# design 1

==> design_1/density.png <==
7 x 7 tiles, from white (low) to dark blue (high), 0 to 100% covered.
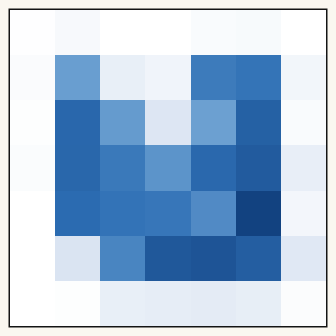

**config.mk**
```make
export PLATFORM = sky130hd
export DESIGN_NAME = rc4_phase_sched
export DESIGN_NICKNAME = d
export VERILOG_FILES = /design/src/rtl/rc4_phase_sched.sv
export SDC_FILE = /design/constraint.sdc
export NUM_CORES = 1
export LEC_CHECK = 0
export CAP_MARGIN = 0
export CORE_MARGIN = 8
export CORE_UTILIZATION = 30
export DETAILED_ROUTE_END_ITERATION = 10
export GPL_ROUTABILITY_DRIVEN = 0
export PLACE_DENSITY = 0.83
export RECOVER_POWER = 50
export SETUP_SLACK_MARGIN = 0.02
export SLEW_MARGIN = 20
export SYNTH_ARGS = -nofsm -noshare
export SYNTH_HDL_FRONTEND = slang
export SYNTH_SLANG_ARGS = --single-unit
```
**constraint.sdc**
```tcl
create_clock -name clk -period 4.7 [get_ports clk]
set_input_delay 0.94 -clock clk [delete_from_list [all_inputs] [get_ports clk]]
set_output_delay 0.94 -clock clk [all_outputs]
set_load 0.02 [all_outputs]
```
**src/rtl/rc4_phase_sched.sv**
```systemverilog
// RC4 pass scheduler: sequences init, shuffle and PRGA phase FSMs and
// grants the single-port S memory to whichever phase is running.
// Ports: clk, rst (sync, active-high), go, abort -> busy, done, error;
//   per phase x in {init, shuf, prga}: x_start out; x_fin, x_addr,
//   x_wdata, x_wren in; mem_addr, mem_wdata, mem_wren out to S RAM.
// Optional watchdog: define RC4_SCHED_WDOG_EN (WDOG_CYCLES per phase).
module rc4_phase_sched #(
  parameter int ADDR_W      = 8,
  parameter int DATA_W      = 8,
  parameter int WDOG_CYCLES = 2048
) (
  input  logic              clk,
  input  logic              rst,
  input  logic              go,
  input  logic              abort,
  output logic              busy,
  output logic              done,
  output logic              error,
  output logic              init_start,
  input  logic              init_fin,
  input  logic [ADDR_W-1:0] init_addr,
  input  logic [DATA_W-1:0] init_wdata,
  input  logic              init_wren,
  output logic              shuf_start,
  input  logic              shuf_fin,
  input  logic [ADDR_W-1:0] shuf_addr,
  input  logic [DATA_W-1:0] shuf_wdata,
  input  logic              shuf_wren,
  output logic              prga_start,
  input  logic              prga_fin,
  input  logic [ADDR_W-1:0] prga_addr,
  input  logic [DATA_W-1:0] prga_wdata,
  input  logic              prga_wren,
  output logic [ADDR_W-1:0] mem_addr,
  output logic [DATA_W-1:0] mem_wdata,
  output logic              mem_wren
);

  typedef enum logic [3:0] {
    IDLE     = 4'd0,
    ST_INIT  = 4'd1,
    RUN_INIT = 4'd2,
    ST_SHUF  = 4'd3,
    RUN_SHUF = 4'd4,
    ST_PRGA  = 4'd5,
    RUN_PRGA = 4'd6,
    DONE     = 4'd7
`ifdef RC4_SCHED_WDOG_EN
    , ERROR  = 4'd8
`endif
  } state_t;

  state_t state;
  state_t nxt;
  logic   wdog_hit;

`ifdef RC4_SCHED_WDOG_EN
  localparam int CW = $clog2(WDOG_CYCLES) + 1;
  localparam logic [CW-1:0] WD_LAST = CW'(WDOG_CYCLES - 1);

  logic [CW-1:0] cnt;
  logic          in_run;

  assign in_run   = (state == RUN_INIT) || (state == RUN_SHUF) ||
                    (state == RUN_PRGA);
  assign wdog_hit = in_run && (cnt == WD_LAST);

  // Cleared while in ST_x so each RUN state starts counting from zero.
  always_ff @(posedge clk) begin
    if (rst)         cnt <= '0;
    else if (in_run) cnt <= cnt + 1'b1;
    else             cnt <= '0;
  end
`else
  logic wdog_unused;
  assign wdog_unused = (WDOG_CYCLES > 0);
  assign wdog_hit    = 1'b0;
`endif

  // Fin outranks the watchdog; abort outranks both.
  always_comb begin
    nxt = state;
    case (state)
      IDLE:     if (go) nxt = ST_INIT;
      ST_INIT:  nxt = RUN_INIT;
      RUN_INIT: if (init_fin) nxt = ST_SHUF;
`ifdef RC4_SCHED_WDOG_EN
                else if (wdog_hit) nxt = ERROR;
`endif
      ST_SHUF:  nxt = RUN_SHUF;
      RUN_SHUF: if (shuf_fin) nxt = ST_PRGA;
`ifdef RC4_SCHED_WDOG_EN
                else if (wdog_hit) nxt = ERROR;
`endif
      ST_PRGA:  nxt = RUN_PRGA;
      RUN_PRGA: if (prga_fin) nxt = DONE;
`ifdef RC4_SCHED_WDOG_EN
                else if (wdog_hit) nxt = ERROR;
      ERROR:    nxt = ERROR;
`endif
      DONE:     nxt = IDLE;
      default:  nxt = IDLE;
    endcase
    if (abort && state != IDLE) nxt = IDLE;
  end

  // Outputs are registered from the next state so they track state exactly.
  always_ff @(posedge clk) begin
    if (rst) begin
      state      <= IDLE;
      busy       <= 1'b0;
      done       <= 1'b0;
      error      <= 1'b0;
      init_start <= 1'b0;
      shuf_start <= 1'b0;
      prga_start <= 1'b0;
    end else begin
      state      <= nxt;
      busy       <= (nxt != IDLE);
      done       <= (nxt == DONE);
`ifdef RC4_SCHED_WDOG_EN
      error      <= (nxt == ERROR);
`else
      error      <= 1'b0;
`endif
      init_start <= (nxt == ST_INIT);
      shuf_start <= (nxt == ST_SHUF);
      prga_start <= (nxt == ST_PRGA);
    end
  end

  always_comb begin
    mem_addr  = '0;
    mem_wdata = '0;
    mem_wren  = 1'b0;
    case (state)
      RUN_INIT: begin
        mem_addr  = init_addr;
        mem_wdata = init_wdata;
        mem_wren  = init_wren;
      end
      RUN_SHUF: begin
        mem_addr  = shuf_addr;
        mem_wdata = shuf_wdata;
        mem_wren  = shuf_wren;
      end
      RUN_PRGA: begin
        mem_addr  = prga_addr;
        mem_wdata = prga_wdata;
        mem_wren  = prga_wren;
      end
      default: ;
    endcase
    // A write must not land in the cycle the pass is being torn down.
    if (abort) mem_wren = 1'b0;
  end

endmodule

```
# design 2

[config.mk]
export PLATFORM = sky130hd
export DESIGN_NAME = sseg_scan_ctrl
export DESIGN_NICKNAME = d
export VERILOG_FILES = /design/src/rtl/sseg_scan_ctrl.sv
export SDC_FILE = /design/constraint.sdc
export NUM_CORES = 1
export LEC_CHECK = 0
export CAP_MARGIN = 25
export CORE_MARGIN = 5
export CORE_UTILIZATION = 46
export CTS_CLUSTER_DIAMETER = 150
export DETAILED_ROUTE_END_ITERATION = 12
export PLACE_DENSITY_LB_ADDON = 0.08
export SLEW_MARGIN = 40
export SYNTH_ARGS = -nofsm -noshare
export SYNTH_HDL_FRONTEND = slang
export SYNTH_SLANG_ARGS = --single-unit
[constraint.sdc]
create_clock -name clk -period 8.65 [get_ports clk]
set_input_delay 1.73 -clock clk [delete_from_list [all_inputs] [get_ports clk]]
set_output_delay 1.73 -clock clk [all_outputs]
set_load 0.02 [all_outputs]
[src/rtl/sseg_scan_ctrl.sv]
// Memory-mapped 4-digit seven-segment scan controller with DATA/CTRL registers,
// frame-aligned shadowing, anti-ghost blanking, leading-zero blanking and dp mask.
module sseg_scan_ctrl #(
  parameter logic [31:0] BASE_ADDR   = 32'h1100C010,
  parameter int unsigned REFRESH_DIV = 50000,
  parameter int unsigned BLANK_CYC   = 2
) (
  input  logic        clk,
  input  logic        RESET,
  input  logic [31:0] IOBUS_ADDR,
  input  logic [31:0] IOBUS_OUT,
  input  logic        IOBUS_WR,
  output logic [31:0] rd_data,
  output logic [7:0]  segs,
  output logic [3:0]  an
);

  localparam int unsigned     CNT_W     = (REFRESH_DIV > 1) ? $clog2(REFRESH_DIV) : 1;
  localparam logic [31:0]     CTRL_ADDR = BASE_ADDR + 32'd4;
  localparam logic [CNT_W-1:0] CNT_TC    = CNT_W'(REFRESH_DIV - 1);
  localparam logic [CNT_W-1:0] CNT_BLANK = CNT_W'(BLANK_CYC);

  logic [15:0]      data_q, data_d;
  logic [7:0]       ctrl_q, ctrl_d;
  logic [15:0]      sh_data_q, sh_data_d;
  logic [7:0]       sh_ctrl_q, sh_ctrl_d;
  logic [CNT_W-1:0] cnt_q, cnt_d;
  logic [1:0]       idx_q, idx_d;
  logic [3:0]       an_q, an_d;
  logic [7:0]       segs_q, segs_d;

  logic       data_wr_c, ctrl_wr_c, run_c, wrap_c, lz_blank_c;
  logic [3:0] nib_c;
  logic [3:0] dp_mask_c;
  logic       unused_ok_c;

  // Active-low glyphs, bit order {g,f,e,d,c,b,a}
  function automatic logic [6:0] hex_glyph(input logic [3:0] nib);
    case (nib)
      4'h0: hex_glyph = 7'h40;
      4'h1: hex_glyph = 7'h79;
      4'h2: hex_glyph = 7'h24;
      4'h3: hex_glyph = 7'h30;
      4'h4: hex_glyph = 7'h19;
      4'h5: hex_glyph = 7'h12;
      4'h6: hex_glyph = 7'h02;
      4'h7: hex_glyph = 7'h78;
      4'h8: hex_glyph = 7'h00;
      4'h9: hex_glyph = 7'h10;
      4'hA: hex_glyph = 7'h08;
      4'hB: hex_glyph = 7'h03;
      4'hC: hex_glyph = 7'h46;
      4'hD: hex_glyph = 7'h21;
      4'hE: hex_glyph = 7'h06;
      default: hex_glyph = 7'h0E;
    endcase
  endfunction

  assign unused_ok_c = ^{IOBUS_OUT[31:16], sh_ctrl_q[3:2]};

  always_comb begin
    rd_data = 32'h0;
    if (IOBUS_ADDR == BASE_ADDR)      rd_data = {16'h0, data_q};
    else if (IOBUS_ADDR == CTRL_ADDR) rd_data = {24'h0, ctrl_q};
  end

  always_comb begin
    data_d    = data_q;
    ctrl_d    = ctrl_q;
    sh_data_d = sh_data_q;
    sh_ctrl_d = sh_ctrl_q;
    cnt_d     = cnt_q;
    idx_d     = idx_q;
    an_d      = 4'hF;
    segs_d    = 8'hFF;

    data_wr_c = IOBUS_WR && (IOBUS_ADDR == BASE_ADDR);
    ctrl_wr_c = IOBUS_WR && (IOBUS_ADDR == CTRL_ADDR) && !data_wr_c;
    if (data_wr_c) data_d = IOBUS_OUT[15:0];
    if (ctrl_wr_c) ctrl_d = IOBUS_OUT[7:0];

    // Clearing CTRL enable stops the scan at once; everything else waits for the frame wrap
    run_c  = sh_ctrl_q[0] && ctrl_q[0];
    wrap_c = run_c && (cnt_q == CNT_TC) && (idx_q == 2'd3);

    // Shadows take the register values before any write landing on this edge
    if (wrap_c || !run_c) begin
      sh_data_d = data_q;
      sh_ctrl_d = ctrl_q;
    end

    if (!run_c) begin
      cnt_d = '0;
      idx_d = 2'd0;
    end else if (cnt_q == CNT_TC) begin
      cnt_d = '0;
      idx_d = idx_q + 2'd1;
    end else begin
      cnt_d = cnt_q + CNT_W'(1);
    end

    nib_c      = sh_data_q[{idx_q, 2'b00} +: 4];
    dp_mask_c  = sh_ctrl_q[7:4];
    lz_blank_c = sh_ctrl_q[1] && (idx_q != 2'd0) &&
                 ((sh_data_q >> {idx_q, 2'b00}) == 16'h0);

    if (run_c && (cnt_q >= CNT_BLANK) && !lz_blank_c) begin
      an_d   = ~(4'b0001 << idx_q);
      segs_d = {~dp_mask_c[idx_q], hex_glyph(nib_c)};
    end
  end

  always_ff @(posedge clk) begin
    if (RESET) begin
      data_q    <= 16'h0;
      ctrl_q    <= 8'h01;
      sh_data_q <= 16'h0;
      sh_ctrl_q <= 8'h01;
      cnt_q     <= '0;
      idx_q     <= 2'd0;
      an_q      <= 4'hF;
      segs_q    <= 8'hFF;
    end else begin
      data_q    <= data_d;
      ctrl_q    <= ctrl_d;
      sh_data_q <= sh_data_d;
      sh_ctrl_q <= sh_ctrl_d;
      cnt_q     <= cnt_d;
      idx_q     <= idx_d;
      an_q      <= an_d;
      segs_q    <= segs_d;
    end
  end

  assign an   = an_q;
  assign segs = segs_q;

endmodule

==> design_1/met3.png <==
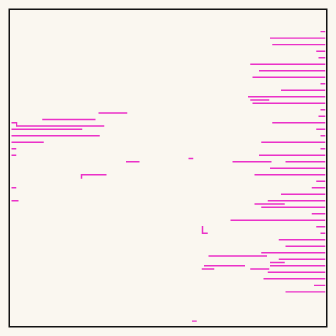
wire length on this layer: 471 um
longest straight run: 19.6 um
nets with wire on the layer: 59

==> design_1/pins.png <==
Pins as bars across the die edge, other pins in gray.
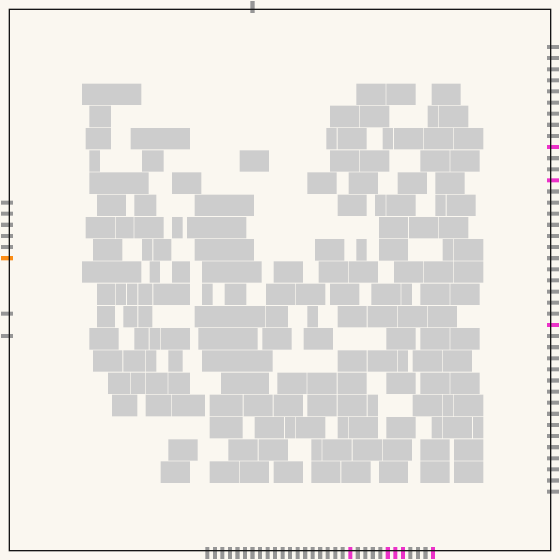
[orange] rst | pins: 1 | direction: input | edge: left
[magenta] mem_addr | pins: 8 | direction: output | edge: 5 bottom, 3 right
all pins by edge: 41 right, 31 bottom, 8 left, 1 top

About design_1/density.png:
tiles over 75% full: 20%
mean over tiles: 34%
emptiest ninth of the die: bottom left
nearly empty tiles: 20%

==> Changelog: implementation, design 1 <==
### Metrics

- PortBufs: 79
- First-pass GRT wire length: 5.18 mm
- Final hold slack: 0.834 ns
- Highest Signal Layer: met4
- Clock network area share: between 1.5 and 2%
- # DRC: 0
- H-Tree Depth: 1
- MI comb cells: a little over 50
- Reg clk slew, reported paths: 0.05 ns
- Area growth, synth to finish: 104%
- Congestion Overflow GR: 0
- Fill count: about 210
- Outcome: finished, final reports clean
- Number of non-clock inverters: 16
- Number of core rows: 18
- Routing usage on met3: 6.78%
- Final #Nets: 219
- DIE HEIGHT: 66.1 um
- Post-DR wirelength/cell: around 18 um
- Cell Type Count: 31
- Top pwr grp: registers
- # hold bufs at CTS: 0
- Startpoint class of the critical path: register
- Post-CTS setup buffer count: 0
- Flop share of the area: between 10% and 20%
- Fin. Hold Viols: 0
- CP Capture Type: primary output
- Top post-synthesis cells by count: a222oi_1, inv_1, dfxtp_1, nor2_1, buf_6
- Top cell category: buffers
- RSZ-0062 raised after global routing: no
- Yosys stat cell total: 83
- Layout Utilization: 63.0%
- Registers: 9
- Logic share of the area: 28.0%
- Max Clock Skew: 0.00208 ns
- Vias/cell: approximately 5.4
- Lkg Pwr: 0.671 nW
- Flop pwr share: 40.2%
- Vias in the first global route: 1018
==> design_2/met3.png <==
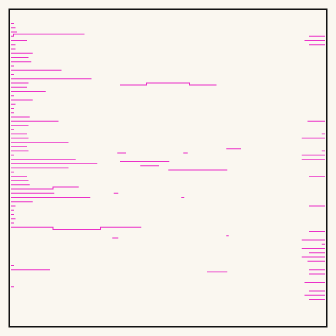
wire length on this layer: 615 um
longest straight run: 27.4 um
share of all routed wire: 7.8%
nets with wire on the layer: 78

==> Changelog: implementation, design 2 <==
### Metrics

- Slowest cell on the critical path: clkdlybuf4s50_1
- Routed WL: 7.85 mm
- Clock network area share: 4.68%
- Critical Path Max Stage Delay: 0.62 ns
- Die width: approximately 100 um
- RD Place Congestion: 0.825
- Non-clock buffer share: 16.7%
- Aoi share: under 10%
- Pre-antenna DRT Iters: 4
- Total Power: between 0.7 and 0.8 mW
- Area of the multi-input gates: 2080 um^2
- Most numerous logic cells after layout: clkdlybuf4s50_1, dfxtp_1, nand2_1, nor2_1, nand2b_1
- Setup ws final: 2.88 ns
- Final setup viols: 0
- EDFF count, synth: 0
- Setup TNS: 0 ns
- Post-layout minimum cycle time: 5.77 ns
- Registers: approximately 76
- GR peak layer: met2
- Pwr/cell area: between 150 and 200 nW/um^2
- Worst hold path cell count: 2
- Critical path arrival: 4.04 ns
- Total core area: 8180 um^2
- Slew HR: 56.1%
- WP depth: 6
- Top post-synthesis cells by count: dfxtp_1, nand2_1, nor2_1, nand2b_1, mux2i_1
- Ys Warns: 0
- Share of layout cells above drive strength 1: between 10% and 20%
- Detailed placer's ending HPWL: 5.91 mm
- # IOs: 111
- Top pwr grp: registers
- CTS Sinks: 76
- Outcome: finished, final reports clean
- Congestion Overflow GR: 0
- Synthesized flop and latch total: 76
- Sw power: between 0.15 and 0.2 mW
- Mapped cell area: 3830 um^2

==> notes/layouts.md <==
Pictures saved along the way, in no particular order.

Placement view.
picture 1
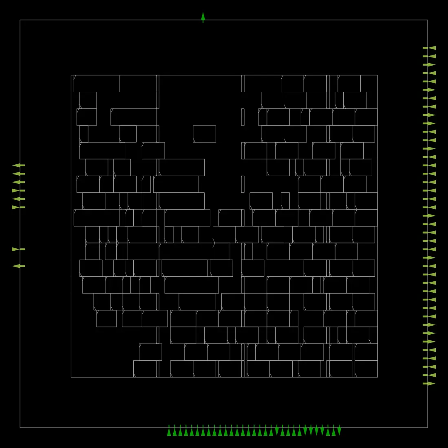
picture 2
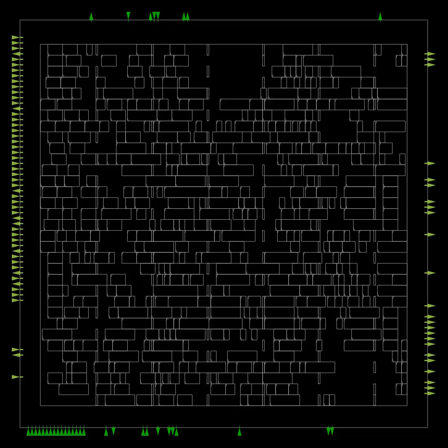
design 2: picture 2
design 1: picture 1


# design 3

==> design_3/final_placement.png <==
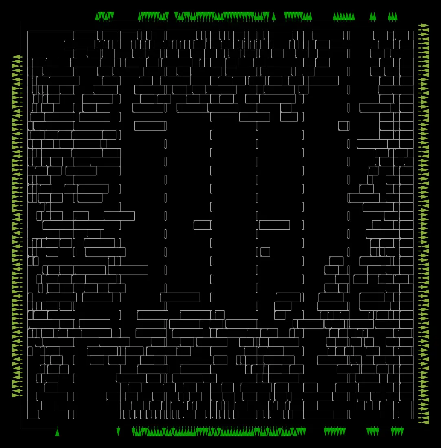

$ cat src/rtl/csr_master_arbiter_pkg.sv
// Shared CSR bus request/response types and the arbiter state encoding.
// Imported by csr_master_arbiter and csr_arbiter_timer.
package csr_master_arbiter_pkg;

    typedef struct packed {
        logic        valid;
        logic        read_not_write;
        logic [15:0] select;
        logic [15:0] address;
        logic [31:0] data;
    } t_csr_request;

    typedef struct packed {
        logic        acknowledge;
        logic        read_data_valid;
        logic        read_data_error;
        logic [31:0] read_data;
    } t_csr_response;

    // Kept as plain constants so older tools that dislike enum ports still parse it.
    typedef logic [1:0] t_csr_arbiter_state;
    localparam t_csr_arbiter_state ST_IDLE  = 2'd0;
    localparam t_csr_arbiter_state ST_REQ   = 2'd1;
    localparam t_csr_arbiter_state ST_RDATA = 2'd2;

    localparam int CSR_ARBITER_TIMEOUT_DEFAULT = 255;

endpackage

$ cat src/rtl/csr_master_arbiter_timer.sv
// Outstanding-transaction watchdog for csr_master_arbiter.
// Only instantiated when CSR_MASTER_ARBITER_TIMEOUT_EN is defined.
module csr_arbiter_timer
    import csr_master_arbiter_pkg::*;
#(
    parameter int TIMEOUT_CYCLES = CSR_ARBITER_TIMEOUT_DEFAULT
) (
    input  logic clk,
    input  logic reset_n,
    input  logic i_clear,
    input  logic i_enable,
    output logic o_expired
);

    localparam logic [7:0] LP_LIMIT = 8'(TIMEOUT_CYCLES);

    logic [7:0] r_count;

    // Saturates so a limit of 255 cannot wrap back to zero and be missed.
    always_ff @(posedge clk or negedge reset_n) begin
        if (!reset_n) begin
            r_count <= '0;
        end else if (i_clear) begin
            r_count <= '0;
        end else if (i_enable && (r_count != 8'hFF)) begin
            r_count <= r_count + 8'd1;
        end
    end

    assign o_expired = i_enable && (r_count == LP_LIMIT);

endmodule

$ cat src/rtl/csr_master_arbiter.sv
// Two-master round-robin arbiter for the shared CSR target chain.
// Optional watchdog: define CSR_MASTER_ARBITER_TIMEOUT_EN.
module csr_master_arbiter
    import csr_master_arbiter_pkg::*;
#(
    parameter int TIMEOUT_CYCLES = CSR_ARBITER_TIMEOUT_DEFAULT
) (
    input  logic          clk,
    input  logic          reset_n,
    input  t_csr_request  req0,
    output t_csr_response resp0,
    input  t_csr_request  req1,
    output t_csr_response resp1,
    output t_csr_request  csr_request,
    input  t_csr_response csr_response,
    output logic [1:0]    grant,
    output logic          timeout_event
);

    t_csr_arbiter_state r_state;
    t_csr_request       r_csr_request;
    logic [1:0]         r_grant;
    logic               r_last_grant;
    logic [1:0]         r_pending;

    logic               w_any_valid;
    logic               w_winner;
    logic               w_expired;
    t_csr_response      w_resp;

    assign w_any_valid = req0.valid | req1.valid;
    // On contention the master that did not win last time goes next.
    assign w_winner    = (req0.valid && req1.valid) ? ~r_last_grant : ~req0.valid;

`ifdef CSR_MASTER_ARBITER_TIMEOUT_EN
    csr_arbiter_timer #(
        .TIMEOUT_CYCLES(TIMEOUT_CYCLES)
    ) u_timer (
        .clk      (clk),
        .reset_n  (reset_n),
        .i_clear  (r_state == ST_IDLE),
        .i_enable (r_state != ST_IDLE),
        .o_expired(w_expired)
    );
`else
    logic w_unused_timeout;
    assign w_unused_timeout = (TIMEOUT_CYCLES != 0);
    assign w_expired        = 1'b0;
`endif

    always_ff @(posedge clk or negedge reset_n) begin
        if (!reset_n) begin
            r_state       <= ST_IDLE;
            r_csr_request <= '0;
            r_grant       <= 2'b00;
            r_last_grant  <= 1'b1;
        end else begin
            case (r_state)
                ST_IDLE: begin
                    if (w_any_valid) begin
                        r_csr_request <= w_winner ? req1 : req0;
                        r_grant       <= w_winner ? 2'b10 : 2'b01;
                        r_last_grant  <= w_winner;
                        r_state       <= ST_REQ;
                    end
                end
                ST_REQ: begin
                    if (w_expired) begin
                        r_csr_request <= '0;
                        r_grant       <= 2'b00;
                        r_state       <= ST_IDLE;
                    end else if (csr_response.acknowledge) begin
                        if (!r_csr_request.read_not_write || csr_response.read_data_valid) begin
                            r_csr_request <= '0;
                            r_grant       <= 2'b00;
                            r_state       <= ST_IDLE;
                        end else begin
                            r_csr_request.valid <= 1'b0;
                            r_state             <= ST_RDATA;
                        end
                    end
                end
                ST_RDATA: begin
                    if (w_expired || csr_response.read_data_valid) begin
                        r_csr_request <= '0;
                        r_grant       <= 2'b00;
                        r_state       <= ST_IDLE;
                    end
                end
                default: begin
                    r_csr_request <= '0;
                    r_grant       <= 2'b00;
                    r_state       <= ST_IDLE;
                end
            endcase
        end
    end

    // A forced completion replaces whatever the target drives that cycle.
    always_comb begin
        w_resp = csr_response;
        if (w_expired) begin
            w_resp             = '0;
            w_resp.acknowledge = (r_state == ST_REQ);
            if (r_csr_request.read_not_write) begin
                w_resp.read_data_valid = 1'b1;
                w_resp.read_data_error = 1'b1;
            end
        end
        resp0 = '0;
        resp1 = '0;
        if (r_state != ST_IDLE) begin
            if (r_grant[0]) resp0 = w_resp;
            if (r_grant[1]) resp1 = w_resp;
        end
    end

    assign csr_request   = r_csr_request;
    assign grant         = r_grant;
    assign timeout_event = w_expired;

    always_ff @(posedge clk or negedge reset_n) begin
        if (!reset_n) begin
            r_pending <= 2'b00;
        end else begin
            r_pending <= {req1.valid && !resp1.acknowledge, req0.valid && !resp0.acknowledge};
        end
    end

    // A master must keep valid raised until it has been acknowledged.
    always @(posedge clk) begin
        if (reset_n) begin
            a_hold_req0: assert (!r_pending[0] || req0.valid);
            a_hold_req1: assert (!r_pending[1] || req1.valid);
        end
    end

endmodule

$ cat config.mk
export PLATFORM = sky130hd
export DESIGN_NAME = csr_master_arbiter
export DESIGN_NICKNAME = d
export VERILOG_FILES = /design/src/rtl/csr_master_arbiter_pkg.sv /design/src/rtl/csr_master_arbiter_timer.sv /design/src/rtl/csr_master_arbiter.sv
export SDC_FILE = /design/constraint.sdc
export NUM_CORES = 1
export LEC_CHECK = 0
export CAP_MARGIN = 20
export CORE_AREA = 2 2 119 121
export CTS_BUF_LIST = sky130_fd_sc_hd__clkbuf_4 sky130_fd_sc_hd__clkbuf_8
export DETAILED_ROUTE_END_ITERATION = 6
export DIE_AREA = 0 0 121 123
export DONT_BUFFER_PORTS = 1
export HOLD_SLACK_MARGIN = 0.15
export PLACE_DENSITY = 0.52
export RECOVER_POWER = 100
export SLEW_MARGIN = 15
export SYNTH_ARGS = -nofsm -noshare
export SYNTH_HDL_FRONTEND = slang
export SYNTH_SLANG_ARGS = --single-unit
$ cat constraint.sdc
create_clock -name clk -period 2.2 [get_ports clk]
set_clock_uncertainty 0.15 [all_clocks]
set_input_delay 0.55 -clock clk [delete_from_list [all_inputs] [get_ports clk]]
set_output_delay 0.55 -clock clk [all_outputs]
set_load 0.02 [all_outputs]
# design 4

==> config.mk <==
export PLATFORM = sky130hd
export DESIGN_NAME = calc_seq_ctrl
export DESIGN_NICKNAME = d
export VERILOG_FILES = /design/src/rtl/calc_pkg.sv /design/src/rtl/bcd_digit_acc.sv /design/src/rtl/calc_seq_ctrl.sv
export SDC_FILE = /design/constraint.sdc
export NUM_CORES = 1
export LEC_CHECK = 0
export CAP_MARGIN = 10
export CORE_MARGIN = 3
export CORE_UTILIZATION = 49
export CTS_CLUSTER_DIAMETER = 120
export DETAILED_ROUTE_END_ITERATION = 7
export PLACE_DENSITY = 0.77
export SYNTH_ARGS = -nofsm -noshare
export SYNTH_HDL_FRONTEND = slang
export SYNTH_HIERARCHICAL = 1
export SYNTH_SLANG_ARGS = --single-unit
==> constraint.sdc <==
create_clock -name clk -period 2.33 [get_ports clk]
set_clock_uncertainty 0.1 [all_clocks]
set_input_delay 0.466 -clock clk [delete_from_list [all_inputs] [get_ports clk]]
set_output_delay 0.466 -clock clk [all_outputs]
set_load 0.03 [all_outputs]
==> src/rtl/calc_pkg.sv <==
// Shared types and constants for the keypad calculator sequencing controller.
package calc_pkg;

    typedef enum logic [2:0] {
        ST_ENTER_A = 3'd0,
        ST_ENTER_B = 3'd1,
        ST_CALC    = 3'd2,
        ST_RESULT  = 3'd3,
        ST_ERROR   = 3'd4
    } state_e;

    localparam logic [1:0] KEY_DIGIT = 2'd0;
    localparam logic [1:0] KEY_OP    = 2'd1;
    localparam logic [1:0] KEY_EQ    = 2'd2;
    localparam logic [1:0] KEY_CLR   = 2'd3;

    localparam logic [1:0] OP_ADD = 2'd0;
    localparam logic [1:0] OP_SUB = 2'd1;
    localparam logic [1:0] OP_MUL = 2'd2;
    localparam logic [1:0] OP_DIV = 2'd3;

    localparam logic [3:0] BCD_ERR = 4'hE;

endpackage

==> src/rtl/bcd_digit_acc.sv <==
// One packed-BCD operand with its digit count; clear beats load beats shift-in.
module bcd_digit_acc #(
    parameter int unsigned NDIG = 4
) (
    input  logic                          clk,
    input  logic                          rst,
    input  logic                          clr,
    input  logic                          load,
    input  logic [4*NDIG-1:0]             load_val,
    input  logic [$clog2(NDIG+1)-1:0]     load_cnt,
    input  logic                          shift,
    input  logic [3:0]                    digit,
    output logic [4*NDIG-1:0]             value,
    output logic [$clog2(NDIG+1)-1:0]     cnt
);

    localparam int unsigned W  = 4 * NDIG;
    localparam int unsigned CW = $clog2(NDIG + 1);

    // Digits past NDIG are dropped so the operand never loses its leading digits.
    always_ff @(posedge clk or negedge rst) begin
        if (!rst) begin
            value <= '0;
            cnt   <= '0;
        end else if (clr) begin
            value <= '0;
            cnt   <= '0;
        end else if (load) begin
            value <= load_val;
            cnt   <= load_cnt;
        end else if (shift && (cnt < CW'(NDIG))) begin
            value <= {value[W-5:0], digit};
            cnt   <= cnt + CW'(1);
        end
    end

endmodule

==> src/rtl/calc_seq_ctrl.sv <==
// Keypad calculator sequencer: operand entry, ALU start/done handshake, display feed.
// Optional result chaining into a new operation is enabled by defining CALC_CHAIN_EN.
module calc_seq_ctrl
    import calc_pkg::*;
#(
    parameter int unsigned NDIG        = 4,
    parameter int unsigned ALU_TIMEOUT = 255
) (
    input  logic                clk,
    input  logic                rst,
    input  logic                key_valid,
    input  logic [1:0]          key_class,
    input  logic [3:0]          key_code,
    output logic                alu_start,
    output logic [1:0]          alu_op,
    output logic [4*NDIG-1:0]   alu_a,
    output logic [4*NDIG-1:0]   alu_b,
    input  logic                alu_done,
    input  logic                alu_err,
    input  logic [4*NDIG-1:0]   alu_result,
    output logic [4*NDIG-1:0]   disp_value,
    output logic                disp_load,
    input  logic                disp_busy,
    output logic [2:0]          state_o,
    output logic                err
);

    localparam int unsigned W  = 4 * NDIG;
    localparam int unsigned CW = $clog2(NDIG + 1);
    localparam int unsigned TW = $clog2(ALU_TIMEOUT + 1);

    localparam logic [2:0] S_ENTER_A = ST_ENTER_A;
    localparam logic [2:0] S_ENTER_B = ST_ENTER_B;
    localparam logic [2:0] S_CALC    = ST_CALC;
    localparam logic [2:0] S_RESULT  = ST_RESULT;
    localparam logic [2:0] S_ERROR   = ST_ERROR;

    logic [2:0]    state, state_nx;
    logic [1:0]    op, op_nx;
    logic [W-1:0]  res, res_nx;
    logic [TW-1:0] tcnt;
    logic          pending;
    logic [W-1:0]  disp_nx;
    logic          start_nx, err_nx;

    logic          a_clr, a_load, a_shift, b_clr, b_shift;
    logic [W-1:0]  a_load_val;
    logic [CW-1:0] a_load_cnt;
    logic [W-1:0]  a_val, b_val;
    logic [CW-1:0] a_cnt, b_cnt;

    logic dig_ok, op_key, eq_key, clr_key;

    assign dig_ok  = key_valid && (key_class == KEY_DIGIT) && (key_code <= 4'd9);
    assign op_key  = key_valid && (key_class == KEY_OP);
    assign eq_key  = key_valid && (key_class == KEY_EQ);
    assign clr_key = key_valid && (key_class == KEY_CLR);

    bcd_digit_acc #(.NDIG(NDIG)) u_acc_a (
        .clk      (clk),
        .rst      (rst),
        .clr      (a_clr),
        .load     (a_load),
        .load_val (a_load_val),
        .load_cnt (a_load_cnt),
        .shift    (a_shift),
        .digit    (key_code),
        .value    (a_val),
        .cnt      (a_cnt)
    );

    bcd_digit_acc #(.NDIG(NDIG)) u_acc_b (
        .clk      (clk),
        .rst      (rst),
        .clr      (b_clr),
        .load     (1'b0),
        .load_val ('0),
        .load_cnt ('0),
        .shift    (b_shift),
        .digit    (key_code),
        .value    (b_val),
        .cnt      (b_cnt)
    );

    always_ff @(posedge clk or negedge rst) begin
        if (!rst) state <= S_ENTER_A;
        else      state <= state_nx;
    end

    // Next state plus operand/op/result controls; clear outranks everything, including alu_done.
    always_comb begin
        state_nx   = state;
        op_nx      = op;
        res_nx     = res;
        a_clr      = 1'b0;
        a_load     = 1'b0;
        a_load_val = W'(key_code);
        a_load_cnt = CW'(1);
        a_shift    = 1'b0;
        b_clr      = 1'b0;
        b_shift    = 1'b0;
        if (clr_key) begin
            a_clr    = 1'b1;
            b_clr    = 1'b1;
            op_nx    = OP_ADD;
            state_nx = S_ENTER_A;
        end else begin
            case (state)
                S_ENTER_A: begin
                    if (dig_ok) begin
                        a_shift = 1'b1;
                    end else if (op_key) begin
                        op_nx    = key_code[1:0];
                        b_clr    = 1'b1;
                        state_nx = S_ENTER_B;
                    end
                end
                S_ENTER_B: begin
                    if (dig_ok) begin
                        b_shift = 1'b1;
                    end else if (op_key) begin
                        if (b_cnt == '0) op_nx = key_code[1:0];
                    end else if (eq_key) begin
                        state_nx = S_CALC;
                    end
                end
                S_CALC: begin
                    // alu_done during the start cycle belongs to no request of ours.
                    if (alu_done && !alu_start) begin
                        if (alu_err) begin
                            state_nx = S_ERROR;
                        end else begin
                            res_nx   = alu_result;
                            state_nx = S_RESULT;
                        end
                    end else if (tcnt == TW'(ALU_TIMEOUT)) begin
                        state_nx = S_ERROR;
                    end
                end
                S_RESULT: begin
                    if (dig_ok) begin
                        a_load   = 1'b1;
                        b_clr    = 1'b1;
                        op_nx    = OP_ADD;
                        res_nx   = '0;
                        state_nx = S_ENTER_A;
                    end
`ifdef CALC_CHAIN_EN
                    else if (op_key) begin
                        a_load     = 1'b1;
                        a_load_val = res;
                        a_load_cnt = CW'(NDIG);
                        b_clr      = 1'b1;
                        op_nx      = key_code[1:0];
                        state_nx   = S_ENTER_B;
                    end
`endif
                end
                S_ERROR: ;
                default: state_nx = S_ENTER_A;
            endcase
        end
    end

    assign start_nx = (state_nx == S_CALC) && (state != S_CALC);
    assign err_nx   = (state_nx == S_ERROR);

    always_comb begin
        disp_nx = a_val;
        case (state)
            S_ENTER_B: if (b_cnt != '0) disp_nx = b_val;
            S_CALC:    disp_nx = b_val;
            S_RESULT:  disp_nx = res;
            S_ERROR:   disp_nx = {NDIG{BCD_ERR}};
            default:   ;
        endcase
    end

    always_ff @(posedge clk or negedge rst) begin
        if (!rst) begin
            op        <= OP_ADD;
            res       <= '0;
            alu_start <= 1'b0;
            err       <= 1'b0;
            tcnt      <= '0;
        end else begin
            op        <= op_nx;
            res       <= res_nx;
            alu_start <= start_nx;
            err       <= err_nx;
            if (start_nx)
                tcnt <= '0;
            else if ((state == S_CALC) && (tcnt != TW'(ALU_TIMEOUT)))
                tcnt <= tcnt + TW'(1);
        end
    end

    // Changes seen while the serializer is busy fold into a single later load.
    always_ff @(posedge clk or negedge rst) begin
        if (!rst) begin
            disp_value <= '0;
            disp_load  <= 1'b0;
            pending    <= 1'b1;
        end else begin
            disp_value <= disp_nx;
            if ((pending || (disp_nx != disp_value)) && !disp_busy) begin
                disp_load <= 1'b1;
                pending   <= 1'b0;
            end else begin
                disp_load <= 1'b0;
                pending   <= pending || (disp_nx != disp_value);
            end
        end
    end

    assign alu_a   = a_val;
    assign alu_b   = b_val;
    assign alu_op  = op;
    assign state_o = state;

endmodule
# design 5

==> src/rtl/ycbcr_422_packer.sv <==
// Pairs adjacent YCbCr pixels into a 4:2:2 beat stream (Y0,Cb_avg) then (Y1,Cr_avg).
// Completed pairs are buffered in a FIFO; drops on a full FIFO raise a sticky overflow flag.
module ycbcr_422_packer #(
    parameter int DATA_WIDTH = 8,
    parameter int FIFO_DEPTH = 8
) (
    input  logic                                 clk,
    input  logic                                 reset,
    input  logic                                 data_valid_in,
    input  logic [DATA_WIDTH-1:0]                y_in,
    input  logic [DATA_WIDTH-1:0]                cb_in,
    input  logic [DATA_WIDTH-1:0]                cr_in,
    input  logic                                 line_end_in,
    input  logic                                 out_ready,
    output logic                                 out_valid,
    output logic [DATA_WIDTH-1:0]                y_out,
    output logic [DATA_WIDTH-1:0]                c_out,
    output logic                                 c_sel_out,
    output logic [$clog2(FIFO_DEPTH+1)-1:0]      fifo_level,
    output logic                                 overflow
);

    localparam int AW = $clog2(FIFO_DEPTH);
    localparam int LW = $clog2(FIFO_DEPTH + 1);
    localparam int DW = DATA_WIDTH;
    localparam int EW = 4 * DATA_WIDTH;
    localparam logic [LW-1:0] FULL_LEVEL = LW'(FIFO_DEPTH);
    localparam logic [DW:0]   ROUND_ONE  = (DW+1)'(1);

    typedef enum logic {
        PAIR_EVEN,
        PAIR_ODD
    } pair_state_t;

    typedef enum logic [1:0] {
        OUT_IDLE,
        OUT_BEAT0,
        OUT_BEAT1
    } out_state_t;

    pair_state_t r_pairState, w_pairNext;
    out_state_t  r_outState, w_outNext;

    logic [DW-1:0] r_y0, r_cb0, r_cr0;
    logic [DW:0]   w_cbSum, w_crSum;
    logic [DW-1:0] w_pairY0, w_pairY1, w_pairCb, w_pairCr;
    logic [EW-1:0] w_pairWord;
    logic          w_pairDone;

    logic [EW-1:0] r_mem [FIFO_DEPTH];
    logic [LW-1:0] r_wrPtr, r_rdPtr;
    logic [LW-1:0] w_level;
    logic [EW-1:0] w_head;
    logic          w_fifoEmpty, w_fifoFull, w_fifoWrite, w_pop;
    logic          r_overflow;

    logic [DW-1:0] r_yOut, r_cOut, r_y1Hold, r_crHold;
    logic          r_cSel;
    logic [DW-1:0] w_yNext, w_cNext, w_y1Next, w_crNext;
    logic          w_selNext;

    // A pair completes on the ODD pixel, or immediately on an EVEN pixel that ends a line.
    always_comb begin
        w_pairNext = r_pairState;
        w_pairDone = 1'b0;
        if (data_valid_in) begin
            if (r_pairState == PAIR_EVEN) begin
                w_pairDone = line_end_in;
                w_pairNext = line_end_in ? PAIR_EVEN : PAIR_ODD;
            end else begin
                w_pairDone = 1'b1;
                w_pairNext = PAIR_EVEN;
            end
        end
    end

    assign w_cbSum = {1'b0, r_cb0} + {1'b0, cb_in} + ROUND_ONE;
    assign w_crSum = {1'b0, r_cr0} + {1'b0, cr_in} + ROUND_ONE;

    always_comb begin
        w_pairY0 = r_y0;
        w_pairY1 = y_in;
        w_pairCb = DW'(w_cbSum >> 1);
        w_pairCr = DW'(w_crSum >> 1);
        if (r_pairState == PAIR_EVEN) begin
            w_pairY0 = y_in;
            w_pairCb = cb_in;
            w_pairCr = cr_in;
        end
    end

    assign w_pairWord = {w_pairY0, w_pairY1, w_pairCb, w_pairCr};

    always_ff @(posedge clk or posedge reset) begin
        if (reset) begin
            r_pairState <= PAIR_EVEN;
            r_y0        <= '0;
            r_cb0       <= '0;
            r_cr0       <= '0;
        end else begin
            r_pairState <= w_pairNext;
            if (data_valid_in && r_pairState == PAIR_EVEN) begin
                r_y0  <= y_in;
                r_cb0 <= cb_in;
                r_cr0 <= cr_in;
            end
        end
    end

    // A full FIFO drops the pair even if a pop happens on the same edge.
    assign w_level     = r_wrPtr - r_rdPtr;
    assign w_fifoEmpty = (w_level == '0);
    assign w_fifoFull  = (w_level == FULL_LEVEL);
    assign w_fifoWrite = w_pairDone && !w_fifoFull;
    assign w_head      = r_mem[r_rdPtr[AW-1:0]];

    always_ff @(posedge clk) begin
        if (w_fifoWrite) begin
            r_mem[r_wrPtr[AW-1:0]] <= w_pairWord;
        end
    end

    always_ff @(posedge clk or posedge reset) begin
        if (reset) begin
            r_wrPtr    <= '0;
            r_rdPtr    <= '0;
            r_overflow <= 1'b0;
        end else begin
            if (w_fifoWrite) begin
                r_wrPtr <= r_wrPtr + 1'b1;
            end
            if (w_pop) begin
                r_rdPtr <= r_rdPtr + 1'b1;
            end
            if (w_pairDone && w_fifoFull) begin
                r_overflow <= 1'b1;
            end
        end
    end

    // BEAT1 pops the next entry straight into BEAT0 so back-to-back pairs have no bubble.
    always_comb begin
        w_outNext = r_outState;
        w_pop     = 1'b0;
        w_yNext   = r_yOut;
        w_cNext   = r_cOut;
        w_selNext = r_cSel;
        w_y1Next  = r_y1Hold;
        w_crNext  = r_crHold;
        case (r_outState)
            OUT_IDLE: begin
                if (!w_fifoEmpty) begin
                    w_pop = 1'b1;
                    w_outNext = OUT_BEAT0;
                end
            end
            OUT_BEAT0: begin
                if (out_ready) begin
                    w_outNext = OUT_BEAT1;
                    w_yNext   = r_y1Hold;
                    w_cNext   = r_crHold;
                    w_selNext = 1'b1;
                end
            end
            OUT_BEAT1: begin
                if (out_ready) begin
                    if (!w_fifoEmpty) begin
                        w_pop = 1'b1;
                        w_outNext = OUT_BEAT0;
                    end else begin
                        w_outNext = OUT_IDLE;
                    end
                end
            end
            default: w_outNext = OUT_IDLE;
        endcase
        if (w_pop) begin
            w_yNext   = w_head[EW-1 -: DW];
            w_y1Next  = w_head[3*DW-1 -: DW];
            w_cNext   = w_head[2*DW-1 -: DW];
            w_crNext  = w_head[DW-1:0];
            w_selNext = 1'b0;
        end
    end

    always_ff @(posedge clk or posedge reset) begin
        if (reset) begin
            r_outState <= OUT_IDLE;
            r_yOut     <= '0;
            r_cOut     <= '0;
            r_cSel     <= 1'b0;
            r_y1Hold   <= '0;
            r_crHold   <= '0;
        end else begin
            r_outState <= w_outNext;
            r_yOut     <= w_yNext;
            r_cOut     <= w_cNext;
            r_cSel     <= w_selNext;
            r_y1Hold   <= w_y1Next;
            r_crHold   <= w_crNext;
        end
    end

    assign out_valid  = (r_outState != OUT_IDLE);
    assign y_out      = r_yOut;
    assign c_out      = r_cOut;
    assign c_sel_out  = r_cSel;
    assign fifo_level = w_level;
    assign overflow   = r_overflow;

endmodule
==> config.mk <==
export PLATFORM = sky130hd
export DESIGN_NAME = ycbcr_422_packer
export DESIGN_NICKNAME = d
export VERILOG_FILES = /design/src/rtl/ycbcr_422_packer.sv
export SDC_FILE = /design/constraint.sdc
export NUM_CORES = 1
export LEC_CHECK = 0
export ABC_CLOCK_PERIOD_IN_PS = 18900
export CORE_MARGIN = 2
export CORE_UTILIZATION = 65
export CTS_BUF_LIST = sky130_fd_sc_hd__clkbuf_16
export DETAILED_ROUTE_END_ITERATION = 7
export GPL_TIMING_DRIVEN = 0
export PLACE_DENSITY_LB_ADDON = 0.12
export SLEW_MARGIN = 0
export SYNTH_ARGS = -nofsm -noshare
export SYNTH_HDL_FRONTEND = slang
export SYNTH_SLANG_ARGS = --single-unit
==> constraint.sdc <==
create_clock -name clk -period 18.9 [get_ports clk]
set_clock_uncertainty 0.15 [all_clocks]
set_input_delay 2.835 -clock clk [delete_from_list [all_inputs] [get_ports clk]]
set_output_delay 2.835 -clock clk [all_outputs]
set_load 0.02 [all_outputs]
==> design_5/met3.png <==
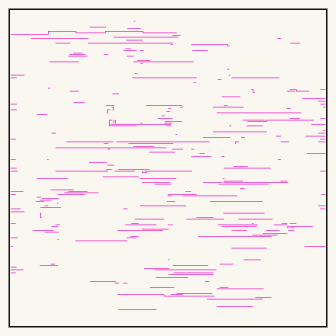
wire length on this layer: 2070 um
longest straight run: 51.5 um
main direction: horizontal

==> Changelog: implementation, design 5 <==
### Metrics

- Clk pwr: 0.581 mW
- RSZ-0062 raised after global routing: no
- # hold bufs at CTS: 0
- CTS Sinks: 325
- Syn nets: 818
- Routing usage on met3: about 3.7%
- Critical path arrival: between 4 and 5 ns
- Pre-antenna DRT Iters: 7
- Syn Area/Cell: 17.5 um^2
- Layout Utilization: between 70% and 80%
- Number of non-clock inverters: 11
- Mapped cell area: 13400 um^2
- Outcome: finished, final reports clean
- First-iteration detailed-routing DRC count: 691
- Yosys stat cell total: 767
- Die width: 148 um
- Yosys simple share: 4.91%
- Detailed placer's ending HPWL: 20.5 mm
- CTS tree: built
- Vias/cell: 6.49
- Critical Path Most Common Cell: clkbuf_1
- PortBufs: 51
- CP top delay family: buffers and inverters
- Sequential power: 0.982 mW
- Lkg Pwr: 5.54 nW
- CLK BUF: 31
- CP Capture Point: fifo_level[3]
- Reg clk slew, reported paths: 0.07 ns
- Final setup viols: 0
- Peak Freq: 143 MHz
- Post-layout minimum cycle time: ~7 ns
- Vias in the first global route: 7903
- Sw power: slightly above 0.8 mW
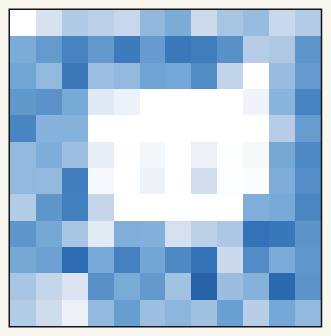
(design_3/density.png)
12 x 12 tiles, from white (low) to dark blue (high), 0 to 100% covered.
fullest tile: 80%
tiles over 75% full: 2.1%
mean over tiles: 37%
nearly empty tiles: 17%
emptiest ninth of the die: middle

==> design_3/met3.png <==
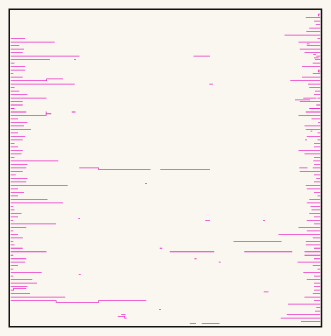
longest straight run: 26.4 um
nets with wire on the layer: 174

## Picture notes: design_3/final_placement.png
total core area: 13600 um^2
Layout Utilization: 41.8%
Post-Layout Cell Count: 670
Tapcells: 180
registers: 71

==> Changelog: implementation, design 3 <==
### Metrics

- Outcome: finished, violations left
- Violated checks: negative hold slack, negative setup slack
- Mapped cell area: 4460 um^2
- Total Power: 7.89 mW
- Clk root buf: clkbuf_8
- Met1 Track Usage GR: 18.2%
- Final worst path period share: 104%
- Fp util: 32.7%
- Top cell category: multi-input combinational cells
- Biggest area consumer among synthesized cells: dfrtp_1
- Most frequent cell after synthesis: nand2_1
- Post-synthesis xor/xnor area fraction: 0%
- Post-layout minimum cycle time: 2.28 ns
- Setup ws final: -0.0790 ns
- H-Tree Depth: 3
- CP top delay family: buffers and inverters
- Sequential power: ~3 mW
- Setup TNS: -3.02 ns
- Peak fanout along the critical path: 9
- Gate count of the mapped netlist: between 400 and 500
- Top post-synthesis cells by count: nand2_1, dfrtp_1, and3_1, mux2i_1, mux2_2
- DIE HEIGHT: 123 um
- First-iteration detailed-routing DRC count: 101
- Final setup viols: 71
- Peak Freq: 439 MHz
- Mux area share: 30.8%
- Final Cell Area: about 5700 um^2
- Synthesized flop and latch total: ~71
- Cell chain of the critical path: buf_4 > nor2_4 > buf_4 > a211o_4 > a31oi_4 > buf_6 > clkbuf_16 > mux2_2
- Flop share of the area: 31.3%
- Area of the multi-input gates: about 2800 um^2
- P_comb: 3.76 mW
- Dominant Register Cell: dfrtp_1
- Reg clk slew, reported paths: around 0.080 ns
- Clock network area share: 3.28%
- GR peak layer: met2
- Fin. Hold Viols: 71
- Pre-CTS setup slack: around 0.083 ns
- Yosys stat area: 4460 um^2
- Logic share of the area: 49.5%
- Chip area: 14900 um^2
- Final #Nets: 655
- Syn Area/Cell: approximately 9.4 um^2
- Largest net degree at the start of global routing: 72
- Yosys simple share: 22.3%
- RD Place Congestion: approximately 0.81
- DRT antenna net count: 0
- Final hold slack: -0.273 ns
- Routing usage on met3: 4.57%
- Hold Crit Class: input port to asynchronous set/reset pin
- Critical Path Most Common Cell: buf_4
==> design_4/final_placement.png <==
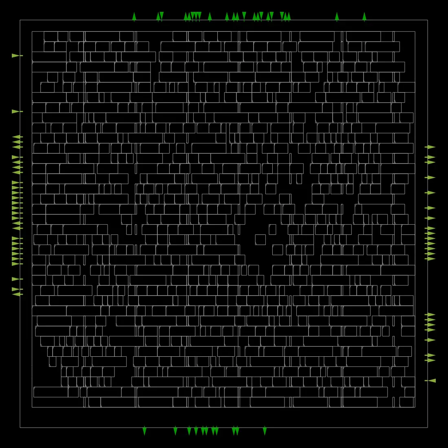
number of core rows: 37
flop share of the area: 27.9%

==> design_4/met3.png <==
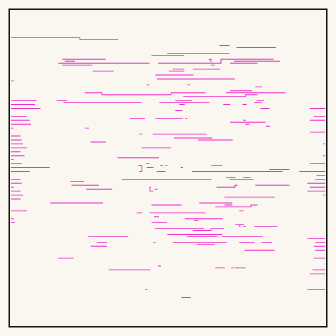
longest straight run: 31.3 um
nets with wire on the layer: 124
share of all routed wire: 6.5%
wire length on this layer: 1190 um

==> Changelog: implementation, design 4 <==
### Metrics

- GR peak layer: met2
- RD Place Congestion: 0.923
- Outcome: finished, violations left
- Biggest area consumer among synthesized cells: dfrtp_1
- Gate count of the mapped netlist: 506
- RR Startpoint: state_o[2]
- Global routing usage on met2: 50.6%
- Internal cell power: about 4.8 mW
- Clk pwr: 1.03 mW
- Final worst path period share: 105%
- Violated checks: negative setup slack
- CP Capture Type: register
- Logic family by area: AND-OR/OR-AND gates
- Synth Area in Adders: 0.912%
- Reg2reg setup slack: -0.13 ns
- Plain + repair buffers: 226
- Clock network power share: 12.4%
- First-iteration detailed-routing DRC count: 419
- Setup ws final: -0.126 ns
- Post-DR wirelength/cell: 20.6 um
- Final Cell Area: approximately 7800 um^2
- DRT antenna net count: 0
- Sw power: 3.47 mW
- Dominant Register Cell: dfrtp_1
- Total Power: 8.32 mW
- PortBufs: ~83
- Worst slew pin tran: 0.696 ns
- CTS Sinks: 87
- Number of non-clock inverters: 13
- WP depth: 11
- Reg area: ~2200 um^2
- Initial antenna violation count: 0
- Die width: 109 um
- Lkg Pwr: 3.47 nW
- Post-CTS resize count: 42
- Final setup viols: 16
- Slowest cell on the critical path: dfrtp_2
- Share of layout cells above drive strength 1: 29.9%
- R2R depth: 11
- Final hold slack: 0.377 ns
- Pre-antenna DRT Iters: 5
- Clk latency late pin: 0.36 ns
- Registers: 87
- First-pass GRT wire length: 28.1 mm
- Flop pwr share: 28.9%
- Clock network area share: 2.30%
- DIE HEIGHT: around 110 um
- Mapped cell area: 5220 um^2
- Total Routing Usage GR: 31.2%
- Post-CTS setup buffer count: 16
- Peak fanout along the critical path: 7
- Post-layout minimum cycle time: 2.46 ns
- Clk root buf: clkbuf_8
- Most numerous logic cells after layout: buf_4, dfrtp_1, clkdlybuf4s50_1, mux2i_1, conb_1
- Wire length on met3: 1.19 mm
- Critical Path Max Stage Delay: 0.43 ns
- Cell chain of the critical path: buf_6 > buf_6 > o21bai_2 > buf_4 > o21ai_2 > o21ai_2 > nor4_2 > nand4_1 > nor4_2 > buf_4 > a31oi_1
- Biggest area cells: dfrtp_1, mux2i_1, o2bb2ai_1
- Total of max-cap violations: 0
- Pre-CTS setup slack: -0.546 ns
- Routed WL: 18.4 mm
- Post-synthesis xor/xnor area fraction: 2.69%
- Pwr/cell area: 1060 nW/um^2

==> screenshots <==
Clock wires, drivers and flops.
Plate I
Scale bar: 20 um.
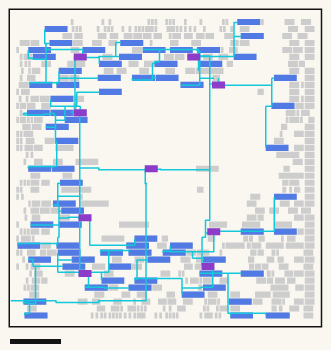
Plate II
Scale bar: 50 um.
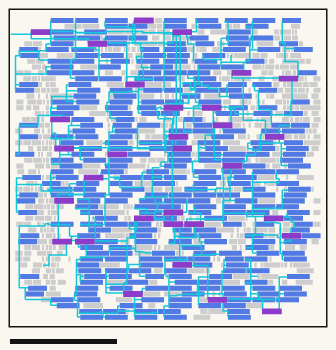
Plate III
Scale bar: 20 um.
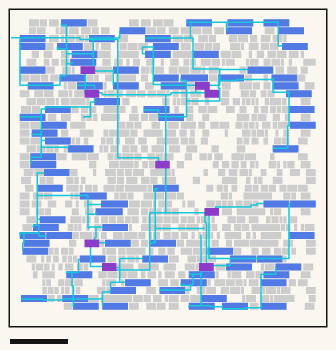
design 3: Plate I
design 4: Plate III
design 5: Plate II


# design 6

==> design_6/clock_map.png <==
Scale bar: 50 um.
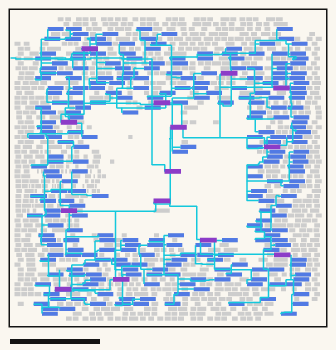

`src/rtl/notconcat_sched_if.sv`:
```
// notconcat_sched_if
//   Request/result bundle for the notconcat scheduler.
//   master : requesters + result consumer (drives req_*, out_ready)
//   slave  : the scheduler (drives req_ready, out_*, busy)
//   req_valid/req_ready : per-requester handshake, req_ready one-hot or zero
//   req_data0/1         : 128-bit words from requester 0/1
//   out_valid/out_ready : result handshake
//   out_data/out_id     : assembled result and owning requester
//   busy                : transaction in flight (RUN or HOLD)
interface notconcat_sched_if;
    logic [1:0]   req_valid;
    logic [1:0]   req_ready;
    logic [127:0] req_data0;
    logic [127:0] req_data1;
    logic         out_valid;
    logic         out_ready;
    logic [127:0] out_data;
    logic         out_id;
    logic         busy;

    modport master (
        output req_valid, req_data0, req_data1, out_ready,
        input  req_ready, out_valid, out_data, out_id, busy
    );

    modport slave (
        input  req_valid, req_data0, req_data1, out_ready,
        output req_ready, out_valid, out_data, out_id, busy
    );
endinterface

```
`src/rtl/notconcat_sched.sv`:
```
// notconcat_sched
//   Round-robin scheduler for two requesters sharing one 32-bit
//   byte-invert/pack lane ({~a,~b,~c,~d}). A granted 128-bit word is pushed
//   through the lane 32 bits per cycle (lane 0 first) and the assembled
//   128-bit result is held on the output handshake with the requester id.
// Ports:
//   clk  : clock, rising edge
//   rst  : asynchronous active-high reset
//   bus  : notconcat_sched_if.slave (request/result handshakes, busy)
// Optional build macro NOTCONCAT_SCHED_PERF_EN adds:
//   done_count     : 16-bit count of result handshakes (wraps)
//   conflict_count : 16-bit count of accepts with both requesters valid (wraps)
//
// state | meaning
// IDLE  | waiting for a request; req_ready driven from arbitration
// RUN   | one lane per cycle through the notconcat unit, lanes 0..3
// HOLD  | result valid, waiting for out_ready
module notconcat_sched (
    input  logic              clk,
    input  logic              rst,
    notconcat_sched_if.slave  bus
`ifdef NOTCONCAT_SCHED_PERF_EN
    ,
    output logic [15:0]       done_count,
    output logic [15:0]       conflict_count
`endif
);

    typedef enum logic [1:0] {S_IDLE, S_RUN, S_HOLD} state_t;

    state_t       state_q, state_d;
    logic [1:0]   lane_q, lane_d;
    logic         rr_last_q, rr_last_d;
    logic [127:0] word_q, word_d;
    logic [127:0] out_data_q, out_data_d;
    logic         out_valid_q, out_valid_d;
    logic         out_id_q, out_id_d;
    logic         busy_q, busy_d;

    logic [1:0]   grant;
    logic         accept;
    logic [31:0]  lane_in;
    logic [31:0]  lane_out;

    // Tie goes to the requester that did not win last time.
    always_comb begin
        grant = 2'b00;
        case (bus.req_valid)
            2'b01:   grant = 2'b01;
            2'b10:   grant = 2'b10;
            2'b11:   grant = rr_last_q ? 2'b01 : 2'b10;
            default: grant = 2'b00;
        endcase
    end

    assign bus.req_ready = (state_q == S_IDLE) ? grant : 2'b00;
    assign accept        = |bus.req_ready;

    // The single shared notconcat unit.
    assign lane_in  = word_q[{lane_q, 5'd0} +: 32];
    assign lane_out = {~lane_in[7:0], ~lane_in[15:8], ~lane_in[23:16], ~lane_in[31:24]};

    always_comb begin
        state_d     = state_q;
        lane_d      = lane_q;
        rr_last_d   = rr_last_q;
        word_d      = word_q;
        out_data_d  = out_data_q;
        out_valid_d = out_valid_q;
        out_id_d    = out_id_q;
        busy_d      = busy_q;
        case (state_q)
            S_IDLE: begin
                if (accept) begin
                    word_d    = grant[1] ? bus.req_data1 : bus.req_data0;
                    out_id_d  = grant[1];
                    rr_last_d = grant[1];
                    lane_d    = 2'd0;
                    busy_d    = 1'b1;
                    state_d   = S_RUN;
                end
            end
            S_RUN: begin
                out_data_d[{lane_q, 5'd0} +: 32] = lane_out;
                lane_d = lane_q + 2'd1;
                if (lane_q == 2'd3) begin
                    out_valid_d = 1'b1;
                    state_d     = S_HOLD;
                end
            end
            S_HOLD: begin
                if (bus.out_ready) begin
                    out_valid_d = 1'b0;
                    busy_d      = 1'b0;
                    state_d     = S_IDLE;
                end
            end
            default: begin
                out_valid_d = 1'b0;
                busy_d      = 1'b0;
                state_d     = S_IDLE;
            end
        endcase
    end

    always_ff @(posedge clk or posedge rst) begin
        if (rst) begin
            state_q     <= S_IDLE;
            lane_q      <= 2'd0;
            rr_last_q   <= 1'b1;
            word_q      <= '0;
            out_data_q  <= '0;
            out_valid_q <= 1'b0;
            out_id_q    <= 1'b0;
            busy_q      <= 1'b0;
        end else begin
            state_q     <= state_d;
            lane_q      <= lane_d;
            rr_last_q   <= rr_last_d;
            word_q      <= word_d;
            out_data_q  <= out_data_d;
            out_valid_q <= out_valid_d;
            out_id_q    <= out_id_d;
            busy_q      <= busy_d;
        end
    end

    assign bus.out_valid = out_valid_q;
    assign bus.out_data  = out_data_q;
    assign bus.out_id    = out_id_q;
    assign bus.busy      = busy_q;

`ifdef NOTCONCAT_SCHED_PERF_EN
    logic [15:0] done_count_q, done_count_d;
    logic [15:0] conflict_count_q, conflict_count_d;

    always_comb begin
        done_count_d     = done_count_q;
        conflict_count_d = conflict_count_q;
        if ((state_q == S_HOLD) && bus.out_ready)
            done_count_d = done_count_q + 16'd1;
        if (accept && (bus.req_valid == 2'b11))
            conflict_count_d = conflict_count_q + 16'd1;
    end

    always_ff @(posedge clk or posedge rst) begin
        if (rst) begin
            done_count_q     <= 16'd0;
            conflict_count_q <= 16'd0;
        end else begin
            done_count_q     <= done_count_d;
            conflict_count_q <= conflict_count_d;
        end
    end

    assign done_count     = done_count_q;
    assign conflict_count = conflict_count_q;
`endif

endmodule

```
`src/flat_wrapper.sv`:
```
// flat-port wrapper written by rule: the top's interface ports become plain ports
module notconcat_sched_flat 
  (clk, rst, bus_req_valid, bus_req_data0, bus_req_data1, bus_out_ready, bus_req_ready, bus_out_valid, bus_out_data, bus_out_id, bus_busy);
  notconcat_sched_if bus_i ();
  input  logic clk;
  input  logic rst;
  input wire logic [$bits(bus_i.req_valid)-1:0] bus_req_valid;
  input wire logic [$bits(bus_i.req_data0)-1:0] bus_req_data0;
  input wire logic [$bits(bus_i.req_data1)-1:0] bus_req_data1;
  input wire logic [$bits(bus_i.out_ready)-1:0] bus_out_ready;
  output wire logic [$bits(bus_i.req_ready)-1:0] bus_req_ready;
  output wire logic [$bits(bus_i.out_valid)-1:0] bus_out_valid;
  output wire logic [$bits(bus_i.out_data)-1:0] bus_out_data;
  output wire logic [$bits(bus_i.out_id)-1:0] bus_out_id;
  output wire logic [$bits(bus_i.busy)-1:0] bus_busy;
  assign bus_i.req_valid = bus_req_valid;
  assign bus_i.req_data0 = bus_req_data0;
  assign bus_i.req_data1 = bus_req_data1;
  assign bus_i.out_ready = bus_out_ready;
  assign bus_req_ready = bus_i.req_ready;
  assign bus_out_valid = bus_i.out_valid;
  assign bus_out_data = bus_i.out_data;
  assign bus_out_id = bus_i.out_id;
  assign bus_busy = bus_i.busy;
  notconcat_sched u_core (.clk(clk), .rst(rst), .bus(bus_i));
endmodule
```
`config.mk`:
```
export PLATFORM = sky130hd
export DESIGN_NAME = notconcat_sched_flat
export DESIGN_NICKNAME = d
export VERILOG_FILES = /design/src/rtl/notconcat_sched_if.sv /design/src/rtl/notconcat_sched.sv /design/src/flat_wrapper.sv
export SDC_FILE = /design/constraint.sdc
export NUM_CORES = 1
export LEC_CHECK = 0
export CORE_MARGIN = 2
export CORE_UTILIZATION = 43
export CTS_CLUSTER_DIAMETER = 120
export CTS_CLUSTER_SIZE = 25
export DETAILED_ROUTE_END_ITERATION = 6
export PLACE_DENSITY = 0.88
export SYNTH_ARGS = -nofsm -noshare
export SYNTH_HDL_FRONTEND = slang
export SYNTH_SLANG_ARGS = --single-unit
```
`constraint.sdc`:
```
create_clock -name clk -period 8.6 [get_ports clk]
set_input_delay 1.72 -clock clk [delete_from_list [all_inputs] [get_ports clk]]
set_output_delay 1.72 -clock clk [all_outputs]
set_load 0.03 [all_outputs]
```
# design 7

$ cat src/rtl/shift_right_seq.sv
// shift_right_seq: multi-cycle right shifter, one bit per clock, logical or arithmetic fill
// Ports: clk, rst_n (async active-low); start/din/amt/arith sampled in IDLE;
//        dout result register (updated on entry to DONE), busy (SHIFT or DONE), done (1-cycle pulse).
module shift_right_seq #(
  parameter int WIDTH = 4,
  parameter int AMT_W = 2
) (
  input  logic             clk,
  input  logic             rst_n,
  input  logic             start,
  input  logic [WIDTH-1:0] din,
  input  logic [AMT_W-1:0] amt,
  input  logic             arith,
  output logic [WIDTH-1:0] dout,
  output logic             busy,
  output logic             done
);
  // counter wide enough to hold both any amt and WIDTH itself, so the clamp never wraps
  localparam int CW = (AMT_W > $clog2(WIDTH + 1)) ? AMT_W : $clog2(WIDTH + 1);
  localparam logic [CW-1:0] W_C = CW'(WIDTH);
  typedef enum logic [1:0] {IDLE, SHIFT, DONE} state_t;
  state_t state, state_nx;
  logic [WIDTH-1:0] sr, sr_nx;
  logic fill, fill_nx;
  logic [CW-1:0] cnt, cnt_nx, amt_c, cnt_ld;
  assign amt_c = CW'(amt);
  assign cnt_ld = (amt_c > W_C) ? W_C : amt_c;
  always_comb begin
    state_nx = state;
    sr_nx = sr;
    fill_nx = fill;
    cnt_nx = cnt;
    case (state)
      IDLE: if (start) begin
        sr_nx = din;
        fill_nx = arith & din[WIDTH-1];
        cnt_nx = cnt_ld;
        state_nx = (cnt_ld != '0) ? SHIFT : DONE;
      end
      SHIFT: begin
        sr_nx = {fill, sr[WIDTH-1:1]};
        cnt_nx = cnt - CW'(1);
        state_nx = (cnt == CW'(1)) ? DONE : SHIFT;
      end
      DONE: state_nx = IDLE;
      default: state_nx = IDLE;
    endcase
  end
  // DONE is only ever entered from IDLE or SHIFT, so state_nx==DONE marks entry
  always_ff @(posedge clk or negedge rst_n) begin
    if (!rst_n) begin
      state <= IDLE;
      sr <= '0;
      fill <= 1'b0;
      cnt <= '0;
      dout <= '0;
      busy <= 1'b0;
      done <= 1'b0;
    end else begin
      state <= state_nx;
      sr <= sr_nx;
      fill <= fill_nx;
      cnt <= cnt_nx;
      dout <= (state_nx == DONE) ? sr_nx : dout;
      busy <= state_nx != IDLE;
      done <= state_nx == DONE;
    end
  end
endmodule

$ cat config.mk
export PLATFORM = sky130hd
export DESIGN_NAME = shift_right_seq
export DESIGN_NICKNAME = d
export VERILOG_FILES = /design/src/rtl/shift_right_seq.sv
export SDC_FILE = /design/constraint.sdc
export NUM_CORES = 1
export LEC_CHECK = 0
export CORE_ASPECT_RATIO = 1.2
export CORE_UTILIZATION = 45
export DETAILED_ROUTE_END_ITERATION = 7
export PLACE_DENSITY = 0.74
export SYNTH_ARGS = -nofsm -noshare
export SYNTH_HDL_FRONTEND = slang
export SYNTH_SLANG_ARGS = --single-unit
$ cat constraint.sdc
create_clock -name clk -period 3.57 [get_ports clk]
set_clock_uncertainty 0.2 [all_clocks]
set_input_delay 0.357 -clock clk [delete_from_list [all_inputs] [get_ports clk]]
set_output_delay 0.357 -clock clk [all_outputs]
set_load 0.01 [all_outputs]
# design 8

<file path="src/rtl/loader_write_buffer.sv">
// Write buffer between the JTAG loader and the memory write port.
// Queues unthrottled loader writes and holds the core in reset until they drain.
module loader_write_buffer #(
    parameter int FIFO_DEPTH = 8
) (
    input  logic        clk,
    input  logic        reset_n,
    input  logic        loader_we,
    input  logic [31:0] loader_addr,
    input  logic [31:0] loader_data,
    input  logic        loader_reset,
    output logic        mem_valid,
    output logic [31:0] mem_addr,
    output logic [31:0] mem_data,
    input  logic        mem_ready,
    output logic        core_reset,
    output logic        overflow,
    output logic [15:0] words_written
);

    localparam int AW = $clog2(FIFO_DEPTH);
    localparam logic [AW:0] FULL_CNT = (AW + 1)'(FIFO_DEPTH);
    localparam logic [AW:0] ONE_CNT  = (AW + 1)'(1);
    localparam logic [AW-1:0] ONE_PTR = AW'(1);

    logic [29:0]   addr_q [FIFO_DEPTH];
    logic [31:0]   data_q [FIFO_DEPTH];
    logic [AW-1:0] rd_ptr;
    logic [AW-1:0] wr_ptr;
    logic [AW:0]   count;
    logic [AW:0]   count_next;
    logic          full;
    logic          push;
    logic          pop;
    logic          drop;

    assign full = (count == FULL_CNT);
    assign pop  = mem_valid && mem_ready;
    assign push = loader_we && (!full || pop);
    assign drop = loader_we && full && !pop;

    always_comb begin
        count_next = count;
        unique case ({push, pop})
            2'b10:   count_next = count + ONE_CNT;
            2'b01:   count_next = count - ONE_CNT;
            default: count_next = count;
        endcase
    end

    assign mem_valid = (count != '0);
    assign mem_addr  = {addr_q[rd_ptr], 2'b00};
    assign mem_data  = data_q[rd_ptr];

    always_ff @(posedge clk) begin
        if (!reset_n) begin
            rd_ptr        <= '0;
            wr_ptr        <= '0;
            count         <= '0;
            overflow      <= 1'b0;
            words_written <= 16'd0;
            core_reset    <= 1'b1;
        end else begin
            if (push) wr_ptr <= wr_ptr + ONE_PTR;
            if (pop) begin
                rd_ptr        <= rd_ptr + ONE_PTR;
                words_written <= words_written + 16'd1;
            end
            if (drop) overflow <= 1'b1;
            count      <= count_next;
            core_reset <= loader_reset | loader_we | (count_next != '0);
        end
    end

    // Entry storage carries no reset; contents are only observed while valid.
    always_ff @(posedge clk) begin
        if (push) begin
            addr_q[wr_ptr] <= loader_addr[31:2];
            data_q[wr_ptr] <= loader_data;
        end
    end

endmodule

</file>
<file path="config.mk">
export PLATFORM = sky130hd
export DESIGN_NAME = loader_write_buffer
export DESIGN_NICKNAME = d
export VERILOG_FILES = /design/src/rtl/loader_write_buffer.sv
export SDC_FILE = /design/constraint.sdc
export NUM_CORES = 1
export LEC_CHECK = 0
export CORE_ASPECT_RATIO = 0.6
export CORE_MARGIN = 2
export CORE_UTILIZATION = 38
export DETAILED_ROUTE_END_ITERATION = 6
export RECOVER_POWER = 25
export SYNTH_ARGS = -nofsm -noshare
export SYNTH_HDL_FRONTEND = slang
export SYNTH_SLANG_ARGS = --single-unit
export TNS_END_PERCENT = 100
</file>
<file path="constraint.sdc">
create_clock -name clk -period 12.9 [get_ports clk]
set_clock_uncertainty 0.15 [all_clocks]
set_input_delay 3.225 -clock clk [delete_from_list [all_inputs] [get_ports clk]]
set_output_delay 3.225 -clock clk [all_outputs]
set_load 0.005 [all_outputs]
</file>
# design 9

[src/rtl/sram_arbiter_pkg.sv]
// Shared types and constants for the SRAM-like instruction/data port arbiter.
package sram_arbiter_pkg;

    typedef enum logic {SRC_INST = 1'b0, SRC_DATA = 1'b1} src_t;
    typedef enum logic {ST_IDLE = 1'b0, ST_HOLD = 1'b1} arb_state_t;

    localparam logic [1:0] SIZE_BYTE = 2'd0;
    localparam logic [1:0] SIZE_HALF = 2'd1;
    localparam logic [1:0] SIZE_WORD = 2'd2;

endpackage

[src/rtl/sram_arb_idfifo.sv]
// Small FIFO remembering which source owns each accepted-but-unanswered transfer.
module sram_arb_idfifo
    import sram_arbiter_pkg::*;
#(
    parameter int MAX_OUTSTANDING = 4
) (
    input  logic clk,
    input  logic rst,
    input  logic push,
    input  src_t push_src,
    input  logic pop,
    output logic full,
    output logic empty,
    output src_t head
);

    localparam int PW = (MAX_OUTSTANDING > 1) ? $clog2(MAX_OUTSTANDING) : 1;
    localparam int CW = $clog2(MAX_OUTSTANDING + 1);

    src_t          mem [MAX_OUTSTANDING];
    logic [PW-1:0] wr_ptr;
    logic [PW-1:0] rd_ptr;
    logic [CW-1:0] count;
    logic          do_push;
    logic          do_pop;

    function automatic logic [PW-1:0] ptr_inc(input logic [PW-1:0] p);
        if (p == PW'(MAX_OUTSTANDING - 1))
            return '0;
        return p + 1'b1;
    endfunction

    assign full    = (count == CW'(MAX_OUTSTANDING));
    assign empty   = (count == '0);
    assign do_push = push & ~full;
    assign do_pop  = pop & ~empty;
    assign head    = mem[rd_ptr];

    always_ff @(posedge clk or negedge rst) begin
        if (!rst) begin
            wr_ptr <= '0;
            rd_ptr <= '0;
            count  <= '0;
        end else begin
            if (do_push)
                wr_ptr <= ptr_inc(wr_ptr);
            if (do_pop)
                rd_ptr <= ptr_inc(rd_ptr);
            case ({do_push, do_pop})
                2'b10:   count <= count + 1'b1;
                2'b01:   count <= count - 1'b1;
                default: count <= count;
            endcase
        end
    end

    // Storage carries no reset; only the pointers and count define validity.
    always_ff @(posedge clk) begin
        if (do_push)
            mem[wr_ptr] <= push_src;
    end

endmodule

[src/rtl/sram_arbiter.sv]
// Merges the core's inst/data SRAM-like masters onto one downstream port.
// Optional round-robin tie-break: define SRAM_ARBITER_ARB_RR_EN.
module sram_arbiter
    import sram_arbiter_pkg::*;
#(
    parameter int MAX_OUTSTANDING = 4,
    parameter bit DATA_FIRST      = 1'b1
) (
    input  logic        clk,
    input  logic        rst,
    input  logic        inst_req,
    input  logic        inst_wr,
    input  logic [1:0]  inst_size,
    input  logic [31:0] inst_addr,
    input  logic [31:0] inst_wdata,
    output logic [31:0] inst_rdata,
    output logic        inst_addr_ok,
    output logic        inst_data_ok,
    input  logic        data_req,
    input  logic        data_wr,
    input  logic [1:0]  data_size,
    input  logic [31:0] data_addr,
    input  logic [31:0] data_wdata,
    output logic [31:0] data_rdata,
    output logic        data_addr_ok,
    output logic        data_data_ok,
    output logic        m_req,
    output logic        m_wr,
    output logic [1:0]  m_size,
    output logic [31:0] m_addr,
    output logic [31:0] m_wdata,
    input  logic [31:0] m_rdata,
    input  logic        m_addr_ok,
    input  logic        m_data_ok
);

    arb_state_t state, next_state;
    src_t       g, next_g;
    src_t       pick, grant, tie_src, head;
    logic       grant_vld, sel_data, push, pop;
    logic       fifo_full, fifo_empty;

`ifdef SRAM_ARBITER_ARB_RR_EN
    src_t last;

    assign tie_src = (last == SRC_INST) ? SRC_DATA : SRC_INST;

    always_ff @(posedge clk or negedge rst) begin
        if (!rst)
            last <= SRC_INST;
        else if (push)
            last <= grant;
    end
`else
    assign tie_src = DATA_FIRST ? SRC_DATA : SRC_INST;
`endif

    always_comb begin
        pick = SRC_INST;
        if (inst_req && data_req)
            pick = tie_src;
        else if (data_req)
            pick = SRC_DATA;
    end

    always_ff @(posedge clk or negedge rst) begin
        if (!rst) begin
            state <= ST_IDLE;
            g     <= SRC_INST;
        end else begin
            state <= next_state;
            g     <= next_g;
        end
    end

    // Gating on rst keeps every request/handshake low while reset is asserted.
    always_comb begin
        next_state = state;
        next_g     = g;
        grant_vld  = 1'b0;
        grant      = g;
        push       = 1'b0;
        if (rst && !fifo_full) begin
            case (state)
                ST_IDLE: begin
                    if (inst_req || data_req) begin
                        grant_vld = 1'b1;
                        grant     = pick;
                        if (m_addr_ok) begin
                            push = 1'b1;
                        end else begin
                            next_state = ST_HOLD;
                            next_g     = pick;
                        end
                    end
                end
                ST_HOLD: begin
                    grant_vld = 1'b1;
                    grant     = g;
                    if (m_addr_ok) begin
                        push       = 1'b1;
                        next_state = ST_IDLE;
                    end
                end
                default: next_state = ST_IDLE;
            endcase
        end
    end

    assign sel_data = (grant == SRC_DATA);
    assign m_req    = grant_vld;
    assign m_wr     = grant_vld & (sel_data ? data_wr : inst_wr);
    assign m_size   = grant_vld ? (sel_data ? data_size : inst_size) : SIZE_BYTE;
    assign m_addr   = grant_vld ? (sel_data ? data_addr : inst_addr) : 32'd0;
    assign m_wdata  = grant_vld ? (sel_data ? data_wdata : inst_wdata) : 32'd0;

    assign inst_addr_ok = m_addr_ok & grant_vld & ~sel_data;
    assign data_addr_ok = m_addr_ok & grant_vld & sel_data;

    assign pop          = m_data_ok & rst;
    assign inst_data_ok = pop & ~fifo_empty & (head == SRC_INST);
    assign data_data_ok = pop & ~fifo_empty & (head == SRC_DATA);
    assign inst_rdata   = m_rdata;
    assign data_rdata   = m_rdata;

    sram_arb_idfifo #(
        .MAX_OUTSTANDING(MAX_OUTSTANDING)
    ) u_idfifo (
        .clk      (clk),
        .rst      (rst),
        .push     (push),
        .push_src (grant),
        .pop      (pop),
        .full     (fifo_full),
        .empty    (fifo_empty),
        .head     (head)
    );

`ifndef SYNTHESIS
    always @(posedge clk) begin
        if (rst && m_data_ok && fifo_empty)
            $error("sram_arbiter: m_data_ok with no outstanding transfer");
    end
`endif

endmodule
[config.mk]
export PLATFORM = sky130hd
export DESIGN_NAME = sram_arbiter
export DESIGN_NICKNAME = d
export VERILOG_FILES = /design/src/rtl/sram_arbiter_pkg.sv /design/src/rtl/sram_arb_idfifo.sv /design/src/rtl/sram_arbiter.sv
export SDC_FILE = /design/constraint.sdc
export NUM_CORES = 1
export LEC_CHECK = 0
export CORE_MARGIN = 10
export CORE_UTILIZATION = 28
export CTS_CLUSTER_DIAMETER = 80
export DETAILED_ROUTE_END_ITERATION = 10
export MAX_ROUTING_LAYER = met4
export PLACE_DENSITY = 0.79
export SYNTH_ARGS = -nofsm -noshare
export SYNTH_HDL_FRONTEND = slang
export SYNTH_HIERARCHICAL = 1
export SYNTH_SLANG_ARGS = --single-unit
[constraint.sdc]
create_clock -name clk -period 2.35 [get_ports clk]
set_input_delay 0.3525 -clock clk [delete_from_list [all_inputs] [get_ports clk]]
set_output_delay 0.3525 -clock clk [all_outputs]
set_load 0.02 [all_outputs]
==> design_6/pins.png <==
Pins as bars across the die edge, other pins in gray.
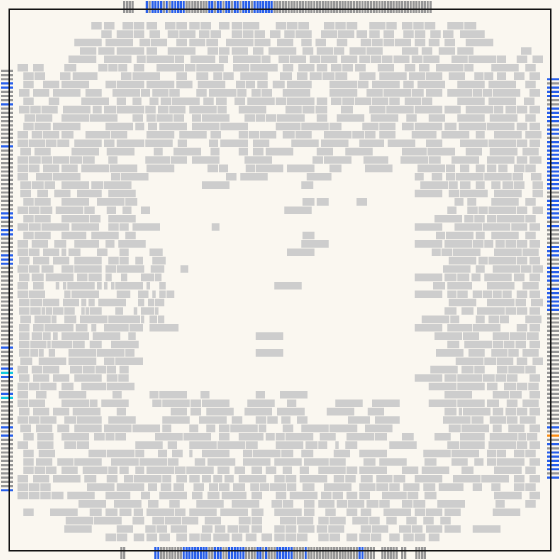
[orange] rst | pins: 1 | direction: input | edge: right
[blue] bus_out_data | pins: 128 | direction: output | edge: 49 right, 32 bottom, 29 top, 18 left
[cyan] bus_req_ready | pins: 2 | direction: output | edge: left
all pins by edge: 105 top, 101 left, 96 right, 92 bottom

About design_6/clock_map.png:
[purple] cells driving clock nets | count: 14
[blue] flip-flops | count: 264
[cyan] clock wires | length: 2850 um
flops lie: all over the die
routed clock nets: 15

==> Changelog: implementation, design 6 <==
### Metrics

- Total of max-cap violations: 0
- # DRC: 0
- Cell chain of the critical path: clkdlybuf4s50_1 > a21boi_4 > and2_1 > clkdlybuf4s50_1
- # hold bufs at CTS: 0
- Clk pwr: about 0.72 mW
- Fin. Hold Viols: 0
- RD Place Congestion: 0.758
- Hold endpoint: u_core.bus.out_data[82]
- CTS tree: built
- Worst hold path cell count: 1
- GR peak layer: met2
- Mux area share: 33.1%
- Final Cell Area: around 17000 um^2
- Ys Warns: 0
- Area growth, synth to finish: 36.1%
- Pwr/cell area: 312 nW/um^2
- Yosys simple share: 1.07%
- Yosys stat cell total: 789
- Dpl cell area: 16700 um^2
- Detailed placer's ending HPWL: 24.8 mm
- Final worst path period share: 64.2%
- Final #Nets: 1413
- Most frequent cell after synthesis: dfrtp_1
- Critical Path Most Common Cell: clkdlybuf4s50_1
- Final hold slack: approximately 0.49 ns
- Most numerous logic cells after layout: clkdlybuf4s50_1, dfrtp_1, mux2_4, o2bb2ai_1, mux2_2
- Non-clock buffer share: 23.4%
- RSZ-0062 raised after global routing: no
- Setup ws final: 3.08 ns
- Bufs and invs on worst path: 2
- Total Routing Usage GR: 22.6%
- Congestion Overflow GR: 0
- Gate power share: 47.6%
- Area of the multi-input gates: 5610 um^2
- Peak fanout along the critical path: 16
- Logic family by area: multiplexers
- Final setup viols: 0
- Highest Signal Layer: met5
- Slew HR: 27.6%
- Critical path class: input port to primary output
- Critical path arrival: ~3.8 ns
- Largest net degree at the start of global routing: around 150
- Clock network power share: 13.4%
- Yosys stat area: ~13000 um^2
- Layout Utilization: approximately three fifths
- Max VDD drop: 247 uV
- Gate count of the mapped netlist: 789
- Clk root buf: clkbuf_16
- First-iteration detailed-routing DRC count: 543
- Peak Freq: around 180 MHz
- Hold Crit Class: register to register
- Post-DR wirelength/cell: ~23 um
- Commonest Layout Cell: clkdlybuf4s50_1
- Synthesized flop and latch total: between 200 and 300
- Critical Path Max Stage Delay: between 0.6 and 0.7 ns
- Startpoint class of the critical path: input port
- Max Clock Skew: 0.0138 ns
- First-pass GRT wire length: 53.5 mm
- Internal cell power: 3.36 mW
- Flop pwr share: 39.0%
- Outcome: finished, final reports clean
- Top post-synthesis cells by count: dfrtp_1, mux2_4, o2bb2ai_1, mux2_2, mux4_2
- Data required time of the worst path: 6.88 ns
- Post-CTS resize count: 0
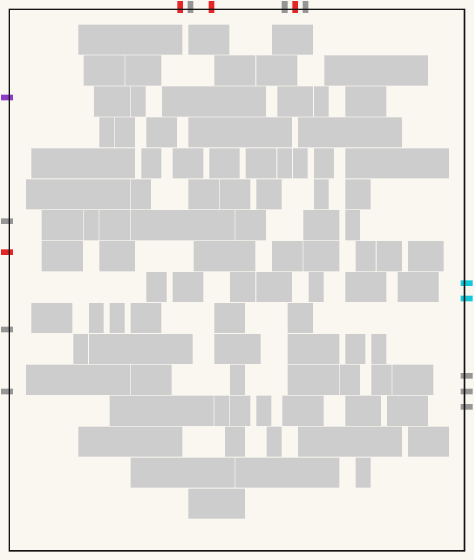
(design_7/pins.png)
Pins as bars across the die edge, other pins in gray.
[red] din | pins: 4 | direction: input | edge: 3 top, 1 left
[purple] clk | pins: 1 | direction: input | edge: left
[cyan] amt | pins: 2 | direction: input | edge: right
all pins by edge: 6 top, 5 right, 5 left

==> Changelog: implementation, design 7 <==
### Metrics

- Switching power share of the total: 37.1%
- Initial antenna violation count: 0
- Final #Nets: around 110
- Final setup viols: 0
- WP depth: 5
- Via count: 619
- Synth Area in Adders: 3.23%
- Critical Path Max Stage Delay: 0.59 ns
- Critical path class: register to register
- PortBufs: 15
- Commonest Layout Cell: dfrtp_1
- Worst slew pin tran: 0.697 ns
- Synthesized flop and latch total: 16
- RR Startpoint: cnt[1]
- TritonCTS Buffers: 3
- Total core area: 1620 um^2
- Routing usage on met3: 3.72%
- Wire length on met3: 66 um
- CP Capture Point: dout[0]
- Outcome: finished, final reports clean
- Syn Area/Cell: 10.2 um^2
- Routed WL: 1.54 mm
- Area growth, synth to finish: 25.2%
- Critical path arrival: a little under 2 ns
- Lkg Pwr: 0.422 nW
- Setup ws final: 1.59 ns
- P_comb: 0.366 mW
- Die width: 39.9 um
- CP top delay family: simple AND/OR/NAND/NOR gates
- Registers: 16
- Post-Layout Cell Count: 110
- Top pwr grp: combinational logic
- Tool Warnings: 27
- Top cell category: sequential cells
- Aoi share: 25.5%
- DIE HEIGHT: 47.5 um
- Logic share of the area: 34.5%
- Pwr/cell area: 851 nW/um^2
- Met2 WL: 688 um
- CTS tree: built
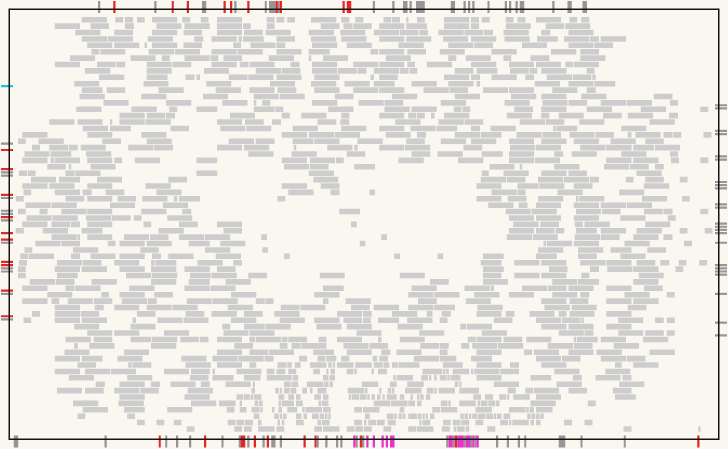
(design_8/pins.png)
Pins as bars across the die edge, other pins in gray.
[magenta] words_written | pins: 16 | direction: output | edge: bottom
[red] mem_addr | pins: 32 | direction: output | edge: 11 bottom, 11 top, 10 left
[cyan] clk | pins: 1 | direction: input | edge: left
all pins by edge: 60 bottom, 46 top, 23 left, 23 right

==> design_8/clock_map.png <==
Scale bar: 100 um.
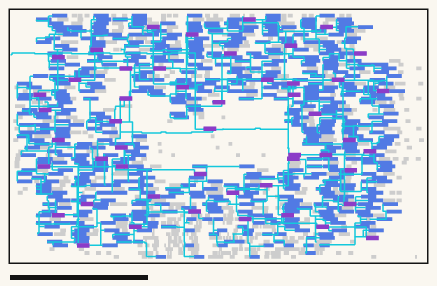
[cyan] clock wires | length: 6130 um
[blue] flip-flops | count: 527
[purple] cells driving clock nets | count: 50
routed clock nets: 51

==> Changelog: implementation, design 8 <==
### Metrics

- TritonCTS Buffers: 50
- Fp util: 38.4%
- Largest Register: data_q
- Area of the multi-input gates: 4430 um^2
- Clock network power share: around 34%
- Clk root buf: clkbuf_16
- Yosys stat cell total: slightly above 900
- RD Place Congestion: 0.729
- Critical Path Max Stage Delay: 0.98 ns
- Startpoint class of the critical path: register
- Flop pwr share: 47.6%
- CTS Sinks: 527
- Bufs and invs on worst path: 2
- Logic family by area: multiplexers
- Regs by FF count: data_q: 256 flops, addr_q: 240 flops, words_written: 16 flops
- Antenna Cells: 3
- Layout Utilization: a little under half
- Top pwr grp: registers
- Slew HR: 23.2%
- Hold Crit Class: register to register
- # DRC: 0
- CLK BUF: 62
- # IOs: 152
- Non-clock buffer share: 6.62%
- Final #Nets: 1151
- Dpl cell area: 22400 um^2
- MI comb cells: 330
- Post-CTS setup buffer count: 0
- Outcome: finished, final reports clean
- Switching power share of the total: 23.4%
- Number of core rows: about 65
- Cell chain of the critical path: buf_4 > mux4_2 > mux2_2 > clkdlybuf4s50_1
- Reg area: 15500 um^2
- Post-DR wirelength/cell: around 22 um
- Die width: 301 um
- Mux area share: 17.6%
- Syn Area/Cell: 22.1 um^2
- Largest net degree at the start of global routing: 65
- Area growth, synth to finish: 19.5%
- Top post-synthesis cells by count: edfxtp_1, mux4_2, mux2_2, dfxtp_1, nor2_1
- Slowest cell on the critical path: dfxtp_4
- Worst hold path cell count: 2
- Routing usage on met3: 3.13%
- Total Routing Usage GR: 14.8%
- Detailed placer's ending HPWL: 21.1 mm
- Biggest area cells: edfxtp_1, mux4_2, mux2_2
- Logic share of the area: 18.4%
- GR peak layer: met2
- Final Cell Area: 24100 um^2
==> design_9/final_placement.png <==
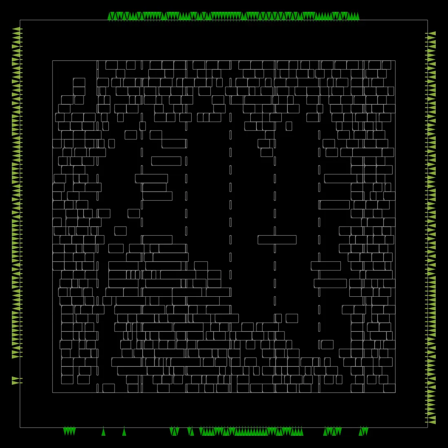
Layout Utilization: 47.6%
Tapcells: 140

==> Changelog: implementation, design 9 <==
### Metrics

- Outcome: finished, violations left
- Violated checks: negative setup slack
- Yosys stat area: about 3200 um^2
- Final worst path period share: 105%
- Synth async-reset ratio: 69.2%
- Max-area cell share: about a fifth
- Internal cell power: between 2 and 3 mW
- Seq share, synth: 10.8%
- Vias/cell: 4.93
- Final setup viols: 66
- Top cell category: buffers
- Registers: 13
- RD Place Congestion: 0.818
- Yosys simple share: 34.2%
- Peak Freq: 404 MHz
- CP Capture Point: m_wdata[17]
- Cell chain of the critical path: nor3b_4 > buf_4 > nand4bb_4 > a32oi_4 > buf_6 > buf_12 > mux2i_2 > buf_4
- Top pwr grp: combinational logic
- Setup ws final: -0.126 ns
- Ys Warns: 6
- Syn nets: between 500 and 600
- Top post-synthesis cells by count: nand3_1, buf_4, mux2i_1, nand3_2, buf_2
- Reg2reg setup slack: around 0.030 ns
- Clock network power share: 6.5%
- Share of layout cells above drive strength 1: between 30% and 40%
- Initial antenna violation count: 0
- # IOs: 308
- Final Cell Area: 5250 um^2
- Die width: ~130 um
- Slew HR: between 60% and 70%
- Total Routing Usage GR: 14.7%
- # DRC: 0
- Detailed placer's ending HPWL: 9.40 mm
- Met2 WL: about 7.0 mm
- Peak fanout along the critical path: 8
- Dominant Register Cell: dfrtp_1
- CP Capture Type: primary output
- H-Tree Depth: 1
- Fin. Hold Viols: 0
- Global routing usage on met2: between 20% and 30%
- Post-CTS resize count: 356
- Hold Crit Class: input port to asynchronous set/reset pin
- Highest Signal Layer: met4
- Clk root buf: clkbuf_16
- Data required time of the worst path: approximately 2.0 ns
- EDFF count, synth: 4
- Final slew viol count: 0
- First-pass GRT wire length: 18.9 mm
- Worst slew pin tran: around 0.47 ns
- Lkg Pwr: 2.32 nW
- Post-layout minimum cycle time: 2.48 ns
- Sw power: 2.15 mW
- Critical Path Most Common Cell: buf_4
- MI comb cells: 243
- Flop pwr share: 8.8%

# design 10

==> design_10/density.png <==
12 x 12 tiles, from white (low) to dark blue (high), 0 to 100% covered.
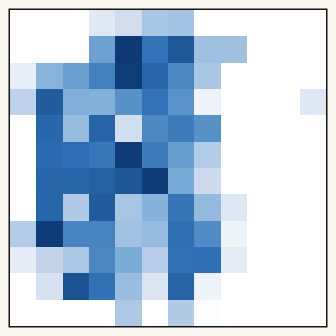

===== src/rtl/ser2par8.sv =====
// ser2par8: 8-bit serial-to-parallel receiver with registered Load strobe.
// Define SER2PAR8_PARITY_CHECK_EN to add a 9th (even parity) bit and the Par_Err flag.
module ser2par8 #(
   parameter int LSB_FIRST = 1
) (
   input  logic       clk,
   input  logic       res,
   input  logic       Start,
   input  logic       Ser_In,
   output logic [7:0] Par_Out,
   output logic       Load,
   output logic       Busy,
   output logic       Par_Err
);
   typedef enum logic [1:0] {IDLE, SHIFT, PARITY, DONE} state_t;
   state_t state_q, state_d;
   logic [2:0] cnt_q, cnt_d;
   logic [7:0] sr_q, sr_d, par_out_q, par_out_d;
   logic load_q, load_d, enter_done;
`ifdef SER2PAR8_PARITY_CHECK_EN
   logic par_err_q, par_err_d;
`endif

   always_ff @(posedge clk or posedge res) begin
      if (res) begin
         state_q   <= IDLE;
         cnt_q     <= 3'd0;
         sr_q      <= 8'h00;
         par_out_q <= 8'h00;
         load_q    <= 1'b0;
`ifdef SER2PAR8_PARITY_CHECK_EN
         par_err_q <= 1'b0;
`endif
      end else begin
         state_q   <= state_d;
         cnt_q     <= cnt_d;
         sr_q      <= sr_d;
         par_out_q <= par_out_d;
         load_q    <= load_d;
`ifdef SER2PAR8_PARITY_CHECK_EN
         par_err_q <= par_err_d;
`endif
      end
   end

   always_comb begin
      state_d = state_q;
      case (state_q)
         IDLE:   state_d = Start ? SHIFT : IDLE;
`ifdef SER2PAR8_PARITY_CHECK_EN
         SHIFT:  state_d = (cnt_q == 3'd7) ? PARITY : SHIFT;
`else
         SHIFT:  state_d = (cnt_q == 3'd7) ? DONE : SHIFT;
`endif
         PARITY: state_d = DONE;
         DONE:   state_d = Start ? SHIFT : IDLE;
      endcase
   end

   // Counter idles at zero, so every entry into SHIFT starts a fresh word.
   always_comb begin
      enter_done = (state_d == DONE) && (state_q != DONE);
      cnt_d      = (state_q == SHIFT) ? cnt_q + 3'd1 : 3'd0;
      sr_d       = (state_q != SHIFT) ? sr_q :
                   (LSB_FIRST != 0)   ? {Ser_In, sr_q[7:1]} : {sr_q[6:0], Ser_In};
      par_out_d  = enter_done ? sr_d : par_out_q;
      load_d     = enter_done;
`ifdef SER2PAR8_PARITY_CHECK_EN
      par_err_d  = enter_done ? ^{sr_q, Ser_In} : par_err_q;
`endif
   end

   always_comb begin
      Busy    = (state_q == SHIFT) || (state_q == PARITY);
      Par_Out = par_out_q;
      Load    = load_q;
`ifdef SER2PAR8_PARITY_CHECK_EN
      Par_Err = par_err_q;
`else
      Par_Err = 1'b0;
`endif
   end
endmodule


===== config.mk =====
export PLATFORM = sky130hd
export DESIGN_NAME = ser2par8
export DESIGN_NICKNAME = d
export VERILOG_FILES = /design/src/rtl/ser2par8.sv
export SDC_FILE = /design/constraint.sdc
export NUM_CORES = 1
export LEC_CHECK = 0
export CAP_MARGIN = 15
export CORE_MARGIN = 2
export CORE_UTILIZATION = 30
export DETAILED_ROUTE_END_ITERATION = 12
export GPL_ROUTABILITY_DRIVEN = 0
export GPL_TIMING_DRIVEN = 1
export PLACE_DENSITY = 0.58
export SYNTH_ARGS = -nofsm -noshare
export SYNTH_HDL_FRONTEND = slang
export SYNTH_SLANG_ARGS = --single-unit

===== constraint.sdc =====
create_clock -name clk -period 2.07 [get_ports clk]
set_input_delay 0.414 -clock clk [delete_from_list [all_inputs] [get_ports clk]]
set_output_delay 0.414 -clock clk [all_outputs]
set_load 0.01 [all_outputs]

# design 11

`config.mk`:
```
export PLATFORM = sky130hd
export DESIGN_NAME = fetch_pc_unit
export DESIGN_NICKNAME = d
export VERILOG_FILES = /design/src/rtl/fetch_pc_unit_pkg.sv /design/src/rtl/fetch_pc_unit_npc_calc.sv /design/src/rtl/fetch_pc_unit.sv
export SDC_FILE = /design/constraint.sdc
export NUM_CORES = 1
export LEC_CHECK = 0
export CAP_MARGIN = 20
export CORE_ASPECT_RATIO = 0.9
export CORE_MARGIN = 10
export CORE_UTILIZATION = 35
export CTS_BUF_LIST = sky130_fd_sc_hd__clkbuf_4
export DETAILED_ROUTE_END_ITERATION = 16
export GPL_TIMING_DRIVEN = 0
export PLACE_DENSITY = 0.76
export SYNTH_ARGS = -nofsm -noshare
export SYNTH_HDL_FRONTEND = slang
export SYNTH_SLANG_ARGS = --single-unit
```
`constraint.sdc`:
```
create_clock -name clk -period 7.2 [get_ports clk]
set_input_delay 1.44 -clock clk [delete_from_list [all_inputs] [get_ports clk]]
set_output_delay 1.44 -clock clk [all_outputs]
set_load 0.02 [all_outputs]
```
`src/rtl/fetch_pc_unit_pkg.sv`:
```
// fetch_pc_unit_pkg
// Shared constants for the PC/next-PC logic:
//   - jump_op encodings JOP_SEQ, JOP_BR, JOP_J and JOP_JR
//   - default reset PC and the legal instruction-memory window
package fetch_pc_unit_pkg;

   localparam logic [1:0] JOP_SEQ = 2'b00;  // pc + 4
   localparam logic [1:0] JOP_BR  = 2'b01;  // conditional branch
   localparam logic [1:0] JOP_J   = 2'b10;  // j / jal
   localparam logic [1:0] JOP_JR  = 2'b11;  // jr

   localparam logic [31:0] DEF_PC_RESET = 32'h0000_3000;
   localparam logic [31:0] DEF_IM_BASE  = 32'h0000_3000;
   localparam logic [31:0] DEF_IM_LAST  = 32'h0000_6FFC;

endpackage

```
`src/rtl/fetch_pc_unit_npc_calc.sv`:
```
// npc_calc
// Purely combinational next-PC generator and fetch-target legality check.
// Ports:
//   pc           in  32  current fetch address
//   jump_op      in  2   next-PC source select (see package encodings)
//   branch_taken in  1   comparator decision, only used for JOP_BR
//   imm16        in  16  branch offset field
//   imm26        in  26  jump index field
//   rs_data      in  32  jr target
//   npc          out 32  next-PC candidate
//   pc_plus4     out 32  pc + 4
//   legal        out 1   npc is word aligned and inside [IM_BASE, IM_LAST]
module npc_calc
   import fetch_pc_unit_pkg::*;
#(
   parameter logic [31:0] IM_BASE = DEF_IM_BASE,
   parameter logic [31:0] IM_LAST = DEF_IM_LAST
) (
   input  logic [31:0] pc,
   input  logic [1:0]  jump_op,
   input  logic        branch_taken,
   input  logic [15:0] imm16,
   input  logic [25:0] imm26,
   input  logic [31:0] rs_data,
   output logic [31:0] npc,
   output logic [31:0] pc_plus4,
   output logic        legal
);

   logic [31:0] w_br_offset;
   logic [31:0] w_br_target;

   assign pc_plus4    = pc + 32'd4;
   assign w_br_offset = {{14{imm16[15]}}, imm16, 2'b00};
   // Modulo-2^32 add: targets that wrap land outside the window and fail legality.
   assign w_br_target = pc_plus4 + w_br_offset;

   // branch_taken is only consulted inside the JOP_BR arm so an X on it
   // under any other code cannot reach npc.
   always_comb begin
      npc = pc_plus4;
      case (jump_op)
         JOP_SEQ: npc = pc_plus4;
         JOP_BR: begin
            if (branch_taken) npc = w_br_target;
            else              npc = pc_plus4;
         end
         JOP_J:   npc = {pc_plus4[31:28], imm26, 2'b00};
         JOP_JR:  npc = rs_data;
         default: npc = pc_plus4;
      endcase
   end

   assign legal = (npc[1:0] == 2'b00) && (npc >= IM_BASE) && (npc <= IM_LAST);

endmodule

```
`src/rtl/fetch_pc_unit.sv`:
```
// fetch_pc_unit
// Program-counter register for the single-cycle MIPS datapath. Registers the
// next PC on every enabled edge, halts on an illegal fetch target and counts
// committed PC updates.
// Ports:
//   clk          in  1   rising-edge clock
//   reset        in  1   synchronous active-high reset
//   en           in  1   PC update enable (0 = stall)
//   jump_op      in  2   next-PC source select
//   branch_taken in  1   comparator decision for conditional branches
//   imm16        in  16  branch offset field
//   imm26        in  26  jump index field
//   rs_data      in  32  jr target
//   pc           out 32  current fetch address (registered)
//   pc_plus4     out 32  pc + 4 (combinational)
//   link_addr    out 32  jal link address, pc + 4
//   npc          out 32  combinational next-PC candidate
//   fault        out 1   sticky illegal-target flag; 1 means HALT
//   fault_addr   out 32  offending target captured at fault
//   commit_cnt   out 32  committed PC updates, wraps silently
module fetch_pc_unit
   import fetch_pc_unit_pkg::*;
#(
   parameter logic [31:0] PC_RESET = DEF_PC_RESET,
   parameter logic [31:0] IM_BASE  = DEF_IM_BASE,
   parameter logic [31:0] IM_LAST  = DEF_IM_LAST
) (
   input  logic        clk,
   input  logic        reset,
   input  logic        en,
   input  logic [1:0]  jump_op,
   input  logic        branch_taken,
   input  logic [15:0] imm16,
   input  logic [25:0] imm26,
   input  logic [31:0] rs_data,
   output logic [31:0] pc,
   output logic [31:0] pc_plus4,
   output logic [31:0] link_addr,
   output logic [31:0] npc,
   output logic        fault,
   output logic [31:0] fault_addr,
   output logic [31:0] commit_cnt
);

   logic [31:0] r_pc;
   logic        r_fault;
   logic [31:0] r_fault_addr;
   logic [31:0] r_commit_cnt;
   logic [31:0] w_npc;
   logic [31:0] w_pc_plus4;
   logic        w_legal;

   npc_calc #(
      .IM_BASE (IM_BASE),
      .IM_LAST (IM_LAST)
   ) u_npc_calc (
      .pc           (r_pc),
      .jump_op      (jump_op),
      .branch_taken (branch_taken),
      .imm16        (imm16),
      .imm26        (imm26),
      .rs_data      (rs_data),
      .npc          (w_npc),
      .pc_plus4     (w_pc_plus4),
      .legal        (w_legal)
   );

   // The fault flag doubles as the RUN/HALT state: once set, only reset
   // releases the registers.
   always_ff @(posedge clk) begin
      if (reset) begin
         r_pc         <= PC_RESET;
         r_fault      <= 1'b0;
         r_fault_addr <= 32'h0;
         r_commit_cnt <= 32'h0;
      end else if (en && !r_fault) begin
         if (w_legal) begin
            r_pc         <= w_npc;
            r_commit_cnt <= r_commit_cnt + 32'd1;
         end else begin
            r_fault      <= 1'b1;
            r_fault_addr <= w_npc;
         end
      end
   end

   assign pc         = r_pc;
   assign pc_plus4   = w_pc_plus4;
   assign link_addr  = w_pc_plus4;
   assign npc        = w_npc;
   assign fault      = r_fault;
   assign fault_addr = r_fault_addr;
   assign commit_cnt = r_commit_cnt;

endmodule

```
# design 12

**src/rtl/motor_drive_ctrl_pkg.sv**
```systemverilog
// Shared encodings for the motor drive controller: FSM states, direction and
// drive/stop levels (matching the collision stage), and the status LED decode.
package motor_drive_ctrl_pkg;

    typedef enum logic [2:0] {
        ST_IDLE    = 3'd0,
        ST_RAMP    = 3'd1,
        ST_RUN     = 3'd2,
        ST_REVERSE = 3'd3,
        ST_HALT    = 3'd4
    } state_t;

    typedef enum logic {
        BACKWARDS = 1'b0,
        FORWARDS  = 1'b1
    } dir_e;

    typedef enum logic {
        STOP  = 1'b0,
        DRIVE = 1'b1
    } drive_e;

    // One-hot status: [0] RUN/RAMP, [1] REVERSE, [2] HALT; IDLE shows nothing.
    function automatic logic [2:0] state_leds_of(input state_t s);
        case (s)
            ST_RAMP, ST_RUN: state_leds_of = 3'b001;
            ST_REVERSE:      state_leds_of = 3'b010;
            ST_HALT:         state_leds_of = 3'b100;
            default:         state_leds_of = 3'b000;
        endcase
    endfunction

endpackage

```
**src/rtl/motor_drive_ctrl_pwm_gen.sv**
```systemverilog
// Free-running PWM counter with a registered compare against the applied duty.
module pwm_gen #(
    parameter int unsigned PWM_BITS = 8
) (
    input  logic                clk,
    input  logic                rst,
    input  logic [PWM_BITS-1:0] duty,
    output logic                pwm
);

    logic [PWM_BITS-1:0] cnt;

    always_ff @(posedge clk or negedge rst) begin
        if (!rst) begin
            cnt <= '0;
            pwm <= 1'b0;
        end else begin
            cnt <= cnt + PWM_BITS'(1);
            pwm <= (cnt < duty);
        end
    end

endmodule

```
**src/rtl/motor_drive_ctrl.sv**
```systemverilog
// H-bridge drive controller: soft-start ramp, collision halt and dead-time on reversal.
// Soft-start ramping is built only when MOTOR_SOFT_START_EN is defined.
module motor_drive_ctrl
    import motor_drive_ctrl_pkg::*;
#(
    parameter int unsigned PWM_BITS = 8,
    parameter int unsigned RAMP_DIV = 50_000,
    parameter int unsigned DEADTIME = 5_000
) (
    input  logic                clk,
    input  logic                rst,
    input  logic                colDetect,
    input  logic                direction,
    input  logic [PWM_BITS-1:0] speed,
    output logic                pwm_out,
    output logic                dir_out,
    output logic                brake,
    output logic [PWM_BITS-1:0] duty_now,
    output logic [2:0]          state_leds
);

    localparam int unsigned DEAD_W = (DEADTIME > 1) ? $clog2(DEADTIME) : 1;
    localparam logic [DEAD_W-1:0] DEAD_LAST = DEAD_W'(DEADTIME - 1);

    state_t              state, state_nxt;
    logic [PWM_BITS-1:0] duty_nxt;
    logic                dir_nxt;
    logic                brake_nxt;
    logic [DEAD_W-1:0]   dead_cnt, dead_cnt_nxt;

`ifdef MOTOR_SOFT_START_EN
    localparam int unsigned RAMP_W = (RAMP_DIV > 1) ? $clog2(RAMP_DIV) : 1;
    localparam logic [RAMP_W-1:0]   RAMP_LAST = RAMP_W'(RAMP_DIV - 1);
    localparam logic [PWM_BITS-1:0] DUTY_MAX  = '1;

    logic [RAMP_W-1:0] ramp_cnt, ramp_cnt_nxt;

    always_ff @(posedge clk or negedge rst) begin
        if (!rst) begin
            ramp_cnt <= '0;
        end else begin
            ramp_cnt <= ramp_cnt_nxt;
        end
    end
`else
    // Ramp divider has no effect when duty is applied in a single step.
    logic [31:0] unused_ramp_div;
    assign unused_ramp_div = RAMP_DIV;
`endif

    always_ff @(posedge clk or negedge rst) begin
        if (!rst) begin
            state      <= ST_IDLE;
            duty_now   <= '0;
            dir_out    <= FORWARDS;
            brake      <= 1'b0;
            dead_cnt   <= '0;
            state_leds <= 3'b000;
        end else begin
            state      <= state_nxt;
            duty_now   <= duty_nxt;
            dir_out    <= dir_nxt;
            brake      <= brake_nxt;
            dead_cnt   <= dead_cnt_nxt;
            state_leds <= state_leds_of(state_nxt);
        end
    end

    // Next state: collision halt first, then reversal, then ramp/run.
    always_comb begin
        state_nxt    = state;
        duty_nxt     = duty_now;
        dir_nxt      = dir_out;
        brake_nxt    = brake;
        dead_cnt_nxt = '0;
`ifdef MOTOR_SOFT_START_EN
        ramp_cnt_nxt = '0;
`endif
        if (colDetect == STOP) begin
            state_nxt = ST_HALT;
            duty_nxt  = '0;
            brake_nxt = 1'b1;
        end else begin
            case (state)
                ST_HALT: begin
                    brake_nxt = 1'b0;
                    state_nxt = ST_IDLE;
                end
                ST_REVERSE: begin
                    if (direction == dir_out) begin
                        state_nxt = ST_RAMP;
                    end else if (dead_cnt == DEAD_LAST) begin
                        dir_nxt   = direction;
                        state_nxt = ST_RAMP;
                    end else begin
                        dead_cnt_nxt = dead_cnt + DEAD_W'(1);
                    end
                end
                ST_IDLE, ST_RAMP, ST_RUN: begin
                    if (direction != dir_out) begin
                        state_nxt = ST_REVERSE;
                        duty_nxt  = '0;
                    end else if (state == ST_IDLE) begin
                        if (speed != '0) begin
                            state_nxt = ST_RAMP;
                        end
                    end else if (state == ST_RAMP) begin
`ifdef MOTOR_SOFT_START_EN
                        if (duty_now == speed) begin
                            state_nxt = ST_RUN;
                        end else if (ramp_cnt == RAMP_LAST) begin
                            if (duty_now < speed) begin
                                duty_nxt = (duty_now == DUTY_MAX) ? duty_now : duty_now + PWM_BITS'(1);
                            end else begin
                                duty_nxt = (duty_now == '0) ? duty_now : duty_now - PWM_BITS'(1);
                            end
                        end else begin
                            ramp_cnt_nxt = ramp_cnt + RAMP_W'(1);
                        end
`else
                        duty_nxt  = speed;
                        state_nxt = ST_RUN;
`endif
                    end else begin
                        if (speed != duty_now) begin
                            state_nxt = ST_RAMP;
                        end else if (speed == '0) begin
                            state_nxt = ST_IDLE;
                        end
                    end
                end
                default: begin
                    state_nxt = ST_IDLE;
                    duty_nxt  = '0;
                    brake_nxt = 1'b0;
                end
            endcase
        end
    end

    pwm_gen #(
        .PWM_BITS(PWM_BITS)
    ) u_pwm_gen (
        .clk  (clk),
        .rst  (rst),
        .duty (duty_now),
        .pwm  (pwm_out)
    );

endmodule

```
**config.mk**
```make
export PLATFORM = sky130hd
export DESIGN_NAME = motor_drive_ctrl
export DESIGN_NICKNAME = d
export VERILOG_FILES = /design/src/rtl/motor_drive_ctrl_pkg.sv /design/src/rtl/motor_drive_ctrl_pwm_gen.sv /design/src/rtl/motor_drive_ctrl.sv
export SDC_FILE = /design/constraint.sdc
export NUM_CORES = 1
export LEC_CHECK = 0
export ABC_AREA = 1
export CELL_PAD_IN_SITES_DETAIL_PLACEMENT = 1
export CELL_PAD_IN_SITES_GLOBAL_PLACEMENT = 1
export CORE_UTILIZATION = 35
export CTS_CLUSTER_DIAMETER = 60
export DETAILED_ROUTE_END_ITERATION = 6
export HOLD_SLACK_MARGIN = 0.03
export MAX_ROUTING_LAYER = met4
export PLACE_DENSITY_LB_ADDON = 0.05
export SETUP_SLACK_MARGIN = 0.05
export SLEW_MARGIN = 30
export SYNTH_ARGS = -nofsm -noshare
export SYNTH_HDL_FRONTEND = slang
export SYNTH_SLANG_ARGS = --single-unit
export TNS_END_PERCENT = 20
```
**constraint.sdc**
```tcl
create_clock -name clk -period 4.4 [get_ports clk]
set_clock_uncertainty 0.1 [all_clocks]
set_input_delay 1.32 -clock clk [delete_from_list [all_inputs] [get_ports clk]]
set_output_delay 1.32 -clock clk [all_outputs]
set_load 0.02 [all_outputs]
```
# design 13

`src/rtl/vga_compositor.sv`:
```
// 800x600 raster generator and final layer mixer: publishes the raster position to the
// sprite layers, delays the timing flags to meet their pixels, and drives the VGA pins.
module vga_compositor #(
  parameter int          H_ACTIVE     = 800,
  parameter int          H_FP         = 56,
  parameter int          H_SYNC       = 120,
  parameter int          H_BP         = 64,
  parameter int          V_ACTIVE     = 600,
  parameter int          V_FP         = 37,
  parameter int          V_SYNC       = 6,
  parameter int          V_BP         = 23,
  parameter int          PIPE         = 2,
  parameter logic [23:0] BG_COLOR     = 24'h000020,
  parameter logic [23:0] BULLET_COLOR = 24'hFFFF00
) (
  input  logic        clock,
  input  logic        reset,
  input  logic [24:0] ship_color,
  input  logic        bullet_pixel,
  output logic [11:0] display_col,
  output logic [10:0] display_row,
  output logic        frame_tick,
  output logic [7:0]  vga_r,
  output logic [7:0]  vga_g,
  output logic [7:0]  vga_b,
  output logic        vga_hs,
  output logic        vga_vs,
  output logic        vga_blank_n
);

  localparam int H_TOTAL = H_ACTIVE + H_FP + H_SYNC + H_BP;
  localparam int V_TOTAL = V_ACTIVE + V_FP + V_SYNC + V_BP;

  localparam logic [11:0] H_ACT_END  = 12'(H_ACTIVE);
  localparam logic [11:0] H_SYNC_BEG = 12'(H_ACTIVE + H_FP);
  localparam logic [11:0] H_SYNC_END = 12'(H_ACTIVE + H_FP + H_SYNC);
  localparam logic [11:0] H_LAST     = 12'(H_TOTAL - 1);
  localparam logic [10:0] V_ACT_END  = 11'(V_ACTIVE);
  localparam logic [10:0] V_SYNC_BEG = 11'(V_ACTIVE + V_FP);
  localparam logic [10:0] V_SYNC_END = 11'(V_ACTIVE + V_FP + V_SYNC);
  localparam logic [10:0] V_LAST     = 11'(V_TOTAL - 1);

  logic [11:0] h_cnt;
  logic [10:0] v_cnt;
  logic        h_last, v_last;
  logic        act_p0, hs_p0, vs_p0;
  logic [PIPE-1:0] vld_p, hs_p, vs_p;
  logic [23:0] rgb_out;

  // Blanking forces black; inside the active area the bullet wins over an opaque ship.
  function automatic logic [23:0] mix_pixel(input logic act, input logic bullet,
                                            input logic [24:0] ship);
    if (!act)         return 24'h000000;
    else if (bullet)  return BULLET_COLOR;
    else if (ship[0]) return ship[24:1];
    else              return BG_COLOR;
  endfunction

  // Stage p0: raw timing flags decoded from the live counters.
  always_comb begin
    h_last = (h_cnt == H_LAST);
    v_last = (v_cnt == V_LAST);
    act_p0 = (h_cnt < H_ACT_END) && (v_cnt < V_ACT_END);
    hs_p0  = (h_cnt >= H_SYNC_BEG) && (h_cnt < H_SYNC_END);
    vs_p0  = (v_cnt >= V_SYNC_BEG) && (v_cnt < V_SYNC_END);
  end

  always_ff @(posedge clock) begin
    if (!reset) begin
      h_cnt       <= '0;
      v_cnt       <= '0;
      frame_tick  <= 1'b0;
      vld_p       <= '0;
      hs_p        <= '0;
      vs_p        <= '0;
      rgb_out     <= '0;
      vga_hs      <= 1'b0;
      vga_vs      <= 1'b0;
      vga_blank_n <= 1'b0;
    end else begin
      h_cnt <= h_last ? 12'd0 : h_cnt + 12'd1;
      if (h_last) v_cnt <= v_last ? 11'd0 : v_cnt + 11'd1;
      // Registered from the wrap condition so it is high while the counters read (0,0).
      frame_tick <= h_last && v_last;

      // Stages p1..pPIPE: flags travel with the layer pipeline.
      vld_p[0] <= act_p0;
      hs_p[0]  <= hs_p0;
      vs_p[0]  <= vs_p0;
      for (int i = 1; i < PIPE; i++) begin
        vld_p[i] <= vld_p[i-1];
        hs_p[i]  <= hs_p[i-1];
        vs_p[i]  <= vs_p[i-1];
      end

      // Output stage: colour and syncs share one register so the pins stay aligned.
      rgb_out     <= mix_pixel(vld_p[PIPE-1], bullet_pixel, ship_color);
      vga_hs      <= hs_p[PIPE-1];
      vga_vs      <= vs_p[PIPE-1];
      vga_blank_n <= vld_p[PIPE-1];
    end
  end

  assign display_col = h_cnt;
  assign display_row = v_cnt;
  assign vga_r       = rgb_out[23:16];
  assign vga_g       = rgb_out[15:8];
  assign vga_b       = rgb_out[7:0];

endmodule

```
`config.mk`:
```
export PLATFORM = sky130hd
export DESIGN_NAME = vga_compositor
export DESIGN_NICKNAME = d
export VERILOG_FILES = /design/src/rtl/vga_compositor.sv
export SDC_FILE = /design/constraint.sdc
export NUM_CORES = 1
export LEC_CHECK = 0
export CORE_MARGIN = 2
export CORE_UTILIZATION = 46
export CTS_BUF_LIST = sky130_fd_sc_hd__clkbuf_2
export DETAILED_ROUTE_END_ITERATION = 12
export GPL_TIMING_DRIVEN = 0
export HOLD_SLACK_MARGIN = 0.02
export PLACE_DENSITY = 0.82
export SKIP_LAST_GASP = 1
export SYNTH_ARGS = -nofsm -noshare
export SYNTH_HDL_FRONTEND = slang
export SYNTH_SLANG_ARGS = --single-unit
```
`constraint.sdc`:
```
create_clock -name clock -period 1.8 [get_ports clock]
set_input_delay 0.18 -clock clock [delete_from_list [all_inputs] [get_ports clock]]
set_output_delay 0.18 -clock clock [all_outputs]
set_load 0.05 [all_outputs]
```
# design 14

File: src/rtl/cpu_pkg.sv
// Shared ISA definitions for the execute-feed stage: opcodes, instruction layout and field widths.
package cpu_pkg;

  localparam int OP_ADD  = 0;
  localparam int OP_AND  = 1;
  localparam int OP_OR   = 2;
  localparam int OP_SLL  = 3;
  localparam int OP_SLR  = 4;
  localparam int OP_SLRA = 5;
  localparam int OP_ROL  = 6;
  localparam int OP_ROR  = 7;
  localparam int OP_NOT  = 8;
  localparam int OP_NEG  = 9;
  localparam int OP_MUL  = 10;
  localparam int OP_DIV  = 11;

  localparam int OPCODE_COUNT = OP_DIV + 1;

  localparam int FIELD_W = 5;
  localparam int IMM_W   = 11;
  localparam int INSTR_W = 32;

  // [31:27]op [26:22]rd [21:17]rs1 [16:12]rs2 [11]imm_sel [10:0]imm11
  typedef struct packed {
    logic [FIELD_W-1:0] op;
    logic [FIELD_W-1:0] rd;
    logic [FIELD_W-1:0] rs1;
    logic [FIELD_W-1:0] rs2;
    logic               imm_sel;
    logic [IMM_W-1:0]   imm11;
  } instr_t;

endpackage

File: src/rtl/regfile_2r1w.sv
// Register file with two combinational read ports and one clocked write port.
// r0 is hardwired to zero; a same-cycle write is forwarded to the read ports.
module regfile_2r1w #(
  parameter int DATA_W = 32,
  parameter int REG_AW = 5
) (
  input  logic              clk,
  input  logic              rst_n,
  input  logic [REG_AW-1:0] ra1,
  input  logic [REG_AW-1:0] ra2,
  output logic [DATA_W-1:0] rdata1,
  output logic [DATA_W-1:0] rdata2,
  input  logic              we,
  input  logic [REG_AW-1:0] wa,
  input  logic [DATA_W-1:0] wdata
);

  localparam int NREG = 2 ** REG_AW;

  logic [DATA_W-1:0] mem [NREG];
  logic              wr_hit;

  assign wr_hit = we && (wa != '0);

  always_ff @(posedge clk or negedge rst_n) begin
    if (!rst_n) begin
      for (int i = 0; i < NREG; i++) mem[i] <= '0;
    end else if (wr_hit) begin
      mem[wa] <= wdata;
    end
  end

  assign rdata1 = (ra1 == '0) ? '0 : (wr_hit && (wa == ra1)) ? wdata : mem[ra1];
  assign rdata2 = (ra2 == '0) ? '0 : (wr_hit && (wa == ra2)) ? wdata : mem[ra2];

endmodule

File: src/rtl/alu_operand_issue.sv
// Execute-feed stage: decodes an instruction, reads operands, tracks outstanding
// destinations in a scoreboard and presents registered A/B/op to the ALU.
module alu_operand_issue
  import cpu_pkg::*;
#(
  parameter int DATA_W  = 32,
  parameter int REG_AW  = 5,
  parameter int OP_W    = 5,
  parameter int NUM_OPS = OPCODE_COUNT
) (
  input  logic              clk,
  input  logic              rst_n,
  input  logic              in_valid,
  output logic              in_ready,
  input  logic [31:0]       in_instr,
  output logic              out_valid,
  input  logic              out_ready,
  output logic [DATA_W-1:0] out_a,
  output logic [DATA_W-1:0] out_b,
  output logic [OP_W-1:0]   out_op,
  output logic [REG_AW-1:0] out_rd,
  input  logic              wb_en,
  input  logic [REG_AW-1:0] wb_rd,
  input  logic [DATA_W-1:0] wb_data,
  output logic              illegal
);

  localparam int NREG = 2 ** REG_AW;

  instr_t              instr;
  logic [OP_W-1:0]     dec_op;
  logic [REG_AW-1:0]   dec_rd, dec_rs1, dec_rs2;
  logic [DATA_W-1:0]   rdata1, rdata2, imm_ext;
  logic [NREG-1:0]     pend, pend_eff, wb_mask, set_mask;
  logic                wb_hit, hazard, in_fire, legal, issue;

  assign instr   = instr_t'(in_instr);
  assign dec_op  = OP_W'(instr.op);
  assign dec_rd  = REG_AW'(instr.rd);
  assign dec_rs1 = REG_AW'(instr.rs1);
  assign dec_rs2 = REG_AW'(instr.rs2);
  assign imm_ext = {{(DATA_W-IMM_W){instr.imm11[IMM_W-1]}}, instr.imm11};

  regfile_2r1w #(
    .DATA_W (DATA_W),
    .REG_AW (REG_AW)
  ) u_regfile (
    .clk    (clk),
    .rst_n  (rst_n),
    .ra1    (dec_rs1),
    .ra2    (dec_rs2),
    .rdata1 (rdata1),
    .rdata2 (rdata2),
    .we     (wb_en),
    .wa     (wb_rd),
    .wdata  (wb_data)
  );

  // A writeback landing this cycle retires its pend bit before the hazard check.
  assign wb_hit   = wb_en && (wb_rd != '0);
  assign wb_mask  = wb_hit ? (NREG'(1) << wb_rd) : '0;
  assign pend_eff = pend & ~wb_mask;

  assign hazard   = pend_eff[dec_rs1] | (!instr.imm_sel & pend_eff[dec_rs2]) | pend_eff[dec_rd];
  assign in_ready = (!out_valid | out_ready) & !hazard;
  assign in_fire  = in_valid & in_ready;
  assign legal    = dec_op < OP_W'(NUM_OPS);
  assign issue    = in_fire & legal;
  assign set_mask = (issue && dec_rd != '0) ? (NREG'(1) << dec_rd) : '0;

  // Set is OR'd after the clear so a same-register issue wins over writeback.
  always_ff @(posedge clk or negedge rst_n) begin
    if (!rst_n) pend <= '0;
    else        pend <= pend_eff | set_mask;
  end

  // Decode -> ALU operand register boundary.
  always_ff @(posedge clk or negedge rst_n) begin
    if (!rst_n) begin
      out_valid <= 1'b0;
      out_a     <= '0;
      out_b     <= '0;
      out_op    <= '0;
      out_rd    <= '0;
      illegal   <= 1'b0;
    end else begin
      illegal <= in_fire & ~legal;
      if (issue) begin
        out_valid <= 1'b1;
        out_a     <= rdata1;
        out_b     <= instr.imm_sel ? imm_ext : rdata2;
        out_op    <= dec_op;
        out_rd    <= dec_rd;
      end else if (out_ready) begin
        out_valid <= 1'b0;
      end
    end
  end

endmodule

File: config.mk
export PLATFORM = sky130hd
export DESIGN_NAME = alu_operand_issue
export DESIGN_NICKNAME = d
export VERILOG_FILES = /design/src/rtl/cpu_pkg.sv /design/src/rtl/regfile_2r1w.sv /design/src/rtl/alu_operand_issue.sv
export SDC_FILE = /design/constraint.sdc
export NUM_CORES = 2
export LEC_CHECK = 0
export CAP_MARGIN = 20
export CELL_PAD_IN_SITES_DETAIL_PLACEMENT = 1
export CELL_PAD_IN_SITES_GLOBAL_PLACEMENT = 2
export CORE_UTILIZATION = 30
export DETAILED_ROUTE_END_ITERATION = 6
export DONT_BUFFER_PORTS = 1
export MAX_ROUTING_LAYER = met4
export PLACE_DENSITY_LB_ADDON = 0.12
export SKIP_LAST_GASP = 1
export SLEW_MARGIN = 20
export SYNTH_ARGS = -nofsm -noshare
export SYNTH_HDL_FRONTEND = slang
export SYNTH_SLANG_ARGS = --single-unit
File: constraint.sdc
create_clock -name clk -period 2.7 [get_ports clk]
set_input_delay 0.27 -clock clk [delete_from_list [all_inputs] [get_ports clk]]
set_output_delay 0.27 -clock clk [all_outputs]
set_load 0.005 [all_outputs]
==> design_10/final_placement.png <==
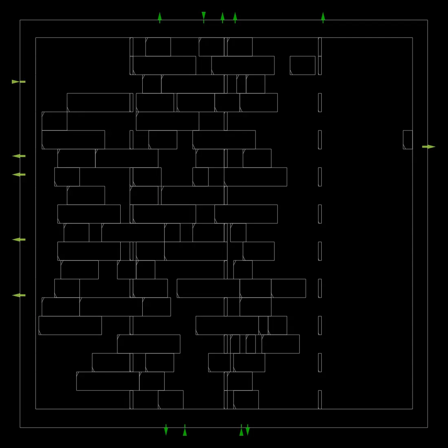
flop share of the area: 48.8%
Tapcells: 33

## Picture notes: design_10/density.png
nearly empty tiles: 42%
fullest tile: 96%
emptiest ninth of the die: right middle
tiles over 75% full: 14%
mean over tiles: 31%

==> Changelog: implementation, design 10 <==
### Metrics

- Yosys simple share: 3.49%
- Hold Crit Class: input port to asynchronous set/reset pin
- Post-CTS setup buffer count: 0
- Outcome: finished, final reports clean
- Dominant Register Cell: dfrtp_1
- CTS max path bufs: 2
- Detailed placer's ending HPWL: 857 um
- Dpl cell area: 1080 um^2
- Synth Area in Adders: 6.72%
- PortBufs: 13
- Cells after DPL: a little over 100
- Metal-1 WL: roughly 580 um
- Vias/cell: around 4.3
- Critical path arrival: around 1.6 ns
- GR peak layer: met2
- Post-DR wirelength/cell: between 10 and 15 um
- Tool Warnings: 28
- Setup ws final: between 0.06 and 0.07 ns
- Final worst path period share: 96.7%
==> design_13/final_placement.png <==
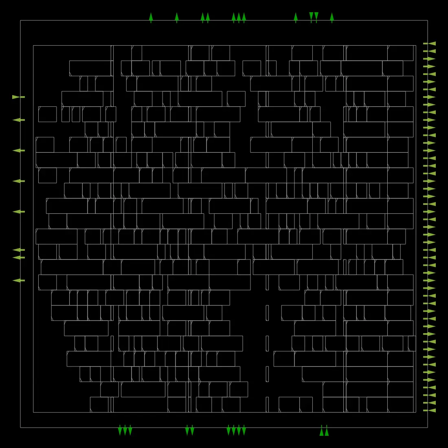
Post-Layout Cell Count: 378
number of core rows: 24
flop share of the area: 36.7%
total core area: 4440 um^2
Layout Utilization: 70.8%

==> Changelog: implementation, design 13 <==
### Metrics

- Outcome: finished, final reports clean
- Antenna Cells: 0
- Largest net degree at the start of global routing: 11
- Total Routing Usage GR: between 20% and 30%
- Clock network area share: 3.02%
- Metal-1 WL: roughly 2.3 mm
- Max-area cell share: 52.9%
- CTS max path bufs: 2
- Ys Warns: 0
- Reg area: 1150 um^2
- Vias/cell: between 5 and 6
- Routing usage on met3: 6.81%
- Startpoint class of the critical path: register
- Mapped cell area: 2160 um^2
- Global routing usage on met2: 34.5%
- Crit. Startpoint: display_row[5]
- Total of max-cap violations: 0
- Setup ws final: around 0.069 ns
- Data required time of the worst path: 2.20 ns
- Largest Register: rgb_out
- Critical path class: register to register
- Max VDD drop: 672 uV
- Mux area share: 0.929%
- Syn Area/Cell: 9.37 um^2
- Highest Signal Layer: met4
- Final Cell Area: around 3100 um^2
- Final #Nets: 353
- Top cell category: sequential cells
- Detailed placer's ending HPWL: roughly 3.7 mm
- Plain + repair buffers: 93
- Commonest Layout Cell: dfxtp_1
==> design_11/density.png <==
18 x 16 tiles, from white (low) to dark blue (high), 0 to 100% covered.
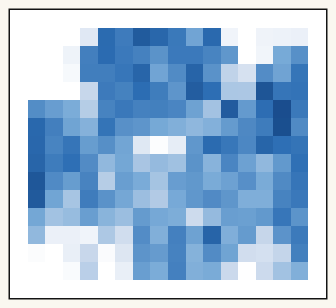
mean over tiles: 38%
emptiest ninth of the die: bottom left
fullest tile: 88%

==> Changelog: implementation, design 11 <==
### Metrics

- Outcome: finished, final reports clean
- Flop pwr share: a little over two fifths
- Wire length on met3: 4.22 mm
- Top pwr grp: registers
- Final worst path period share: 96.0%
- Tool Warnings: 28
- TritonCTS Buffers: 9
- Post-layout minimum cycle time: 6.91 ns
- Final setup viols: 0
- Dominant Register Cell: dfxtp_1
- CTS Sinks: 97
- Routing usage on met3: under 10%
- Via count: roughly 9400
- Bufs and invs on worst path: 4
- Mapped cell area: 7890 um^2
- Gate power share: 27.8%
- Peak Freq: 145 MHz
- WP depth: 15
- Largest net degree at the start of global routing: 20
- Worst R2R End: commit_cnt[22]
- Fill count: about 2200
- First-pass GRT wire length: 53.6 mm
- Pre-antenna DRT Iters: 5
- Met2 WL: 16.3 mm
- Congestion Overflow GR: 0
- Highest Signal Layer: met4
- # IOs: 273
==> design_14/final_placement.png <==
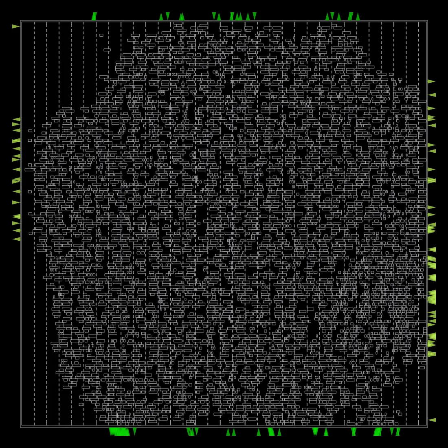
total core area: 202000 um^2
flop share of the area: 38.8%
fill count: 20700
Post-Layout Cell Count: 7406
Layout Utilization: 36.1%

==> Changelog: implementation, design 14 <==
### Metrics

- Final hold slack: -0.00631 ns
- Mapped cell area: roughly 61000 um^2
- Seq share, synth: 46.4%
- CTS tree: built
- Critical Path Most Common Cell: mux4_2
- Final setup viols: 108
- Setup ws final: -1.17 ns
- Global routing usage on met2: 37.9%
- Pre-antenna DRT Iters: 5
- Yosys simple share: approximately 3.5%
- Tool Warnings: 65
- CLK BUF: 215
- EDFF count, synth: 0
- Outcome: finished, violations left
- Clk pwr: 20.3 mW
- Final slew viol count: 260
- Max Clock Skew: 0.0285 ns
- Initial antenna violation count: 8
- Tapcells: around 2700
- Max FFs per register: 1024
- Synthesized flop and latch total: 1132
- Congestion Overflow GR: 0
- Hold endpoint: u_regfile.mem[603]
- Ys Warns: 0
- Fp util: 30.2%
- Highest Signal Layer: met4
- Vias in the first global route: 44700
- R2R depth: 10
- Fin. Hold Viols: 2
- Vias/cell: 5.62
- Lkg Pwr: 31.2 nW
- Violated checks: negative hold slack, max-slew violations, negative setup slack
==> design_12/met3.png <==
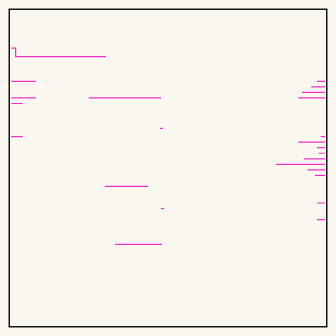
share of all routed wire: 2.9%
nets with wire on the layer: 20
wire length on this layer: 134 um
main direction: horizontal
longest straight run: 22.1 um

==> design_12/pins.png <==
Pins as bars across the die edge, other pins in gray.
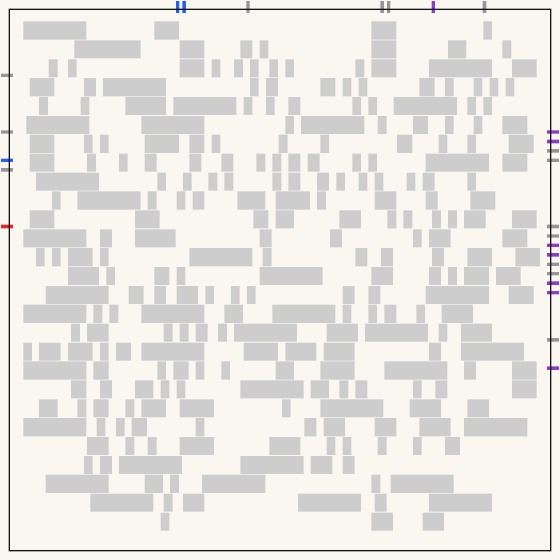
[red] direction | pins: 1 | direction: input | edge: left
[blue] state_leds | pins: 3 | direction: output | edge: 2 top, 1 left
[purple] duty_now | pins: 8 | direction: output | edge: 7 right, 1 top
all pins by edge: 14 right, 7 top, 5 left

==> Changelog: implementation, design 12 <==
### Metrics

- Slew HR: 66.6%
- Max FFs per register: 13
- First-iteration detailed-routing DRC count: 45
- Clk pwr: 0.256 mW
- Plain + repair buffers: 25
- Final worst path period share: 65.7%
- Critical Path Max Stage Delay: 0.61 ns
- Clock network power share: 36.4%
- Outcome: finished, final reports clean
- Antenna Cells: 0
- Flop share of the area: just under 40%
- Final slew viol count: 0
- Initial antenna violation count: 0
- Routed WL: around 4.6 mm
- Setup ws final: about 1.5 ns
- # DRC: 0
- Worst slew pin tran: about 0.50 ns
- Synth Area in Adders: about 5.6%
- Area growth, synth to finish: 21.3%
- Syn nets: 255
- Met2 WL: 2.37 mm
- Post-synthesis xor/xnor area fraction: around 7.4%
- CP top delay family: buffers and inverters
- Dominant Register Cell: dfrtp_1
- Pre-CTS setup slack: 1.34 ns
- Die width: between 70 and 80 um
- Final Cell Area: 2440 um^2
- Reg2reg setup slack: 2.72 ns
- CLK BUF: 6
- Crit. Startpoint: dir_out
- Hold_sp: u_pwm_gen.cnt[0]
- Biggest area cells: dfrtp_1, nand2_1, ha_1
- Tool Warnings: 26
- Most numerous logic cells after layout: nand2_1, dfrtp_1, inv_1, nor2_1, clkdlybuf4s50_1
- Reg area: 952 um^2
- WP depth: 1

# design 15

==> design_15/pins.png <==
Pins as bars across the die edge, other pins in gray.
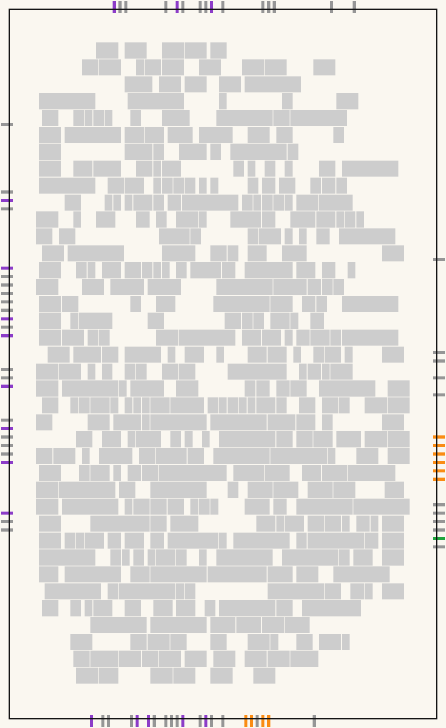

<file path="src/rtl/alu_run_accum.sv">
`default_nettype none
// +--------------------------------------------------------------------------+
// | Module      : alu_run_accum                                              |
// | Description : Running-sum stage behind the ALU. It adds a programmed     |
// |               number of results with a sticky carry flag and hands the   |
// |               sum downstream through a valid/ready handshake.            |
// | Revision    : 1.0  initial release                                       |
// +--------------------------------------------------------------------------+
module alu_run_accum #(
  parameter int WIDTH = 16,
  parameter int CNT_W = 10
) (
  input  logic             clk,
  input  logic             reset,
  input  logic             start,
  input  logic [CNT_W-1:0] len,
  input  logic             abort,
  input  logic             in_valid,
  input  logic [WIDTH-1:0] in_data,
  output logic             in_ready,
  output logic [WIDTH-1:0] runsum,
  output logic             out_valid,
  output logic [WIDTH-1:0] out_sum,
  output logic [CNT_W-1:0] out_count,
  output logic             overflow,
  input  logic             out_ready,
  output logic             busy
);

  typedef enum logic [1:0] {
    ST_IDLE  = 2'd0,
    ST_ACCUM = 2'd1,
    ST_DONE  = 2'd2
  } state_t;

  localparam logic [CNT_W-1:0] c_one = CNT_W'(1);

  state_t           r_state;
  state_t           w_state_nxt;
  logic [CNT_W-1:0] r_len;
  logic [CNT_W-1:0] r_count;
  logic [WIDTH-1:0] r_runsum;
  logic             r_overflow;

  logic             w_start_ok;
  logic             w_accept;
  logic             w_last;
  logic [CNT_W-1:0] w_count_inc;
  logic [WIDTH:0]   w_sum_ext;

  assign w_start_ok  = (r_state == ST_IDLE) && start && (len != '0);
  // abort wins over a beat offered in the same cycle
  assign w_accept    = (r_state == ST_ACCUM) && in_valid && !abort;
  assign w_count_inc = r_count + c_one;
  assign w_last      = (w_count_inc == r_len);
  assign w_sum_ext   = {1'b0, r_runsum} + {1'b0, in_data};

  always_ff @(posedge clk or posedge reset) begin
    if (reset) begin
      r_state <= ST_IDLE;
    end else begin
      r_state <= w_state_nxt;
    end
  end

  always_comb begin
    w_state_nxt = r_state;
    case (r_state)
      ST_IDLE: begin
        if (w_start_ok) w_state_nxt = ST_ACCUM;
      end
      ST_ACCUM: begin
        if (abort)                  w_state_nxt = ST_IDLE;
        else if (w_accept && w_last) w_state_nxt = ST_DONE;
      end
      ST_DONE: begin
        if (abort || out_ready) w_state_nxt = ST_IDLE;
      end
      default: w_state_nxt = ST_IDLE;
    endcase
  end

  always_ff @(posedge clk or posedge reset) begin
    if (reset) begin
      r_len      <= '0;
      r_count    <= '0;
      r_runsum   <= '0;
      r_overflow <= 1'b0;
    end else if (w_start_ok) begin
      r_len      <= len;
      r_count    <= '0;
      r_runsum   <= '0;
      r_overflow <= 1'b0;
    end else if (w_accept) begin
      r_count    <= w_count_inc;
      r_runsum   <= w_sum_ext[WIDTH-1:0];
      r_overflow <= r_overflow | w_sum_ext[WIDTH];
    end
  end

  // handshake outputs come straight from the state register
  assign in_ready  = (r_state == ST_ACCUM);
  assign out_valid = (r_state == ST_DONE);
  assign busy      = (r_state != ST_IDLE);
  assign runsum    = r_runsum;
  assign out_sum   = r_runsum;
  assign out_count = r_count;
  assign overflow  = r_overflow;

endmodule
`default_nettype wire

</file>
<file path="config.mk">
export PLATFORM = sky130hd
export DESIGN_NAME = alu_run_accum
export DESIGN_NICKNAME = d
export VERILOG_FILES = /design/src/rtl/alu_run_accum.sv
export SDC_FILE = /design/constraint.sdc
export NUM_CORES = 1
export LEC_CHECK = 0
export CAP_MARGIN = 0
export CORE_ASPECT_RATIO = 1.75
export CORE_MARGIN = 4
export CORE_UTILIZATION = 44
export DETAILED_ROUTE_END_ITERATION = 6
export GPL_TIMING_DRIVEN = 0
export PLACE_DENSITY = 0.77
export SKIP_LAST_GASP = 1
export SYNTH_ARGS = -nofsm -noshare
export SYNTH_HDL_FRONTEND = slang
export SYNTH_SLANG_ARGS = --single-unit
</file>
<file path="constraint.sdc">
create_clock -name clk -period 2.4 [get_ports clk]
set_input_delay 0.72 -clock clk [delete_from_list [all_inputs] [get_ports clk]]
set_output_delay 0.72 -clock clk [all_outputs]
set_load 0.01 [all_outputs]
</file>
# design 16

[src/rtl/dma_mem_port.sv]
// Byte-wide memory port for a nibble-serial DMA: packs nibbles into memory writes
// (cpu_to_mem) or unpacks memory reads into nibbles (mem_to_cpu), low nibble first.
module dma_mem_port #(
    parameter int ADDR_W = 8
) (
    input  logic              clk,
    input  logic              resetn,
    input  logic              mode,
    input  logic              start,
    input  logic              abort,
    input  logic [ADDR_W-1:0] base_addr,
    input  logic [ADDR_W-1:0] len,
    input  logic [3:0]        nib_in,
    input  logic              nib_in_valid,
    output logic              nib_in_enable,
    output logic [3:0]        nib_out,
    output logic              nib_out_valid,
    input  logic              nib_out_enable,
    output logic [ADDR_W-1:0] mem_addr,
    output logic [7:0]        mem_wdata,
    output logic              mem_we,
    output logic              mem_re,
    input  logic [7:0]        mem_rdata,
    output logic              busy,
    output logic              done,
    output logic [ADDR_W-1:0] byte_count,
    output logic [3:0]        state_dbg
);

    // Handshake: a nibble moves on a posedge where valid and enable are both high;
    // the source holds its nibble until that edge, and nothing else moves data.

    typedef enum logic [3:0] {
        IDLE    = 4'd0,
        WR_LO   = 4'd1,
        WR_HI   = 4'd2,
        WR_MEM  = 4'd3,
        RD_REQ  = 4'd4,
        RD_WAIT = 4'd5,
        RD_LO   = 4'd6,
        RD_HI   = 4'd7,
        DONE    = 4'd8
    } state_t;

    state_t              state;
    state_t              state_nx;
    logic                mode_r;
    logic [ADDR_W-1:0]   base_r;
    logic [ADDR_W-1:0]   len_r;
    logic [ADDR_W-1:0]   count_r;
    logic [3:0]          lo_nib;
    logic [3:0]          hi_nib;
    logic [7:0]          rd_byte;
    logic                start_ok;
    logic                count_inc;
    logic [ADDR_W-1:0]   count_plus1;
    logic [ADDR_W-1:0]   cur_addr;

    // Both sums wrap naturally at 2^ADDR_W.
    assign count_plus1 = count_r + 1'b1;
    assign cur_addr    = base_r + count_r;

    always_ff @(posedge clk or negedge resetn) begin
        if (!resetn) begin
            state   <= IDLE;
            mode_r  <= 1'b0;
            base_r  <= '0;
            len_r   <= '0;
            count_r <= '0;
            lo_nib  <= 4'h0;
            hi_nib  <= 4'h0;
            rd_byte <= 8'h00;
        end else begin
            state <= state_nx;
            if (start_ok) begin
                mode_r  <= mode;
                base_r  <= base_addr;
                len_r   <= len;
                count_r <= '0;
            end else if (count_inc) begin
                count_r <= count_plus1;
            end
            if (state == WR_LO && nib_in_valid) begin
                lo_nib <= nib_in;
            end
            if (state == WR_HI && nib_in_valid) begin
                hi_nib <= nib_in;
            end
            if (state == RD_WAIT) begin
                rd_byte <= mem_rdata;
            end
        end
    end

    always_comb begin
        state_nx      = state;
        start_ok      = 1'b0;
        count_inc     = 1'b0;
        nib_in_enable = 1'b0;
        nib_out_valid = 1'b0;
        nib_out       = 4'h0;
        mem_we        = 1'b0;
        mem_re        = 1'b0;
        mem_addr      = '0;
        mem_wdata     = 8'h00;
        case (state)
            IDLE: begin
                if (start && !abort) begin
                    start_ok = 1'b1;
                    if (len == '0) begin
                        state_nx = DONE;
                    end else if (mode) begin
                        state_nx = WR_LO;
                    end else begin
                        state_nx = RD_REQ;
                    end
                end
            end
            WR_LO: begin
                nib_in_enable = 1'b1;
                if (nib_in_valid) state_nx = WR_HI;
            end
            WR_HI: begin
                nib_in_enable = 1'b1;
                if (nib_in_valid) state_nx = WR_MEM;
            end
            WR_MEM: begin
                // A cancelled cycle must not touch memory or the count.
                mem_we    = !abort;
                count_inc = !abort;
                mem_wdata = {hi_nib, lo_nib};
                mem_addr  = cur_addr;
                state_nx  = (count_plus1 == len_r) ? DONE : WR_LO;
            end
            RD_REQ: begin
                mem_re   = !abort;
                mem_addr = cur_addr;
                state_nx = RD_WAIT;
            end
            RD_WAIT: begin
                state_nx = RD_LO;
            end
            RD_LO: begin
                nib_out_valid = 1'b1;
                nib_out       = rd_byte[3:0];
                if (nib_out_enable) state_nx = RD_HI;
            end
            RD_HI: begin
                nib_out_valid = 1'b1;
                nib_out       = rd_byte[7:4];
                if (nib_out_enable) begin
                    count_inc = !abort;
                    state_nx  = (count_plus1 == len_r) ? DONE : RD_REQ;
                end
            end
            DONE: begin
                state_nx = IDLE;
            end
            default: begin
                state_nx = IDLE;
            end
        endcase
        if (abort && state != IDLE && state != DONE) begin
            state_nx = IDLE;
        end
    end

    assign busy       = (state != IDLE) && (state != DONE);
    assign done       = (state == DONE);
    assign byte_count = count_r;
    assign state_dbg  = state;

endmodule
[config.mk]
export PLATFORM = sky130hd
export DESIGN_NAME = dma_mem_port
export DESIGN_NICKNAME = d
export VERILOG_FILES = /design/src/rtl/dma_mem_port.sv
export SDC_FILE = /design/constraint.sdc
export NUM_CORES = 1
export LEC_CHECK = 0
export ABC_AREA = 0
export ABC_CLOCK_PERIOD_IN_PS = 5200
export CAP_MARGIN = 20
export CORE_UTILIZATION = 53
export CTS_CLUSTER_SIZE = 28
export DETAILED_ROUTE_END_ITERATION = 8
export GPL_TIMING_DRIVEN = 0
export PLACE_DENSITY = 0.86
export SYNTH_ARGS = -nofsm -noshare
export SYNTH_HDL_FRONTEND = slang
export SYNTH_SLANG_ARGS = --single-unit
[constraint.sdc]
create_clock -name clk -period 5.2 [get_ports clk]
set_input_delay 1.04 -clock clk [delete_from_list [all_inputs] [get_ports clk]]
set_output_delay 1.04 -clock clk [all_outputs]
set_load 0.05 [all_outputs]
# design 17

`config.mk`:
```
export PLATFORM = sky130hd
export DESIGN_NAME = uart_rx
export DESIGN_NICKNAME = d
export VERILOG_FILES = /design/src/rtl/uart_rx.sv
export SDC_FILE = /design/constraint.sdc
export NUM_CORES = 1
export LEC_CHECK = 0
export CELL_PAD_IN_SITES_DETAIL_PLACEMENT = 0
export CELL_PAD_IN_SITES_GLOBAL_PLACEMENT = 1
export CORE_AREA = 2 2 94 60
export CTS_CLUSTER_DIAMETER = 120
export DETAILED_ROUTE_END_ITERATION = 10
export DIE_AREA = 0 0 96 62
export PLACE_DENSITY = 0.53
export SLEW_MARGIN = 25
export SYNTH_ARGS = -nofsm -noshare
export SYNTH_HDL_FRONTEND = slang
export SYNTH_SLANG_ARGS = --single-unit
```
`constraint.sdc`:
```
create_clock -name clk -period 2.4 [get_ports clk]
set_input_delay 0.72 -clock clk [delete_from_list [all_inputs] [get_ports clk]]
set_output_delay 0.72 -clock clk [all_outputs]
set_load 0.05 [all_outputs]
```
`src/rtl/uart_rx.sv`:
```
// uart_rx -- 8N1 UART receiver.
//
// Samples an asynchronous serial line in the middle of each bit period. It
// checks the start and stop bits and delivers each good byte with a
// one-cycle strobe. A low stop bit raises a one-cycle frame-error strobe.
// The receiver then waits for the line to return high before it looks for
// the next start bit.
//
// Ports:
//   clk        system clock
//   rst_n      asynchronous active-low reset
//   rx         serial line, asynchronous to clk, idle high
//   data       last correctly received byte (holds until the next good byte)
//   data_valid one-cycle strobe: data updated this cycle
//   frame_err  one-cycle strobe: stop bit sampled low
//   busy       high whenever the receiver is not idle
//
// CLKS_PER_BIT must be at least 4 so that the half-bit count is non-zero.
module uart_rx #(
  parameter int CLKS_PER_BIT = 87
) (
  input  logic       clk,
  input  logic       rst_n,
  input  logic       rx,
  output logic [7:0] data,
  output logic       data_valid,
  output logic       frame_err,
  output logic       busy
);

  localparam int HALF_BIT = CLKS_PER_BIT / 2;
  localparam int CNT_W    = $clog2(CLKS_PER_BIT);

  localparam logic [CNT_W-1:0] CNT_HALF_LAST = CNT_W'(HALF_BIT - 1);
  localparam logic [CNT_W-1:0] CNT_BIT_LAST  = CNT_W'(CLKS_PER_BIT - 1);

  typedef enum logic [2:0] {
    IDLE,
    START,
    DATA,
    STOP,
    WAIT_HIGH
  } state_t;

  state_t            state;
  logic              rx_meta;
  logic              rx_s;
  logic [CNT_W-1:0]  cnt;
  logic [2:0]        bit_idx;
  logic [7:0]        shift;

  // Two-flop synchronizer. Both flops reset to the idle level, so a reset
  // release never looks like a start edge.
  // NOTE: sequential state is always written with non-blocking (<=) assignments.
  always_ff @(posedge clk or negedge rst_n) begin
    if (!rst_n) begin
      rx_meta <= 1'b1;
      rx_s    <= 1'b1;
    end else begin
      rx_meta <= rx;
      rx_s    <= rx_meta;
    end
  end

  always_ff @(posedge clk or negedge rst_n) begin
    if (!rst_n) begin
      state      <= IDLE;
      cnt        <= '0;
      bit_idx    <= '0;
      shift      <= '0;
      data       <= '0;
      data_valid <= 1'b0;
      frame_err  <= 1'b0;
    end else begin
      // NOTE: strobes default low every cycle; only the stop-bit branch raises them.
      data_valid <= 1'b0;
      frame_err  <= 1'b0;

      unique case (state)
        IDLE: begin
          if (!rx_s) begin
            state <= START;
            cnt   <= '0;
          end
        end

        // Re-check the line at the middle of the start bit to reject glitches.
        START: begin
          if (cnt == CNT_HALF_LAST) begin
            cnt <= '0;
            if (!rx_s) begin
              state   <= DATA;
              bit_idx <= '0;
            end else begin
              state <= IDLE;
            end
          end else begin
            cnt <= cnt + 1'b1;
          end
        end

        // The wire sends LSB first, so each bit enters at the MSB and moves right.
        DATA: begin
          if (cnt == CNT_BIT_LAST) begin
            cnt     <= '0;
            shift   <= {rx_s, shift[7:1]};
            bit_idx <= bit_idx + 1'b1;
            if (bit_idx == 3'd7) begin
              state <= STOP;
            end
          end else begin
            cnt <= cnt + 1'b1;
          end
        end

        // Go back to IDLE at the stop-bit mid-sample. A start bit that follows
        // straight after the stop bit is then caught with no idle gap.
        STOP: begin
          if (cnt == CNT_BIT_LAST) begin
            cnt <= '0;
            if (rx_s) begin
              data       <= shift;
              data_valid <= 1'b1;
              state      <= IDLE;
            end else begin
              frame_err <= 1'b1;
              state     <= WAIT_HIGH;
            end
          end else begin
            cnt <= cnt + 1'b1;
          end
        end

        // A line break holds rx low. Stay here until it goes high again.
        WAIT_HIGH: begin
          if (rx_s) begin
            state <= IDLE;
          end
        end

        default: state <= IDLE;
      endcase
    end
  end

  assign busy = (state != IDLE);

endmodule
```
# design 18

==> config.mk <==
export PLATFORM = sky130hd
export DESIGN_NAME = trap_sequencer
export DESIGN_NICKNAME = d
export VERILOG_FILES = /design/src/rtl/trap_sequencer_pkg.sv /design/src/rtl/trap_sequencer_sat_counter.sv /design/src/rtl/trap_sequencer.sv
export SDC_FILE = /design/constraint.sdc
export NUM_CORES = 1
export LEC_CHECK = 0
export ABC_AREA = 1
export CAP_MARGIN = 5
export CORE_UTILIZATION = 41
export DETAILED_ROUTE_END_ITERATION = 8
export GPL_ROUTABILITY_DRIVEN = 0
export PLACE_DENSITY = 0.87
export SLEW_MARGIN = 5
export SYNTH_ARGS = -nofsm -noshare
export SYNTH_HDL_FRONTEND = slang
export SYNTH_HIERARCHICAL = 1
export SYNTH_SLANG_ARGS = --single-unit
export TNS_END_PERCENT = 50
==> constraint.sdc <==
create_clock -name CLK -period 2.2 [get_ports CLK]
set_input_delay 0.44 -clock CLK [delete_from_list [all_inputs] [get_ports CLK]]
set_output_delay 0.44 -clock CLK [all_outputs]
set_load 0.005 [all_outputs]
==> src/rtl/trap_sequencer_pkg.sv <==
// Shared types and constants for the machine-mode trap/return sequencer.
package otter_trap_pkg;

  typedef enum logic [2:0] {
    IDLE,
    DRAIN,
    TRAP,
    MRET,
    REDIRECT
  } trap_state_t;

  localparam logic [31:0] MCAUSE_EXT_IRQ   = 32'h8000_000B;
  // Direct-mode vectoring only: the low two mtvec bits are the mode field.
  localparam logic [31:0] MTVEC_ALIGN_MASK = 32'hFFFF_FFFC;

endpackage

==> src/rtl/trap_sequencer_sat_counter.sv <==
// Saturating event counter; holds at all-ones instead of wrapping.
module sat_counter #(
  parameter int W = 16
) (
  input  logic         clk,
  input  logic         rst_n,
  input  logic         en,
  output logic [W-1:0] count
);

  always_ff @(posedge clk) begin
    if (!rst_n) begin
      count <= '0;
    end else if (en && (count != {W{1'b1}})) begin
      count <= count + W'(1);
    end
  end

endmodule

==> src/rtl/trap_sequencer.sv <==
// Sequences interrupt entry and mret return: stalls fetch, drains memory,
// pulses the CSR strobes, then flushes and redirects the PC.
module trap_sequencer
  import otter_trap_pkg::*;
#(
  parameter int          CNT_W      = 16,
  parameter logic [31:0] MCAUSE_EXT = MCAUSE_EXT_IRQ
) (
  input  logic             CLK,
  input  logic             RST_N,
  input  logic             ex_valid,
  input  logic [31:0]      ex_pc,
  input  logic             mret_ex,
  input  logic             intr,
  input  logic             mie,
  input  logic             mem_busy,
  input  logic [31:0]      mtvec,
  input  logic [31:0]      mepc,
  output logic             stall_if,
  output logic             flush,
  output logic             pc_redirect,
  output logic [31:0]      redirect_pc,
  output logic             csr_trap_we,
  output logic [31:0]      mepc_wdata,
  output logic [31:0]      mcause_wdata,
  output logic             mstatus_trap,
  output logic             mstatus_mret,
  output logic             busy,
  output logic [CNT_W-1:0] trap_cnt
);

  trap_state_t state;
  logic [31:0] epc;
  logic [31:0] target;

  // Outputs are registered alongside the state so each reflects the state
  // being entered; nothing reaches an output combinationally from an input.
  always_ff @(posedge CLK) begin
    if (!RST_N) begin
      state        <= IDLE;
      epc          <= '0;
      target       <= '0;
      stall_if     <= 1'b0;
      flush        <= 1'b0;
      pc_redirect  <= 1'b0;
      csr_trap_we  <= 1'b0;
      mstatus_trap <= 1'b0;
      mstatus_mret <= 1'b0;
      busy         <= 1'b0;
    end else begin
      stall_if     <= 1'b0;
      flush        <= 1'b0;
      pc_redirect  <= 1'b0;
      csr_trap_we  <= 1'b0;
      mstatus_trap <= 1'b0;
      mstatus_mret <= 1'b0;
      busy         <= 1'b0;
      case (state)
        IDLE: begin
          // mret takes priority; a pending interrupt is re-evaluated once MIE is restored.
          if (ex_valid && mret_ex) begin
            state        <= MRET;
            mstatus_mret <= 1'b1;
            flush        <= 1'b1;
            stall_if     <= 1'b1;
            busy         <= 1'b1;
          end else if (ex_valid && intr && mie) begin
            state    <= DRAIN;
            epc      <= ex_pc;
            stall_if <= 1'b1;
            busy     <= 1'b1;
          end
        end
        DRAIN: begin
          stall_if <= 1'b1;
          busy     <= 1'b1;
          if (!mem_busy) begin
            state        <= TRAP;
            csr_trap_we  <= 1'b1;
            mstatus_trap <= 1'b1;
            flush        <= 1'b1;
          end
        end
        TRAP: begin
          state       <= REDIRECT;
          target      <= mtvec & MTVEC_ALIGN_MASK;
          pc_redirect <= 1'b1;
          flush       <= 1'b1;
          stall_if    <= 1'b1;
          busy        <= 1'b1;
        end
        MRET: begin
          state       <= REDIRECT;
          target      <= mepc & MTVEC_ALIGN_MASK;
          pc_redirect <= 1'b1;
          flush       <= 1'b1;
          stall_if    <= 1'b1;
          busy        <= 1'b1;
        end
        REDIRECT: state <= IDLE;
        default:  state <= IDLE;
      endcase
    end
  end

  assign redirect_pc  = target;
  assign mepc_wdata   = epc;
  assign mcause_wdata = MCAUSE_EXT;

  sat_counter #(.W(CNT_W)) u_trap_cnt (
    .clk   (CLK),
    .rst_n (RST_N),
    .en    (state == TRAP),
    .count (trap_cnt)
  );

endmodule
==> design_15/density.png <==
7 x 11 tiles, from white (low) to dark blue (high), 0 to 100% covered.
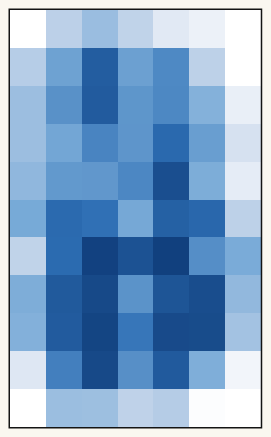
mean over tiles: 52%
densest ninth of the die: middle
fullest tile: 94%
emptiest ninth of the die: top right

==> design_15/final_placement.png <==
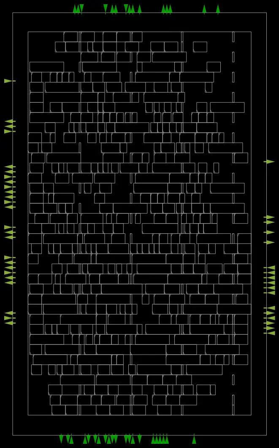
fill count: 501
Post-Layout Cell Count: 492
number of core rows: 38
Layout Utilization: 66.2%
registers: 39

## Picture notes: design_15/pins.png
[orange] len | pins: 10 | direction: input | edge: 6 right, 4 bottom
[purple] out_sum | pins: 16 | direction: output | edge: 8 left, 5 bottom, 3 top
[green] out_valid | pins: 1 | direction: output | edge: right
all pins by edge: 25 left, 21 bottom, 17 right, 15 top

==> Changelog: implementation, design 15 <==
### Metrics

- RD Place Congestion: approximately 0.9
- Syn nets: 365
- Hold_sp: r_state[0]
- Synth async-reset ratio: 100%
- Pre-CTS setup slack: -0.730 ns
- Switching power share of the total: a little over a third
- Total of max-cap violations: 0
- Post-synthesis xor/xnor area fraction: 7.14%
- Area of the multi-input gates: 1860 um^2
- # hold bufs at CTS: 0
- Sw power: 1.10 mW
- Vias in the first global route: ~2700
- Gate power share: 50.9%
- Top post-synthesis cells by count: dfrtp_1, nand2_1, o21ai_0, nor2_1
- Synth Area in Adders: under 10%
- Crit. Startpoint: in_data[0]
- # DRC: 0
- # IOs: about 78
- Yosys stat cell total: 315
- Max-area cell share: approximately a third
- Critical path arrival: roughly 2.5 ns
- Highest Signal Layer: met4
- Fin. Hold Viols: 0
- Antenna Cells: 0
- Vias/cell: 5.54
- Total Power: 3.02 mW
- Flop share of the area: 23.7%
- WP depth: 9
- R2R depth: 8
- Startpoint class of the critical path: input port
- Hold endpoint: r_state[1]
- Reg area: between 900 and 1000 um^2
- Worst R2R End: out_sum[14]
- First-iteration detailed-routing DRC count: between 100 and 150
- Pwr/cell area: 732 nW/um^2
- Tool Warnings: 29
- Gate count of the mapped netlist: between 300 and 400
- First-pass GRT wire length: 12.8 mm
- Outcome: finished, final reports clean
- Sequential power: 0.914 mW
- Commonest Layout Cell: clkdlybuf4s50_1
- Mapped cell area: 2820 um^2
- Total core area: just over 6000 um^2
- Yosys simple share: about 18%
- Most frequent cell after synthesis: dfrtp_1
- Ys Warns: 0
- Aoi share: 20.0%
- Worst slew pin tran: 0.851 ns
- CP Capture Point: out_sum[14]
- Wire length on met3: 393 um
- Routed WL: around 8.3 mm
- Max FFs per register: 16
- Met2 WL: 4.56 mm
- Clk pwr: about 0.57 mW
- Max Clock Skew: 0.0121 ns
- CTS max path bufs: 2
==> design_16/pins.png <==
Pins as bars across the die edge, other pins in gray.
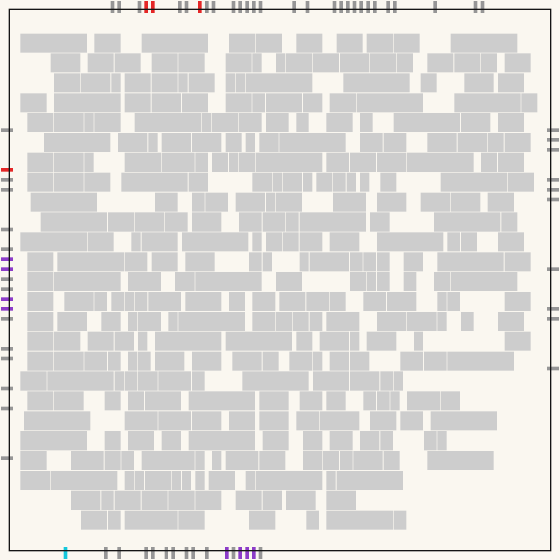
[cyan] clk | pins: 1 | direction: input | edge: bottom
[purple] len | pins: 8 | direction: input | edge: 4 bottom, 4 left
[red] nib_out | pins: 4 | direction: output | edge: 3 top, 1 left

==> Changelog: implementation, design 16 <==
### Metrics

- Syn Area/Cell: 10.5 um^2
- Die width: between 70 and 80 um
- Biggest area consumer among synthesized cells: dfrtp_1
- Syn nets: about 310
- Outcome: finished, final reports clean
- Number of non-clock inverters: 10
- DIE HEIGHT: 73.9 um
- CP Capture Type: primary output
- Clock network power share: between 10% and 20%
- Met1 Track Usage GR: ~30%
- Final setup viols: 0
- Tapcells: 67
- Commonest Layout Cell: clkdlybuf4s50_1
- Clk root buf: clkbuf_8
- Switching power share of the total: 42.1%
- CP top delay family: buffers and inverters
- First-iteration detailed-routing DRC count: 144
- Peak Freq: 234 MHz
- Critical Path Most Common Cell: nor3_1
- Final slew viol count: 0
- EDFF count, synth: 0
- Top pwr grp: combinational logic
- Plain + repair buffers: slightly below 90
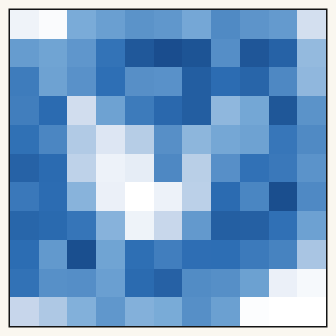
(design_18/density.png)
11 x 11 tiles, from white (low) to dark blue (high), 0 to 100% covered.
tiles over 75% full: 21%
nearly empty tiles: 3.3%
fullest tile: 88%
emptiest ninth of the die: middle

==> Changelog: implementation, design 18 <==
### Metrics

- Switching power share of the total: 29.0%
- Antenna Cells: 0
- Gate power share: 19.1%
- First-iteration detailed-routing DRC count: 195
- CLK BUF: 9
- Internal cell power: between 2 and 2.5 mW
- Biggest area cells: dfxtp_1, nor2_1, nand2_1
- Max Clock Skew: 0.00909 ns
- Ys Warns: 6
- Slew HR: between 50% and 60%
- Data required time of the worst path: 1.76 ns
- RR Startpoint: state[2]
- Fp util: 42.8%
- CTS tree: built
- CP Capture Type: primary output
- Max VDD drop: 247 uV
- Hold Crit Class: register to register
- Outcome: finished, final reports clean
- Post-Layout Cell Count: 995
- Clk pwr: 1.09 mW
- Non-clock buffer share: 30.2%
- Metal-1 WL: 4.94 mm
- Final slew viol count: 0
- Clock network power share: 32.2%
- DIE HEIGHT: roughly 110 um
- Hold endpoint: redirect_pc[29]
- Highest Signal Layer: met4
- Final hold slack: between 0.4 and 0.5 ns
- Vias/cell: approximately 4.5
- Chip area: 11300 um^2
- Met2 WL: approximately 5.7 mm
- Peak Freq: 565 MHz
- Peak fanout along the critical path: 6
- Cells after DPL: 979
- Cell chain of the critical path: clkdlybuf4s50_1
- First-pass GRT wire length: 19.2 mm
- R2R depth: 10
- Critical path class: register to primary output
- Most numerous logic cells after layout: clkdlybuf4s50_1, nor2_1, nand2_1, dfxtp_1, nand3_1
- PortBufs: approximately 180
- EDFF count, synth: 0
- Setup TNS: 0 ns
- Post-CTS setup buffer count: 0
- Area of the multi-input gates: 2090 um^2
- Pre-antenna DRT Iters: 4
- # hold bufs at CTS: 0
- Worst slew pin tran: between 0.6 and 0.7 ns
- Bufs and invs on worst path: 1
- Routing usage on met3: 5.33%
- Pre-CTS setup slack: 0.394 ns
- Detailed placer's ending HPWL: between 8 and 9 mm
- Max-area cell share: about two fifths
- Vias in the first global route: 4104
- Routed WL: 11.6 mm
- Setup ws final: 0.429 ns
- Final Cell Area: 6400 um^2
- Commonest Layout Cell: clkdlybuf4s50_1
- Synth async-reset ratio: 0%
- Final worst path period share: between 80 and 90%
==> design_17/density.png <==
10 x 6 tiles, from white (low) to dark blue (high), 0 to 100% covered.
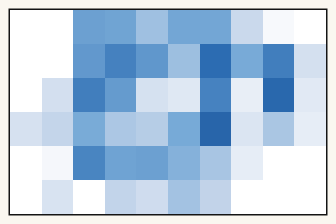
mean over tiles: 30%
emptiest ninth of the die: bottom right
densest ninth of the die: top middle
tiles over 75% full: 5.0%

==> Changelog: implementation, design 17 <==
### Metrics

- Clock network power share: 43.9%
- R2R depth: 6
- Reg clk slew, reported paths: 0.07 ns
- Tool Warnings: 27
- Post-CTS setup buffer count: 0
- Area of the multi-input gates: 663 um^2
- Clock network area share: around 6.2%
- Routing usage on met3: approximately 3.6%
- Post-layout minimum cycle time: 2.15 ns
- RSZ-0062 raised after global routing: no
- Bufs and invs on worst path: 1
- Top post-synthesis cells by count: dfrtp_1, nor2_1, mux2_2, inv_1, mux2_4
- Non-clock buffer share: about 8.4%
- Worst slew pin tran: 0.491 ns
- RD Place Congestion: 0.725
- Syn nets: around 130
- Total of max-cap violations: 0
- Most frequent cell after synthesis: dfrtp_1
- Final #Nets: roughly 150
- Sw power: 0.272 mW
- Worst R2R End: shift[7]
- Outcome: finished, final reports clean
- Critical path class: register to primary output
- PortBufs: 13
- Crit. Startpoint: data[2]
- CTS tree: built
- Syn Area/Cell: 12.4 um^2
- Startpoint class of the critical path: register
- Slew HR: approximately 67%
- Yosys stat cell total: 126
- Highest Signal Layer: met4
- Metal-1 WL: 1.51 mm

==> gallery <==
Clock wires, drivers and flops.
Scale bar: 20 um.
image #1
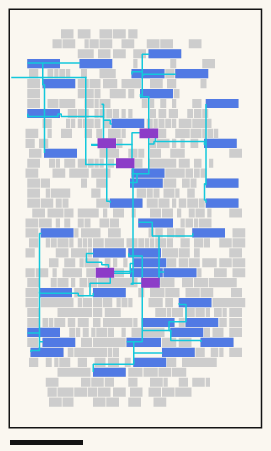
image #2
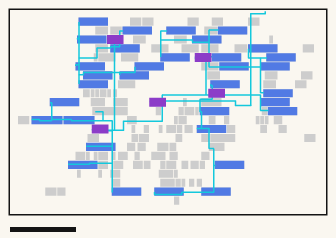
image #3
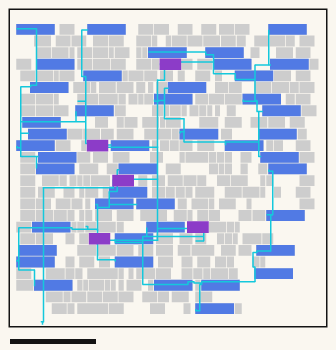
image #4
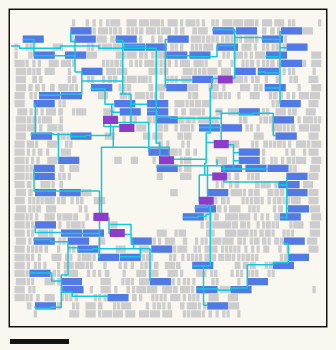
- largest die: image #4
- most sequential cells: image #4
| picture | from |
|---|---|
| image #2 | design 17 |
| image #3 | design 16 |
| image #1 | design 15 |
| image #4 | design 18 |

Key to image #2:
[purple] cells driving clock nets | count: 5
[cyan] clock wires | length: 459 um
[blue] flip-flops | count: 33
flops lie: all over the die


# design 19

==> design_19/pins.png <==
Pins as bars across the die edge, other pins in gray.
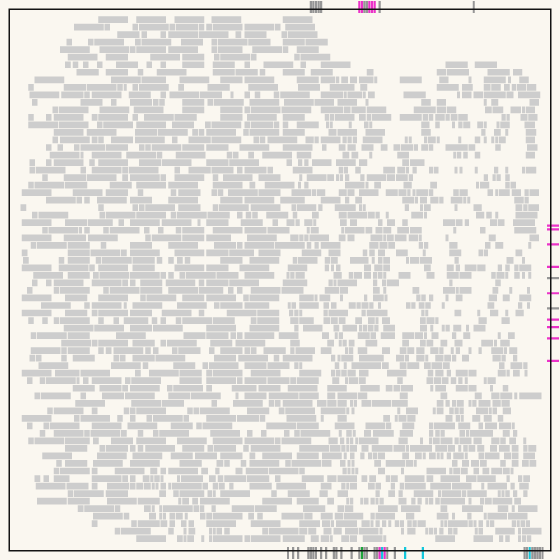

[src/rtl/pipelined_datapath.sv]
// Three-stage register-file/ALU datapath with full forwarding. The result appears one cycle after acceptance.
// Every stage advances only when the output slot is empty or being consumed, and instr_ready mirrors that condition.
module pipelined_datapath #(
  parameter int DSIZE = 16,
  parameter int AW = 4,
  localparam int ISIZE = 4 + 3*AW
) (
  input  logic             Clock,
  input  logic             Reset,
  input  logic [ISIZE-1:0] Instruction,
  input  logic             instr_valid,
  output logic             instr_ready,
  input  logic [DSIZE-1:0] DataInit,
  input  logic             InitSel,
  output logic [DSIZE-1:0] ALUOut,
  output logic [AW-1:0]    out_waddr,
  output logic             out_valid,
  input  logic             out_ready
);

  localparam int NREG = 2**AW;

  localparam logic [3:0] OP_ADD  = 4'd0;
  localparam logic [3:0] OP_SUB  = 4'd1;
  localparam logic [3:0] OP_AND  = 4'd2;
  localparam logic [3:0] OP_OR   = 4'd3;
  localparam logic [3:0] OP_XOR  = 4'd4;
  localparam logic [3:0] OP_SLL  = 4'd5;
  localparam logic [3:0] OP_SRL  = 4'd6;
  localparam logic [3:0] OP_ADDI = 4'd7;

  typedef struct packed {
    logic             vld;
    logic             we;
    logic             init;
    logic [3:0]       op;
    logic [AW-1:0]    waddr;
    logic [AW-1:0]    imm;
    logic [DSIZE-1:0] a;
    logic [DSIZE-1:0] b;
  } ex_t;

  typedef struct packed {
    logic             vld;
    logic             we;
    logic [AW-1:0]    waddr;
    logic [DSIZE-1:0] res;
  } wb_t;

  logic [DSIZE-1:0] rf [NREG];
  ex_t              ex_q, ex_d;
  wb_t              wb_q, wb_d;
  logic             adv, accept;
  logic [3:0]       id_op;
  logic [AW-1:0]    id_waddr, id_raddr1, id_raddr2;
  logic [DSIZE-1:0] opa, opb, ex_res;
  logic [AW-1:0]    shamt;

  assign id_op     = Instruction[ISIZE-1 -: 4];
  assign id_waddr  = Instruction[3*AW-1 -: AW];
  assign id_raddr1 = Instruction[2*AW-1 -: AW];
  assign id_raddr2 = Instruction[AW-1:0];

  assign adv         = !out_valid || out_ready;
  assign instr_ready = adv;
  assign accept      = instr_valid && adv;

  // Later assignments override earlier ones, so EX beats WB beats the register file.
  // The we flags are only ever set on valid stages, so they double as stage-valid qualifiers.
  always_comb begin
    opa = rf[id_raddr1];
    opb = rf[id_raddr2];
    if (wb_q.we && wb_q.waddr == id_raddr1) opa = wb_q.res;
    if (wb_q.we && wb_q.waddr == id_raddr2) opb = wb_q.res;
    if (ex_q.we && ex_q.waddr == id_raddr1) opa = ex_res;
    if (ex_q.we && ex_q.waddr == id_raddr2) opb = ex_res;
  end

  always_comb begin
    ex_d = '0;
    if (accept) begin
      ex_d.vld   = 1'b1;
      ex_d.init  = !InitSel;
      ex_d.op    = id_op;
      ex_d.we    = !InitSel || !id_op[3];
      ex_d.waddr = id_waddr;
      ex_d.imm   = id_raddr2;
      ex_d.a     = InitSel ? opa : DataInit;
      ex_d.b     = opb;
    end
  end

  always_comb begin
    shamt  = AW'(32'(ex_q.imm) % DSIZE);
    ex_res = '0;
    if (ex_q.init) begin
      ex_res = ex_q.a;
    end else begin
      case (ex_q.op)
        OP_ADD:  ex_res = ex_q.a + ex_q.b;
        OP_SUB:  ex_res = ex_q.a - ex_q.b;
        OP_AND:  ex_res = ex_q.a & ex_q.b;
        OP_OR:   ex_res = ex_q.a | ex_q.b;
        OP_XOR:  ex_res = ex_q.a ^ ex_q.b;
        OP_SLL:  ex_res = ex_q.a << shamt;
        OP_SRL:  ex_res = ex_q.a >> shamt;
        OP_ADDI: ex_res = ex_q.a + DSIZE'(ex_q.imm);
        default: ex_res = '0;
      endcase
    end
  end

  always_comb begin
    wb_d       = '0;
    wb_d.vld   = ex_q.vld;
    wb_d.we    = ex_q.vld && ex_q.we;
    wb_d.waddr = ex_q.waddr;
    wb_d.res   = ex_q.vld ? ex_res : '0;
  end

  always_ff @(posedge Clock) begin
    if (Reset) begin
      ex_q <= '0;
      wb_q <= '0;
      for (int i = 0; i < NREG; i++) rf[i] <= '0;
    end else begin
      if (adv) begin
        ex_q <= ex_d;
        wb_q <= wb_d;
      end
      // Results retire into the register file only when the consumer takes them.
      if (out_valid && out_ready && wb_q.we) rf[wb_q.waddr] <= wb_q.res;
    end
  end

  assign out_valid = wb_q.vld;
  assign ALUOut    = wb_q.res;
  assign out_waddr = wb_q.waddr;

endmodule

[config.mk]
export PLATFORM = sky130hd
export DESIGN_NAME = pipelined_datapath
export DESIGN_NICKNAME = d
export VERILOG_FILES = /design/src/rtl/pipelined_datapath.sv
export SDC_FILE = /design/constraint.sdc
export NUM_CORES = 1
export LEC_CHECK = 0
export CAP_MARGIN = 20
export CORE_UTILIZATION = 55
export CTS_CLUSTER_DIAMETER = 120
export CTS_CLUSTER_SIZE = 24
export DETAILED_ROUTE_END_ITERATION = 16
export DONT_BUFFER_PORTS = 1
export PLACE_DENSITY = 0.73
export SYNTH_ARGS = -nofsm -noshare
export SYNTH_HDL_FRONTEND = slang
export SYNTH_SLANG_ARGS = --single-unit
[constraint.sdc]
create_clock -name Clock -period 3.3 [get_ports Clock]
set_input_delay 0.66 -clock Clock [delete_from_list [all_inputs] [get_ports Clock]]
set_output_delay 0.66 -clock Clock [all_outputs]
set_load 0.01 [all_outputs]
# design 20

[src/rtl/memarb_if.sv]
// Two-port requester bus plus the single-port RAM side of the memory arbiter.
// The arbiter uses the slave view; requesters and the RAM model use the master view.
interface memarb_if;
   logic        p0_req;
   logic        p0_we;
   logic        p0_lock;
   logic [15:0] p0_addr;
   logic [15:0] p0_wdata;
   logic        p0_ack;
   logic        p0_rvalid;
   logic [15:0] p0_rdata;
   logic        p1_req;
   logic        p1_we;
   logic        p1_lock;
   logic [15:0] p1_addr;
   logic [15:0] p1_wdata;
   logic        p1_ack;
   logic        p1_rvalid;
   logic [15:0] p1_rdata;
   logic [15:0] mem_waddr;
   logic [15:0] mem_wdata;
   logic        mem_we;
   logic [15:0] mem_raddr;
   logic        mem_re;
   logic [15:0] mem_rdata;

   modport slave (
      input  p0_req, p0_we, p0_lock, p0_addr, p0_wdata,
      output p0_ack, p0_rvalid, p0_rdata,
      input  p1_req, p1_we, p1_lock, p1_addr, p1_wdata,
      output p1_ack, p1_rvalid, p1_rdata,
      output mem_waddr, mem_wdata, mem_we, mem_raddr, mem_re,
      input  mem_rdata
   );

   modport master (
      output p0_req, p0_we, p0_lock, p0_addr, p0_wdata,
      input  p0_ack, p0_rvalid, p0_rdata,
      output p1_req, p1_we, p1_lock, p1_addr, p1_wdata,
      input  p1_ack, p1_rvalid, p1_rdata,
      input  mem_waddr, mem_wdata, mem_we, mem_raddr, mem_re,
      output mem_rdata
   );
endinterface

[src/rtl/memarb.sv]
// Two-port RAM arbiter: round-robin or fixed priority, with per-port
// bus locking and an idle timeout that forces a held lock to release.
module memarb #(
   parameter bit          FIXED_PRIO   = 1'b0,
   parameter int unsigned LOCK_TIMEOUT = 16
) (
   input logic     clk,
   input logic     rst_n,
   memarb_if.slave bus
);
   typedef enum logic [1:0] {IDLE, OWN0, OWN1} state_t;

   localparam logic [7:0] TO_LAST = 8'(LOCK_TIMEOUT - 1);

   state_t     state, state_nxt;
   logic       last_grant, last_nxt;
   logic [7:0] idle_cnt, idle_nxt;
   logic       rv0, rv1;
   logic       g0, g1;
   logic       own_lock;

   always_comb begin
      g0 = 1'b0;
      g1 = 1'b0;
      unique case (state)
         IDLE: begin
            if (bus.p0_req && bus.p1_req) begin
               g0 = FIXED_PRIO || last_grant;
               g1 = !(FIXED_PRIO || last_grant);
            end else begin
               g0 = bus.p0_req;
               g1 = bus.p1_req;
            end
         end
         OWN0: g0 = bus.p0_req;
         OWN1: g1 = bus.p1_req;
         default: ;
      endcase
      if (!rst_n) begin
         g0 = 1'b0;
         g1 = 1'b0;
      end
   end

   always_comb begin
      state_nxt = state;
      last_nxt  = last_grant;
      idle_nxt  = idle_cnt;
      own_lock  = (state == OWN1) ? bus.p1_lock : bus.p0_lock;
      if (g0 || g1) begin
         last_nxt = g1;
         idle_nxt = 8'd0;
         if (g0)
            state_nxt = bus.p0_lock ? OWN0 : IDLE;
         else
            state_nxt = bus.p1_lock ? OWN1 : IDLE;
      end else if (state != IDLE) begin
         // Owner is idle here; release on unlock or after the idle budget.
         if (!own_lock || idle_cnt >= TO_LAST) begin
            state_nxt = IDLE;
            idle_nxt  = 8'd0;
         end else begin
            idle_nxt = idle_cnt + 8'd1;
         end
      end
   end

   always_ff @(posedge clk) begin
      if (!rst_n) begin
         state      <= IDLE;
         last_grant <= 1'b1;
         idle_cnt   <= 8'd0;
         rv0        <= 1'b0;
         rv1        <= 1'b0;
      end else begin
         state      <= state_nxt;
         last_grant <= last_nxt;
         idle_cnt   <= idle_nxt;
         rv0        <= g0 & ~bus.p0_we;
         rv1        <= g1 & ~bus.p1_we;
      end
   end

   assign bus.p0_ack    = g0;
   assign bus.p1_ack    = g1;
   assign bus.p0_rvalid = rv0 & rst_n;
   assign bus.p1_rvalid = rv1 & rst_n;
   assign bus.p0_rdata  = (rv0 & rst_n) ? bus.mem_rdata : 16'h0000;
   assign bus.p1_rdata  = (rv1 & rst_n) ? bus.mem_rdata : 16'h0000;

   always_comb begin
      bus.mem_waddr = 16'h0000;
      bus.mem_raddr = 16'h0000;
      bus.mem_wdata = 16'h0000;
      bus.mem_we    = 1'b0;
      bus.mem_re    = 1'b0;
      unique case (1'b1)
         g0: begin
            bus.mem_waddr = bus.p0_addr;
            bus.mem_raddr = bus.p0_addr;
            bus.mem_wdata = bus.p0_wdata;
            bus.mem_we    = bus.p0_we;
            bus.mem_re    = ~bus.p0_we;
         end
         g1: begin
            bus.mem_waddr = bus.p1_addr;
            bus.mem_raddr = bus.p1_addr;
            bus.mem_wdata = bus.p1_wdata;
            bus.mem_we    = bus.p1_we;
            bus.mem_re    = ~bus.p1_we;
         end
         default: ;
      endcase
   end
endmodule

[src/flat_wrapper.sv]
// flat-port wrapper written by rule: the top's interface ports become plain ports
module memarb_flat 
#(
   parameter bit          FIXED_PRIO   = 1'b0,
   parameter int unsigned LOCK_TIMEOUT = 16
)
  (clk, rst_n, bus_p0_req, bus_p0_we, bus_p0_lock, bus_p0_addr, bus_p0_wdata, bus_p0_ack, bus_p0_rvalid, bus_p0_rdata, bus_p1_req, bus_p1_we, bus_p1_lock, bus_p1_addr, bus_p1_wdata, bus_p1_ack, bus_p1_rvalid, bus_p1_rdata, bus_mem_waddr, bus_mem_wdata, bus_mem_we, bus_mem_raddr, bus_mem_re, bus_mem_rdata);
  memarb_if bus_i ();
  input logic clk;
  input logic rst_n;
  input wire logic [$bits(bus_i.p0_req)-1:0] bus_p0_req;
  input wire logic [$bits(bus_i.p0_we)-1:0] bus_p0_we;
  input wire logic [$bits(bus_i.p0_lock)-1:0] bus_p0_lock;
  input wire logic [$bits(bus_i.p0_addr)-1:0] bus_p0_addr;
  input wire logic [$bits(bus_i.p0_wdata)-1:0] bus_p0_wdata;
  output wire logic [$bits(bus_i.p0_ack)-1:0] bus_p0_ack;
  output wire logic [$bits(bus_i.p0_rvalid)-1:0] bus_p0_rvalid;
  output wire logic [$bits(bus_i.p0_rdata)-1:0] bus_p0_rdata;
  input wire logic [$bits(bus_i.p1_req)-1:0] bus_p1_req;
  input wire logic [$bits(bus_i.p1_we)-1:0] bus_p1_we;
  input wire logic [$bits(bus_i.p1_lock)-1:0] bus_p1_lock;
  input wire logic [$bits(bus_i.p1_addr)-1:0] bus_p1_addr;
  input wire logic [$bits(bus_i.p1_wdata)-1:0] bus_p1_wdata;
  output wire logic [$bits(bus_i.p1_ack)-1:0] bus_p1_ack;
  output wire logic [$bits(bus_i.p1_rvalid)-1:0] bus_p1_rvalid;
  output wire logic [$bits(bus_i.p1_rdata)-1:0] bus_p1_rdata;
  output wire logic [$bits(bus_i.mem_waddr)-1:0] bus_mem_waddr;
  output wire logic [$bits(bus_i.mem_wdata)-1:0] bus_mem_wdata;
  output wire logic [$bits(bus_i.mem_we)-1:0] bus_mem_we;
  output wire logic [$bits(bus_i.mem_raddr)-1:0] bus_mem_raddr;
  output wire logic [$bits(bus_i.mem_re)-1:0] bus_mem_re;
  input wire logic [$bits(bus_i.mem_rdata)-1:0] bus_mem_rdata;
  assign bus_i.p0_req = bus_p0_req;
  assign bus_i.p0_we = bus_p0_we;
  assign bus_i.p0_lock = bus_p0_lock;
  assign bus_i.p0_addr = bus_p0_addr;
  assign bus_i.p0_wdata = bus_p0_wdata;
  assign bus_p0_ack = bus_i.p0_ack;
  assign bus_p0_rvalid = bus_i.p0_rvalid;
  assign bus_p0_rdata = bus_i.p0_rdata;
  assign bus_i.p1_req = bus_p1_req;
  assign bus_i.p1_we = bus_p1_we;
  assign bus_i.p1_lock = bus_p1_lock;
  assign bus_i.p1_addr = bus_p1_addr;
  assign bus_i.p1_wdata = bus_p1_wdata;
  assign bus_p1_ack = bus_i.p1_ack;
  assign bus_p1_rvalid = bus_i.p1_rvalid;
  assign bus_p1_rdata = bus_i.p1_rdata;
  assign bus_mem_waddr = bus_i.mem_waddr;
  assign bus_mem_wdata = bus_i.mem_wdata;
  assign bus_mem_we = bus_i.mem_we;
  assign bus_mem_raddr = bus_i.mem_raddr;
  assign bus_mem_re = bus_i.mem_re;
  assign bus_i.mem_rdata = bus_mem_rdata;
  memarb #(.FIXED_PRIO(FIXED_PRIO), .LOCK_TIMEOUT(LOCK_TIMEOUT)) u_core (.clk(clk), .rst_n(rst_n), .bus(bus_i));
endmodule
[config.mk]
export PLATFORM = sky130hd
export DESIGN_NAME = memarb_flat
export DESIGN_NICKNAME = d
export VERILOG_FILES = /design/src/rtl/memarb_if.sv /design/src/rtl/memarb.sv /design/src/flat_wrapper.sv
export SDC_FILE = /design/constraint.sdc
export NUM_CORES = 1
export LEC_CHECK = 0
export CAP_MARGIN = 30
export CORE_MARGIN = 2
export CORE_UTILIZATION = 27
export DETAILED_ROUTE_END_ITERATION = 8
export GPL_ROUTABILITY_DRIVEN = 0
export HOLD_SLACK_MARGIN = 0.02
export PLACE_DENSITY = 0.87
export SLEW_MARGIN = 40
export SYNTH_ARGS = -nofsm -noshare
export SYNTH_HDL_FRONTEND = slang
export SYNTH_SLANG_ARGS = --single-unit
[constraint.sdc]
create_clock -name clk -period 2.4 [get_ports clk]
set_input_delay 0.36 -clock clk [delete_from_list [all_inputs] [get_ports clk]]
set_output_delay 0.36 -clock clk [all_outputs]
set_load 0.01 [all_outputs]
# design 21

[src/rtl/countdown_timer_if.sv]
// Control and status bundle for countdown_timer: the master drives commands,
// the slave (the timer) returns count and status.
interface countdown_timer_if #(
  parameter int unsigned WIDTH = 8
);
  logic             en;
  logic             load;
  logic [WIDTH-1:0] load_val;
  logic             start;
  logic             stop;
  logic             periodic;
  logic [WIDTH-1:0] count;
  logic             busy;
  logic             expired;
  logic             done;

  modport master (
    output en, load, load_val, start, stop, periodic,
    input  count, busy, expired, done
  );

  modport slave (
    input  en, load, load_val, start, stop, periodic,
    output count, busy, expired, done
  );
endinterface

[src/rtl/countdown_timer.sv]
// Loadable down-counting timer with one-shot/periodic modes and an en-qualified
// prescaler; all outputs come straight from registers.
module countdown_timer #(
  parameter int unsigned WIDTH    = 8,
  parameter int unsigned PRESCALE = 1
) (
  input  logic              clk,
  input  logic              rst,
  countdown_timer_if.slave  bus
);
  localparam int unsigned PW = (PRESCALE > 1) ? $clog2(PRESCALE) : 1;

  typedef enum logic [1:0] {IDLE, RUN, DONE} state_t;

  state_t           state_q, state_d;
  logic [WIDTH-1:0] reload_q, reload_d;
  logic [WIDTH-1:0] count_q, count_d;
  logic [PW-1:0]    pre_q, pre_d;
  logic             busy_q, busy_d;
  logic             expired_q, expired_d;
  logic             done_q, done_d;
  logic [WIDTH-1:0] eff_reload;

  always_ff @(posedge clk) begin
    if (rst) begin
      state_q   <= IDLE;
      reload_q  <= '0;
      count_q   <= '0;
      pre_q     <= '0;
      busy_q    <= 1'b0;
      expired_q <= 1'b0;
      done_q    <= 1'b0;
    end else begin
      state_q   <= state_d;
      reload_q  <= reload_d;
      count_q   <= count_d;
      pre_q     <= pre_d;
      busy_q    <= busy_d;
      expired_q <= expired_d;
      done_q    <= done_d;
    end
  end

  always_comb begin
    state_d    = state_q;
    reload_d   = reload_q;
    count_d    = count_q;
    pre_d      = pre_q;
    expired_d  = 1'b0;
    done_d     = done_q;
    eff_reload = bus.load ? bus.load_val : reload_q;

    if (bus.stop && state_q == RUN) begin
      state_d = IDLE;
      pre_d   = '0;
    end else if (bus.start && eff_reload != '0) begin
      reload_d = eff_reload;
      count_d  = eff_reload;
      pre_d    = '0;
      done_d   = 1'b0;
      state_d  = RUN;
    end else begin
      // A load while running only retargets the next reload; the tick still proceeds.
      if (bus.load) begin
        reload_d = bus.load_val;
        if (state_q != RUN) begin
          count_d = bus.load_val;
          done_d  = 1'b0;
        end
      end
      if (state_q == RUN && bus.en) begin
        if (pre_q == PW'(PRESCALE - 1)) begin
          pre_d = '0;
          if (count_q == WIDTH'(1)) begin
            expired_d = 1'b1;
            if (bus.periodic) begin
              count_d = reload_q;
            end else begin
              count_d = '0;
              state_d = DONE;
              done_d  = 1'b1;
            end
          end else begin
            count_d = count_q - WIDTH'(1);
          end
        end else begin
          pre_d = pre_q + PW'(1);
        end
      end
    end

    busy_d = (state_d == RUN);
  end

  assign bus.count   = count_q;
  assign bus.busy    = busy_q;
  assign bus.expired = expired_q;
  assign bus.done    = done_q;
endmodule
[src/flat_wrapper.sv]
// flat-port wrapper written by rule: the top's interface ports become plain ports
module countdown_timer_flat 
#(
  parameter int unsigned WIDTH    = 8,
  parameter int unsigned PRESCALE = 1
)
  (clk, rst, bus_en, bus_load, bus_load_val, bus_start, bus_stop, bus_periodic, bus_count, bus_busy, bus_expired, bus_done);
  countdown_timer_if #(.WIDTH(WIDTH)) bus_i ();
  input  logic clk;
  input  logic rst;
  input wire logic [$bits(bus_i.en)-1:0] bus_en;
  input wire logic [$bits(bus_i.load)-1:0] bus_load;
  input wire logic [$bits(bus_i.load_val)-1:0] bus_load_val;
  input wire logic [$bits(bus_i.start)-1:0] bus_start;
  input wire logic [$bits(bus_i.stop)-1:0] bus_stop;
  input wire logic [$bits(bus_i.periodic)-1:0] bus_periodic;
  output wire logic [$bits(bus_i.count)-1:0] bus_count;
  output wire logic [$bits(bus_i.busy)-1:0] bus_busy;
  output wire logic [$bits(bus_i.expired)-1:0] bus_expired;
  output wire logic [$bits(bus_i.done)-1:0] bus_done;
  assign bus_i.en = bus_en;
  assign bus_i.load = bus_load;
  assign bus_i.load_val = bus_load_val;
  assign bus_i.start = bus_start;
  assign bus_i.stop = bus_stop;
  assign bus_i.periodic = bus_periodic;
  assign bus_count = bus_i.count;
  assign bus_busy = bus_i.busy;
  assign bus_expired = bus_i.expired;
  assign bus_done = bus_i.done;
  countdown_timer #(.WIDTH(WIDTH), .PRESCALE(PRESCALE)) u_core (.clk(clk), .rst(rst), .bus(bus_i));
endmodule
[config.mk]
export PLATFORM = sky130hd
export DESIGN_NAME = countdown_timer_flat
export DESIGN_NICKNAME = d
export VERILOG_FILES = /design/src/rtl/countdown_timer_if.sv /design/src/rtl/countdown_timer.sv /design/src/flat_wrapper.sv
export SDC_FILE = /design/constraint.sdc
export NUM_CORES = 1
export LEC_CHECK = 0
export CAP_MARGIN = 20
export CORE_MARGIN = 4
export CORE_UTILIZATION = 48
export CTS_BUF_LIST = sky130_fd_sc_hd__clkbuf_16
export DETAILED_ROUTE_END_ITERATION = 10
export MAX_ROUTING_LAYER = met4
export PLACE_DENSITY_LB_ADDON = 0.3
export SLEW_MARGIN = 15
export SYNTH_ARGS = -nofsm -noshare
export SYNTH_HDL_FRONTEND = slang
export SYNTH_SLANG_ARGS = --single-unit
export TNS_END_PERCENT = 10
[constraint.sdc]
create_clock -name clk -period 3.47 [get_ports clk]
set_input_delay 0.5205 -clock clk [delete_from_list [all_inputs] [get_ports clk]]
set_output_delay 0.5205 -clock clk [all_outputs]
set_load 0.02 [all_outputs]
==> design_19/met3.png <==
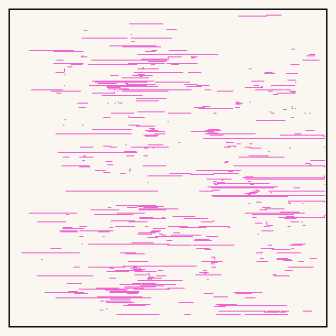
share of all routed wire: 7.4%
longest straight run: 75.2 um
wire length on this layer: 4590 um

Notes on design_19/pins.png above:
[cyan] out_waddr | pins: 4 | direction: output | edge: bottom
[green] out_valid | pins: 1 | direction: output | edge: bottom
[magenta] DataInit | pins: 16 | direction: input | edge: 9 right, 5 top, 2 bottom
all pins by edge: 34 bottom, 14 top, 11 right

==> Changelog: implementation, design 19 <==
### Metrics

- Share of layout cells above drive strength 1: 22.8%
- Clk latency late pin: 0.53 ns
- Clk pwr: 2.50 mW
- Total Power: 8.44 mW
- Most frequent cell after synthesis: and2_1
- Dpl cell area: 20900 um^2
- Hold Crit Class: input port to register
- Number of core rows: 70
- Cell Type Count: 75
- Reg clk slew, reported paths: around 0.090 ns
- Max-area cell share: 37.4%
- Number of non-clock inverters: 44
- Reg2reg setup slack: ~0.10 ns
- Mapped cell area: 20500 um^2
- Synth async-reset ratio: 0%
- Logic share of the area: 48.9%
- Synth Area in Adders: approximately 3.3%
- Post-CTS setup buffer count: 2
- Flop share of the area: 41.6%
- Total of max-cap violations: 0
- Critical path class: register to register
- Pre-CTS setup slack: -0.0555 ns
- Max Clock Skew: 0.0288 ns
- Critical path arrival: 3.59 ns
- Outcome: finished, final reports clean
- Met2 WL: 31.1 mm
- Biggest area cells: edfxtp_1, mux4_2, and2_1
- Worst hold path cell count: 1
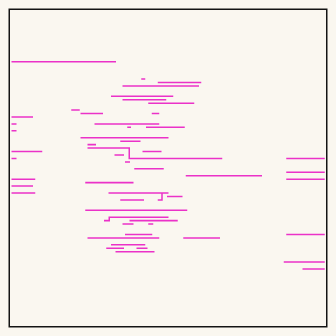
(design_21/met3.png)
nets with wire on the layer: 42
share of all routed wire: 9.2%
longest straight run: 20.2 um
main direction: horizontal

==> Changelog: implementation, design 21 <==
### Metrics

- Outcome: finished, final reports clean
- Die width: 62.2 um
- Post-CTS resize count: 0
- R2R depth: 5
- Pre-CTS setup slack: 0.698 ns
- Post-CTS setup buffer count: 0
- Setup TNS: 0 ns
- GR peak layer: met2
- Flop share of the area: between 20 and 25%
- Flop pwr share: 37.8%
- Clock network area share: under 10%
- CTS tree: built
- Initial antenna violation count: 0
- # IOs: 26
- Slowest cell on the critical path: a21boi_2
- Peak fanout along the critical path: 28
- RR Startpoint: u_core.bus.count[2]
- DIE HEIGHT: 62.2 um
- Biggest area consumer among synthesized cells: dfxtp_1
- Final slew viol count: 0
- Via count: 1477
- Worst R2R End: u_core.state_q[0]
- Cell chain of the critical path: clkdlybuf4s50_1 > buf_4 > nor2_1 > a22o_1 > a21boi_2 > o31ai_1 > a221oi_1
- Tool Warnings: 27
- PortBufs: 25
- Max Clock Skew: 0.00387 ns
- Final hold slack: just under 0.5 ns
- Aoi share: about a third
- Area growth, synth to finish: 23.7%
- Layout Utilization: 62.7%
- Peak Freq: 394 MHz
- Pwr/cell area: 441 nW/um^2
- Commonest Layout Cell: clkdlybuf4s50_1
- Total of max-cap violations: 0
- Wire length on met3: 359 um
- Total Routing Usage GR: 20.5%
- Reg area: 420 um^2
- Largest net degree at the start of global routing: 29
- Pre-antenna DRT Iters: 4
- Mapped cell area: 1410 um^2
- Clk root buf: clkbuf_16
- Post-layout minimum cycle time: 2.54 ns
- TritonCTS Buffers: 3
- Seq share, synth: 29.8%
- H-Tree Depth: 1
- Met1 Track Usage GR: 26.2%
- Top pwr grp: registers
==> design_20/clock_map.png <==
Scale bar: 20 um.
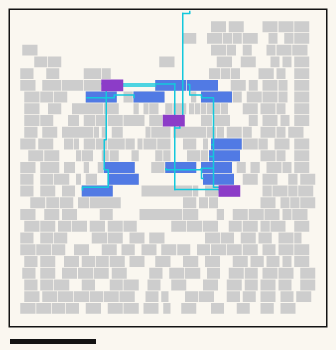
[blue] flip-flops | count: 13
[purple] cells driving clock nets | count: 3
[cyan] clock wires | length: 194 um
routed clock nets: 4
flops lie: middle

==> Changelog: implementation, design 20 <==
### Metrics

- Outcome: finished, final reports clean
- Pre-CTS setup slack: -0.272 ns
- Pre-antenna DRT Iters: 4
- Data required time of the worst path: 2.04 ns
- Vias/cell: 4.99
- Final worst path period share: 98.9%
- Worst slew pin tran: roughly 0.46 ns
- Reg area: 260 um^2
- Global routing usage on met2: 39.3%
- Chip area: approximately 5400 um^2
- Final hold slack: 0.463 ns
- Reg2reg setup slack: 0.92 ns
- First-iteration detailed-routing DRC count: 66
- Critical path arrival: approximately 2.0 ns
- Layout Utilization: between 60 and 70%
- Congestion Overflow GR: 0
- WP depth: 7
- Antenna Cells: 0
- Critical Path Max Stage Delay: about 0.47 ns
- Synth Area in Adders: 0.967%
- Post-layout minimum cycle time: 2.37 ns
- Syn nets: 249
- Post-CTS resize count: 56
- Bufs and invs on worst path: 4
- CTS Sinks: 13
- Slowest cell on the critical path: clkdlybuf4s50_1
- Largest net degree at the start of global routing: 35
- Switching power share of the total: 28.8%
- # IOs: 174
- Peak fanout along the critical path: 7
- Hold endpoint: u_core.idle_cnt[4]
- First-pass GRT wire length: 9.00 mm

==> gallery <==
Local utilization.
(a)
20 x 20 tiles, from white (low) to dark blue (high), 0 to 100% covered.
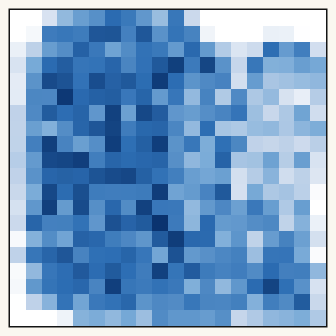
(b)
6 x 6 tiles, from white (low) to dark blue (high), 0 to 100% covered.
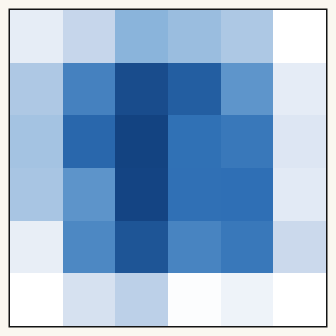
(c)
7 x 7 tiles, from white (low) to dark blue (high), 0 to 100% covered.
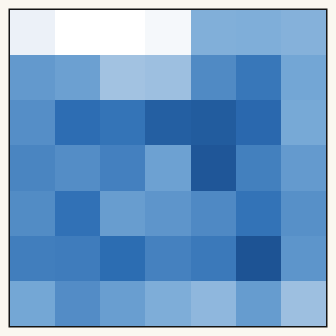
| from | picture |
|---|---|
| design 21 | (b) |
| design 19 | (a) |
| design 20 | (c) |


# design 22

==> design_22/final_placement.png <==
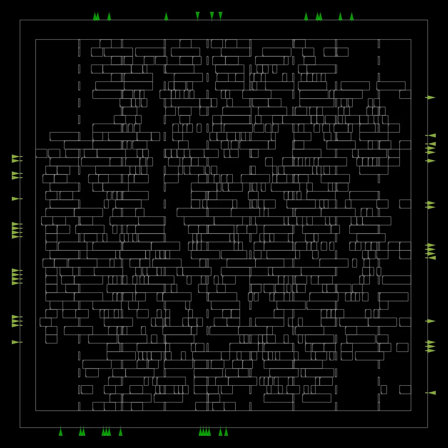

### src/rtl/vote_pkg.sv
// Shared types, frame layout constants and helpers for the vote result reporter.
package vote_pkg;

    localparam int unsigned NUM_CAND    = 4;
    localparam int unsigned BYTE_W      = 8;
    localparam int unsigned FRAME_LEN   = 7;
    localparam int unsigned PAYLOAD_LEN = FRAME_LEN - 1;
    localparam int unsigned PAYLOAD_W   = PAYLOAD_LEN * BYTE_W;

    // Byte positions within the result frame
    localparam int unsigned BYTE_HDR    = 0;
    localparam int unsigned BYTE_VC1    = 1;
    localparam int unsigned BYTE_VC2    = 2;
    localparam int unsigned BYTE_VC3    = 3;
    localparam int unsigned BYTE_VC4    = 4;
    localparam int unsigned BYTE_STATUS = 5;
    localparam int unsigned BYTE_CSUM   = 6;

    localparam logic [7:0] DEF_FRAME_HEADER = 8'hA5;
    localparam logic [7:0] DEF_TIE_PATTERN  = 8'h0F;

    typedef enum logic [1:0] {
        ST_IDLE,
        ST_CAPTURE,
        ST_COMPARE,
        ST_SEND
    } state_t;

    // XOR of all payload bytes; becomes the trailing checksum byte
    function automatic logic [7:0] payload_xor(input logic [PAYLOAD_W-1:0] p);
        logic [7:0] acc;
        acc = '0;
        for (int unsigned i = 0; i < PAYLOAD_LEN; i++) begin
            acc = acc ^ p[i*BYTE_W +: BYTE_W];
        end
        return acc;
    endfunction

    // Status byte: tie flag in bit 7, winner (zeroed on tie) in bits 2:0
    function automatic logic [7:0] status_byte(input logic t, input logic [2:0] w);
        return {t, 4'b0000, (t ? 3'd0 : w)};
    endfunction

endpackage

### src/rtl/vote_result_reporter_frame_tx.sv
// Valid/ready byte sequencer: sends a 6-byte payload followed by its XOR checksum.
module vote_frame_tx
    import vote_pkg::*;
(
    input  logic                 clk,
    input  logic                 rst_n,
    input  logic                 i_start,
    input  logic [PAYLOAD_W-1:0] i_payload,
    input  logic                 i_ready,
    output logic [7:0]           o_data,
    output logic                 o_valid,
    output logic                 o_done_c
);

    logic [PAYLOAD_W-1:0] r_payload;
    logic [7:0]           r_csum;
    logic [2:0]           r_idx;
    logic [7:0]           r_data;
    logic                 r_valid;

    logic                 w_xfer;
    logic                 w_last;
    logic [2:0]           w_next_idx;
    logic [7:0]           w_next_byte;

    assign w_xfer     = r_valid & i_ready;
    assign w_last     = (r_idx == 3'(BYTE_CSUM));
    assign w_next_idx = r_idx + 3'd1;

    // Byte that follows the one currently on the bus
    always_comb begin
        w_next_byte = r_csum;
        if (w_next_idx != 3'(BYTE_CSUM)) begin
            w_next_byte = 8'(r_payload >> (32'(w_next_idx) * BYTE_W));
        end
    end

    // Load on start, advance one byte per accepted transfer, drop valid after the checksum
    always_ff @(posedge clk or negedge rst_n) begin
        if (!rst_n) begin
            r_payload <= '0;
            r_csum    <= '0;
            r_idx     <= '0;
            r_data    <= '0;
            r_valid   <= 1'b0;
        end else if (i_start) begin
            r_payload <= i_payload;
            r_csum    <= payload_xor(i_payload);
            r_idx     <= 3'(BYTE_HDR);
            r_data    <= i_payload[BYTE_HDR*BYTE_W +: BYTE_W];
            r_valid   <= 1'b1;
        end else if (w_xfer) begin
            if (w_last) begin
                r_idx   <= '0;
                r_data  <= '0;
                r_valid <= 1'b0;
            end else begin
                r_idx  <= w_next_idx;
                r_data <= w_next_byte;
            end
        end
    end

    assign o_data   = r_data;
    assign o_valid  = r_valid;
    assign o_done_c = w_xfer & w_last;

endmodule

### src/rtl/vote_result_reporter.sv
// Result read-out: snapshots four vote counters, finds the winner or a tie,
// streams a result frame and shows the winning count on the LEDs.
module vote_result_reporter
    import vote_pkg::*;
#(
    parameter logic [7:0] FRAME_HEADER = DEF_FRAME_HEADER,
    parameter logic [7:0] TIE_PATTERN  = DEF_TIE_PATTERN
) (
    input  logic       clk,
    input  logic       reset,
    input  logic       mode,
    input  logic       report_req,
    input  logic [7:0] vc1,
    input  logic [7:0] vc2,
    input  logic [7:0] vc3,
    input  logic [7:0] vc4,
    input  logic       tx_ready,
    output logic [7:0] tx_data,
    output logic       tx_valid,
    output logic       busy,
    output logic [2:0] winner,
    output logic       tie,
    output logic [7:0] led
);

    state_t               r_state;
    logic [7:0]           r_vc [NUM_CAND];
    logic [2:0]           r_idx;
    logic [7:0]           r_max;
    logic [2:0]           r_run_win;
    logic                 r_run_tie;
    logic                 r_busy;
    logic [2:0]           r_winner;
    logic                 r_tie;
    logic [7:0]           r_led;

    logic [7:0]           w_cand;
    logic                 w_start;
    logic                 w_done;
    logic [PAYLOAD_W-1:0] w_payload;

    assign w_cand  = r_vc[r_idx[1:0]];
    assign w_start = (r_state == ST_COMPARE) && mode && (r_idx == 3'(NUM_CAND));

    // Frame payload assembled from the snapshots and the final running result
    always_comb begin
        w_payload = '0;
        w_payload[BYTE_HDR*BYTE_W    +: BYTE_W] = FRAME_HEADER;
        w_payload[BYTE_VC1*BYTE_W    +: BYTE_W] = r_vc[0];
        w_payload[BYTE_VC2*BYTE_W    +: BYTE_W] = r_vc[1];
        w_payload[BYTE_VC3*BYTE_W    +: BYTE_W] = r_vc[2];
        w_payload[BYTE_VC4*BYTE_W    +: BYTE_W] = r_vc[3];
        w_payload[BYTE_STATUS*BYTE_W +: BYTE_W] = status_byte(r_run_tie, r_run_win);
    end

    vote_frame_tx u_frame_tx (
        .clk       (clk),
        .rst_n     (reset),
        .i_start   (w_start),
        .i_payload (w_payload),
        .i_ready   (tx_ready),
        .o_data    (tx_data),
        .o_valid   (tx_valid),
        .o_done_c  (w_done)
    );

    // Report sequencer: capture, one compare per cycle, result latch, frame send
    always_ff @(posedge clk or negedge reset) begin
        if (!reset) begin
            r_state   <= ST_IDLE;
            for (int unsigned i = 0; i < NUM_CAND; i++) begin
                r_vc[i] <= '0;
            end
            r_idx     <= '0;
            r_max     <= '0;
            r_run_win <= '0;
            r_run_tie <= 1'b0;
            r_busy    <= 1'b0;
            r_winner  <= '0;
            r_tie     <= 1'b0;
            r_led     <= '0;
        end else begin
            case (r_state)
                ST_IDLE: begin
                    if (report_req && mode) begin
                        r_vc[0]   <= vc1;
                        r_vc[1]   <= vc2;
                        r_vc[2]   <= vc3;
                        r_vc[3]   <= vc4;
                        r_idx     <= '0;
                        r_max     <= '0;
                        r_run_win <= '0;
                        r_run_tie <= 1'b0;
                        r_busy    <= 1'b1;
                        r_led     <= '0;
                        r_state   <= ST_CAPTURE;
                    end else if (!mode) begin
                        r_led <= '0;
                    end
                end
                ST_CAPTURE, ST_COMPARE: begin
                    if (!mode) begin
                        // Leaving result mode mid-compare abandons the report
                        r_busy  <= 1'b0;
                        r_led   <= '0;
                        r_state <= ST_IDLE;
                    end else if (r_idx == 3'(NUM_CAND)) begin
                        r_winner <= r_run_tie ? 3'd0 : r_run_win;
                        r_tie    <= r_run_tie;
                        r_state  <= ST_SEND;
                    end else begin
                        // Strict greater-than takes the lead; an equal count marks a tie
                        if (w_cand > r_max) begin
                            r_max     <= w_cand;
                            r_run_win <= r_idx + 3'd1;
                            r_run_tie <= 1'b0;
                        end else if (w_cand == r_max) begin
                            r_run_tie <= 1'b1;
                        end
                        r_idx   <= r_idx + 3'd1;
                        r_state <= ST_COMPARE;
                    end
                end
                ST_SEND: begin
                    if (w_done) begin
                        r_busy  <= 1'b0;
                        r_led   <= r_tie ? TIE_PATTERN : r_max;
                        r_state <= ST_IDLE;
                    end
                end
                default: r_state <= ST_IDLE;
            endcase
        end
    end

    assign busy   = r_busy;
    assign winner = r_winner;
    assign tie    = r_tie;
    assign led    = r_led;

endmodule

### config.mk
export PLATFORM = sky130hd
export DESIGN_NAME = vote_result_reporter
export DESIGN_NICKNAME = d
export VERILOG_FILES = /design/src/rtl/vote_pkg.sv /design/src/rtl/vote_result_reporter_frame_tx.sv /design/src/rtl/vote_result_reporter.sv
export SDC_FILE = /design/constraint.sdc
export NUM_CORES = 1
export LEC_CHECK = 0
export CELL_PAD_IN_SITES_DETAIL_PLACEMENT = 0
export CELL_PAD_IN_SITES_GLOBAL_PLACEMENT = 1
export CORE_MARGIN = 5
export CORE_UTILIZATION = 40
export DETAILED_ROUTE_END_ITERATION = 10
export GPL_ROUTABILITY_DRIVEN = 0
export PLACE_DENSITY_LB_ADDON = 0.2
export RECOVER_POWER = 100
export SLEW_MARGIN = 5
export SYNTH_ARGS = -nofsm -noshare
export SYNTH_HDL_FRONTEND = slang
export SYNTH_SLANG_ARGS = --single-unit
### constraint.sdc
create_clock -name clk -period 2.65 [get_ports clk]
set_input_delay 0.265 -clock clk [delete_from_list [all_inputs] [get_ports clk]]
set_output_delay 0.265 -clock clk [all_outputs]
set_load 0.02 [all_outputs]
# design 23

**config.mk**
```make
export PLATFORM = sky130hd
export DESIGN_NAME = warmboot_seq_ctrl_flat
export DESIGN_NICKNAME = d
export VERILOG_FILES = /design/src/rtl/warmboot_pkg.sv /design/src/rtl/warmboot_seq_ctrl_if.sv /design/src/rtl/warmboot_sync.sv /design/src/rtl/warmboot_seq_ctrl.sv /design/src/flat_wrapper.sv
export SDC_FILE = /design/constraint.sdc
export NUM_CORES = 1
export LEC_CHECK = 0
export ABC_CLOCK_PERIOD_IN_PS = 2500
export CAP_MARGIN = 20
export CORE_ASPECT_RATIO = 0.6
export CORE_MARGIN = 2
export CORE_UTILIZATION = 35
export CTS_CLUSTER_SIZE = 20
export DETAILED_ROUTE_END_ITERATION = 12
export PLACE_DENSITY = 0.63
export REMOVE_ABC_BUFFERS = 1
export SYNTH_ARGS = -nofsm -noshare
export SYNTH_HDL_FRONTEND = slang
export SYNTH_SLANG_ARGS = --single-unit
```
**constraint.sdc**
```tcl
create_clock -name UserCLK -period 2.5 [get_ports UserCLK]
set_input_delay 0.5 -clock UserCLK [delete_from_list [all_inputs] [get_ports UserCLK]]
set_output_delay 0.5 -clock UserCLK [all_outputs]
set_load 0.01 [all_outputs]
```
**src/rtl/warmboot_pkg.sv**
```systemverilog
// Shared definitions for the warm-boot sequencer: FSM state encoding and
// default parameter values used by the sequencer, its synchroniser and the
// configuration handshake interface.
package warmboot_pkg;

  typedef enum logic [1:0] {
    ST_IDLE    = 2'd0,
    ST_QUAL    = 2'd1,
    ST_REQ     = 2'd2,
    ST_RELEASE = 2'd3
  } wb_state_e;

  localparam int unsigned DEF_SLOT_W      = 4;
  localparam int unsigned DEF_SYNC_STAGES = 2;
  localparam int unsigned DEF_HOLD_CYC    = 8;
  localparam int unsigned DEF_TIMEOUT_CYC = 1024;
  localparam int unsigned DEF_CNT_W       = 10;

endpackage

```
**src/rtl/warmboot_seq_ctrl_if.sv**
```systemverilog
// Request/acknowledge link between the warm-boot sequencer (master) and the
// configuration engine (slave). cfg_slot_o is stable whenever cfg_req_o is 1.
interface warmboot_seq_ctrl_if #(
  parameter int unsigned SLOT_W = warmboot_pkg::DEF_SLOT_W
);

  logic              cfg_req_o;
  logic [SLOT_W-1:0] cfg_slot_o;
  logic              cfg_ack_i;

  modport master (
    output cfg_req_o,
    output cfg_slot_o,
    input  cfg_ack_i
  );

  modport slave (
    input  cfg_req_o,
    input  cfg_slot_o,
    output cfg_ack_i
  );

endinterface

```
**src/rtl/warmboot_sync.sv**
```systemverilog
// Multi-bit flop-chain synchroniser. Each bit is synchronised independently;
// the sequencer tolerates bus skew because it requalifies whenever the
// synchronised slot value changes.
module warmboot_sync
  import warmboot_pkg::*;
#(
  parameter int unsigned WIDTH  = 1,
  parameter int unsigned STAGES = DEF_SYNC_STAGES
) (
  input  logic             clk,
  input  logic             resetn,
  input  logic [WIDTH-1:0] d_i,
  output logic [WIDTH-1:0] q_o
);

  logic [WIDTH-1:0] sync_q [STAGES];

  // Shift the asynchronous inputs through the synchroniser chain.
  always_ff @(posedge clk) begin
    // NOTE: reset is sampled on the clock edge (synchronous), and every stage
    // is cleared so no stale boot request survives a reset.
    if (!resetn) begin
      for (int i = 0; i < int'(STAGES); i++) begin
        sync_q[i] <= '0;
      end
    end else begin
      // NOTE: non-blocking assignments make every stage sample the previous
      // stage's old value, giving a true STAGES-deep shift chain.
      sync_q[0] <= d_i;
      for (int i = 1; i < int'(STAGES); i++) begin
        sync_q[i] <= sync_q[i-1];
      end
    end
  end

  assign q_o = sync_q[STAGES-1];

endmodule

```
**src/rtl/warmboot_seq_ctrl.sv**
```systemverilog
// Warm-boot sequencer: qualifies a synchronised fabric boot request, latches
// the requested slot and runs one req/ack reload transaction with timeout.
module warmboot_seq_ctrl
  import warmboot_pkg::*;
#(
  parameter int unsigned SLOT_W      = DEF_SLOT_W,
  parameter int unsigned SYNC_STAGES = DEF_SYNC_STAGES,
  parameter int unsigned HOLD_CYC    = DEF_HOLD_CYC,
  parameter int unsigned TIMEOUT_CYC = DEF_TIMEOUT_CYC,
  parameter int unsigned CNT_W       = DEF_CNT_W
) (
  input  logic                UserCLK,
  input  logic                resetn,
  input  logic                boot_i,
  input  logic [SLOT_W-1:0]   slot_i,
  input  logic                enable_i,
  warmboot_seq_ctrl_if.master cfg_if,
  output logic                busy_o,
  output logic                err_o
);

  // QUAL counts 1..HOLD_CYC. REQ counts from 0, so the value seen during the
  // TIMEOUT_CYC-th request cycle is TIMEOUT_CYC-1 and fits in CNT_W bits.
  localparam logic [CNT_W-1:0] HOLD_LAST    = CNT_W'(HOLD_CYC);
  localparam logic [CNT_W-1:0] TIMEOUT_LAST = CNT_W'(TIMEOUT_CYC - 1);

  logic [SLOT_W:0]   sync_out;
  logic              bs;
  logic [SLOT_W-1:0] ss;

  wb_state_e         state_q;
  logic [CNT_W-1:0]  cnt_q;
  logic [SLOT_W-1:0] slot_q;
  logic [SLOT_W-1:0] cfg_slot_q;
  logic              req_q;
  logic              busy_q;
  logic              err_q;

  warmboot_sync #(
    .WIDTH  (SLOT_W + 1),
    .STAGES (SYNC_STAGES)
  ) u_sync (
    .clk    (UserCLK),
    .resetn (resetn),
    .d_i    ({boot_i, slot_i}),
    .q_o    (sync_out)
  );

  assign bs = sync_out[SLOT_W];
  assign ss = sync_out[SLOT_W-1:0];

  // Sequencer FSM with counter and registered outputs.
  always_ff @(posedge UserCLK) begin
    if (!resetn) begin
      state_q    <= ST_IDLE;
      cnt_q      <= '0;
      slot_q     <= '0;
      cfg_slot_q <= '0;
      req_q      <= 1'b0;
      busy_q     <= 1'b0;
      err_q      <= 1'b0;
    end else begin
      case (state_q)
        ST_IDLE: begin
          if (bs && enable_i) begin
            state_q <= ST_QUAL;
            cnt_q   <= CNT_W'(1);
            slot_q  <= ss;
            busy_q  <= 1'b1;
          end
        end

        ST_QUAL: begin
          if (!bs || (ss != slot_q) || !enable_i) begin
            state_q <= ST_IDLE;
            cnt_q   <= '0;
            busy_q  <= 1'b0;
          end else if (cnt_q == HOLD_LAST) begin
            state_q    <= ST_REQ;
            cnt_q      <= '0;
            cfg_slot_q <= slot_q;
            req_q      <= 1'b1;
          end else if (cnt_q != '1) begin
            cnt_q <= cnt_q + 1'b1;
          end
        end

        ST_REQ: begin
          // Ack is tested first so an ack in the final cycle beats the timeout.
          if (cfg_if.cfg_ack_i) begin
            state_q <= ST_RELEASE;
            cnt_q   <= '0;
            req_q   <= 1'b0;
          end else if (cnt_q == TIMEOUT_LAST) begin
            state_q <= ST_RELEASE;
            cnt_q   <= '0;
            req_q   <= 1'b0;
            err_q   <= 1'b1;
          end else if (cnt_q != '1) begin
            cnt_q <= cnt_q + 1'b1;
          end
        end

        ST_RELEASE: begin
          // One request per rising level: BOOT must fall before re-arming.
          if (!bs) begin
            state_q <= ST_IDLE;
            busy_q  <= 1'b0;
          end
        end

        default: begin
          state_q <= ST_IDLE;
          cnt_q   <= '0;
          req_q   <= 1'b0;
          busy_q  <= 1'b0;
        end
      endcase
    end
  end

  assign cfg_if.cfg_req_o  = req_q;
  assign cfg_if.cfg_slot_o = cfg_slot_q;
  assign busy_o            = busy_q;
  assign err_o             = err_q;

endmodule

```
**src/flat_wrapper.sv**
```systemverilog
// flat-port wrapper written by rule: the top's interface ports become plain ports
module warmboot_seq_ctrl_flat import warmboot_pkg::*;
#(
  parameter int unsigned SLOT_W      = DEF_SLOT_W,
  parameter int unsigned SYNC_STAGES = DEF_SYNC_STAGES,
  parameter int unsigned HOLD_CYC    = DEF_HOLD_CYC,
  parameter int unsigned TIMEOUT_CYC = DEF_TIMEOUT_CYC,
  parameter int unsigned CNT_W       = DEF_CNT_W
)
  (UserCLK, resetn, boot_i, slot_i, enable_i, busy_o, err_o, cfg_if_cfg_req_o, cfg_if_cfg_slot_o, cfg_if_cfg_ack_i);
  warmboot_seq_ctrl_if #(.SLOT_W(SLOT_W)) cfg_if_i ();
  input  logic UserCLK;
  input  logic resetn;
  input  logic boot_i;
  input  logic [SLOT_W-1:0] slot_i;
  input  logic enable_i;
  output logic busy_o;
  output logic err_o;
  output wire logic [$bits(cfg_if_i.cfg_req_o)-1:0] cfg_if_cfg_req_o;
  output wire logic [$bits(cfg_if_i.cfg_slot_o)-1:0] cfg_if_cfg_slot_o;
  input wire logic [$bits(cfg_if_i.cfg_ack_i)-1:0] cfg_if_cfg_ack_i;
  assign cfg_if_cfg_req_o = cfg_if_i.cfg_req_o;
  assign cfg_if_cfg_slot_o = cfg_if_i.cfg_slot_o;
  assign cfg_if_i.cfg_ack_i = cfg_if_cfg_ack_i;
  warmboot_seq_ctrl #(.SLOT_W(SLOT_W), .SYNC_STAGES(SYNC_STAGES), .HOLD_CYC(HOLD_CYC), .TIMEOUT_CYC(TIMEOUT_CYC), .CNT_W(CNT_W)) u_core (.UserCLK(UserCLK), .resetn(resetn), .boot_i(boot_i), .slot_i(slot_i), .enable_i(enable_i), .cfg_if(cfg_if_i), .busy_o(busy_o), .err_o(err_o));
endmodule
```

==> notes/layouts.md <==
Pictures saved along the way, in no particular order.

Signal wires on met3.
shot_01.png
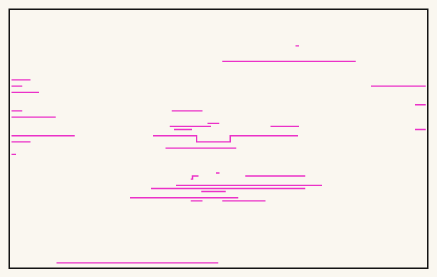
shot_02.png
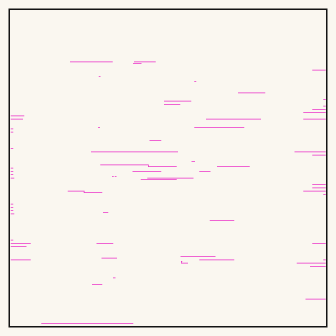
| from | picture |
|---|---|
| design 23 | shot_01.png |
| design 22 | shot_02.png |

==> design_22/pins.png <==
Pins as bars across the die edge, other pins in gray.
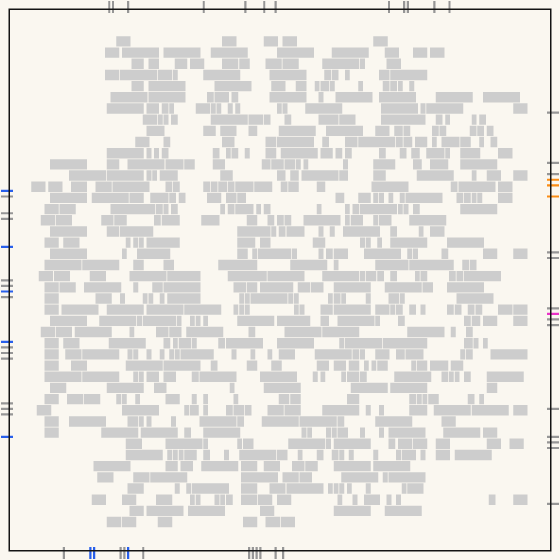
[orange] winner | pins: 3 | direction: output | edge: right
[magenta] tx_valid | pins: 1 | direction: output | edge: right
[blue] vc2 | pins: 8 | direction: input | edge: 5 left, 3 bottom
all pins by edge: 17 right, 17 left, 13 bottom, 12 top

About design_22/final_placement.png:
total core area: 14500 um^2
number of core rows: 44

==> Changelog: implementation, design 22 <==
### Metrics

- Outcome: finished, final reports clean
- CTS Sinks: 119
- Congestion Overflow GR: 0
- Clk latency late pin: 0.42 ns
- # IOs: 59
- Critical path arrival: 2.89 ns
- Vias in the first global route: 4436
- Hold endpoint: r_vc[21]
- CTS max path bufs: 2
- CP Capture Type: register
- Post-synthesis xor/xnor area fraction: 4.46%
- RSZ-0062 raised after global routing: no
- Reg2reg setup slack: 0.10 ns
- Yosys simple share: 14.5%
- Metal-1 WL: 7.01 mm
- Worst R2R End: r_max[6]
- Bufs and invs on worst path: 0
- Biggest area cells: dfrtp_1, nand2_1, mux2_2
- Post-CTS setup buffer count: 0
- Mux area share: 12.3%
- Final setup viols: 0
- Cells after DPL: 802
- Pre-antenna DRT Iters: 5
- Flop pwr share: 32.7%
- Setup ws final: 0.102 ns
- Pre-CTS setup slack: -0.115 ns
- Synth Area in Adders: around 3.4%
- Registers: 119
==> design_23/pins.png <==
Pins as bars across the die edge, other pins in gray.
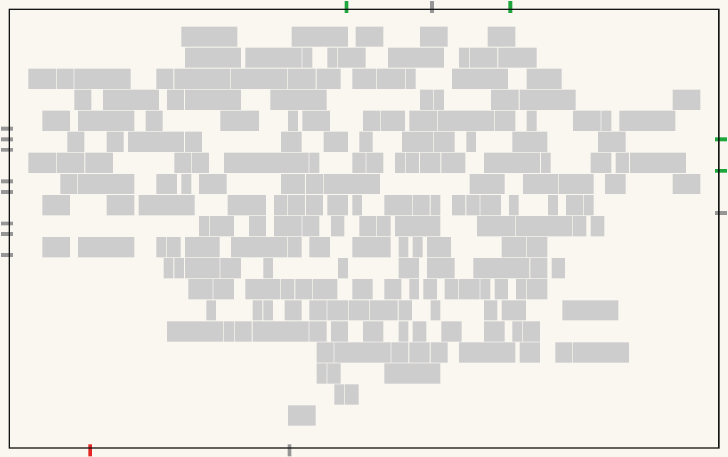
[red] UserCLK | pins: 1 | direction: input | edge: bottom
[green] cfg_if_cfg_slot_o | pins: 4 | direction: output | edge: 2 top, 2 right
all pins by edge: 8 left, 3 right, 3 top, 2 bottom

==> Changelog: implementation, design 23 <==
### Metrics

- Yosys stat cell total: 181
- Switching power share of the total: between 20% and 30%
- Chip area: 5170 um^2
- CLK BUF: 5
- Post-Layout Cell Count: 272
- Cell chain of the critical path: clkdlybuf4s50_1 > nand2_1 > or3b_4 > o32a_1 > or3_1 > a21oi_2
- Startpoint class of the critical path: input port
- Dominant Register Cell: dfxtp_1
- Peak fanout along the critical path: 4
- TritonCTS Buffers: 5
- Cells after DPL: 264
- Seq share, synth: 41.1%
- Post-CTS setup buffer count: 0
- Final #Nets: 225
- Dpl cell area: 1890 um^2
- Most frequent cell after synthesis: dfxtp_1
- Met1 Track Usage GR: approximately 23%
- Via count: 1376
- Antenna Cells: 0
- DRT antenna net count: 0
- Pre-CTS setup slack: 0.109 ns
- Syn Area/Cell: 8.88 um^2
- Synthesized flop and latch total: 33
- Post-DR wirelength/cell: between 10 and 15 um
- First-pass GRT wire length: 6.00 mm
- Outcome: finished, final reports clean
- Final worst path period share: ~85%
- Total Power: 1.18 mW
- Setup ws final: 0.381 ns
- GR peak layer: met1
- Congestion Overflow GR: 0
- Mux area share: 6.23%
- Final slew viol count: 0
- First-iteration detailed-routing DRC count: 89
- WP depth: 6
- Clock network power share: 42.9%
- Final Cell Area: 2010 um^2
- Fin. Hold Viols: 0
- Area of the multi-input gates: 890 um^2
- Synth async-reset ratio: 0%
- Worst slew pin tran: approximately 0.38 ns
- Detailed placer's ending HPWL: 2.78 mm
- Yosys simple share: roughly a quarter
- Largest net degree at the start of global routing: 13
- Total core area: 4490 um^2
- Worst R2R End: u_core.cnt_q[0]
- MI comb cells: roughly 130
- Post-layout minimum cycle time: roughly 2.1 ns
- Share of layout cells above drive strength 1: 10.5%
- Hold_sp: u_core.u_sync.sync_q[0][2]
- P_comb: around 0.12 mW
- Slowest cell on the critical path: clkdlybuf4s50_1
- Clk latency late pin: 0.29 ns
- Tool Warnings: 30
- # IOs: 16
- Non-clock buffer share: about 11%
- Fill count: 426
- Wire length on met3: between 300 and 400 um
- Routing usage on met3: around 6.4%
- Critical path arrival: 2.33 ns
- Logic share of the area: 44.3%
- Number of core rows: 19
- Data required time of the worst path: around 2.7 ns
- Bufs and invs on worst path: 1
- Slew HR: 74.7%
- Number of non-clock inverters: 10
- Pwr/cell area: 590 nW/um^2
- Biggest area consumer among synthesized cells: dfxtp_1
- Mapped cell area: 1610 um^2

# design 24

**config.mk**
```make
export PLATFORM = sky130hd
export DESIGN_NAME = ahblite_apb_bridge_flat
export DESIGN_NICKNAME = d
export VERILOG_FILES = /design/src/rtl/ahblite_apb_bridge_if.sv /design/src/rtl/ahblite_apb_bridge.sv /design/src/flat_wrapper.sv
export SDC_FILE = /design/constraint.sdc
export NUM_CORES = 1
export LEC_CHECK = 0
export CAP_MARGIN = 40
export CORE_MARGIN = 3
export CORE_UTILIZATION = 35
export CTS_CLUSTER_DIAMETER = 30
export DETAILED_ROUTE_END_ITERATION = 7
export MAX_ROUTING_LAYER = met4
export PLACE_DENSITY = 0.86
export SLEW_MARGIN = 0
export SYNTH_ARGS = -nofsm -noshare
export SYNTH_HDL_FRONTEND = slang
export SYNTH_SLANG_ARGS = --single-unit
```
**constraint.sdc**
```tcl
create_clock -name HCLK -period 2.5 [get_ports HCLK]
set_input_delay 0.25 -clock HCLK [delete_from_list [all_inputs] [get_ports HCLK]]
set_output_delay 0.25 -clock HCLK [all_outputs]
set_load 0.02 [all_outputs]
```
**src/rtl/ahblite_apb_bridge_if.sv**
```systemverilog
// rtl/ahblite_apb_bridge_if.sv - AHB-Lite slave lane and APB4 master signal bundle for the bridge
interface ahblite_apb_bridge_if #(
    parameter int ADDR_WIDTH = 16
);
    logic                  HSEL;
    logic [31:0]           HADDR;
    logic [1:0]            HTRANS;
    logic [2:0]            HSIZE;
    logic                  HWRITE;
    logic [31:0]           HWDATA;
    logic                  HREADY;
    logic                  HREADYOUT;
    logic                  HRESP;
    logic [31:0]           HRDATA;
    logic [ADDR_WIDTH-1:0] PADDR;
    logic                  PSEL;
    logic                  PENABLE;
    logic                  PWRITE;
    logic [31:0]           PWDATA;
    logic [3:0]            PSTRB;
    logic [31:0]           PRDATA;
    logic                  PREADY;
    logic                  PSLVERR;

    // Bridge side: AHB-Lite slave, APB requester
    modport slave (
        input  HSEL, HADDR, HTRANS, HSIZE, HWRITE, HWDATA, HREADY,
        output HREADYOUT, HRESP, HRDATA,
        output PADDR, PSEL, PENABLE, PWRITE, PWDATA, PSTRB,
        input  PRDATA, PREADY, PSLVERR
    );

    modport master (
        output HSEL, HADDR, HTRANS, HSIZE, HWRITE, HWDATA, HREADY,
        input  HREADYOUT, HRESP, HRDATA,
        input  PADDR, PSEL, PENABLE, PWRITE, PWDATA, PSTRB,
        output PRDATA, PREADY, PSLVERR
    );
endinterface

```
**src/rtl/ahblite_apb_bridge.sv**
```systemverilog
// rtl/ahblite_apb_bridge.sv - single-transfer AHB-Lite to APB4 bridge with wait and error mapping
module ahblite_apb_bridge #(
    parameter int ADDR_WIDTH = 16
) (
    input  logic                 HCLK,
    input  logic                 HRESETn,
    ahblite_apb_bridge_if.slave  bus
);
    localparam logic [2:0] S_IDLE   = 3'd0;
    localparam logic [2:0] S_SETUP  = 3'd1;
    localparam logic [2:0] S_ACCESS = 3'd2;
    localparam logic [2:0] S_DONE   = 3'd3;
    localparam logic [2:0] S_ERR1   = 3'd4;
    localparam logic [2:0] S_ERR2   = 3'd5;

    logic [2:0]            state_q, state_d;
    logic [ADDR_WIDTH-1:0] addr_q, addr_d;
    logic                  write_q, write_d;
    logic [1:0]            size_q, size_d;
    logic [31:0]           rdata_q, rdata_d;

    logic       accept;
    logic       in_xfer;
    logic [3:0] strb;
    logic       unused_bits;

    assign accept      = bus.HSEL & bus.HTRANS[1] & bus.HREADY;
    assign unused_bits = ^{bus.HADDR, bus.HSIZE, bus.HTRANS};

    always_comb begin
        state_d = state_q;
        addr_d  = addr_q;
        write_d = write_q;
        size_d  = size_q;
        rdata_d = rdata_q;
        case (state_q)
            // Only cycles with HREADYOUT=1 can complete an address phase
            S_IDLE, S_DONE, S_ERR2: begin
                if (accept) begin
                    state_d = S_SETUP;
                    addr_d  = bus.HADDR[ADDR_WIDTH-1:0];
                    write_d = bus.HWRITE;
                    size_d  = bus.HSIZE[1:0];
                end else begin
                    state_d = S_IDLE;
                end
            end
            S_SETUP:  state_d = S_ACCESS;
            S_ACCESS: begin
                if (bus.PREADY) begin
                    if (bus.PSLVERR) begin
                        state_d = S_ERR1;
                    end else begin
                        state_d = S_DONE;
                        if (!write_q) rdata_d = bus.PRDATA;
                    end
                end
            end
            S_ERR1:   state_d = S_ERR2;
            default:  state_d = S_IDLE;
        endcase
    end

    always_ff @(posedge HCLK or negedge HRESETn) begin
        if (!HRESETn) begin
            state_q <= S_IDLE;
            addr_q  <= '0;
            write_q <= 1'b0;
            size_q  <= 2'd0;
            rdata_q <= 32'd0;
        end else begin
            state_q <= state_d;
            addr_q  <= addr_d;
            write_q <= write_d;
            size_q  <= size_d;
            rdata_q <= rdata_d;
        end
    end

    always_comb begin
        strb = 4'b1111;
        case (size_q)
            2'd0:    strb = 4'b0001 << addr_q[1:0];
            2'd1:    strb = addr_q[1] ? 4'b1100 : 4'b0011;
            default: strb = 4'b1111;
        endcase
    end

    assign in_xfer = (state_q == S_SETUP) || (state_q == S_ACCESS);

    assign bus.HREADYOUT = (state_q == S_IDLE) || (state_q == S_DONE) || (state_q == S_ERR2);
    assign bus.HRESP     = (state_q == S_ERR1) || (state_q == S_ERR2);
    assign bus.HRDATA    = rdata_q;
    assign bus.PADDR     = addr_q;
    assign bus.PSEL      = in_xfer;
    assign bus.PENABLE   = (state_q == S_ACCESS);
    assign bus.PWRITE    = write_q;
    // The master holds HWDATA while HREADYOUT is low, so it can feed PWDATA directly
    assign bus.PWDATA    = in_xfer ? bus.HWDATA : 32'd0;
    assign bus.PSTRB     = (in_xfer && write_q) ? strb : 4'b0000;
endmodule

```
**src/flat_wrapper.sv**
```systemverilog
// flat-port wrapper written by rule: the top's interface ports become plain ports
module ahblite_apb_bridge_flat 
#(
    parameter int ADDR_WIDTH = 16
)
  (HCLK, HRESETn, bus_HSEL, bus_HADDR, bus_HTRANS, bus_HSIZE, bus_HWRITE, bus_HWDATA, bus_HREADY, bus_HREADYOUT, bus_HRESP, bus_HRDATA, bus_PADDR, bus_PSEL, bus_PENABLE, bus_PWRITE, bus_PWDATA, bus_PSTRB, bus_PRDATA, bus_PREADY, bus_PSLVERR);
  ahblite_apb_bridge_if #(.ADDR_WIDTH(ADDR_WIDTH)) bus_i ();
  input  logic HCLK;
  input  logic HRESETn;
  input wire logic [$bits(bus_i.HSEL)-1:0] bus_HSEL;
  input wire logic [$bits(bus_i.HADDR)-1:0] bus_HADDR;
  input wire logic [$bits(bus_i.HTRANS)-1:0] bus_HTRANS;
  input wire logic [$bits(bus_i.HSIZE)-1:0] bus_HSIZE;
  input wire logic [$bits(bus_i.HWRITE)-1:0] bus_HWRITE;
  input wire logic [$bits(bus_i.HWDATA)-1:0] bus_HWDATA;
  input wire logic [$bits(bus_i.HREADY)-1:0] bus_HREADY;
  output wire logic [$bits(bus_i.HREADYOUT)-1:0] bus_HREADYOUT;
  output wire logic [$bits(bus_i.HRESP)-1:0] bus_HRESP;
  output wire logic [$bits(bus_i.HRDATA)-1:0] bus_HRDATA;
  output wire logic [$bits(bus_i.PADDR)-1:0] bus_PADDR;
  output wire logic [$bits(bus_i.PSEL)-1:0] bus_PSEL;
  output wire logic [$bits(bus_i.PENABLE)-1:0] bus_PENABLE;
  output wire logic [$bits(bus_i.PWRITE)-1:0] bus_PWRITE;
  output wire logic [$bits(bus_i.PWDATA)-1:0] bus_PWDATA;
  output wire logic [$bits(bus_i.PSTRB)-1:0] bus_PSTRB;
  input wire logic [$bits(bus_i.PRDATA)-1:0] bus_PRDATA;
  input wire logic [$bits(bus_i.PREADY)-1:0] bus_PREADY;
  input wire logic [$bits(bus_i.PSLVERR)-1:0] bus_PSLVERR;
  assign bus_i.HSEL = bus_HSEL;
  assign bus_i.HADDR = bus_HADDR;
  assign bus_i.HTRANS = bus_HTRANS;
  assign bus_i.HSIZE = bus_HSIZE;
  assign bus_i.HWRITE = bus_HWRITE;
  assign bus_i.HWDATA = bus_HWDATA;
  assign bus_i.HREADY = bus_HREADY;
  assign bus_HREADYOUT = bus_i.HREADYOUT;
  assign bus_HRESP = bus_i.HRESP;
  assign bus_HRDATA = bus_i.HRDATA;
  assign bus_PADDR = bus_i.PADDR;
  assign bus_PSEL = bus_i.PSEL;
  assign bus_PENABLE = bus_i.PENABLE;
  assign bus_PWRITE = bus_i.PWRITE;
  assign bus_PWDATA = bus_i.PWDATA;
  assign bus_PSTRB = bus_i.PSTRB;
  assign bus_i.PRDATA = bus_PRDATA;
  assign bus_i.PREADY = bus_PREADY;
  assign bus_i.PSLVERR = bus_PSLVERR;
  ahblite_apb_bridge #(.ADDR_WIDTH(ADDR_WIDTH)) u_core (.HCLK(HCLK), .HRESETn(HRESETn), .bus(bus_i));
endmodule
```
# design 25

## src/rtl/led_demux_writer.sv

```systemverilog
// Debounced up/down/center buttons steer a 4-bit address and write one switch bit into a 16-bit LED bank.
// Optional registered readback of the addressed LED when LED_DEMUX_READBACK_EN is defined.
module led_demux_writer #(
  parameter int unsigned DEBOUNCE_CYCLES = 1000000
) (
  input  logic        clkFromBoard,
  input  logic        resetButtonActiveHigh,
  input  logic        singleSwitchInput,
  input  logic        upBtn,
  input  logic        downBtn,
  input  logic        centerBtn,
`ifdef LED_DEMUX_READBACK_EN
  output logic        readbackBit,
`endif
  output logic [15:0] ledOutputs,
  output logic [3:0]  selectedAddressOut
);

  localparam int unsigned NUM_BTN = 3;
  localparam int unsigned CNT_W   = (DEBOUNCE_CYCLES < 2) ? 1 : $clog2(DEBOUNCE_CYCLES + 1);
  localparam logic [CNT_W-1:0] CNT_LAST = CNT_W'(DEBOUNCE_CYCLES - 1);

  // Bit order: 0 = up, 1 = down, 2 = center.
  logic [NUM_BTN-1:0] rawBtn;
  logic [NUM_BTN-1:0] syncStage1;
  logic [NUM_BTN-1:0] syncStage2;
  logic [NUM_BTN-1:0] acceptedLevel;
  logic [NUM_BTN-1:0] acceptedPrev;
  logic [NUM_BTN-1:0] pressPulse;
  logic [CNT_W-1:0]   debounceCnt [NUM_BTN];

  logic upPulse;
  logic downPulse;
  logic centerPulse;

  assign rawBtn = {centerBtn, downBtn, upBtn};

  // Synchronize then debounce each button; a level is accepted after DEBOUNCE_CYCLES stable cycles.
  always_ff @(posedge clkFromBoard) begin
    if (resetButtonActiveHigh) begin
      syncStage1    <= '0;
      syncStage2    <= '0;
      acceptedLevel <= '0;
      acceptedPrev  <= '0;
      for (int i = 0; i < NUM_BTN; i++) begin
        debounceCnt[i] <= '0;
      end
    end else begin
      syncStage1   <= rawBtn;
      syncStage2   <= syncStage1;
      acceptedPrev <= acceptedLevel;
      for (int i = 0; i < NUM_BTN; i++) begin
        if (syncStage2[i] == acceptedLevel[i]) begin
          debounceCnt[i] <= '0;
        end else if (debounceCnt[i] == CNT_LAST) begin
          debounceCnt[i]   <= '0;
          acceptedLevel[i] <= syncStage2[i];
        end else begin
          debounceCnt[i] <= debounceCnt[i] + CNT_W'(1);
        end
      end
    end
  end

  // High for the single cycle after the accepted level rises; built from registers only.
  assign pressPulse  = acceptedLevel & ~acceptedPrev;
  assign upPulse     = pressPulse[0];
  assign downPulse   = pressPulse[1];
  assign centerPulse = pressPulse[2];

  // Write uses the address as it stands in the pulse cycle; the address moves on the same edge.
  always_ff @(posedge clkFromBoard) begin
    if (resetButtonActiveHigh) begin
      ledOutputs         <= 16'h0000;
      selectedAddressOut <= 4'h0;
    end else begin
      if (centerPulse) begin
        ledOutputs[selectedAddressOut] <= singleSwitchInput;
      end
      if (upPulse && !downPulse) begin
        selectedAddressOut <= selectedAddressOut + 4'd1;
      end else if (downPulse && !upPulse) begin
        selectedAddressOut <= selectedAddressOut - 4'd1;
      end
    end
  end

`ifdef LED_DEMUX_READBACK_EN
  always_ff @(posedge clkFromBoard) begin
    if (resetButtonActiveHigh) begin
      readbackBit <= 1'b0;
    end else begin
      readbackBit <= ledOutputs[selectedAddressOut];
    end
  end
`endif

endmodule

```

## config.mk

```make
export PLATFORM = sky130hd
export DESIGN_NAME = led_demux_writer
export DESIGN_NICKNAME = d
export VERILOG_FILES = /design/src/rtl/led_demux_writer.sv
export SDC_FILE = /design/constraint.sdc
export NUM_CORES = 1
export LEC_CHECK = 0
export CORE_MARGIN = 2
export CORE_UTILIZATION = 40
export CTS_CLUSTER_DIAMETER = 100
export DETAILED_ROUTE_END_ITERATION = 8
export GPL_TIMING_DRIVEN = 0
export PLACE_DENSITY_LB_ADDON = 0.12
export SKIP_CTS_REPAIR_TIMING = 1
export SLEW_MARGIN = 20
export SYNTH_ARGS = -nofsm -noshare
export SYNTH_HDL_FRONTEND = slang
export SYNTH_SLANG_ARGS = --single-unit
export TNS_END_PERCENT = 5
```

## constraint.sdc

```tcl
create_clock -name clkFromBoard -period 5.55 [get_ports clkFromBoard]
set_clock_uncertainty 0.1 [all_clocks]
set_input_delay 1.11 -clock clkFromBoard [delete_from_list [all_inputs] [get_ports clkFromBoard]]
set_output_delay 1.11 -clock clkFromBoard [all_outputs]
set_load 0.02 [all_outputs]
```

==> design_24/pins.png <==
Pins as bars across the die edge, other pins in gray.
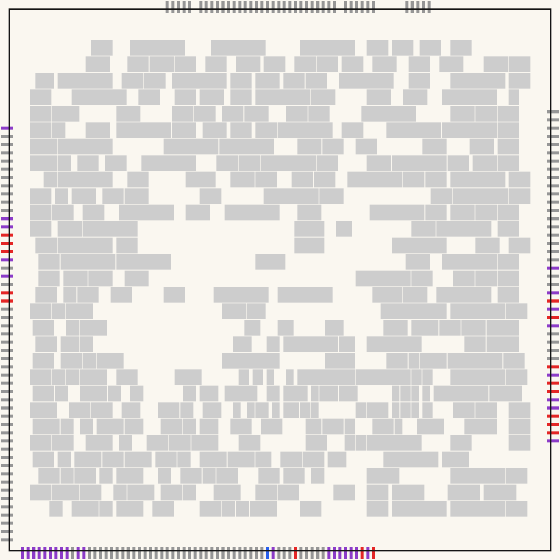
[red] bus_PADDR | pins: 16 | direction: output | edge: 8 right, 5 left, 3 bottom
[blue] bus_PSLVERR | pins: 1 | direction: input | edge: bottom
[purple] bus_HADDR | pins: 32 | direction: input | edge: 19 bottom, 8 right, 5 left
all pins by edge: 64 bottom, 51 left, 41 top, 41 right

==> Changelog: implementation, design 24 <==
### Metrics

- Met1 Track Usage GR: 19.3%
- # DRC: 0
- Via count: 2074
- Number of non-clock inverters: 3
- EDFF count, synth: 0
- MI comb cells: approximately 120
- Metal-1 WL: ~2.6 mm
- GR peak layer: met2
- Sequential power: 1.55 mW
- Tool Warnings: 44
- Outcome: finished, final reports clean
- RR Startpoint: u_core.state_q[2]
- Cells after DPL: 433
- Clk root buf: clkbuf_8
- P_comb: 3.15 mW
- TritonCTS Buffers: 5
- Flop pwr share: 29.2%
- CTS Sinks: 54
- Met2 WL: 3.65 mm
- WP depth: 4
- DRT antenna net count: 0
- Clock network area share: under 10%
- Cell Type Count: 30
- Initial antenna violation count: 0
- Lkg Pwr: ~2.3 nW
- # hold bufs at CTS: 1
- Critical path arrival: around 2.1 ns
- Switching power share of the total: 38.1%
- Plain + repair buffers: roughly 180
- Most numerous logic cells after layout: clkdlybuf4s50_1, dfrtp_1, mux2_2, and2_1, dlymetal6s2s_1
- Clock network power share: 11.6%
- RD Place Congestion: 0.811
- Wire length on met3: 493 um
- Worst R2R End: u_core.bus.PADDR[3]
- Vias in the first global route: 2091
- Post-CTS setup buffer count: 0
- Yosys simple share: 12.5%
- Biggest area cells: dfrtp_1, mux2_2, and2_1
- Post-layout minimum cycle time: around 2.3 ns
- Data required time of the worst path: ~2.3 ns
- Slowest cell on the critical path: clkdlybuf4s50_1
- Final slew viol count: 0
- Max FFs per register: 32
- Area of the multi-input gates: around 990 um^2
- First-iteration detailed-routing DRC count: 75
- Syn Area/Cell: 13.1 um^2
- Setup ws final: 0.161 ns
- DIE HEIGHT: roughly 89 um
- CLK BUF: 6
- Antenna Cells: 0
- Critical path class: register to primary output
==> design_25/met3.png <==
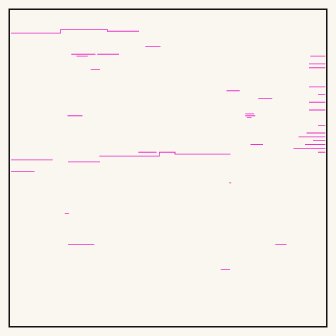
nets with wire on the layer: 29
main direction: horizontal
longest straight run: 21.2 um
share of all routed wire: 3.2%

==> design_25/pins.png <==
Pins as bars across the die edge, other pins in gray.
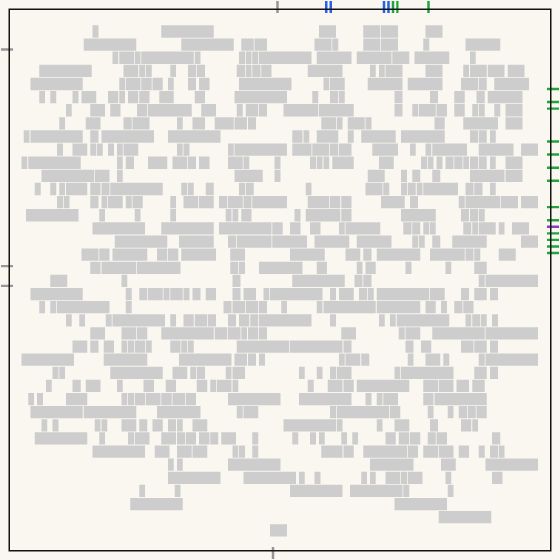
[purple] singleSwitchInput | pins: 1 | direction: input | edge: right
[green] ledOutputs | pins: 16 | direction: output | edge: 13 right, 3 top
[blue] selectedAddressOut | pins: 4 | direction: output | edge: top

==> Changelog: implementation, design 25 <==
### Metrics

- Outcome: finished, final reports clean
- Worst R2R End: debounceCnt[0][7]
- Hold Crit Class: register to register
- EDFF count, synth: 60
- Regs by FF count: debounceCnt: 60 flops, ledOutputs: 16 flops, selectedAddressOut: 4 flops
- Area of the multi-input gates: 2310 um^2
- CTS tree: built
- Cell Type Count: 39
- Final hold slack: 0.344 ns
- # DRC: 0
- Critical path arrival: 1.53 ns
- Gate count of the mapped netlist: 469
- Final Cell Area: 5580 um^2
- Seq share, synth: 52.4%
- CP Capture Point: selectedAddressOut[0]
- Routed WL: just under 9 mm
- WP depth: 1
- Reg clk slew, reported paths: ~0.06 ns
- Most numerous logic cells after layout: nor2_1, edfxtp_1, conb_1, nand2_1, dfxtp_1
- Dominant Register Cell: edfxtp_1
- CP top delay family: buffers and inverters
- Top cell category: sequential cells
- Pwr/cell area: 254 nW/um^2
- CP Capture Type: primary output
- Lkg Pwr: approximately 1.9 nW

==> layout pictures side by side <==
Placement view.
panel A
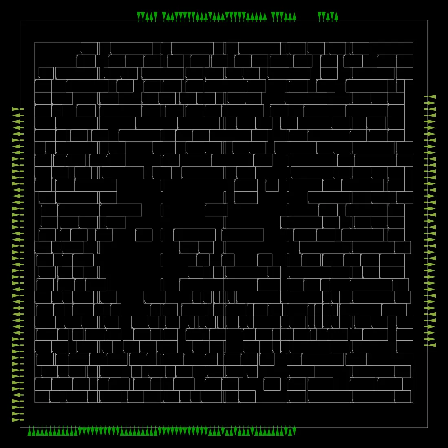
panel B
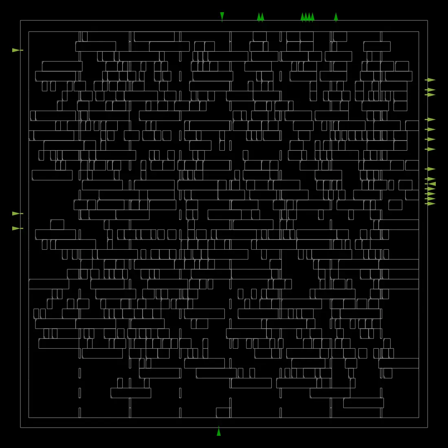
The one with the highest utilization is panel A.
For design 25, see panel B.
For design 24, see panel A.


# design 26

==> design_26/clock_map.png <==
Scale bar: 20 um.
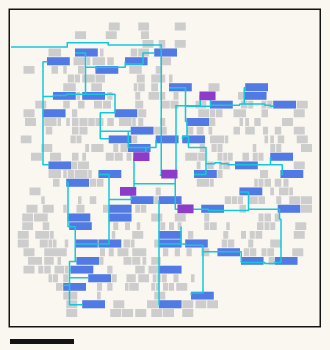

**src/rtl/adder_monitor.sv**
```systemverilog
// adder_monitor: on-line checker comparing a registered signed adder's result against a delayed prediction.
module adder_monitor #(
  parameter int WIDTH         = 4,
  parameter int LATENCY       = 1,
  parameter int CNT_W         = 16,
  parameter bit STOP_ON_ERROR = 1'b0
) (
  input  logic             clk,
  input  logic             reset,
  input  logic             dut_rst,
  input  logic             en,
  input  logic [WIDTH-1:0] A,
  input  logic [WIDTH-1:0] B,
  input  logic [WIDTH:0]   C,
  output logic [CNT_W-1:0] correct_count,
  output logic [CNT_W-1:0] error_count,
  output logic             mismatch,
  output logic             fail,
  output logic [WIDTH:0]   err_expected,
  output logic [WIDTH:0]   err_actual,
  output logic             halted
);
  typedef enum logic [1:0] {IDLE, RUN, HALT} state_t;
  state_t state_q, state_d;
  logic [LATENCY-1:0] vld_q, vld_d;
  logic [WIDTH:0] exp_q [LATENCY];
  logic [WIDTH:0] push_e, eexp_q, eact_q;
  logic [CNT_W-1:0] cor_q, err_q;
  logic push_v, cmp, bad, mis_q, fail_q;
  always_comb begin
    push_v  = state_q != HALT && (dut_rst || en);
    push_e  = dut_rst ? '0 : {A[WIDTH-1], A} + {B[WIDTH-1], B};
    cmp     = state_q != HALT && vld_q[LATENCY-1];
    bad     = cmp && C != exp_q[LATENCY-1];
    state_d = state_q == IDLE ? (push_v ? RUN : IDLE) :
              state_q == RUN  ? ((bad && STOP_ON_ERROR) ? HALT : RUN) : HALT;
    // entering or sitting in HALT flushes every in-flight prediction
    vld_d   = state_d == HALT ? '0 : (vld_q << 1) | LATENCY'(push_v);
  end
  always_ff @(posedge clk) begin
    exp_q[0] <= push_e;
    for (int i = 1; i < LATENCY; i++) exp_q[i] <= exp_q[i-1];
  end
  always_ff @(posedge clk) begin
    if (reset) begin
      state_q <= IDLE;
      vld_q   <= '0;
      cor_q   <= '0;
      err_q   <= '0;
      mis_q   <= 1'b0;
      fail_q  <= 1'b0;
      eexp_q  <= '0;
      eact_q  <= '0;
    end else begin
      state_q <= state_d;
      vld_q   <= vld_d;
      mis_q   <= bad;
      if (cmp && !bad && ~&cor_q) cor_q <= cor_q + CNT_W'(1);
      if (bad && ~&err_q) err_q <= err_q + CNT_W'(1);
      if (bad && !fail_q) begin
        fail_q <= 1'b1;
        eexp_q <= exp_q[LATENCY-1];
        eact_q <= C;
      end
    end
  end
  assign correct_count = cor_q;
  assign error_count   = err_q;
  assign mismatch      = mis_q;
  assign fail          = fail_q;
  assign err_expected  = eexp_q;
  assign err_actual    = eact_q;
  assign halted        = state_q == HALT;
endmodule

```
**config.mk**
```make
export PLATFORM = sky130hd
export DESIGN_NAME = adder_monitor
export DESIGN_NICKNAME = d
export VERILOG_FILES = /design/src/rtl/adder_monitor.sv
export SDC_FILE = /design/constraint.sdc
export NUM_CORES = 1
export LEC_CHECK = 0
export CAP_MARGIN = 20
export CORE_AREA = 2 2 95 97
export CTS_CLUSTER_DIAMETER = 60
export CTS_CLUSTER_SIZE = 25
export DETAILED_ROUTE_END_ITERATION = 10
export DIE_AREA = 0 0 97 99
export PLACE_DENSITY = 0.55
export SLEW_MARGIN = 25
export SYNTH_ARGS = -nofsm -noshare
export SYNTH_HDL_FRONTEND = slang
export SYNTH_SLANG_ARGS = --single-unit
```
**constraint.sdc**
```tcl
create_clock -name clk -period 5.1 [get_ports clk]
set_input_delay 1.02 -clock clk [delete_from_list [all_inputs] [get_ports clk]]
set_output_delay 1.02 -clock clk [all_outputs]
set_load 0.02 [all_outputs]
```
# design 27

$ cat src/rtl/fp32_pkg.sv
// fp32_pkg: shared FP32 field widths, constants and operand classification
// used by the multiplier datapath.
package fp32_pkg;

    localparam int unsigned EXP_W = 8;
    localparam int unsigned MAN_W = 23;
    localparam int          BIAS  = 127;

    localparam logic [EXP_W-1:0] EXP_MAX = 8'hFF;
    localparam logic [31:0]      QNAN    = 32'h7FC0_0000;

    typedef enum logic [1:0] {
        FP_ZERO,
        FP_NORM,
        FP_INF,
        FP_NAN
    } fp_class_e;

    // Denormals (exp=0, mant!=0) classify as zero: the datapath flushes them.
    function automatic fp_class_e classify(input logic [31:0] x);
        fp_class_e c;
        if (x[30:23] == EXP_MAX) begin
            c = (x[22:0] != '0) ? FP_NAN : FP_INF;
        end else if (x[30:23] == '0) begin
            c = FP_ZERO;
        end else begin
            c = FP_NORM;
        end
        return c;
    endfunction

endpackage

$ cat src/rtl/fp32_mant_mul.sv
// fp32_mant_mul: 24x24 unsigned mantissa multiplier with an enabled output
// register (stage 2 of fp32_mul_pipe).
module fp32_mant_mul (
    input  logic        clk,
    input  logic        rst,
    input  logic        en,
    input  logic [23:0] a,
    input  logic [23:0] b,
    output logic [47:0] p
);

    logic [47:0] p_d;
    logic [47:0] p_q;

    // Full-width product of the two hidden-bit mantissas.
    always_comb begin
        p_d = {24'b0, a} * {24'b0, b};
    end

    // Product register; holds while the pipeline is stalled.
    always_ff @(posedge clk or negedge rst) begin
        if (!rst) begin
            p_q <= '0;
        end else if (en) begin
            p_q <= p_d;
        end
    end

    assign p = p_q;

endmodule

$ cat src/rtl/fp32_mul_pipe.sv
// fp32_mul_pipe: 3-stage pipelined FP32 multiplier (C = A*B), flush-to-zero,
// valid/ready handshake, whole-pipeline freeze on output back-pressure.
// Config macro FP32_MUL_RNE_EN: defined -> round-to-nearest-even,
// undefined -> truncate.
module fp32_mul_pipe #(
    parameter int BIAS   = fp32_pkg::BIAS,
    parameter int STAGES = 3
) (
    input  logic        clk,
    input  logic        rst,
    input  logic        in_valid,
    output logic        in_ready,
    input  logic [31:0] A,
    input  logic [31:0] B,
    output logic        out_valid,
    input  logic        out_ready,
    output logic [31:0] C
);
    import fp32_pkg::*;

    generate
        if (STAGES != 3) begin : g_bad_stages
            $error("fp32_mul_pipe: STAGES must be 3");
        end
    endgenerate

`ifdef FP32_MUL_RNE_EN
    localparam logic RNE = 1'b1;
`else
    localparam logic RNE = 1'b0;
`endif

    logic adv;

    fp_class_e   cls_a, cls_b;
    logic        v1_d, v1_q, s1_d, s1_q, sp1_d, sp1_q;
    logic [31:0] spv1_d, spv1_q;
    logic [9:0]  e1_d, e1_q;
    logic [23:0] ma1_d, ma1_q, mb1_d, mb1_q;

    logic        v2_d, v2_q, s2_d, s2_q, sp2_d, sp2_q;
    logic [31:0] spv2_d, spv2_q;
    logic [9:0]  e2_d, e2_q;
    logic [47:0] p_w;

    logic [22:0]        mant, man_f;
    logic               guard, sticky, inc;
    logic [23:0]        mant_r;
    logic signed [9:0]  e_n, e_f;
    logic [31:0]        res;
    logic               ov_d, ov_q;
    logic [31:0]        c_d, c_q;

    assign adv       = ~(ov_q & ~out_ready);
    assign in_ready  = adv;
    assign out_valid = ov_q;
    assign C         = c_q;

    // Stage 1: sign, classification/special result, biased exponent sum.
    always_comb begin
        cls_a  = classify(A);
        cls_b  = classify(B);
        v1_d   = in_valid;
        s1_d   = A[31] ^ B[31];
        sp1_d  = 1'b1;
        spv1_d = '0;
        if (cls_a == FP_NAN || cls_b == FP_NAN ||
            (cls_a == FP_INF && cls_b == FP_ZERO) ||
            (cls_a == FP_ZERO && cls_b == FP_INF)) begin
            spv1_d = QNAN;
        end else if (cls_a == FP_INF || cls_b == FP_INF) begin
            spv1_d = {s1_d, EXP_MAX, {MAN_W{1'b0}}};
        end else if (cls_a == FP_ZERO || cls_b == FP_ZERO) begin
            spv1_d = {s1_d, 31'b0};
        end else begin
            sp1_d = 1'b0;
        end
        e1_d  = {2'b00, A[30:23]} + {2'b00, B[30:23]} - 10'(BIAS);
        ma1_d = {1'b1, A[22:0]};
        mb1_d = {1'b1, B[22:0]};
    end

    // Stage 2 side-band: carry sign/special/exponent alongside the product.
    always_comb begin
        v2_d   = v1_q;
        s2_d   = s1_q;
        sp2_d  = sp1_q;
        spv2_d = spv1_q;
        e2_d   = e1_q;
    end

    // Stage 1 and stage 2 side-band registers; frozen during a stall.
    always_ff @(posedge clk or negedge rst) begin
        if (!rst) begin
            v1_q <= 1'b0; s1_q <= 1'b0; sp1_q <= 1'b0; spv1_q <= '0;
            e1_q <= '0;   ma1_q <= '0;  mb1_q <= '0;
            v2_q <= 1'b0; s2_q <= 1'b0; sp2_q <= 1'b0; spv2_q <= '0;
            e2_q <= '0;
        end else if (adv) begin
            v1_q <= v1_d; s1_q <= s1_d; sp1_q <= sp1_d; spv1_q <= spv1_d;
            e1_q <= e1_d; ma1_q <= ma1_d; mb1_q <= mb1_d;
            v2_q <= v2_d; s2_q <= s2_d; sp2_q <= sp2_d; spv2_q <= spv2_d;
            e2_q <= e2_d;
        end
    end

    fp32_mant_mul u_mant_mul (
        .clk (clk),
        .rst (rst),
        .en  (adv),
        .a   (ma1_q),
        .b   (mb1_q),
        .p   (p_w)
    );

    // Stage 3: normalise, round, range-check and pack.
    always_comb begin
        if (p_w[47]) begin
            mant   = p_w[46:24];
            guard  = p_w[23];
            sticky = |p_w[22:0];
            e_n    = $signed(e2_q) + 10'sd1;
        end else begin
            mant   = p_w[45:23];
            guard  = p_w[22];
            sticky = |p_w[21:0];
            e_n    = $signed(e2_q);
        end
        inc    = RNE & guard & (sticky | mant[0]);
        mant_r = {1'b0, mant} + {23'b0, inc};
        if (mant_r[23]) begin
            man_f = '0;
            e_f   = e_n + 10'sd1;
        end else begin
            man_f = mant_r[22:0];
            e_f   = e_n;
        end
        if (sp2_q) begin
            res = spv2_q;
        end else if (e_f >= 10'sd255) begin
            res = {s2_q, EXP_MAX, 23'b0};
        end else if (e_f <= 10'sd0) begin
            res = {s2_q, 31'b0};
        end else begin
            res = {s2_q, e_f[7:0], man_f};
        end
        ov_d = v2_q;
        c_d  = v2_q ? res : c_q;
    end

    // Output register; holds the presented result until it is accepted.
    always_ff @(posedge clk or negedge rst) begin
        if (!rst) begin
            ov_q <= 1'b0;
            c_q  <= '0;
        end else if (adv) begin
            ov_q <= ov_d;
            c_q  <= c_d;
        end
    end

endmodule

$ cat config.mk
export PLATFORM = sky130hd
export DESIGN_NAME = fp32_mul_pipe
export DESIGN_NICKNAME = d
export VERILOG_FILES = /design/src/rtl/fp32_pkg.sv /design/src/rtl/fp32_mant_mul.sv /design/src/rtl/fp32_mul_pipe.sv
export SDC_FILE = /design/constraint.sdc
export NUM_CORES = 2
export LEC_CHECK = 0
export CAP_MARGIN = 20
export CORE_MARGIN = 3
export CORE_UTILIZATION = 46
export CTS_CLUSTER_DIAMETER = 30
export DETAILED_ROUTE_END_ITERATION = 16
export PLACE_DENSITY = 0.61
export SLEW_MARGIN = 20
export SYNTH_ARGS = -nofsm -noshare
export SYNTH_HDL_FRONTEND = slang
export SYNTH_SLANG_ARGS = --single-unit
$ cat constraint.sdc
create_clock -name clk -period 10.9 [get_ports clk]
set_input_delay 1.635 -clock clk [delete_from_list [all_inputs] [get_ports clk]]
set_output_delay 1.635 -clock clk [all_outputs]
set_load 0.05 [all_outputs]

==> gallery <==
I/O pins on the die edge.
Pins as bars across the die edge, other pins in gray.
picture 1
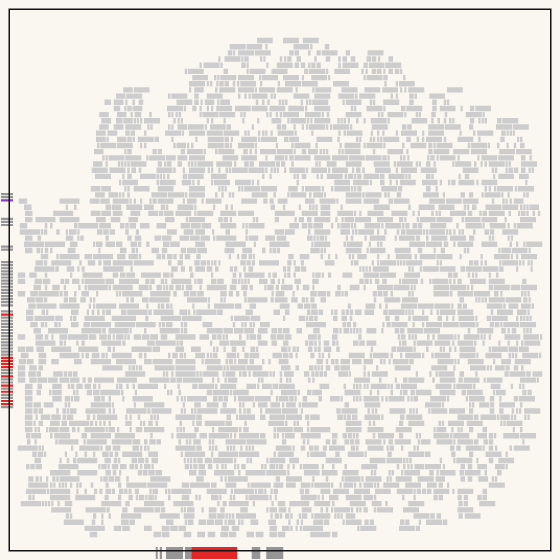
picture 2
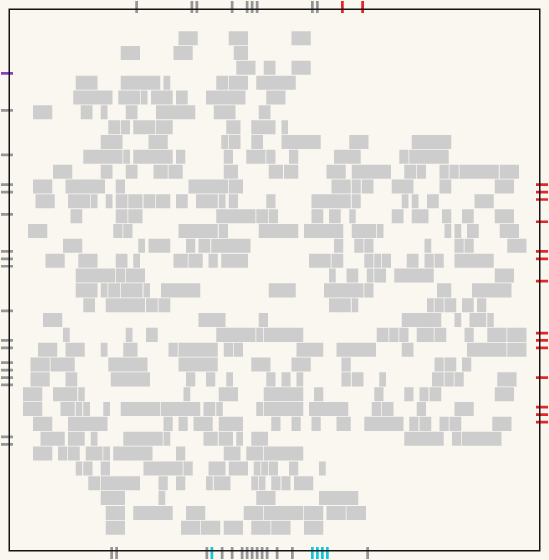
- design 27 = picture 1
- design 26 = picture 2
Of these, most pins: picture 1

==> design_26/met3.png <==
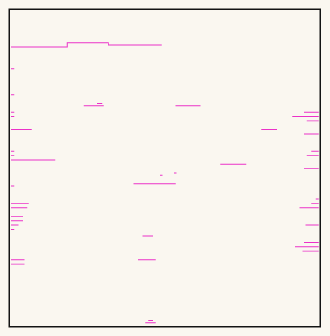
wire length on this layer: 213 um
main direction: horizontal
longest straight run: 17.5 um
nets with wire on the layer: 39

Notes on design_26/clock_map.png above:
[purple] cells driving clock nets | count: 5
[cyan] clock wires | length: 684 um
[blue] flip-flops | count: 52
routed clock nets: 6

==> Changelog: implementation, design 26 <==
### Metrics

- CLK BUF: 6
- Mapped cell area: about 2500 um^2
- Yosys stat cell total: 301
- Reg2reg setup slack: roughly 2.9 ns
- Critical path class: input port to register
- RR Startpoint: exp_q[0][3]
- Most numerous logic cells after layout: clkdlybuf4s50_1, dfxtp_1, a21oi_1, nor2_1, o21ai_0
- R2R depth: 5
- Metal-1 WL: 2.73 mm
- DIE HEIGHT: 99 um
- Wire length on met3: 213 um
- Final worst path period share: 60.1%
- Routed WL: 5.90 mm
- Slew HR: 41.8%
- Total of max-cap violations: 0
- Peak Freq: about 330 MHz
- Flop share of the area: 31.3%
- Cell Type Count: 38
- Area growth, synth to finish: 31.1%
- Post-layout minimum cycle time: 3.06 ns
- CTS max path bufs: 2
- Syn Area/Cell: 8.42 um^2
- First-iteration detailed-routing DRC count: 68
- Aoi share: 13.5%
- # DRC: 0
- DRT antenna net count: 0
- Hold Crit Class: register to register
- Fp util: 29.6%
- RD Place Congestion: ~0.73
- Fin. Hold Viols: 0
- Met2 WL: between 2 and 3 mm
- Die width: around 97 um
- Layout Utilization: 38.8%
- Seq share, synth: a little over 40%
- Final Cell Area: roughly 3300 um^2
- Post-CTS resize count: 0
- Final setup viols: 0
- Outcome: finished, final reports clean
- Routing usage on met3: 2.27%
- Clk root buf: clkbuf_8
- Max Clock Skew: ~0.013 ns
- Synth Area in Adders: between 3 and 4%
- CP top delay family: AND-OR/OR-AND gates
- Vias/cell: a little over 5
- Gate count of the mapped netlist: 301
- Total core area: 8550 um^2
- Dpl cell area: around 3200 um^2
- Reg area: 1040 um^2
- Critical Path Max Stage Delay: 0.75 ns
- Post-synthesis xor/xnor area fraction: 2.42%
==> design_27/clock_map.png <==
Scale bar: 50 um.
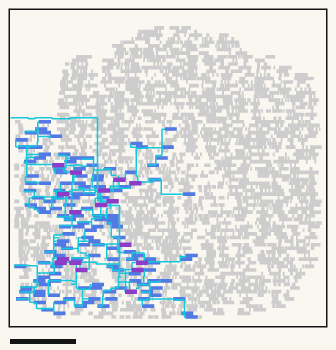
[blue] flip-flops | count: 137
[cyan] clock wires | length: 1930 um
[purple] cells driving clock nets | count: 17
routed clock nets: 18

==> design_27/final_placement.png <==
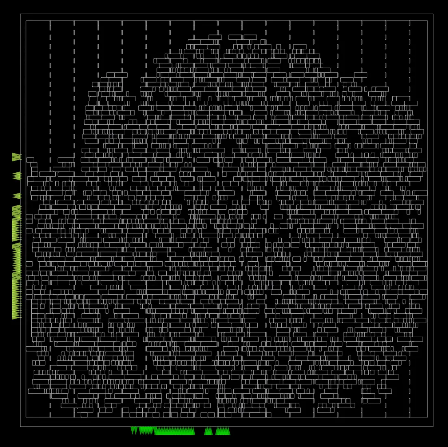
total core area: 52900 um^2
fill count: 4991
number of core rows: 84
registers: 137

==> Changelog: implementation, design 27 <==
### Metrics

- Outcome: finished, final reports clean
- Detailed placer's ending HPWL: about 52 mm
- Routing usage on met3: about 3.2%
- Max-area cell share: 39.0%
- Pre-CTS setup slack: 3.15 ns
- Final slew viol count: 0
- H-Tree Depth: 4
- Yosys simple share: 18.9%
- Clk latency late pin: 0.42 ns
- Final Cell Area: 26900 um^2
- Global routing usage on met2: 40.7%
- Antenna Cells: 0
- Most frequent cell after synthesis: inv_1
- Initial antenna violation count: 2
- # hold bufs at CTS: 0
- GR peak layer: met2
- CTS max path bufs: 2

# design 28

==> design_28/met3.png <==
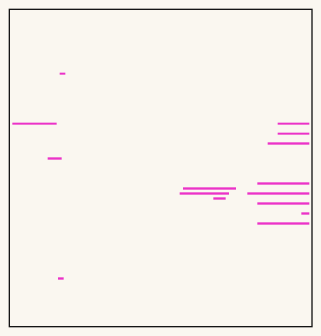
==> design_28/density.png <==
8 x 9 tiles, from white (low) to dark blue (high), 0 to 100% covered.
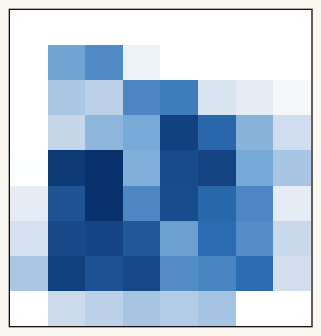
### src/rtl/sha2_pkg.sv
// Shared types and constants for the SHA-2 message padding controller.
package sha2_pkg;

    typedef enum logic [2:0] {
        ST_IDLE = 3'd0,
        ST_DATA = 3'd1,
        ST_PAD  = 3'd2,
        ST_ZERO = 3'd3,
        ST_LEN  = 3'd4,
        ST_BLK  = 3'd5,
        ST_DONE = 3'd6
    } sha2_state_e;

    localparam logic [63:0] PAD_WORD    = 64'h8000_0000_0000_0000;
    localparam logic [2:0]  IDX_LAST    = 3'd7;
    localparam logic [2:0]  IDX_PRE_LEN = 3'd6;

    // Where a pad or zero store at slot idx leads: the length word needs slot 7 free.
    function automatic sha2_state_e fill_next(input logic [2:0] slot);
        sha2_state_e nx;
        case (slot)
            IDX_PRE_LEN: nx = ST_LEN;
            IDX_LAST:    nx = ST_BLK;
            default:     nx = ST_ZERO;
        endcase
        return nx;
    endfunction

endpackage

### src/rtl/sha2_pad_ctrl.sv
// SHA-2 padding controller: sequences data, pad, zero and length stores into 8-word blocks.
// Optional block counter output blk_cnt is enabled with `define SHA2_BLK_CNT_EN.
module sha2_pad_ctrl
    import sha2_pkg::*;
(
    input  logic       clk,
    input  logic       rst_b,
    input  logic       pkt_vld,
    input  logic       pkt_last,
    output logic       pkt_rdy,
    input  logic [2:0] idx,
    output logic       st_pkt,
    output logic       pad_pkt,
    output logic       zero_pkt,
    output logic       mgln_pkt,
    output logic       clr,
    output logic       blk_vld,
    input  logic       blk_ack,
    output logic       msg_done
`ifdef SHA2_BLK_CNT_EN
    ,
    output logic [15:0] blk_cnt
`endif
);

    sha2_state_e state_r;
    sha2_state_e resume_r;
    sha2_state_e state_nx_s;
    sha2_state_e resume_nx_s;

    logic pkt_rdy_r;
    logic blk_vld_r;
    logic clr_r;
    logic msg_done_r;
    logic accept_s;
    logic st_pkt_s;
    logic pad_pkt_s;
    logic zero_pkt_s;
    logic mgln_pkt_s;

    assign accept_s = pkt_vld & pkt_rdy_r;

    // Next-state and resume-state selection.
    always_comb begin
        state_nx_s  = state_r;
        resume_nx_s = resume_r;
        case (state_r)
            ST_IDLE, ST_DATA: begin
                if (accept_s) begin
                    if (idx == IDX_LAST) begin
                        state_nx_s  = ST_BLK;
                        resume_nx_s = pkt_last ? ST_PAD : ST_DATA;
                    end else begin
                        state_nx_s  = pkt_last ? ST_PAD : ST_DATA;
                        resume_nx_s = resume_r;
                    end
                end else begin
                    state_nx_s  = state_r;
                    resume_nx_s = resume_r;
                end
            end
            ST_PAD, ST_ZERO: begin
                state_nx_s = fill_next(idx);
                if (idx == IDX_LAST) begin
                    resume_nx_s = ST_ZERO;
                end else begin
                    resume_nx_s = resume_r;
                end
            end
            ST_LEN: begin
                // The length word only ever lands in slot 7; keep zero-filling until it is reached.
                if (idx == IDX_LAST) begin
                    state_nx_s  = ST_BLK;
                    resume_nx_s = ST_DONE;
                end else begin
                    state_nx_s  = ST_LEN;
                    resume_nx_s = resume_r;
                end
            end
            ST_BLK: begin
                if (blk_ack) begin
                    state_nx_s  = resume_r;
                    resume_nx_s = ST_IDLE;
                end else begin
                    state_nx_s  = ST_BLK;
                    resume_nx_s = resume_r;
                end
            end
            ST_DONE: begin
                state_nx_s  = ST_IDLE;
                resume_nx_s = ST_IDLE;
            end
            default: begin
                state_nx_s  = ST_IDLE;
                resume_nx_s = ST_IDLE;
            end
        endcase
    end

    // State register with Moore outputs registered from the next state.
    always_ff @(posedge clk or negedge rst_b) begin
        if (!rst_b) begin
            state_r    <= ST_IDLE;
            resume_r   <= ST_IDLE;
            pkt_rdy_r  <= 1'b1;
            blk_vld_r  <= 1'b0;
            clr_r      <= 1'b0;
            msg_done_r <= 1'b0;
        end else begin
            state_r    <= state_nx_s;
            resume_r   <= resume_nx_s;
            pkt_rdy_r  <= (state_nx_s == ST_IDLE) || (state_nx_s == ST_DATA);
            blk_vld_r  <= (state_nx_s == ST_BLK);
            clr_r      <= (state_nx_s == ST_DONE);
            msg_done_r <= (state_nx_s == ST_DONE);
        end
    end

    // Store strobes: data stores follow the handshake, fill stores follow the state.
    always_comb begin
        st_pkt_s   = 1'b0;
        pad_pkt_s  = 1'b0;
        zero_pkt_s = 1'b0;
        mgln_pkt_s = 1'b0;
        case (state_r)
            ST_IDLE, ST_DATA: begin
                st_pkt_s = accept_s;
            end
            ST_PAD: begin
                st_pkt_s  = 1'b1;
                pad_pkt_s = 1'b1;
            end
            ST_ZERO: begin
                st_pkt_s   = 1'b1;
                zero_pkt_s = 1'b1;
            end
            ST_LEN: begin
                st_pkt_s = 1'b1;
                if (idx == IDX_LAST) begin
                    mgln_pkt_s = 1'b1;
                end else begin
                    zero_pkt_s = 1'b1;
                end
            end
            default: begin
                st_pkt_s = 1'b0;
            end
        endcase
    end

    assign pkt_rdy  = pkt_rdy_r;
    assign blk_vld  = blk_vld_r;
    assign clr      = clr_r;
    assign msg_done = msg_done_r;
    assign st_pkt   = st_pkt_s;
    assign pad_pkt  = pad_pkt_s;
    assign zero_pkt = zero_pkt_s;
    assign mgln_pkt = mgln_pkt_s;

`ifdef SHA2_BLK_CNT_EN
    logic [15:0] blk_cnt_r;

    // Acknowledged blocks in the current message, saturating, cleared at message end.
    always_ff @(posedge clk or negedge rst_b) begin
        if (!rst_b) begin
            blk_cnt_r <= 16'd0;
        end else if (state_r == ST_DONE) begin
            blk_cnt_r <= 16'd0;
        end else if ((state_r == ST_BLK) && blk_ack && (blk_cnt_r != 16'hFFFF)) begin
            blk_cnt_r <= blk_cnt_r + 16'd1;
        end else begin
            blk_cnt_r <= blk_cnt_r;
        end
    end

    assign blk_cnt = blk_cnt_r;
`endif

endmodule

### config.mk
export PLATFORM = sky130hd
export DESIGN_NAME = sha2_pad_ctrl
export DESIGN_NICKNAME = d
export VERILOG_FILES = /design/src/rtl/sha2_pkg.sv /design/src/rtl/sha2_pad_ctrl.sv
export SDC_FILE = /design/constraint.sdc
export NUM_CORES = 1
export LEC_CHECK = 0
export CORE_AREA = 2 2 39 41
export CTS_CLUSTER_DIAMETER = 120
export DETAILED_ROUTE_END_ITERATION = 8
export DIE_AREA = 0 0 41 43
export PLACE_DENSITY = 0.78
export SETUP_SLACK_MARGIN = 0.3
export SYNTH_ARGS = -nofsm -noshare
export SYNTH_HDL_FRONTEND = slang
export SYNTH_SLANG_ARGS = --single-unit
### constraint.sdc
create_clock -name clk -period 2.1 [get_ports clk]
set_input_delay 0.21 -clock clk [delete_from_list [all_inputs] [get_ports clk]]
set_output_delay 0.21 -clock clk [all_outputs]
set_load 0.02 [all_outputs]
==> Changelog: implementation <==
### Metrics

- Reg2reg setup slack: 0.61 ns
- Pwr/cell area: between 1000 and 1500 nW/um^2
- Fill count: 141
- DIE HEIGHT: 43 um
- Top post-synthesis cells by count: dfrtp_1, nand2_1, nor2_1, a21oi_1
- Most frequent cell after synthesis: dfrtp_1
- Sequential power: 0.379 mW
- Routed WL: 1.12 mm
- Final Cell Area: 733 um^2
- Cell Type Count: 27
- WP depth: 4
- Antenna Cells: 0
- Data required time of the worst path: 1.89 ns
- Post-layout minimum cycle time: 1.71 ns
- Congestion Overflow GR: 0
- Yosys simple share: 32.0%
- Top cell category: multi-input combinational cells
- Vias in the first global route: around 480
- Registers: 9
- Outcome: finished, final reports clean
- Synth async-reset ratio: 100%
- Layout Utilization: between 50% and 60%
- Post-synthesis xor/xnor area fraction: 0%
- Critical path arrival: about 1.5 ns
- Total core area: 1380 um^2
- Mapped cell area: around 540 um^2
- Sw power: 0.449 mW
- Metal-1 WL: 471 um
- Total Power: 1.04 mW
- Syn nets: 63
- Syn Area/Cell: just under 10 um^2
- Chip area: 1760 um^2
- R2R depth: 4
- Global routing usage on met2: 25.0%
- EDFF count, synth: 0
- Fp util: 39.3%
- Synthesized flop and latch total: 9
About design_28/met3.png:
main direction: horizontal
wire length on this layer: 65.4 um
longest straight run: 8.20 um
share of all routed wire: 5.9%
nets with wire on the layer: 13

About design_28/density.png:
emptiest ninth of the die: top right
densest ninth of the die: middle
mean over tiles: 41%
nearly empty tiles: 26%
tiles over 75% full: 25%
fullest tile: 100%



==> screenshots <==
I/O pins on the die edge.
Pins as bars across the die edge, other pins in gray.
(a)
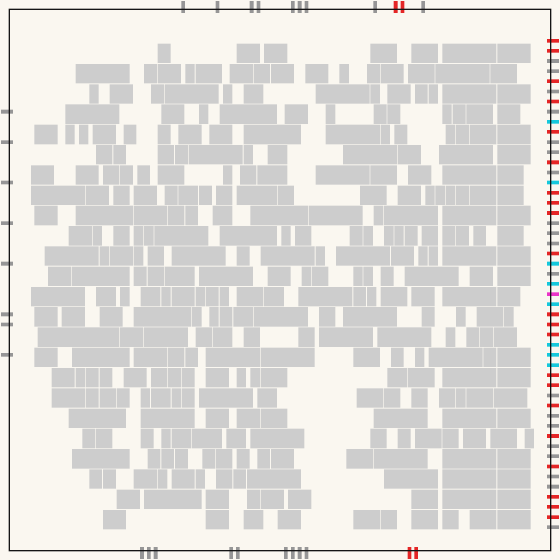
(b)
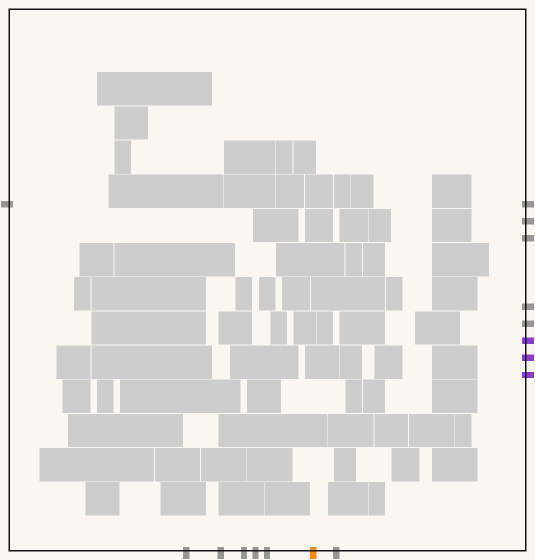
(c)
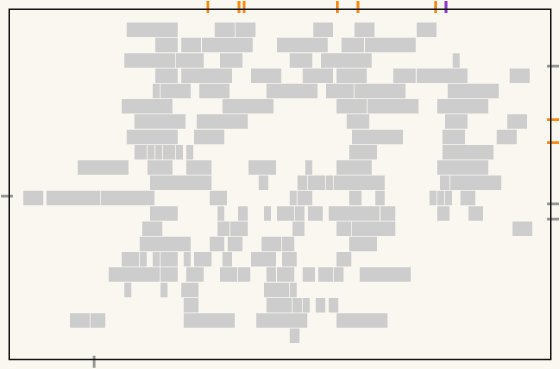
(d)
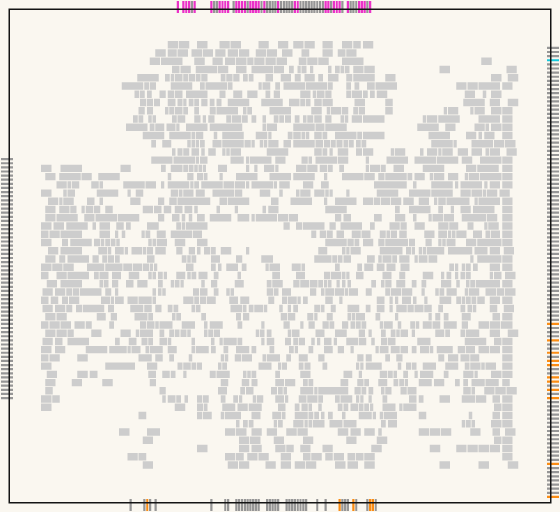
(e)
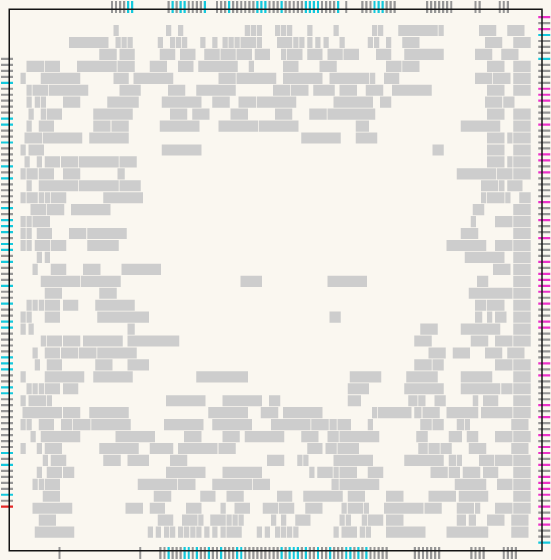
(f)
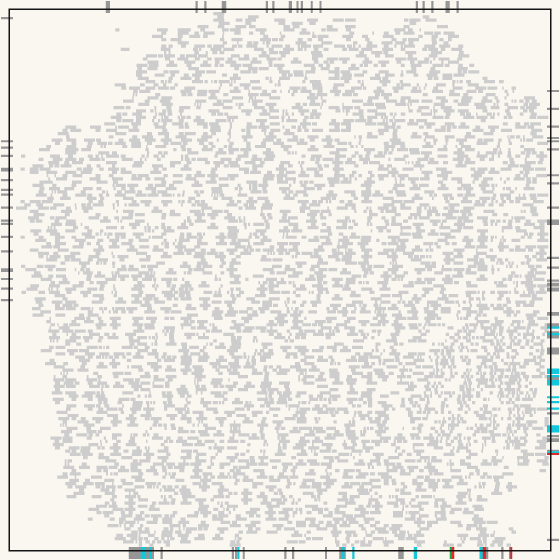
Design 28 is (b).
Design 14 is (f).
Design 11 is (d).
Design 13 is (a).
Design 17 is (c).
Design 3 is (e).


==> layout pictures side by side <==
Signal wires on met3.
shot_01.png
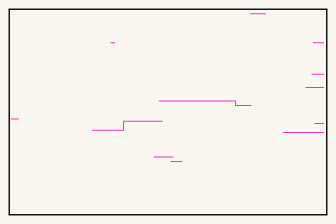
shot_02.png
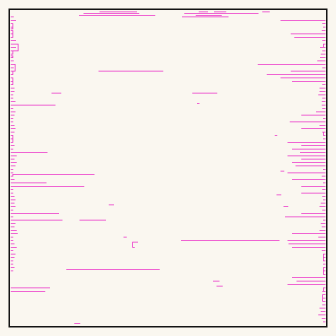
shot_03.png
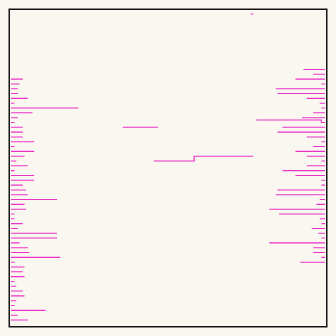
shot_04.png
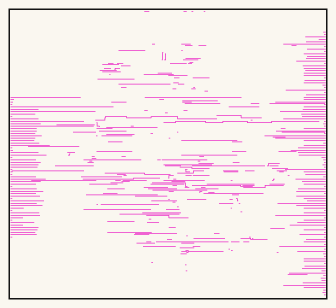
shot_05.png
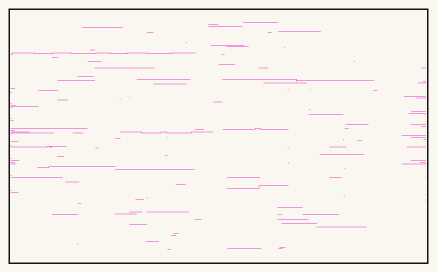
shot_06.png
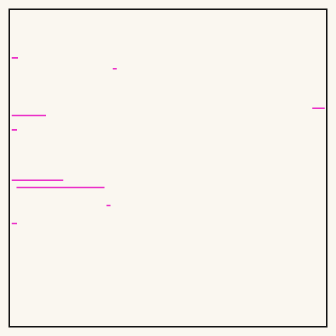
- design 17 = shot_01.png
- design 11 = shot_04.png
- design 8 = shot_05.png
- design 10 = shot_06.png
- design 24 = shot_03.png
- design 9 = shot_02.png

Key to shot_05.png:
longest straight run: 57.0 um
share of all routed wire: 4.3%

Power and IR drop assume default switching activity.
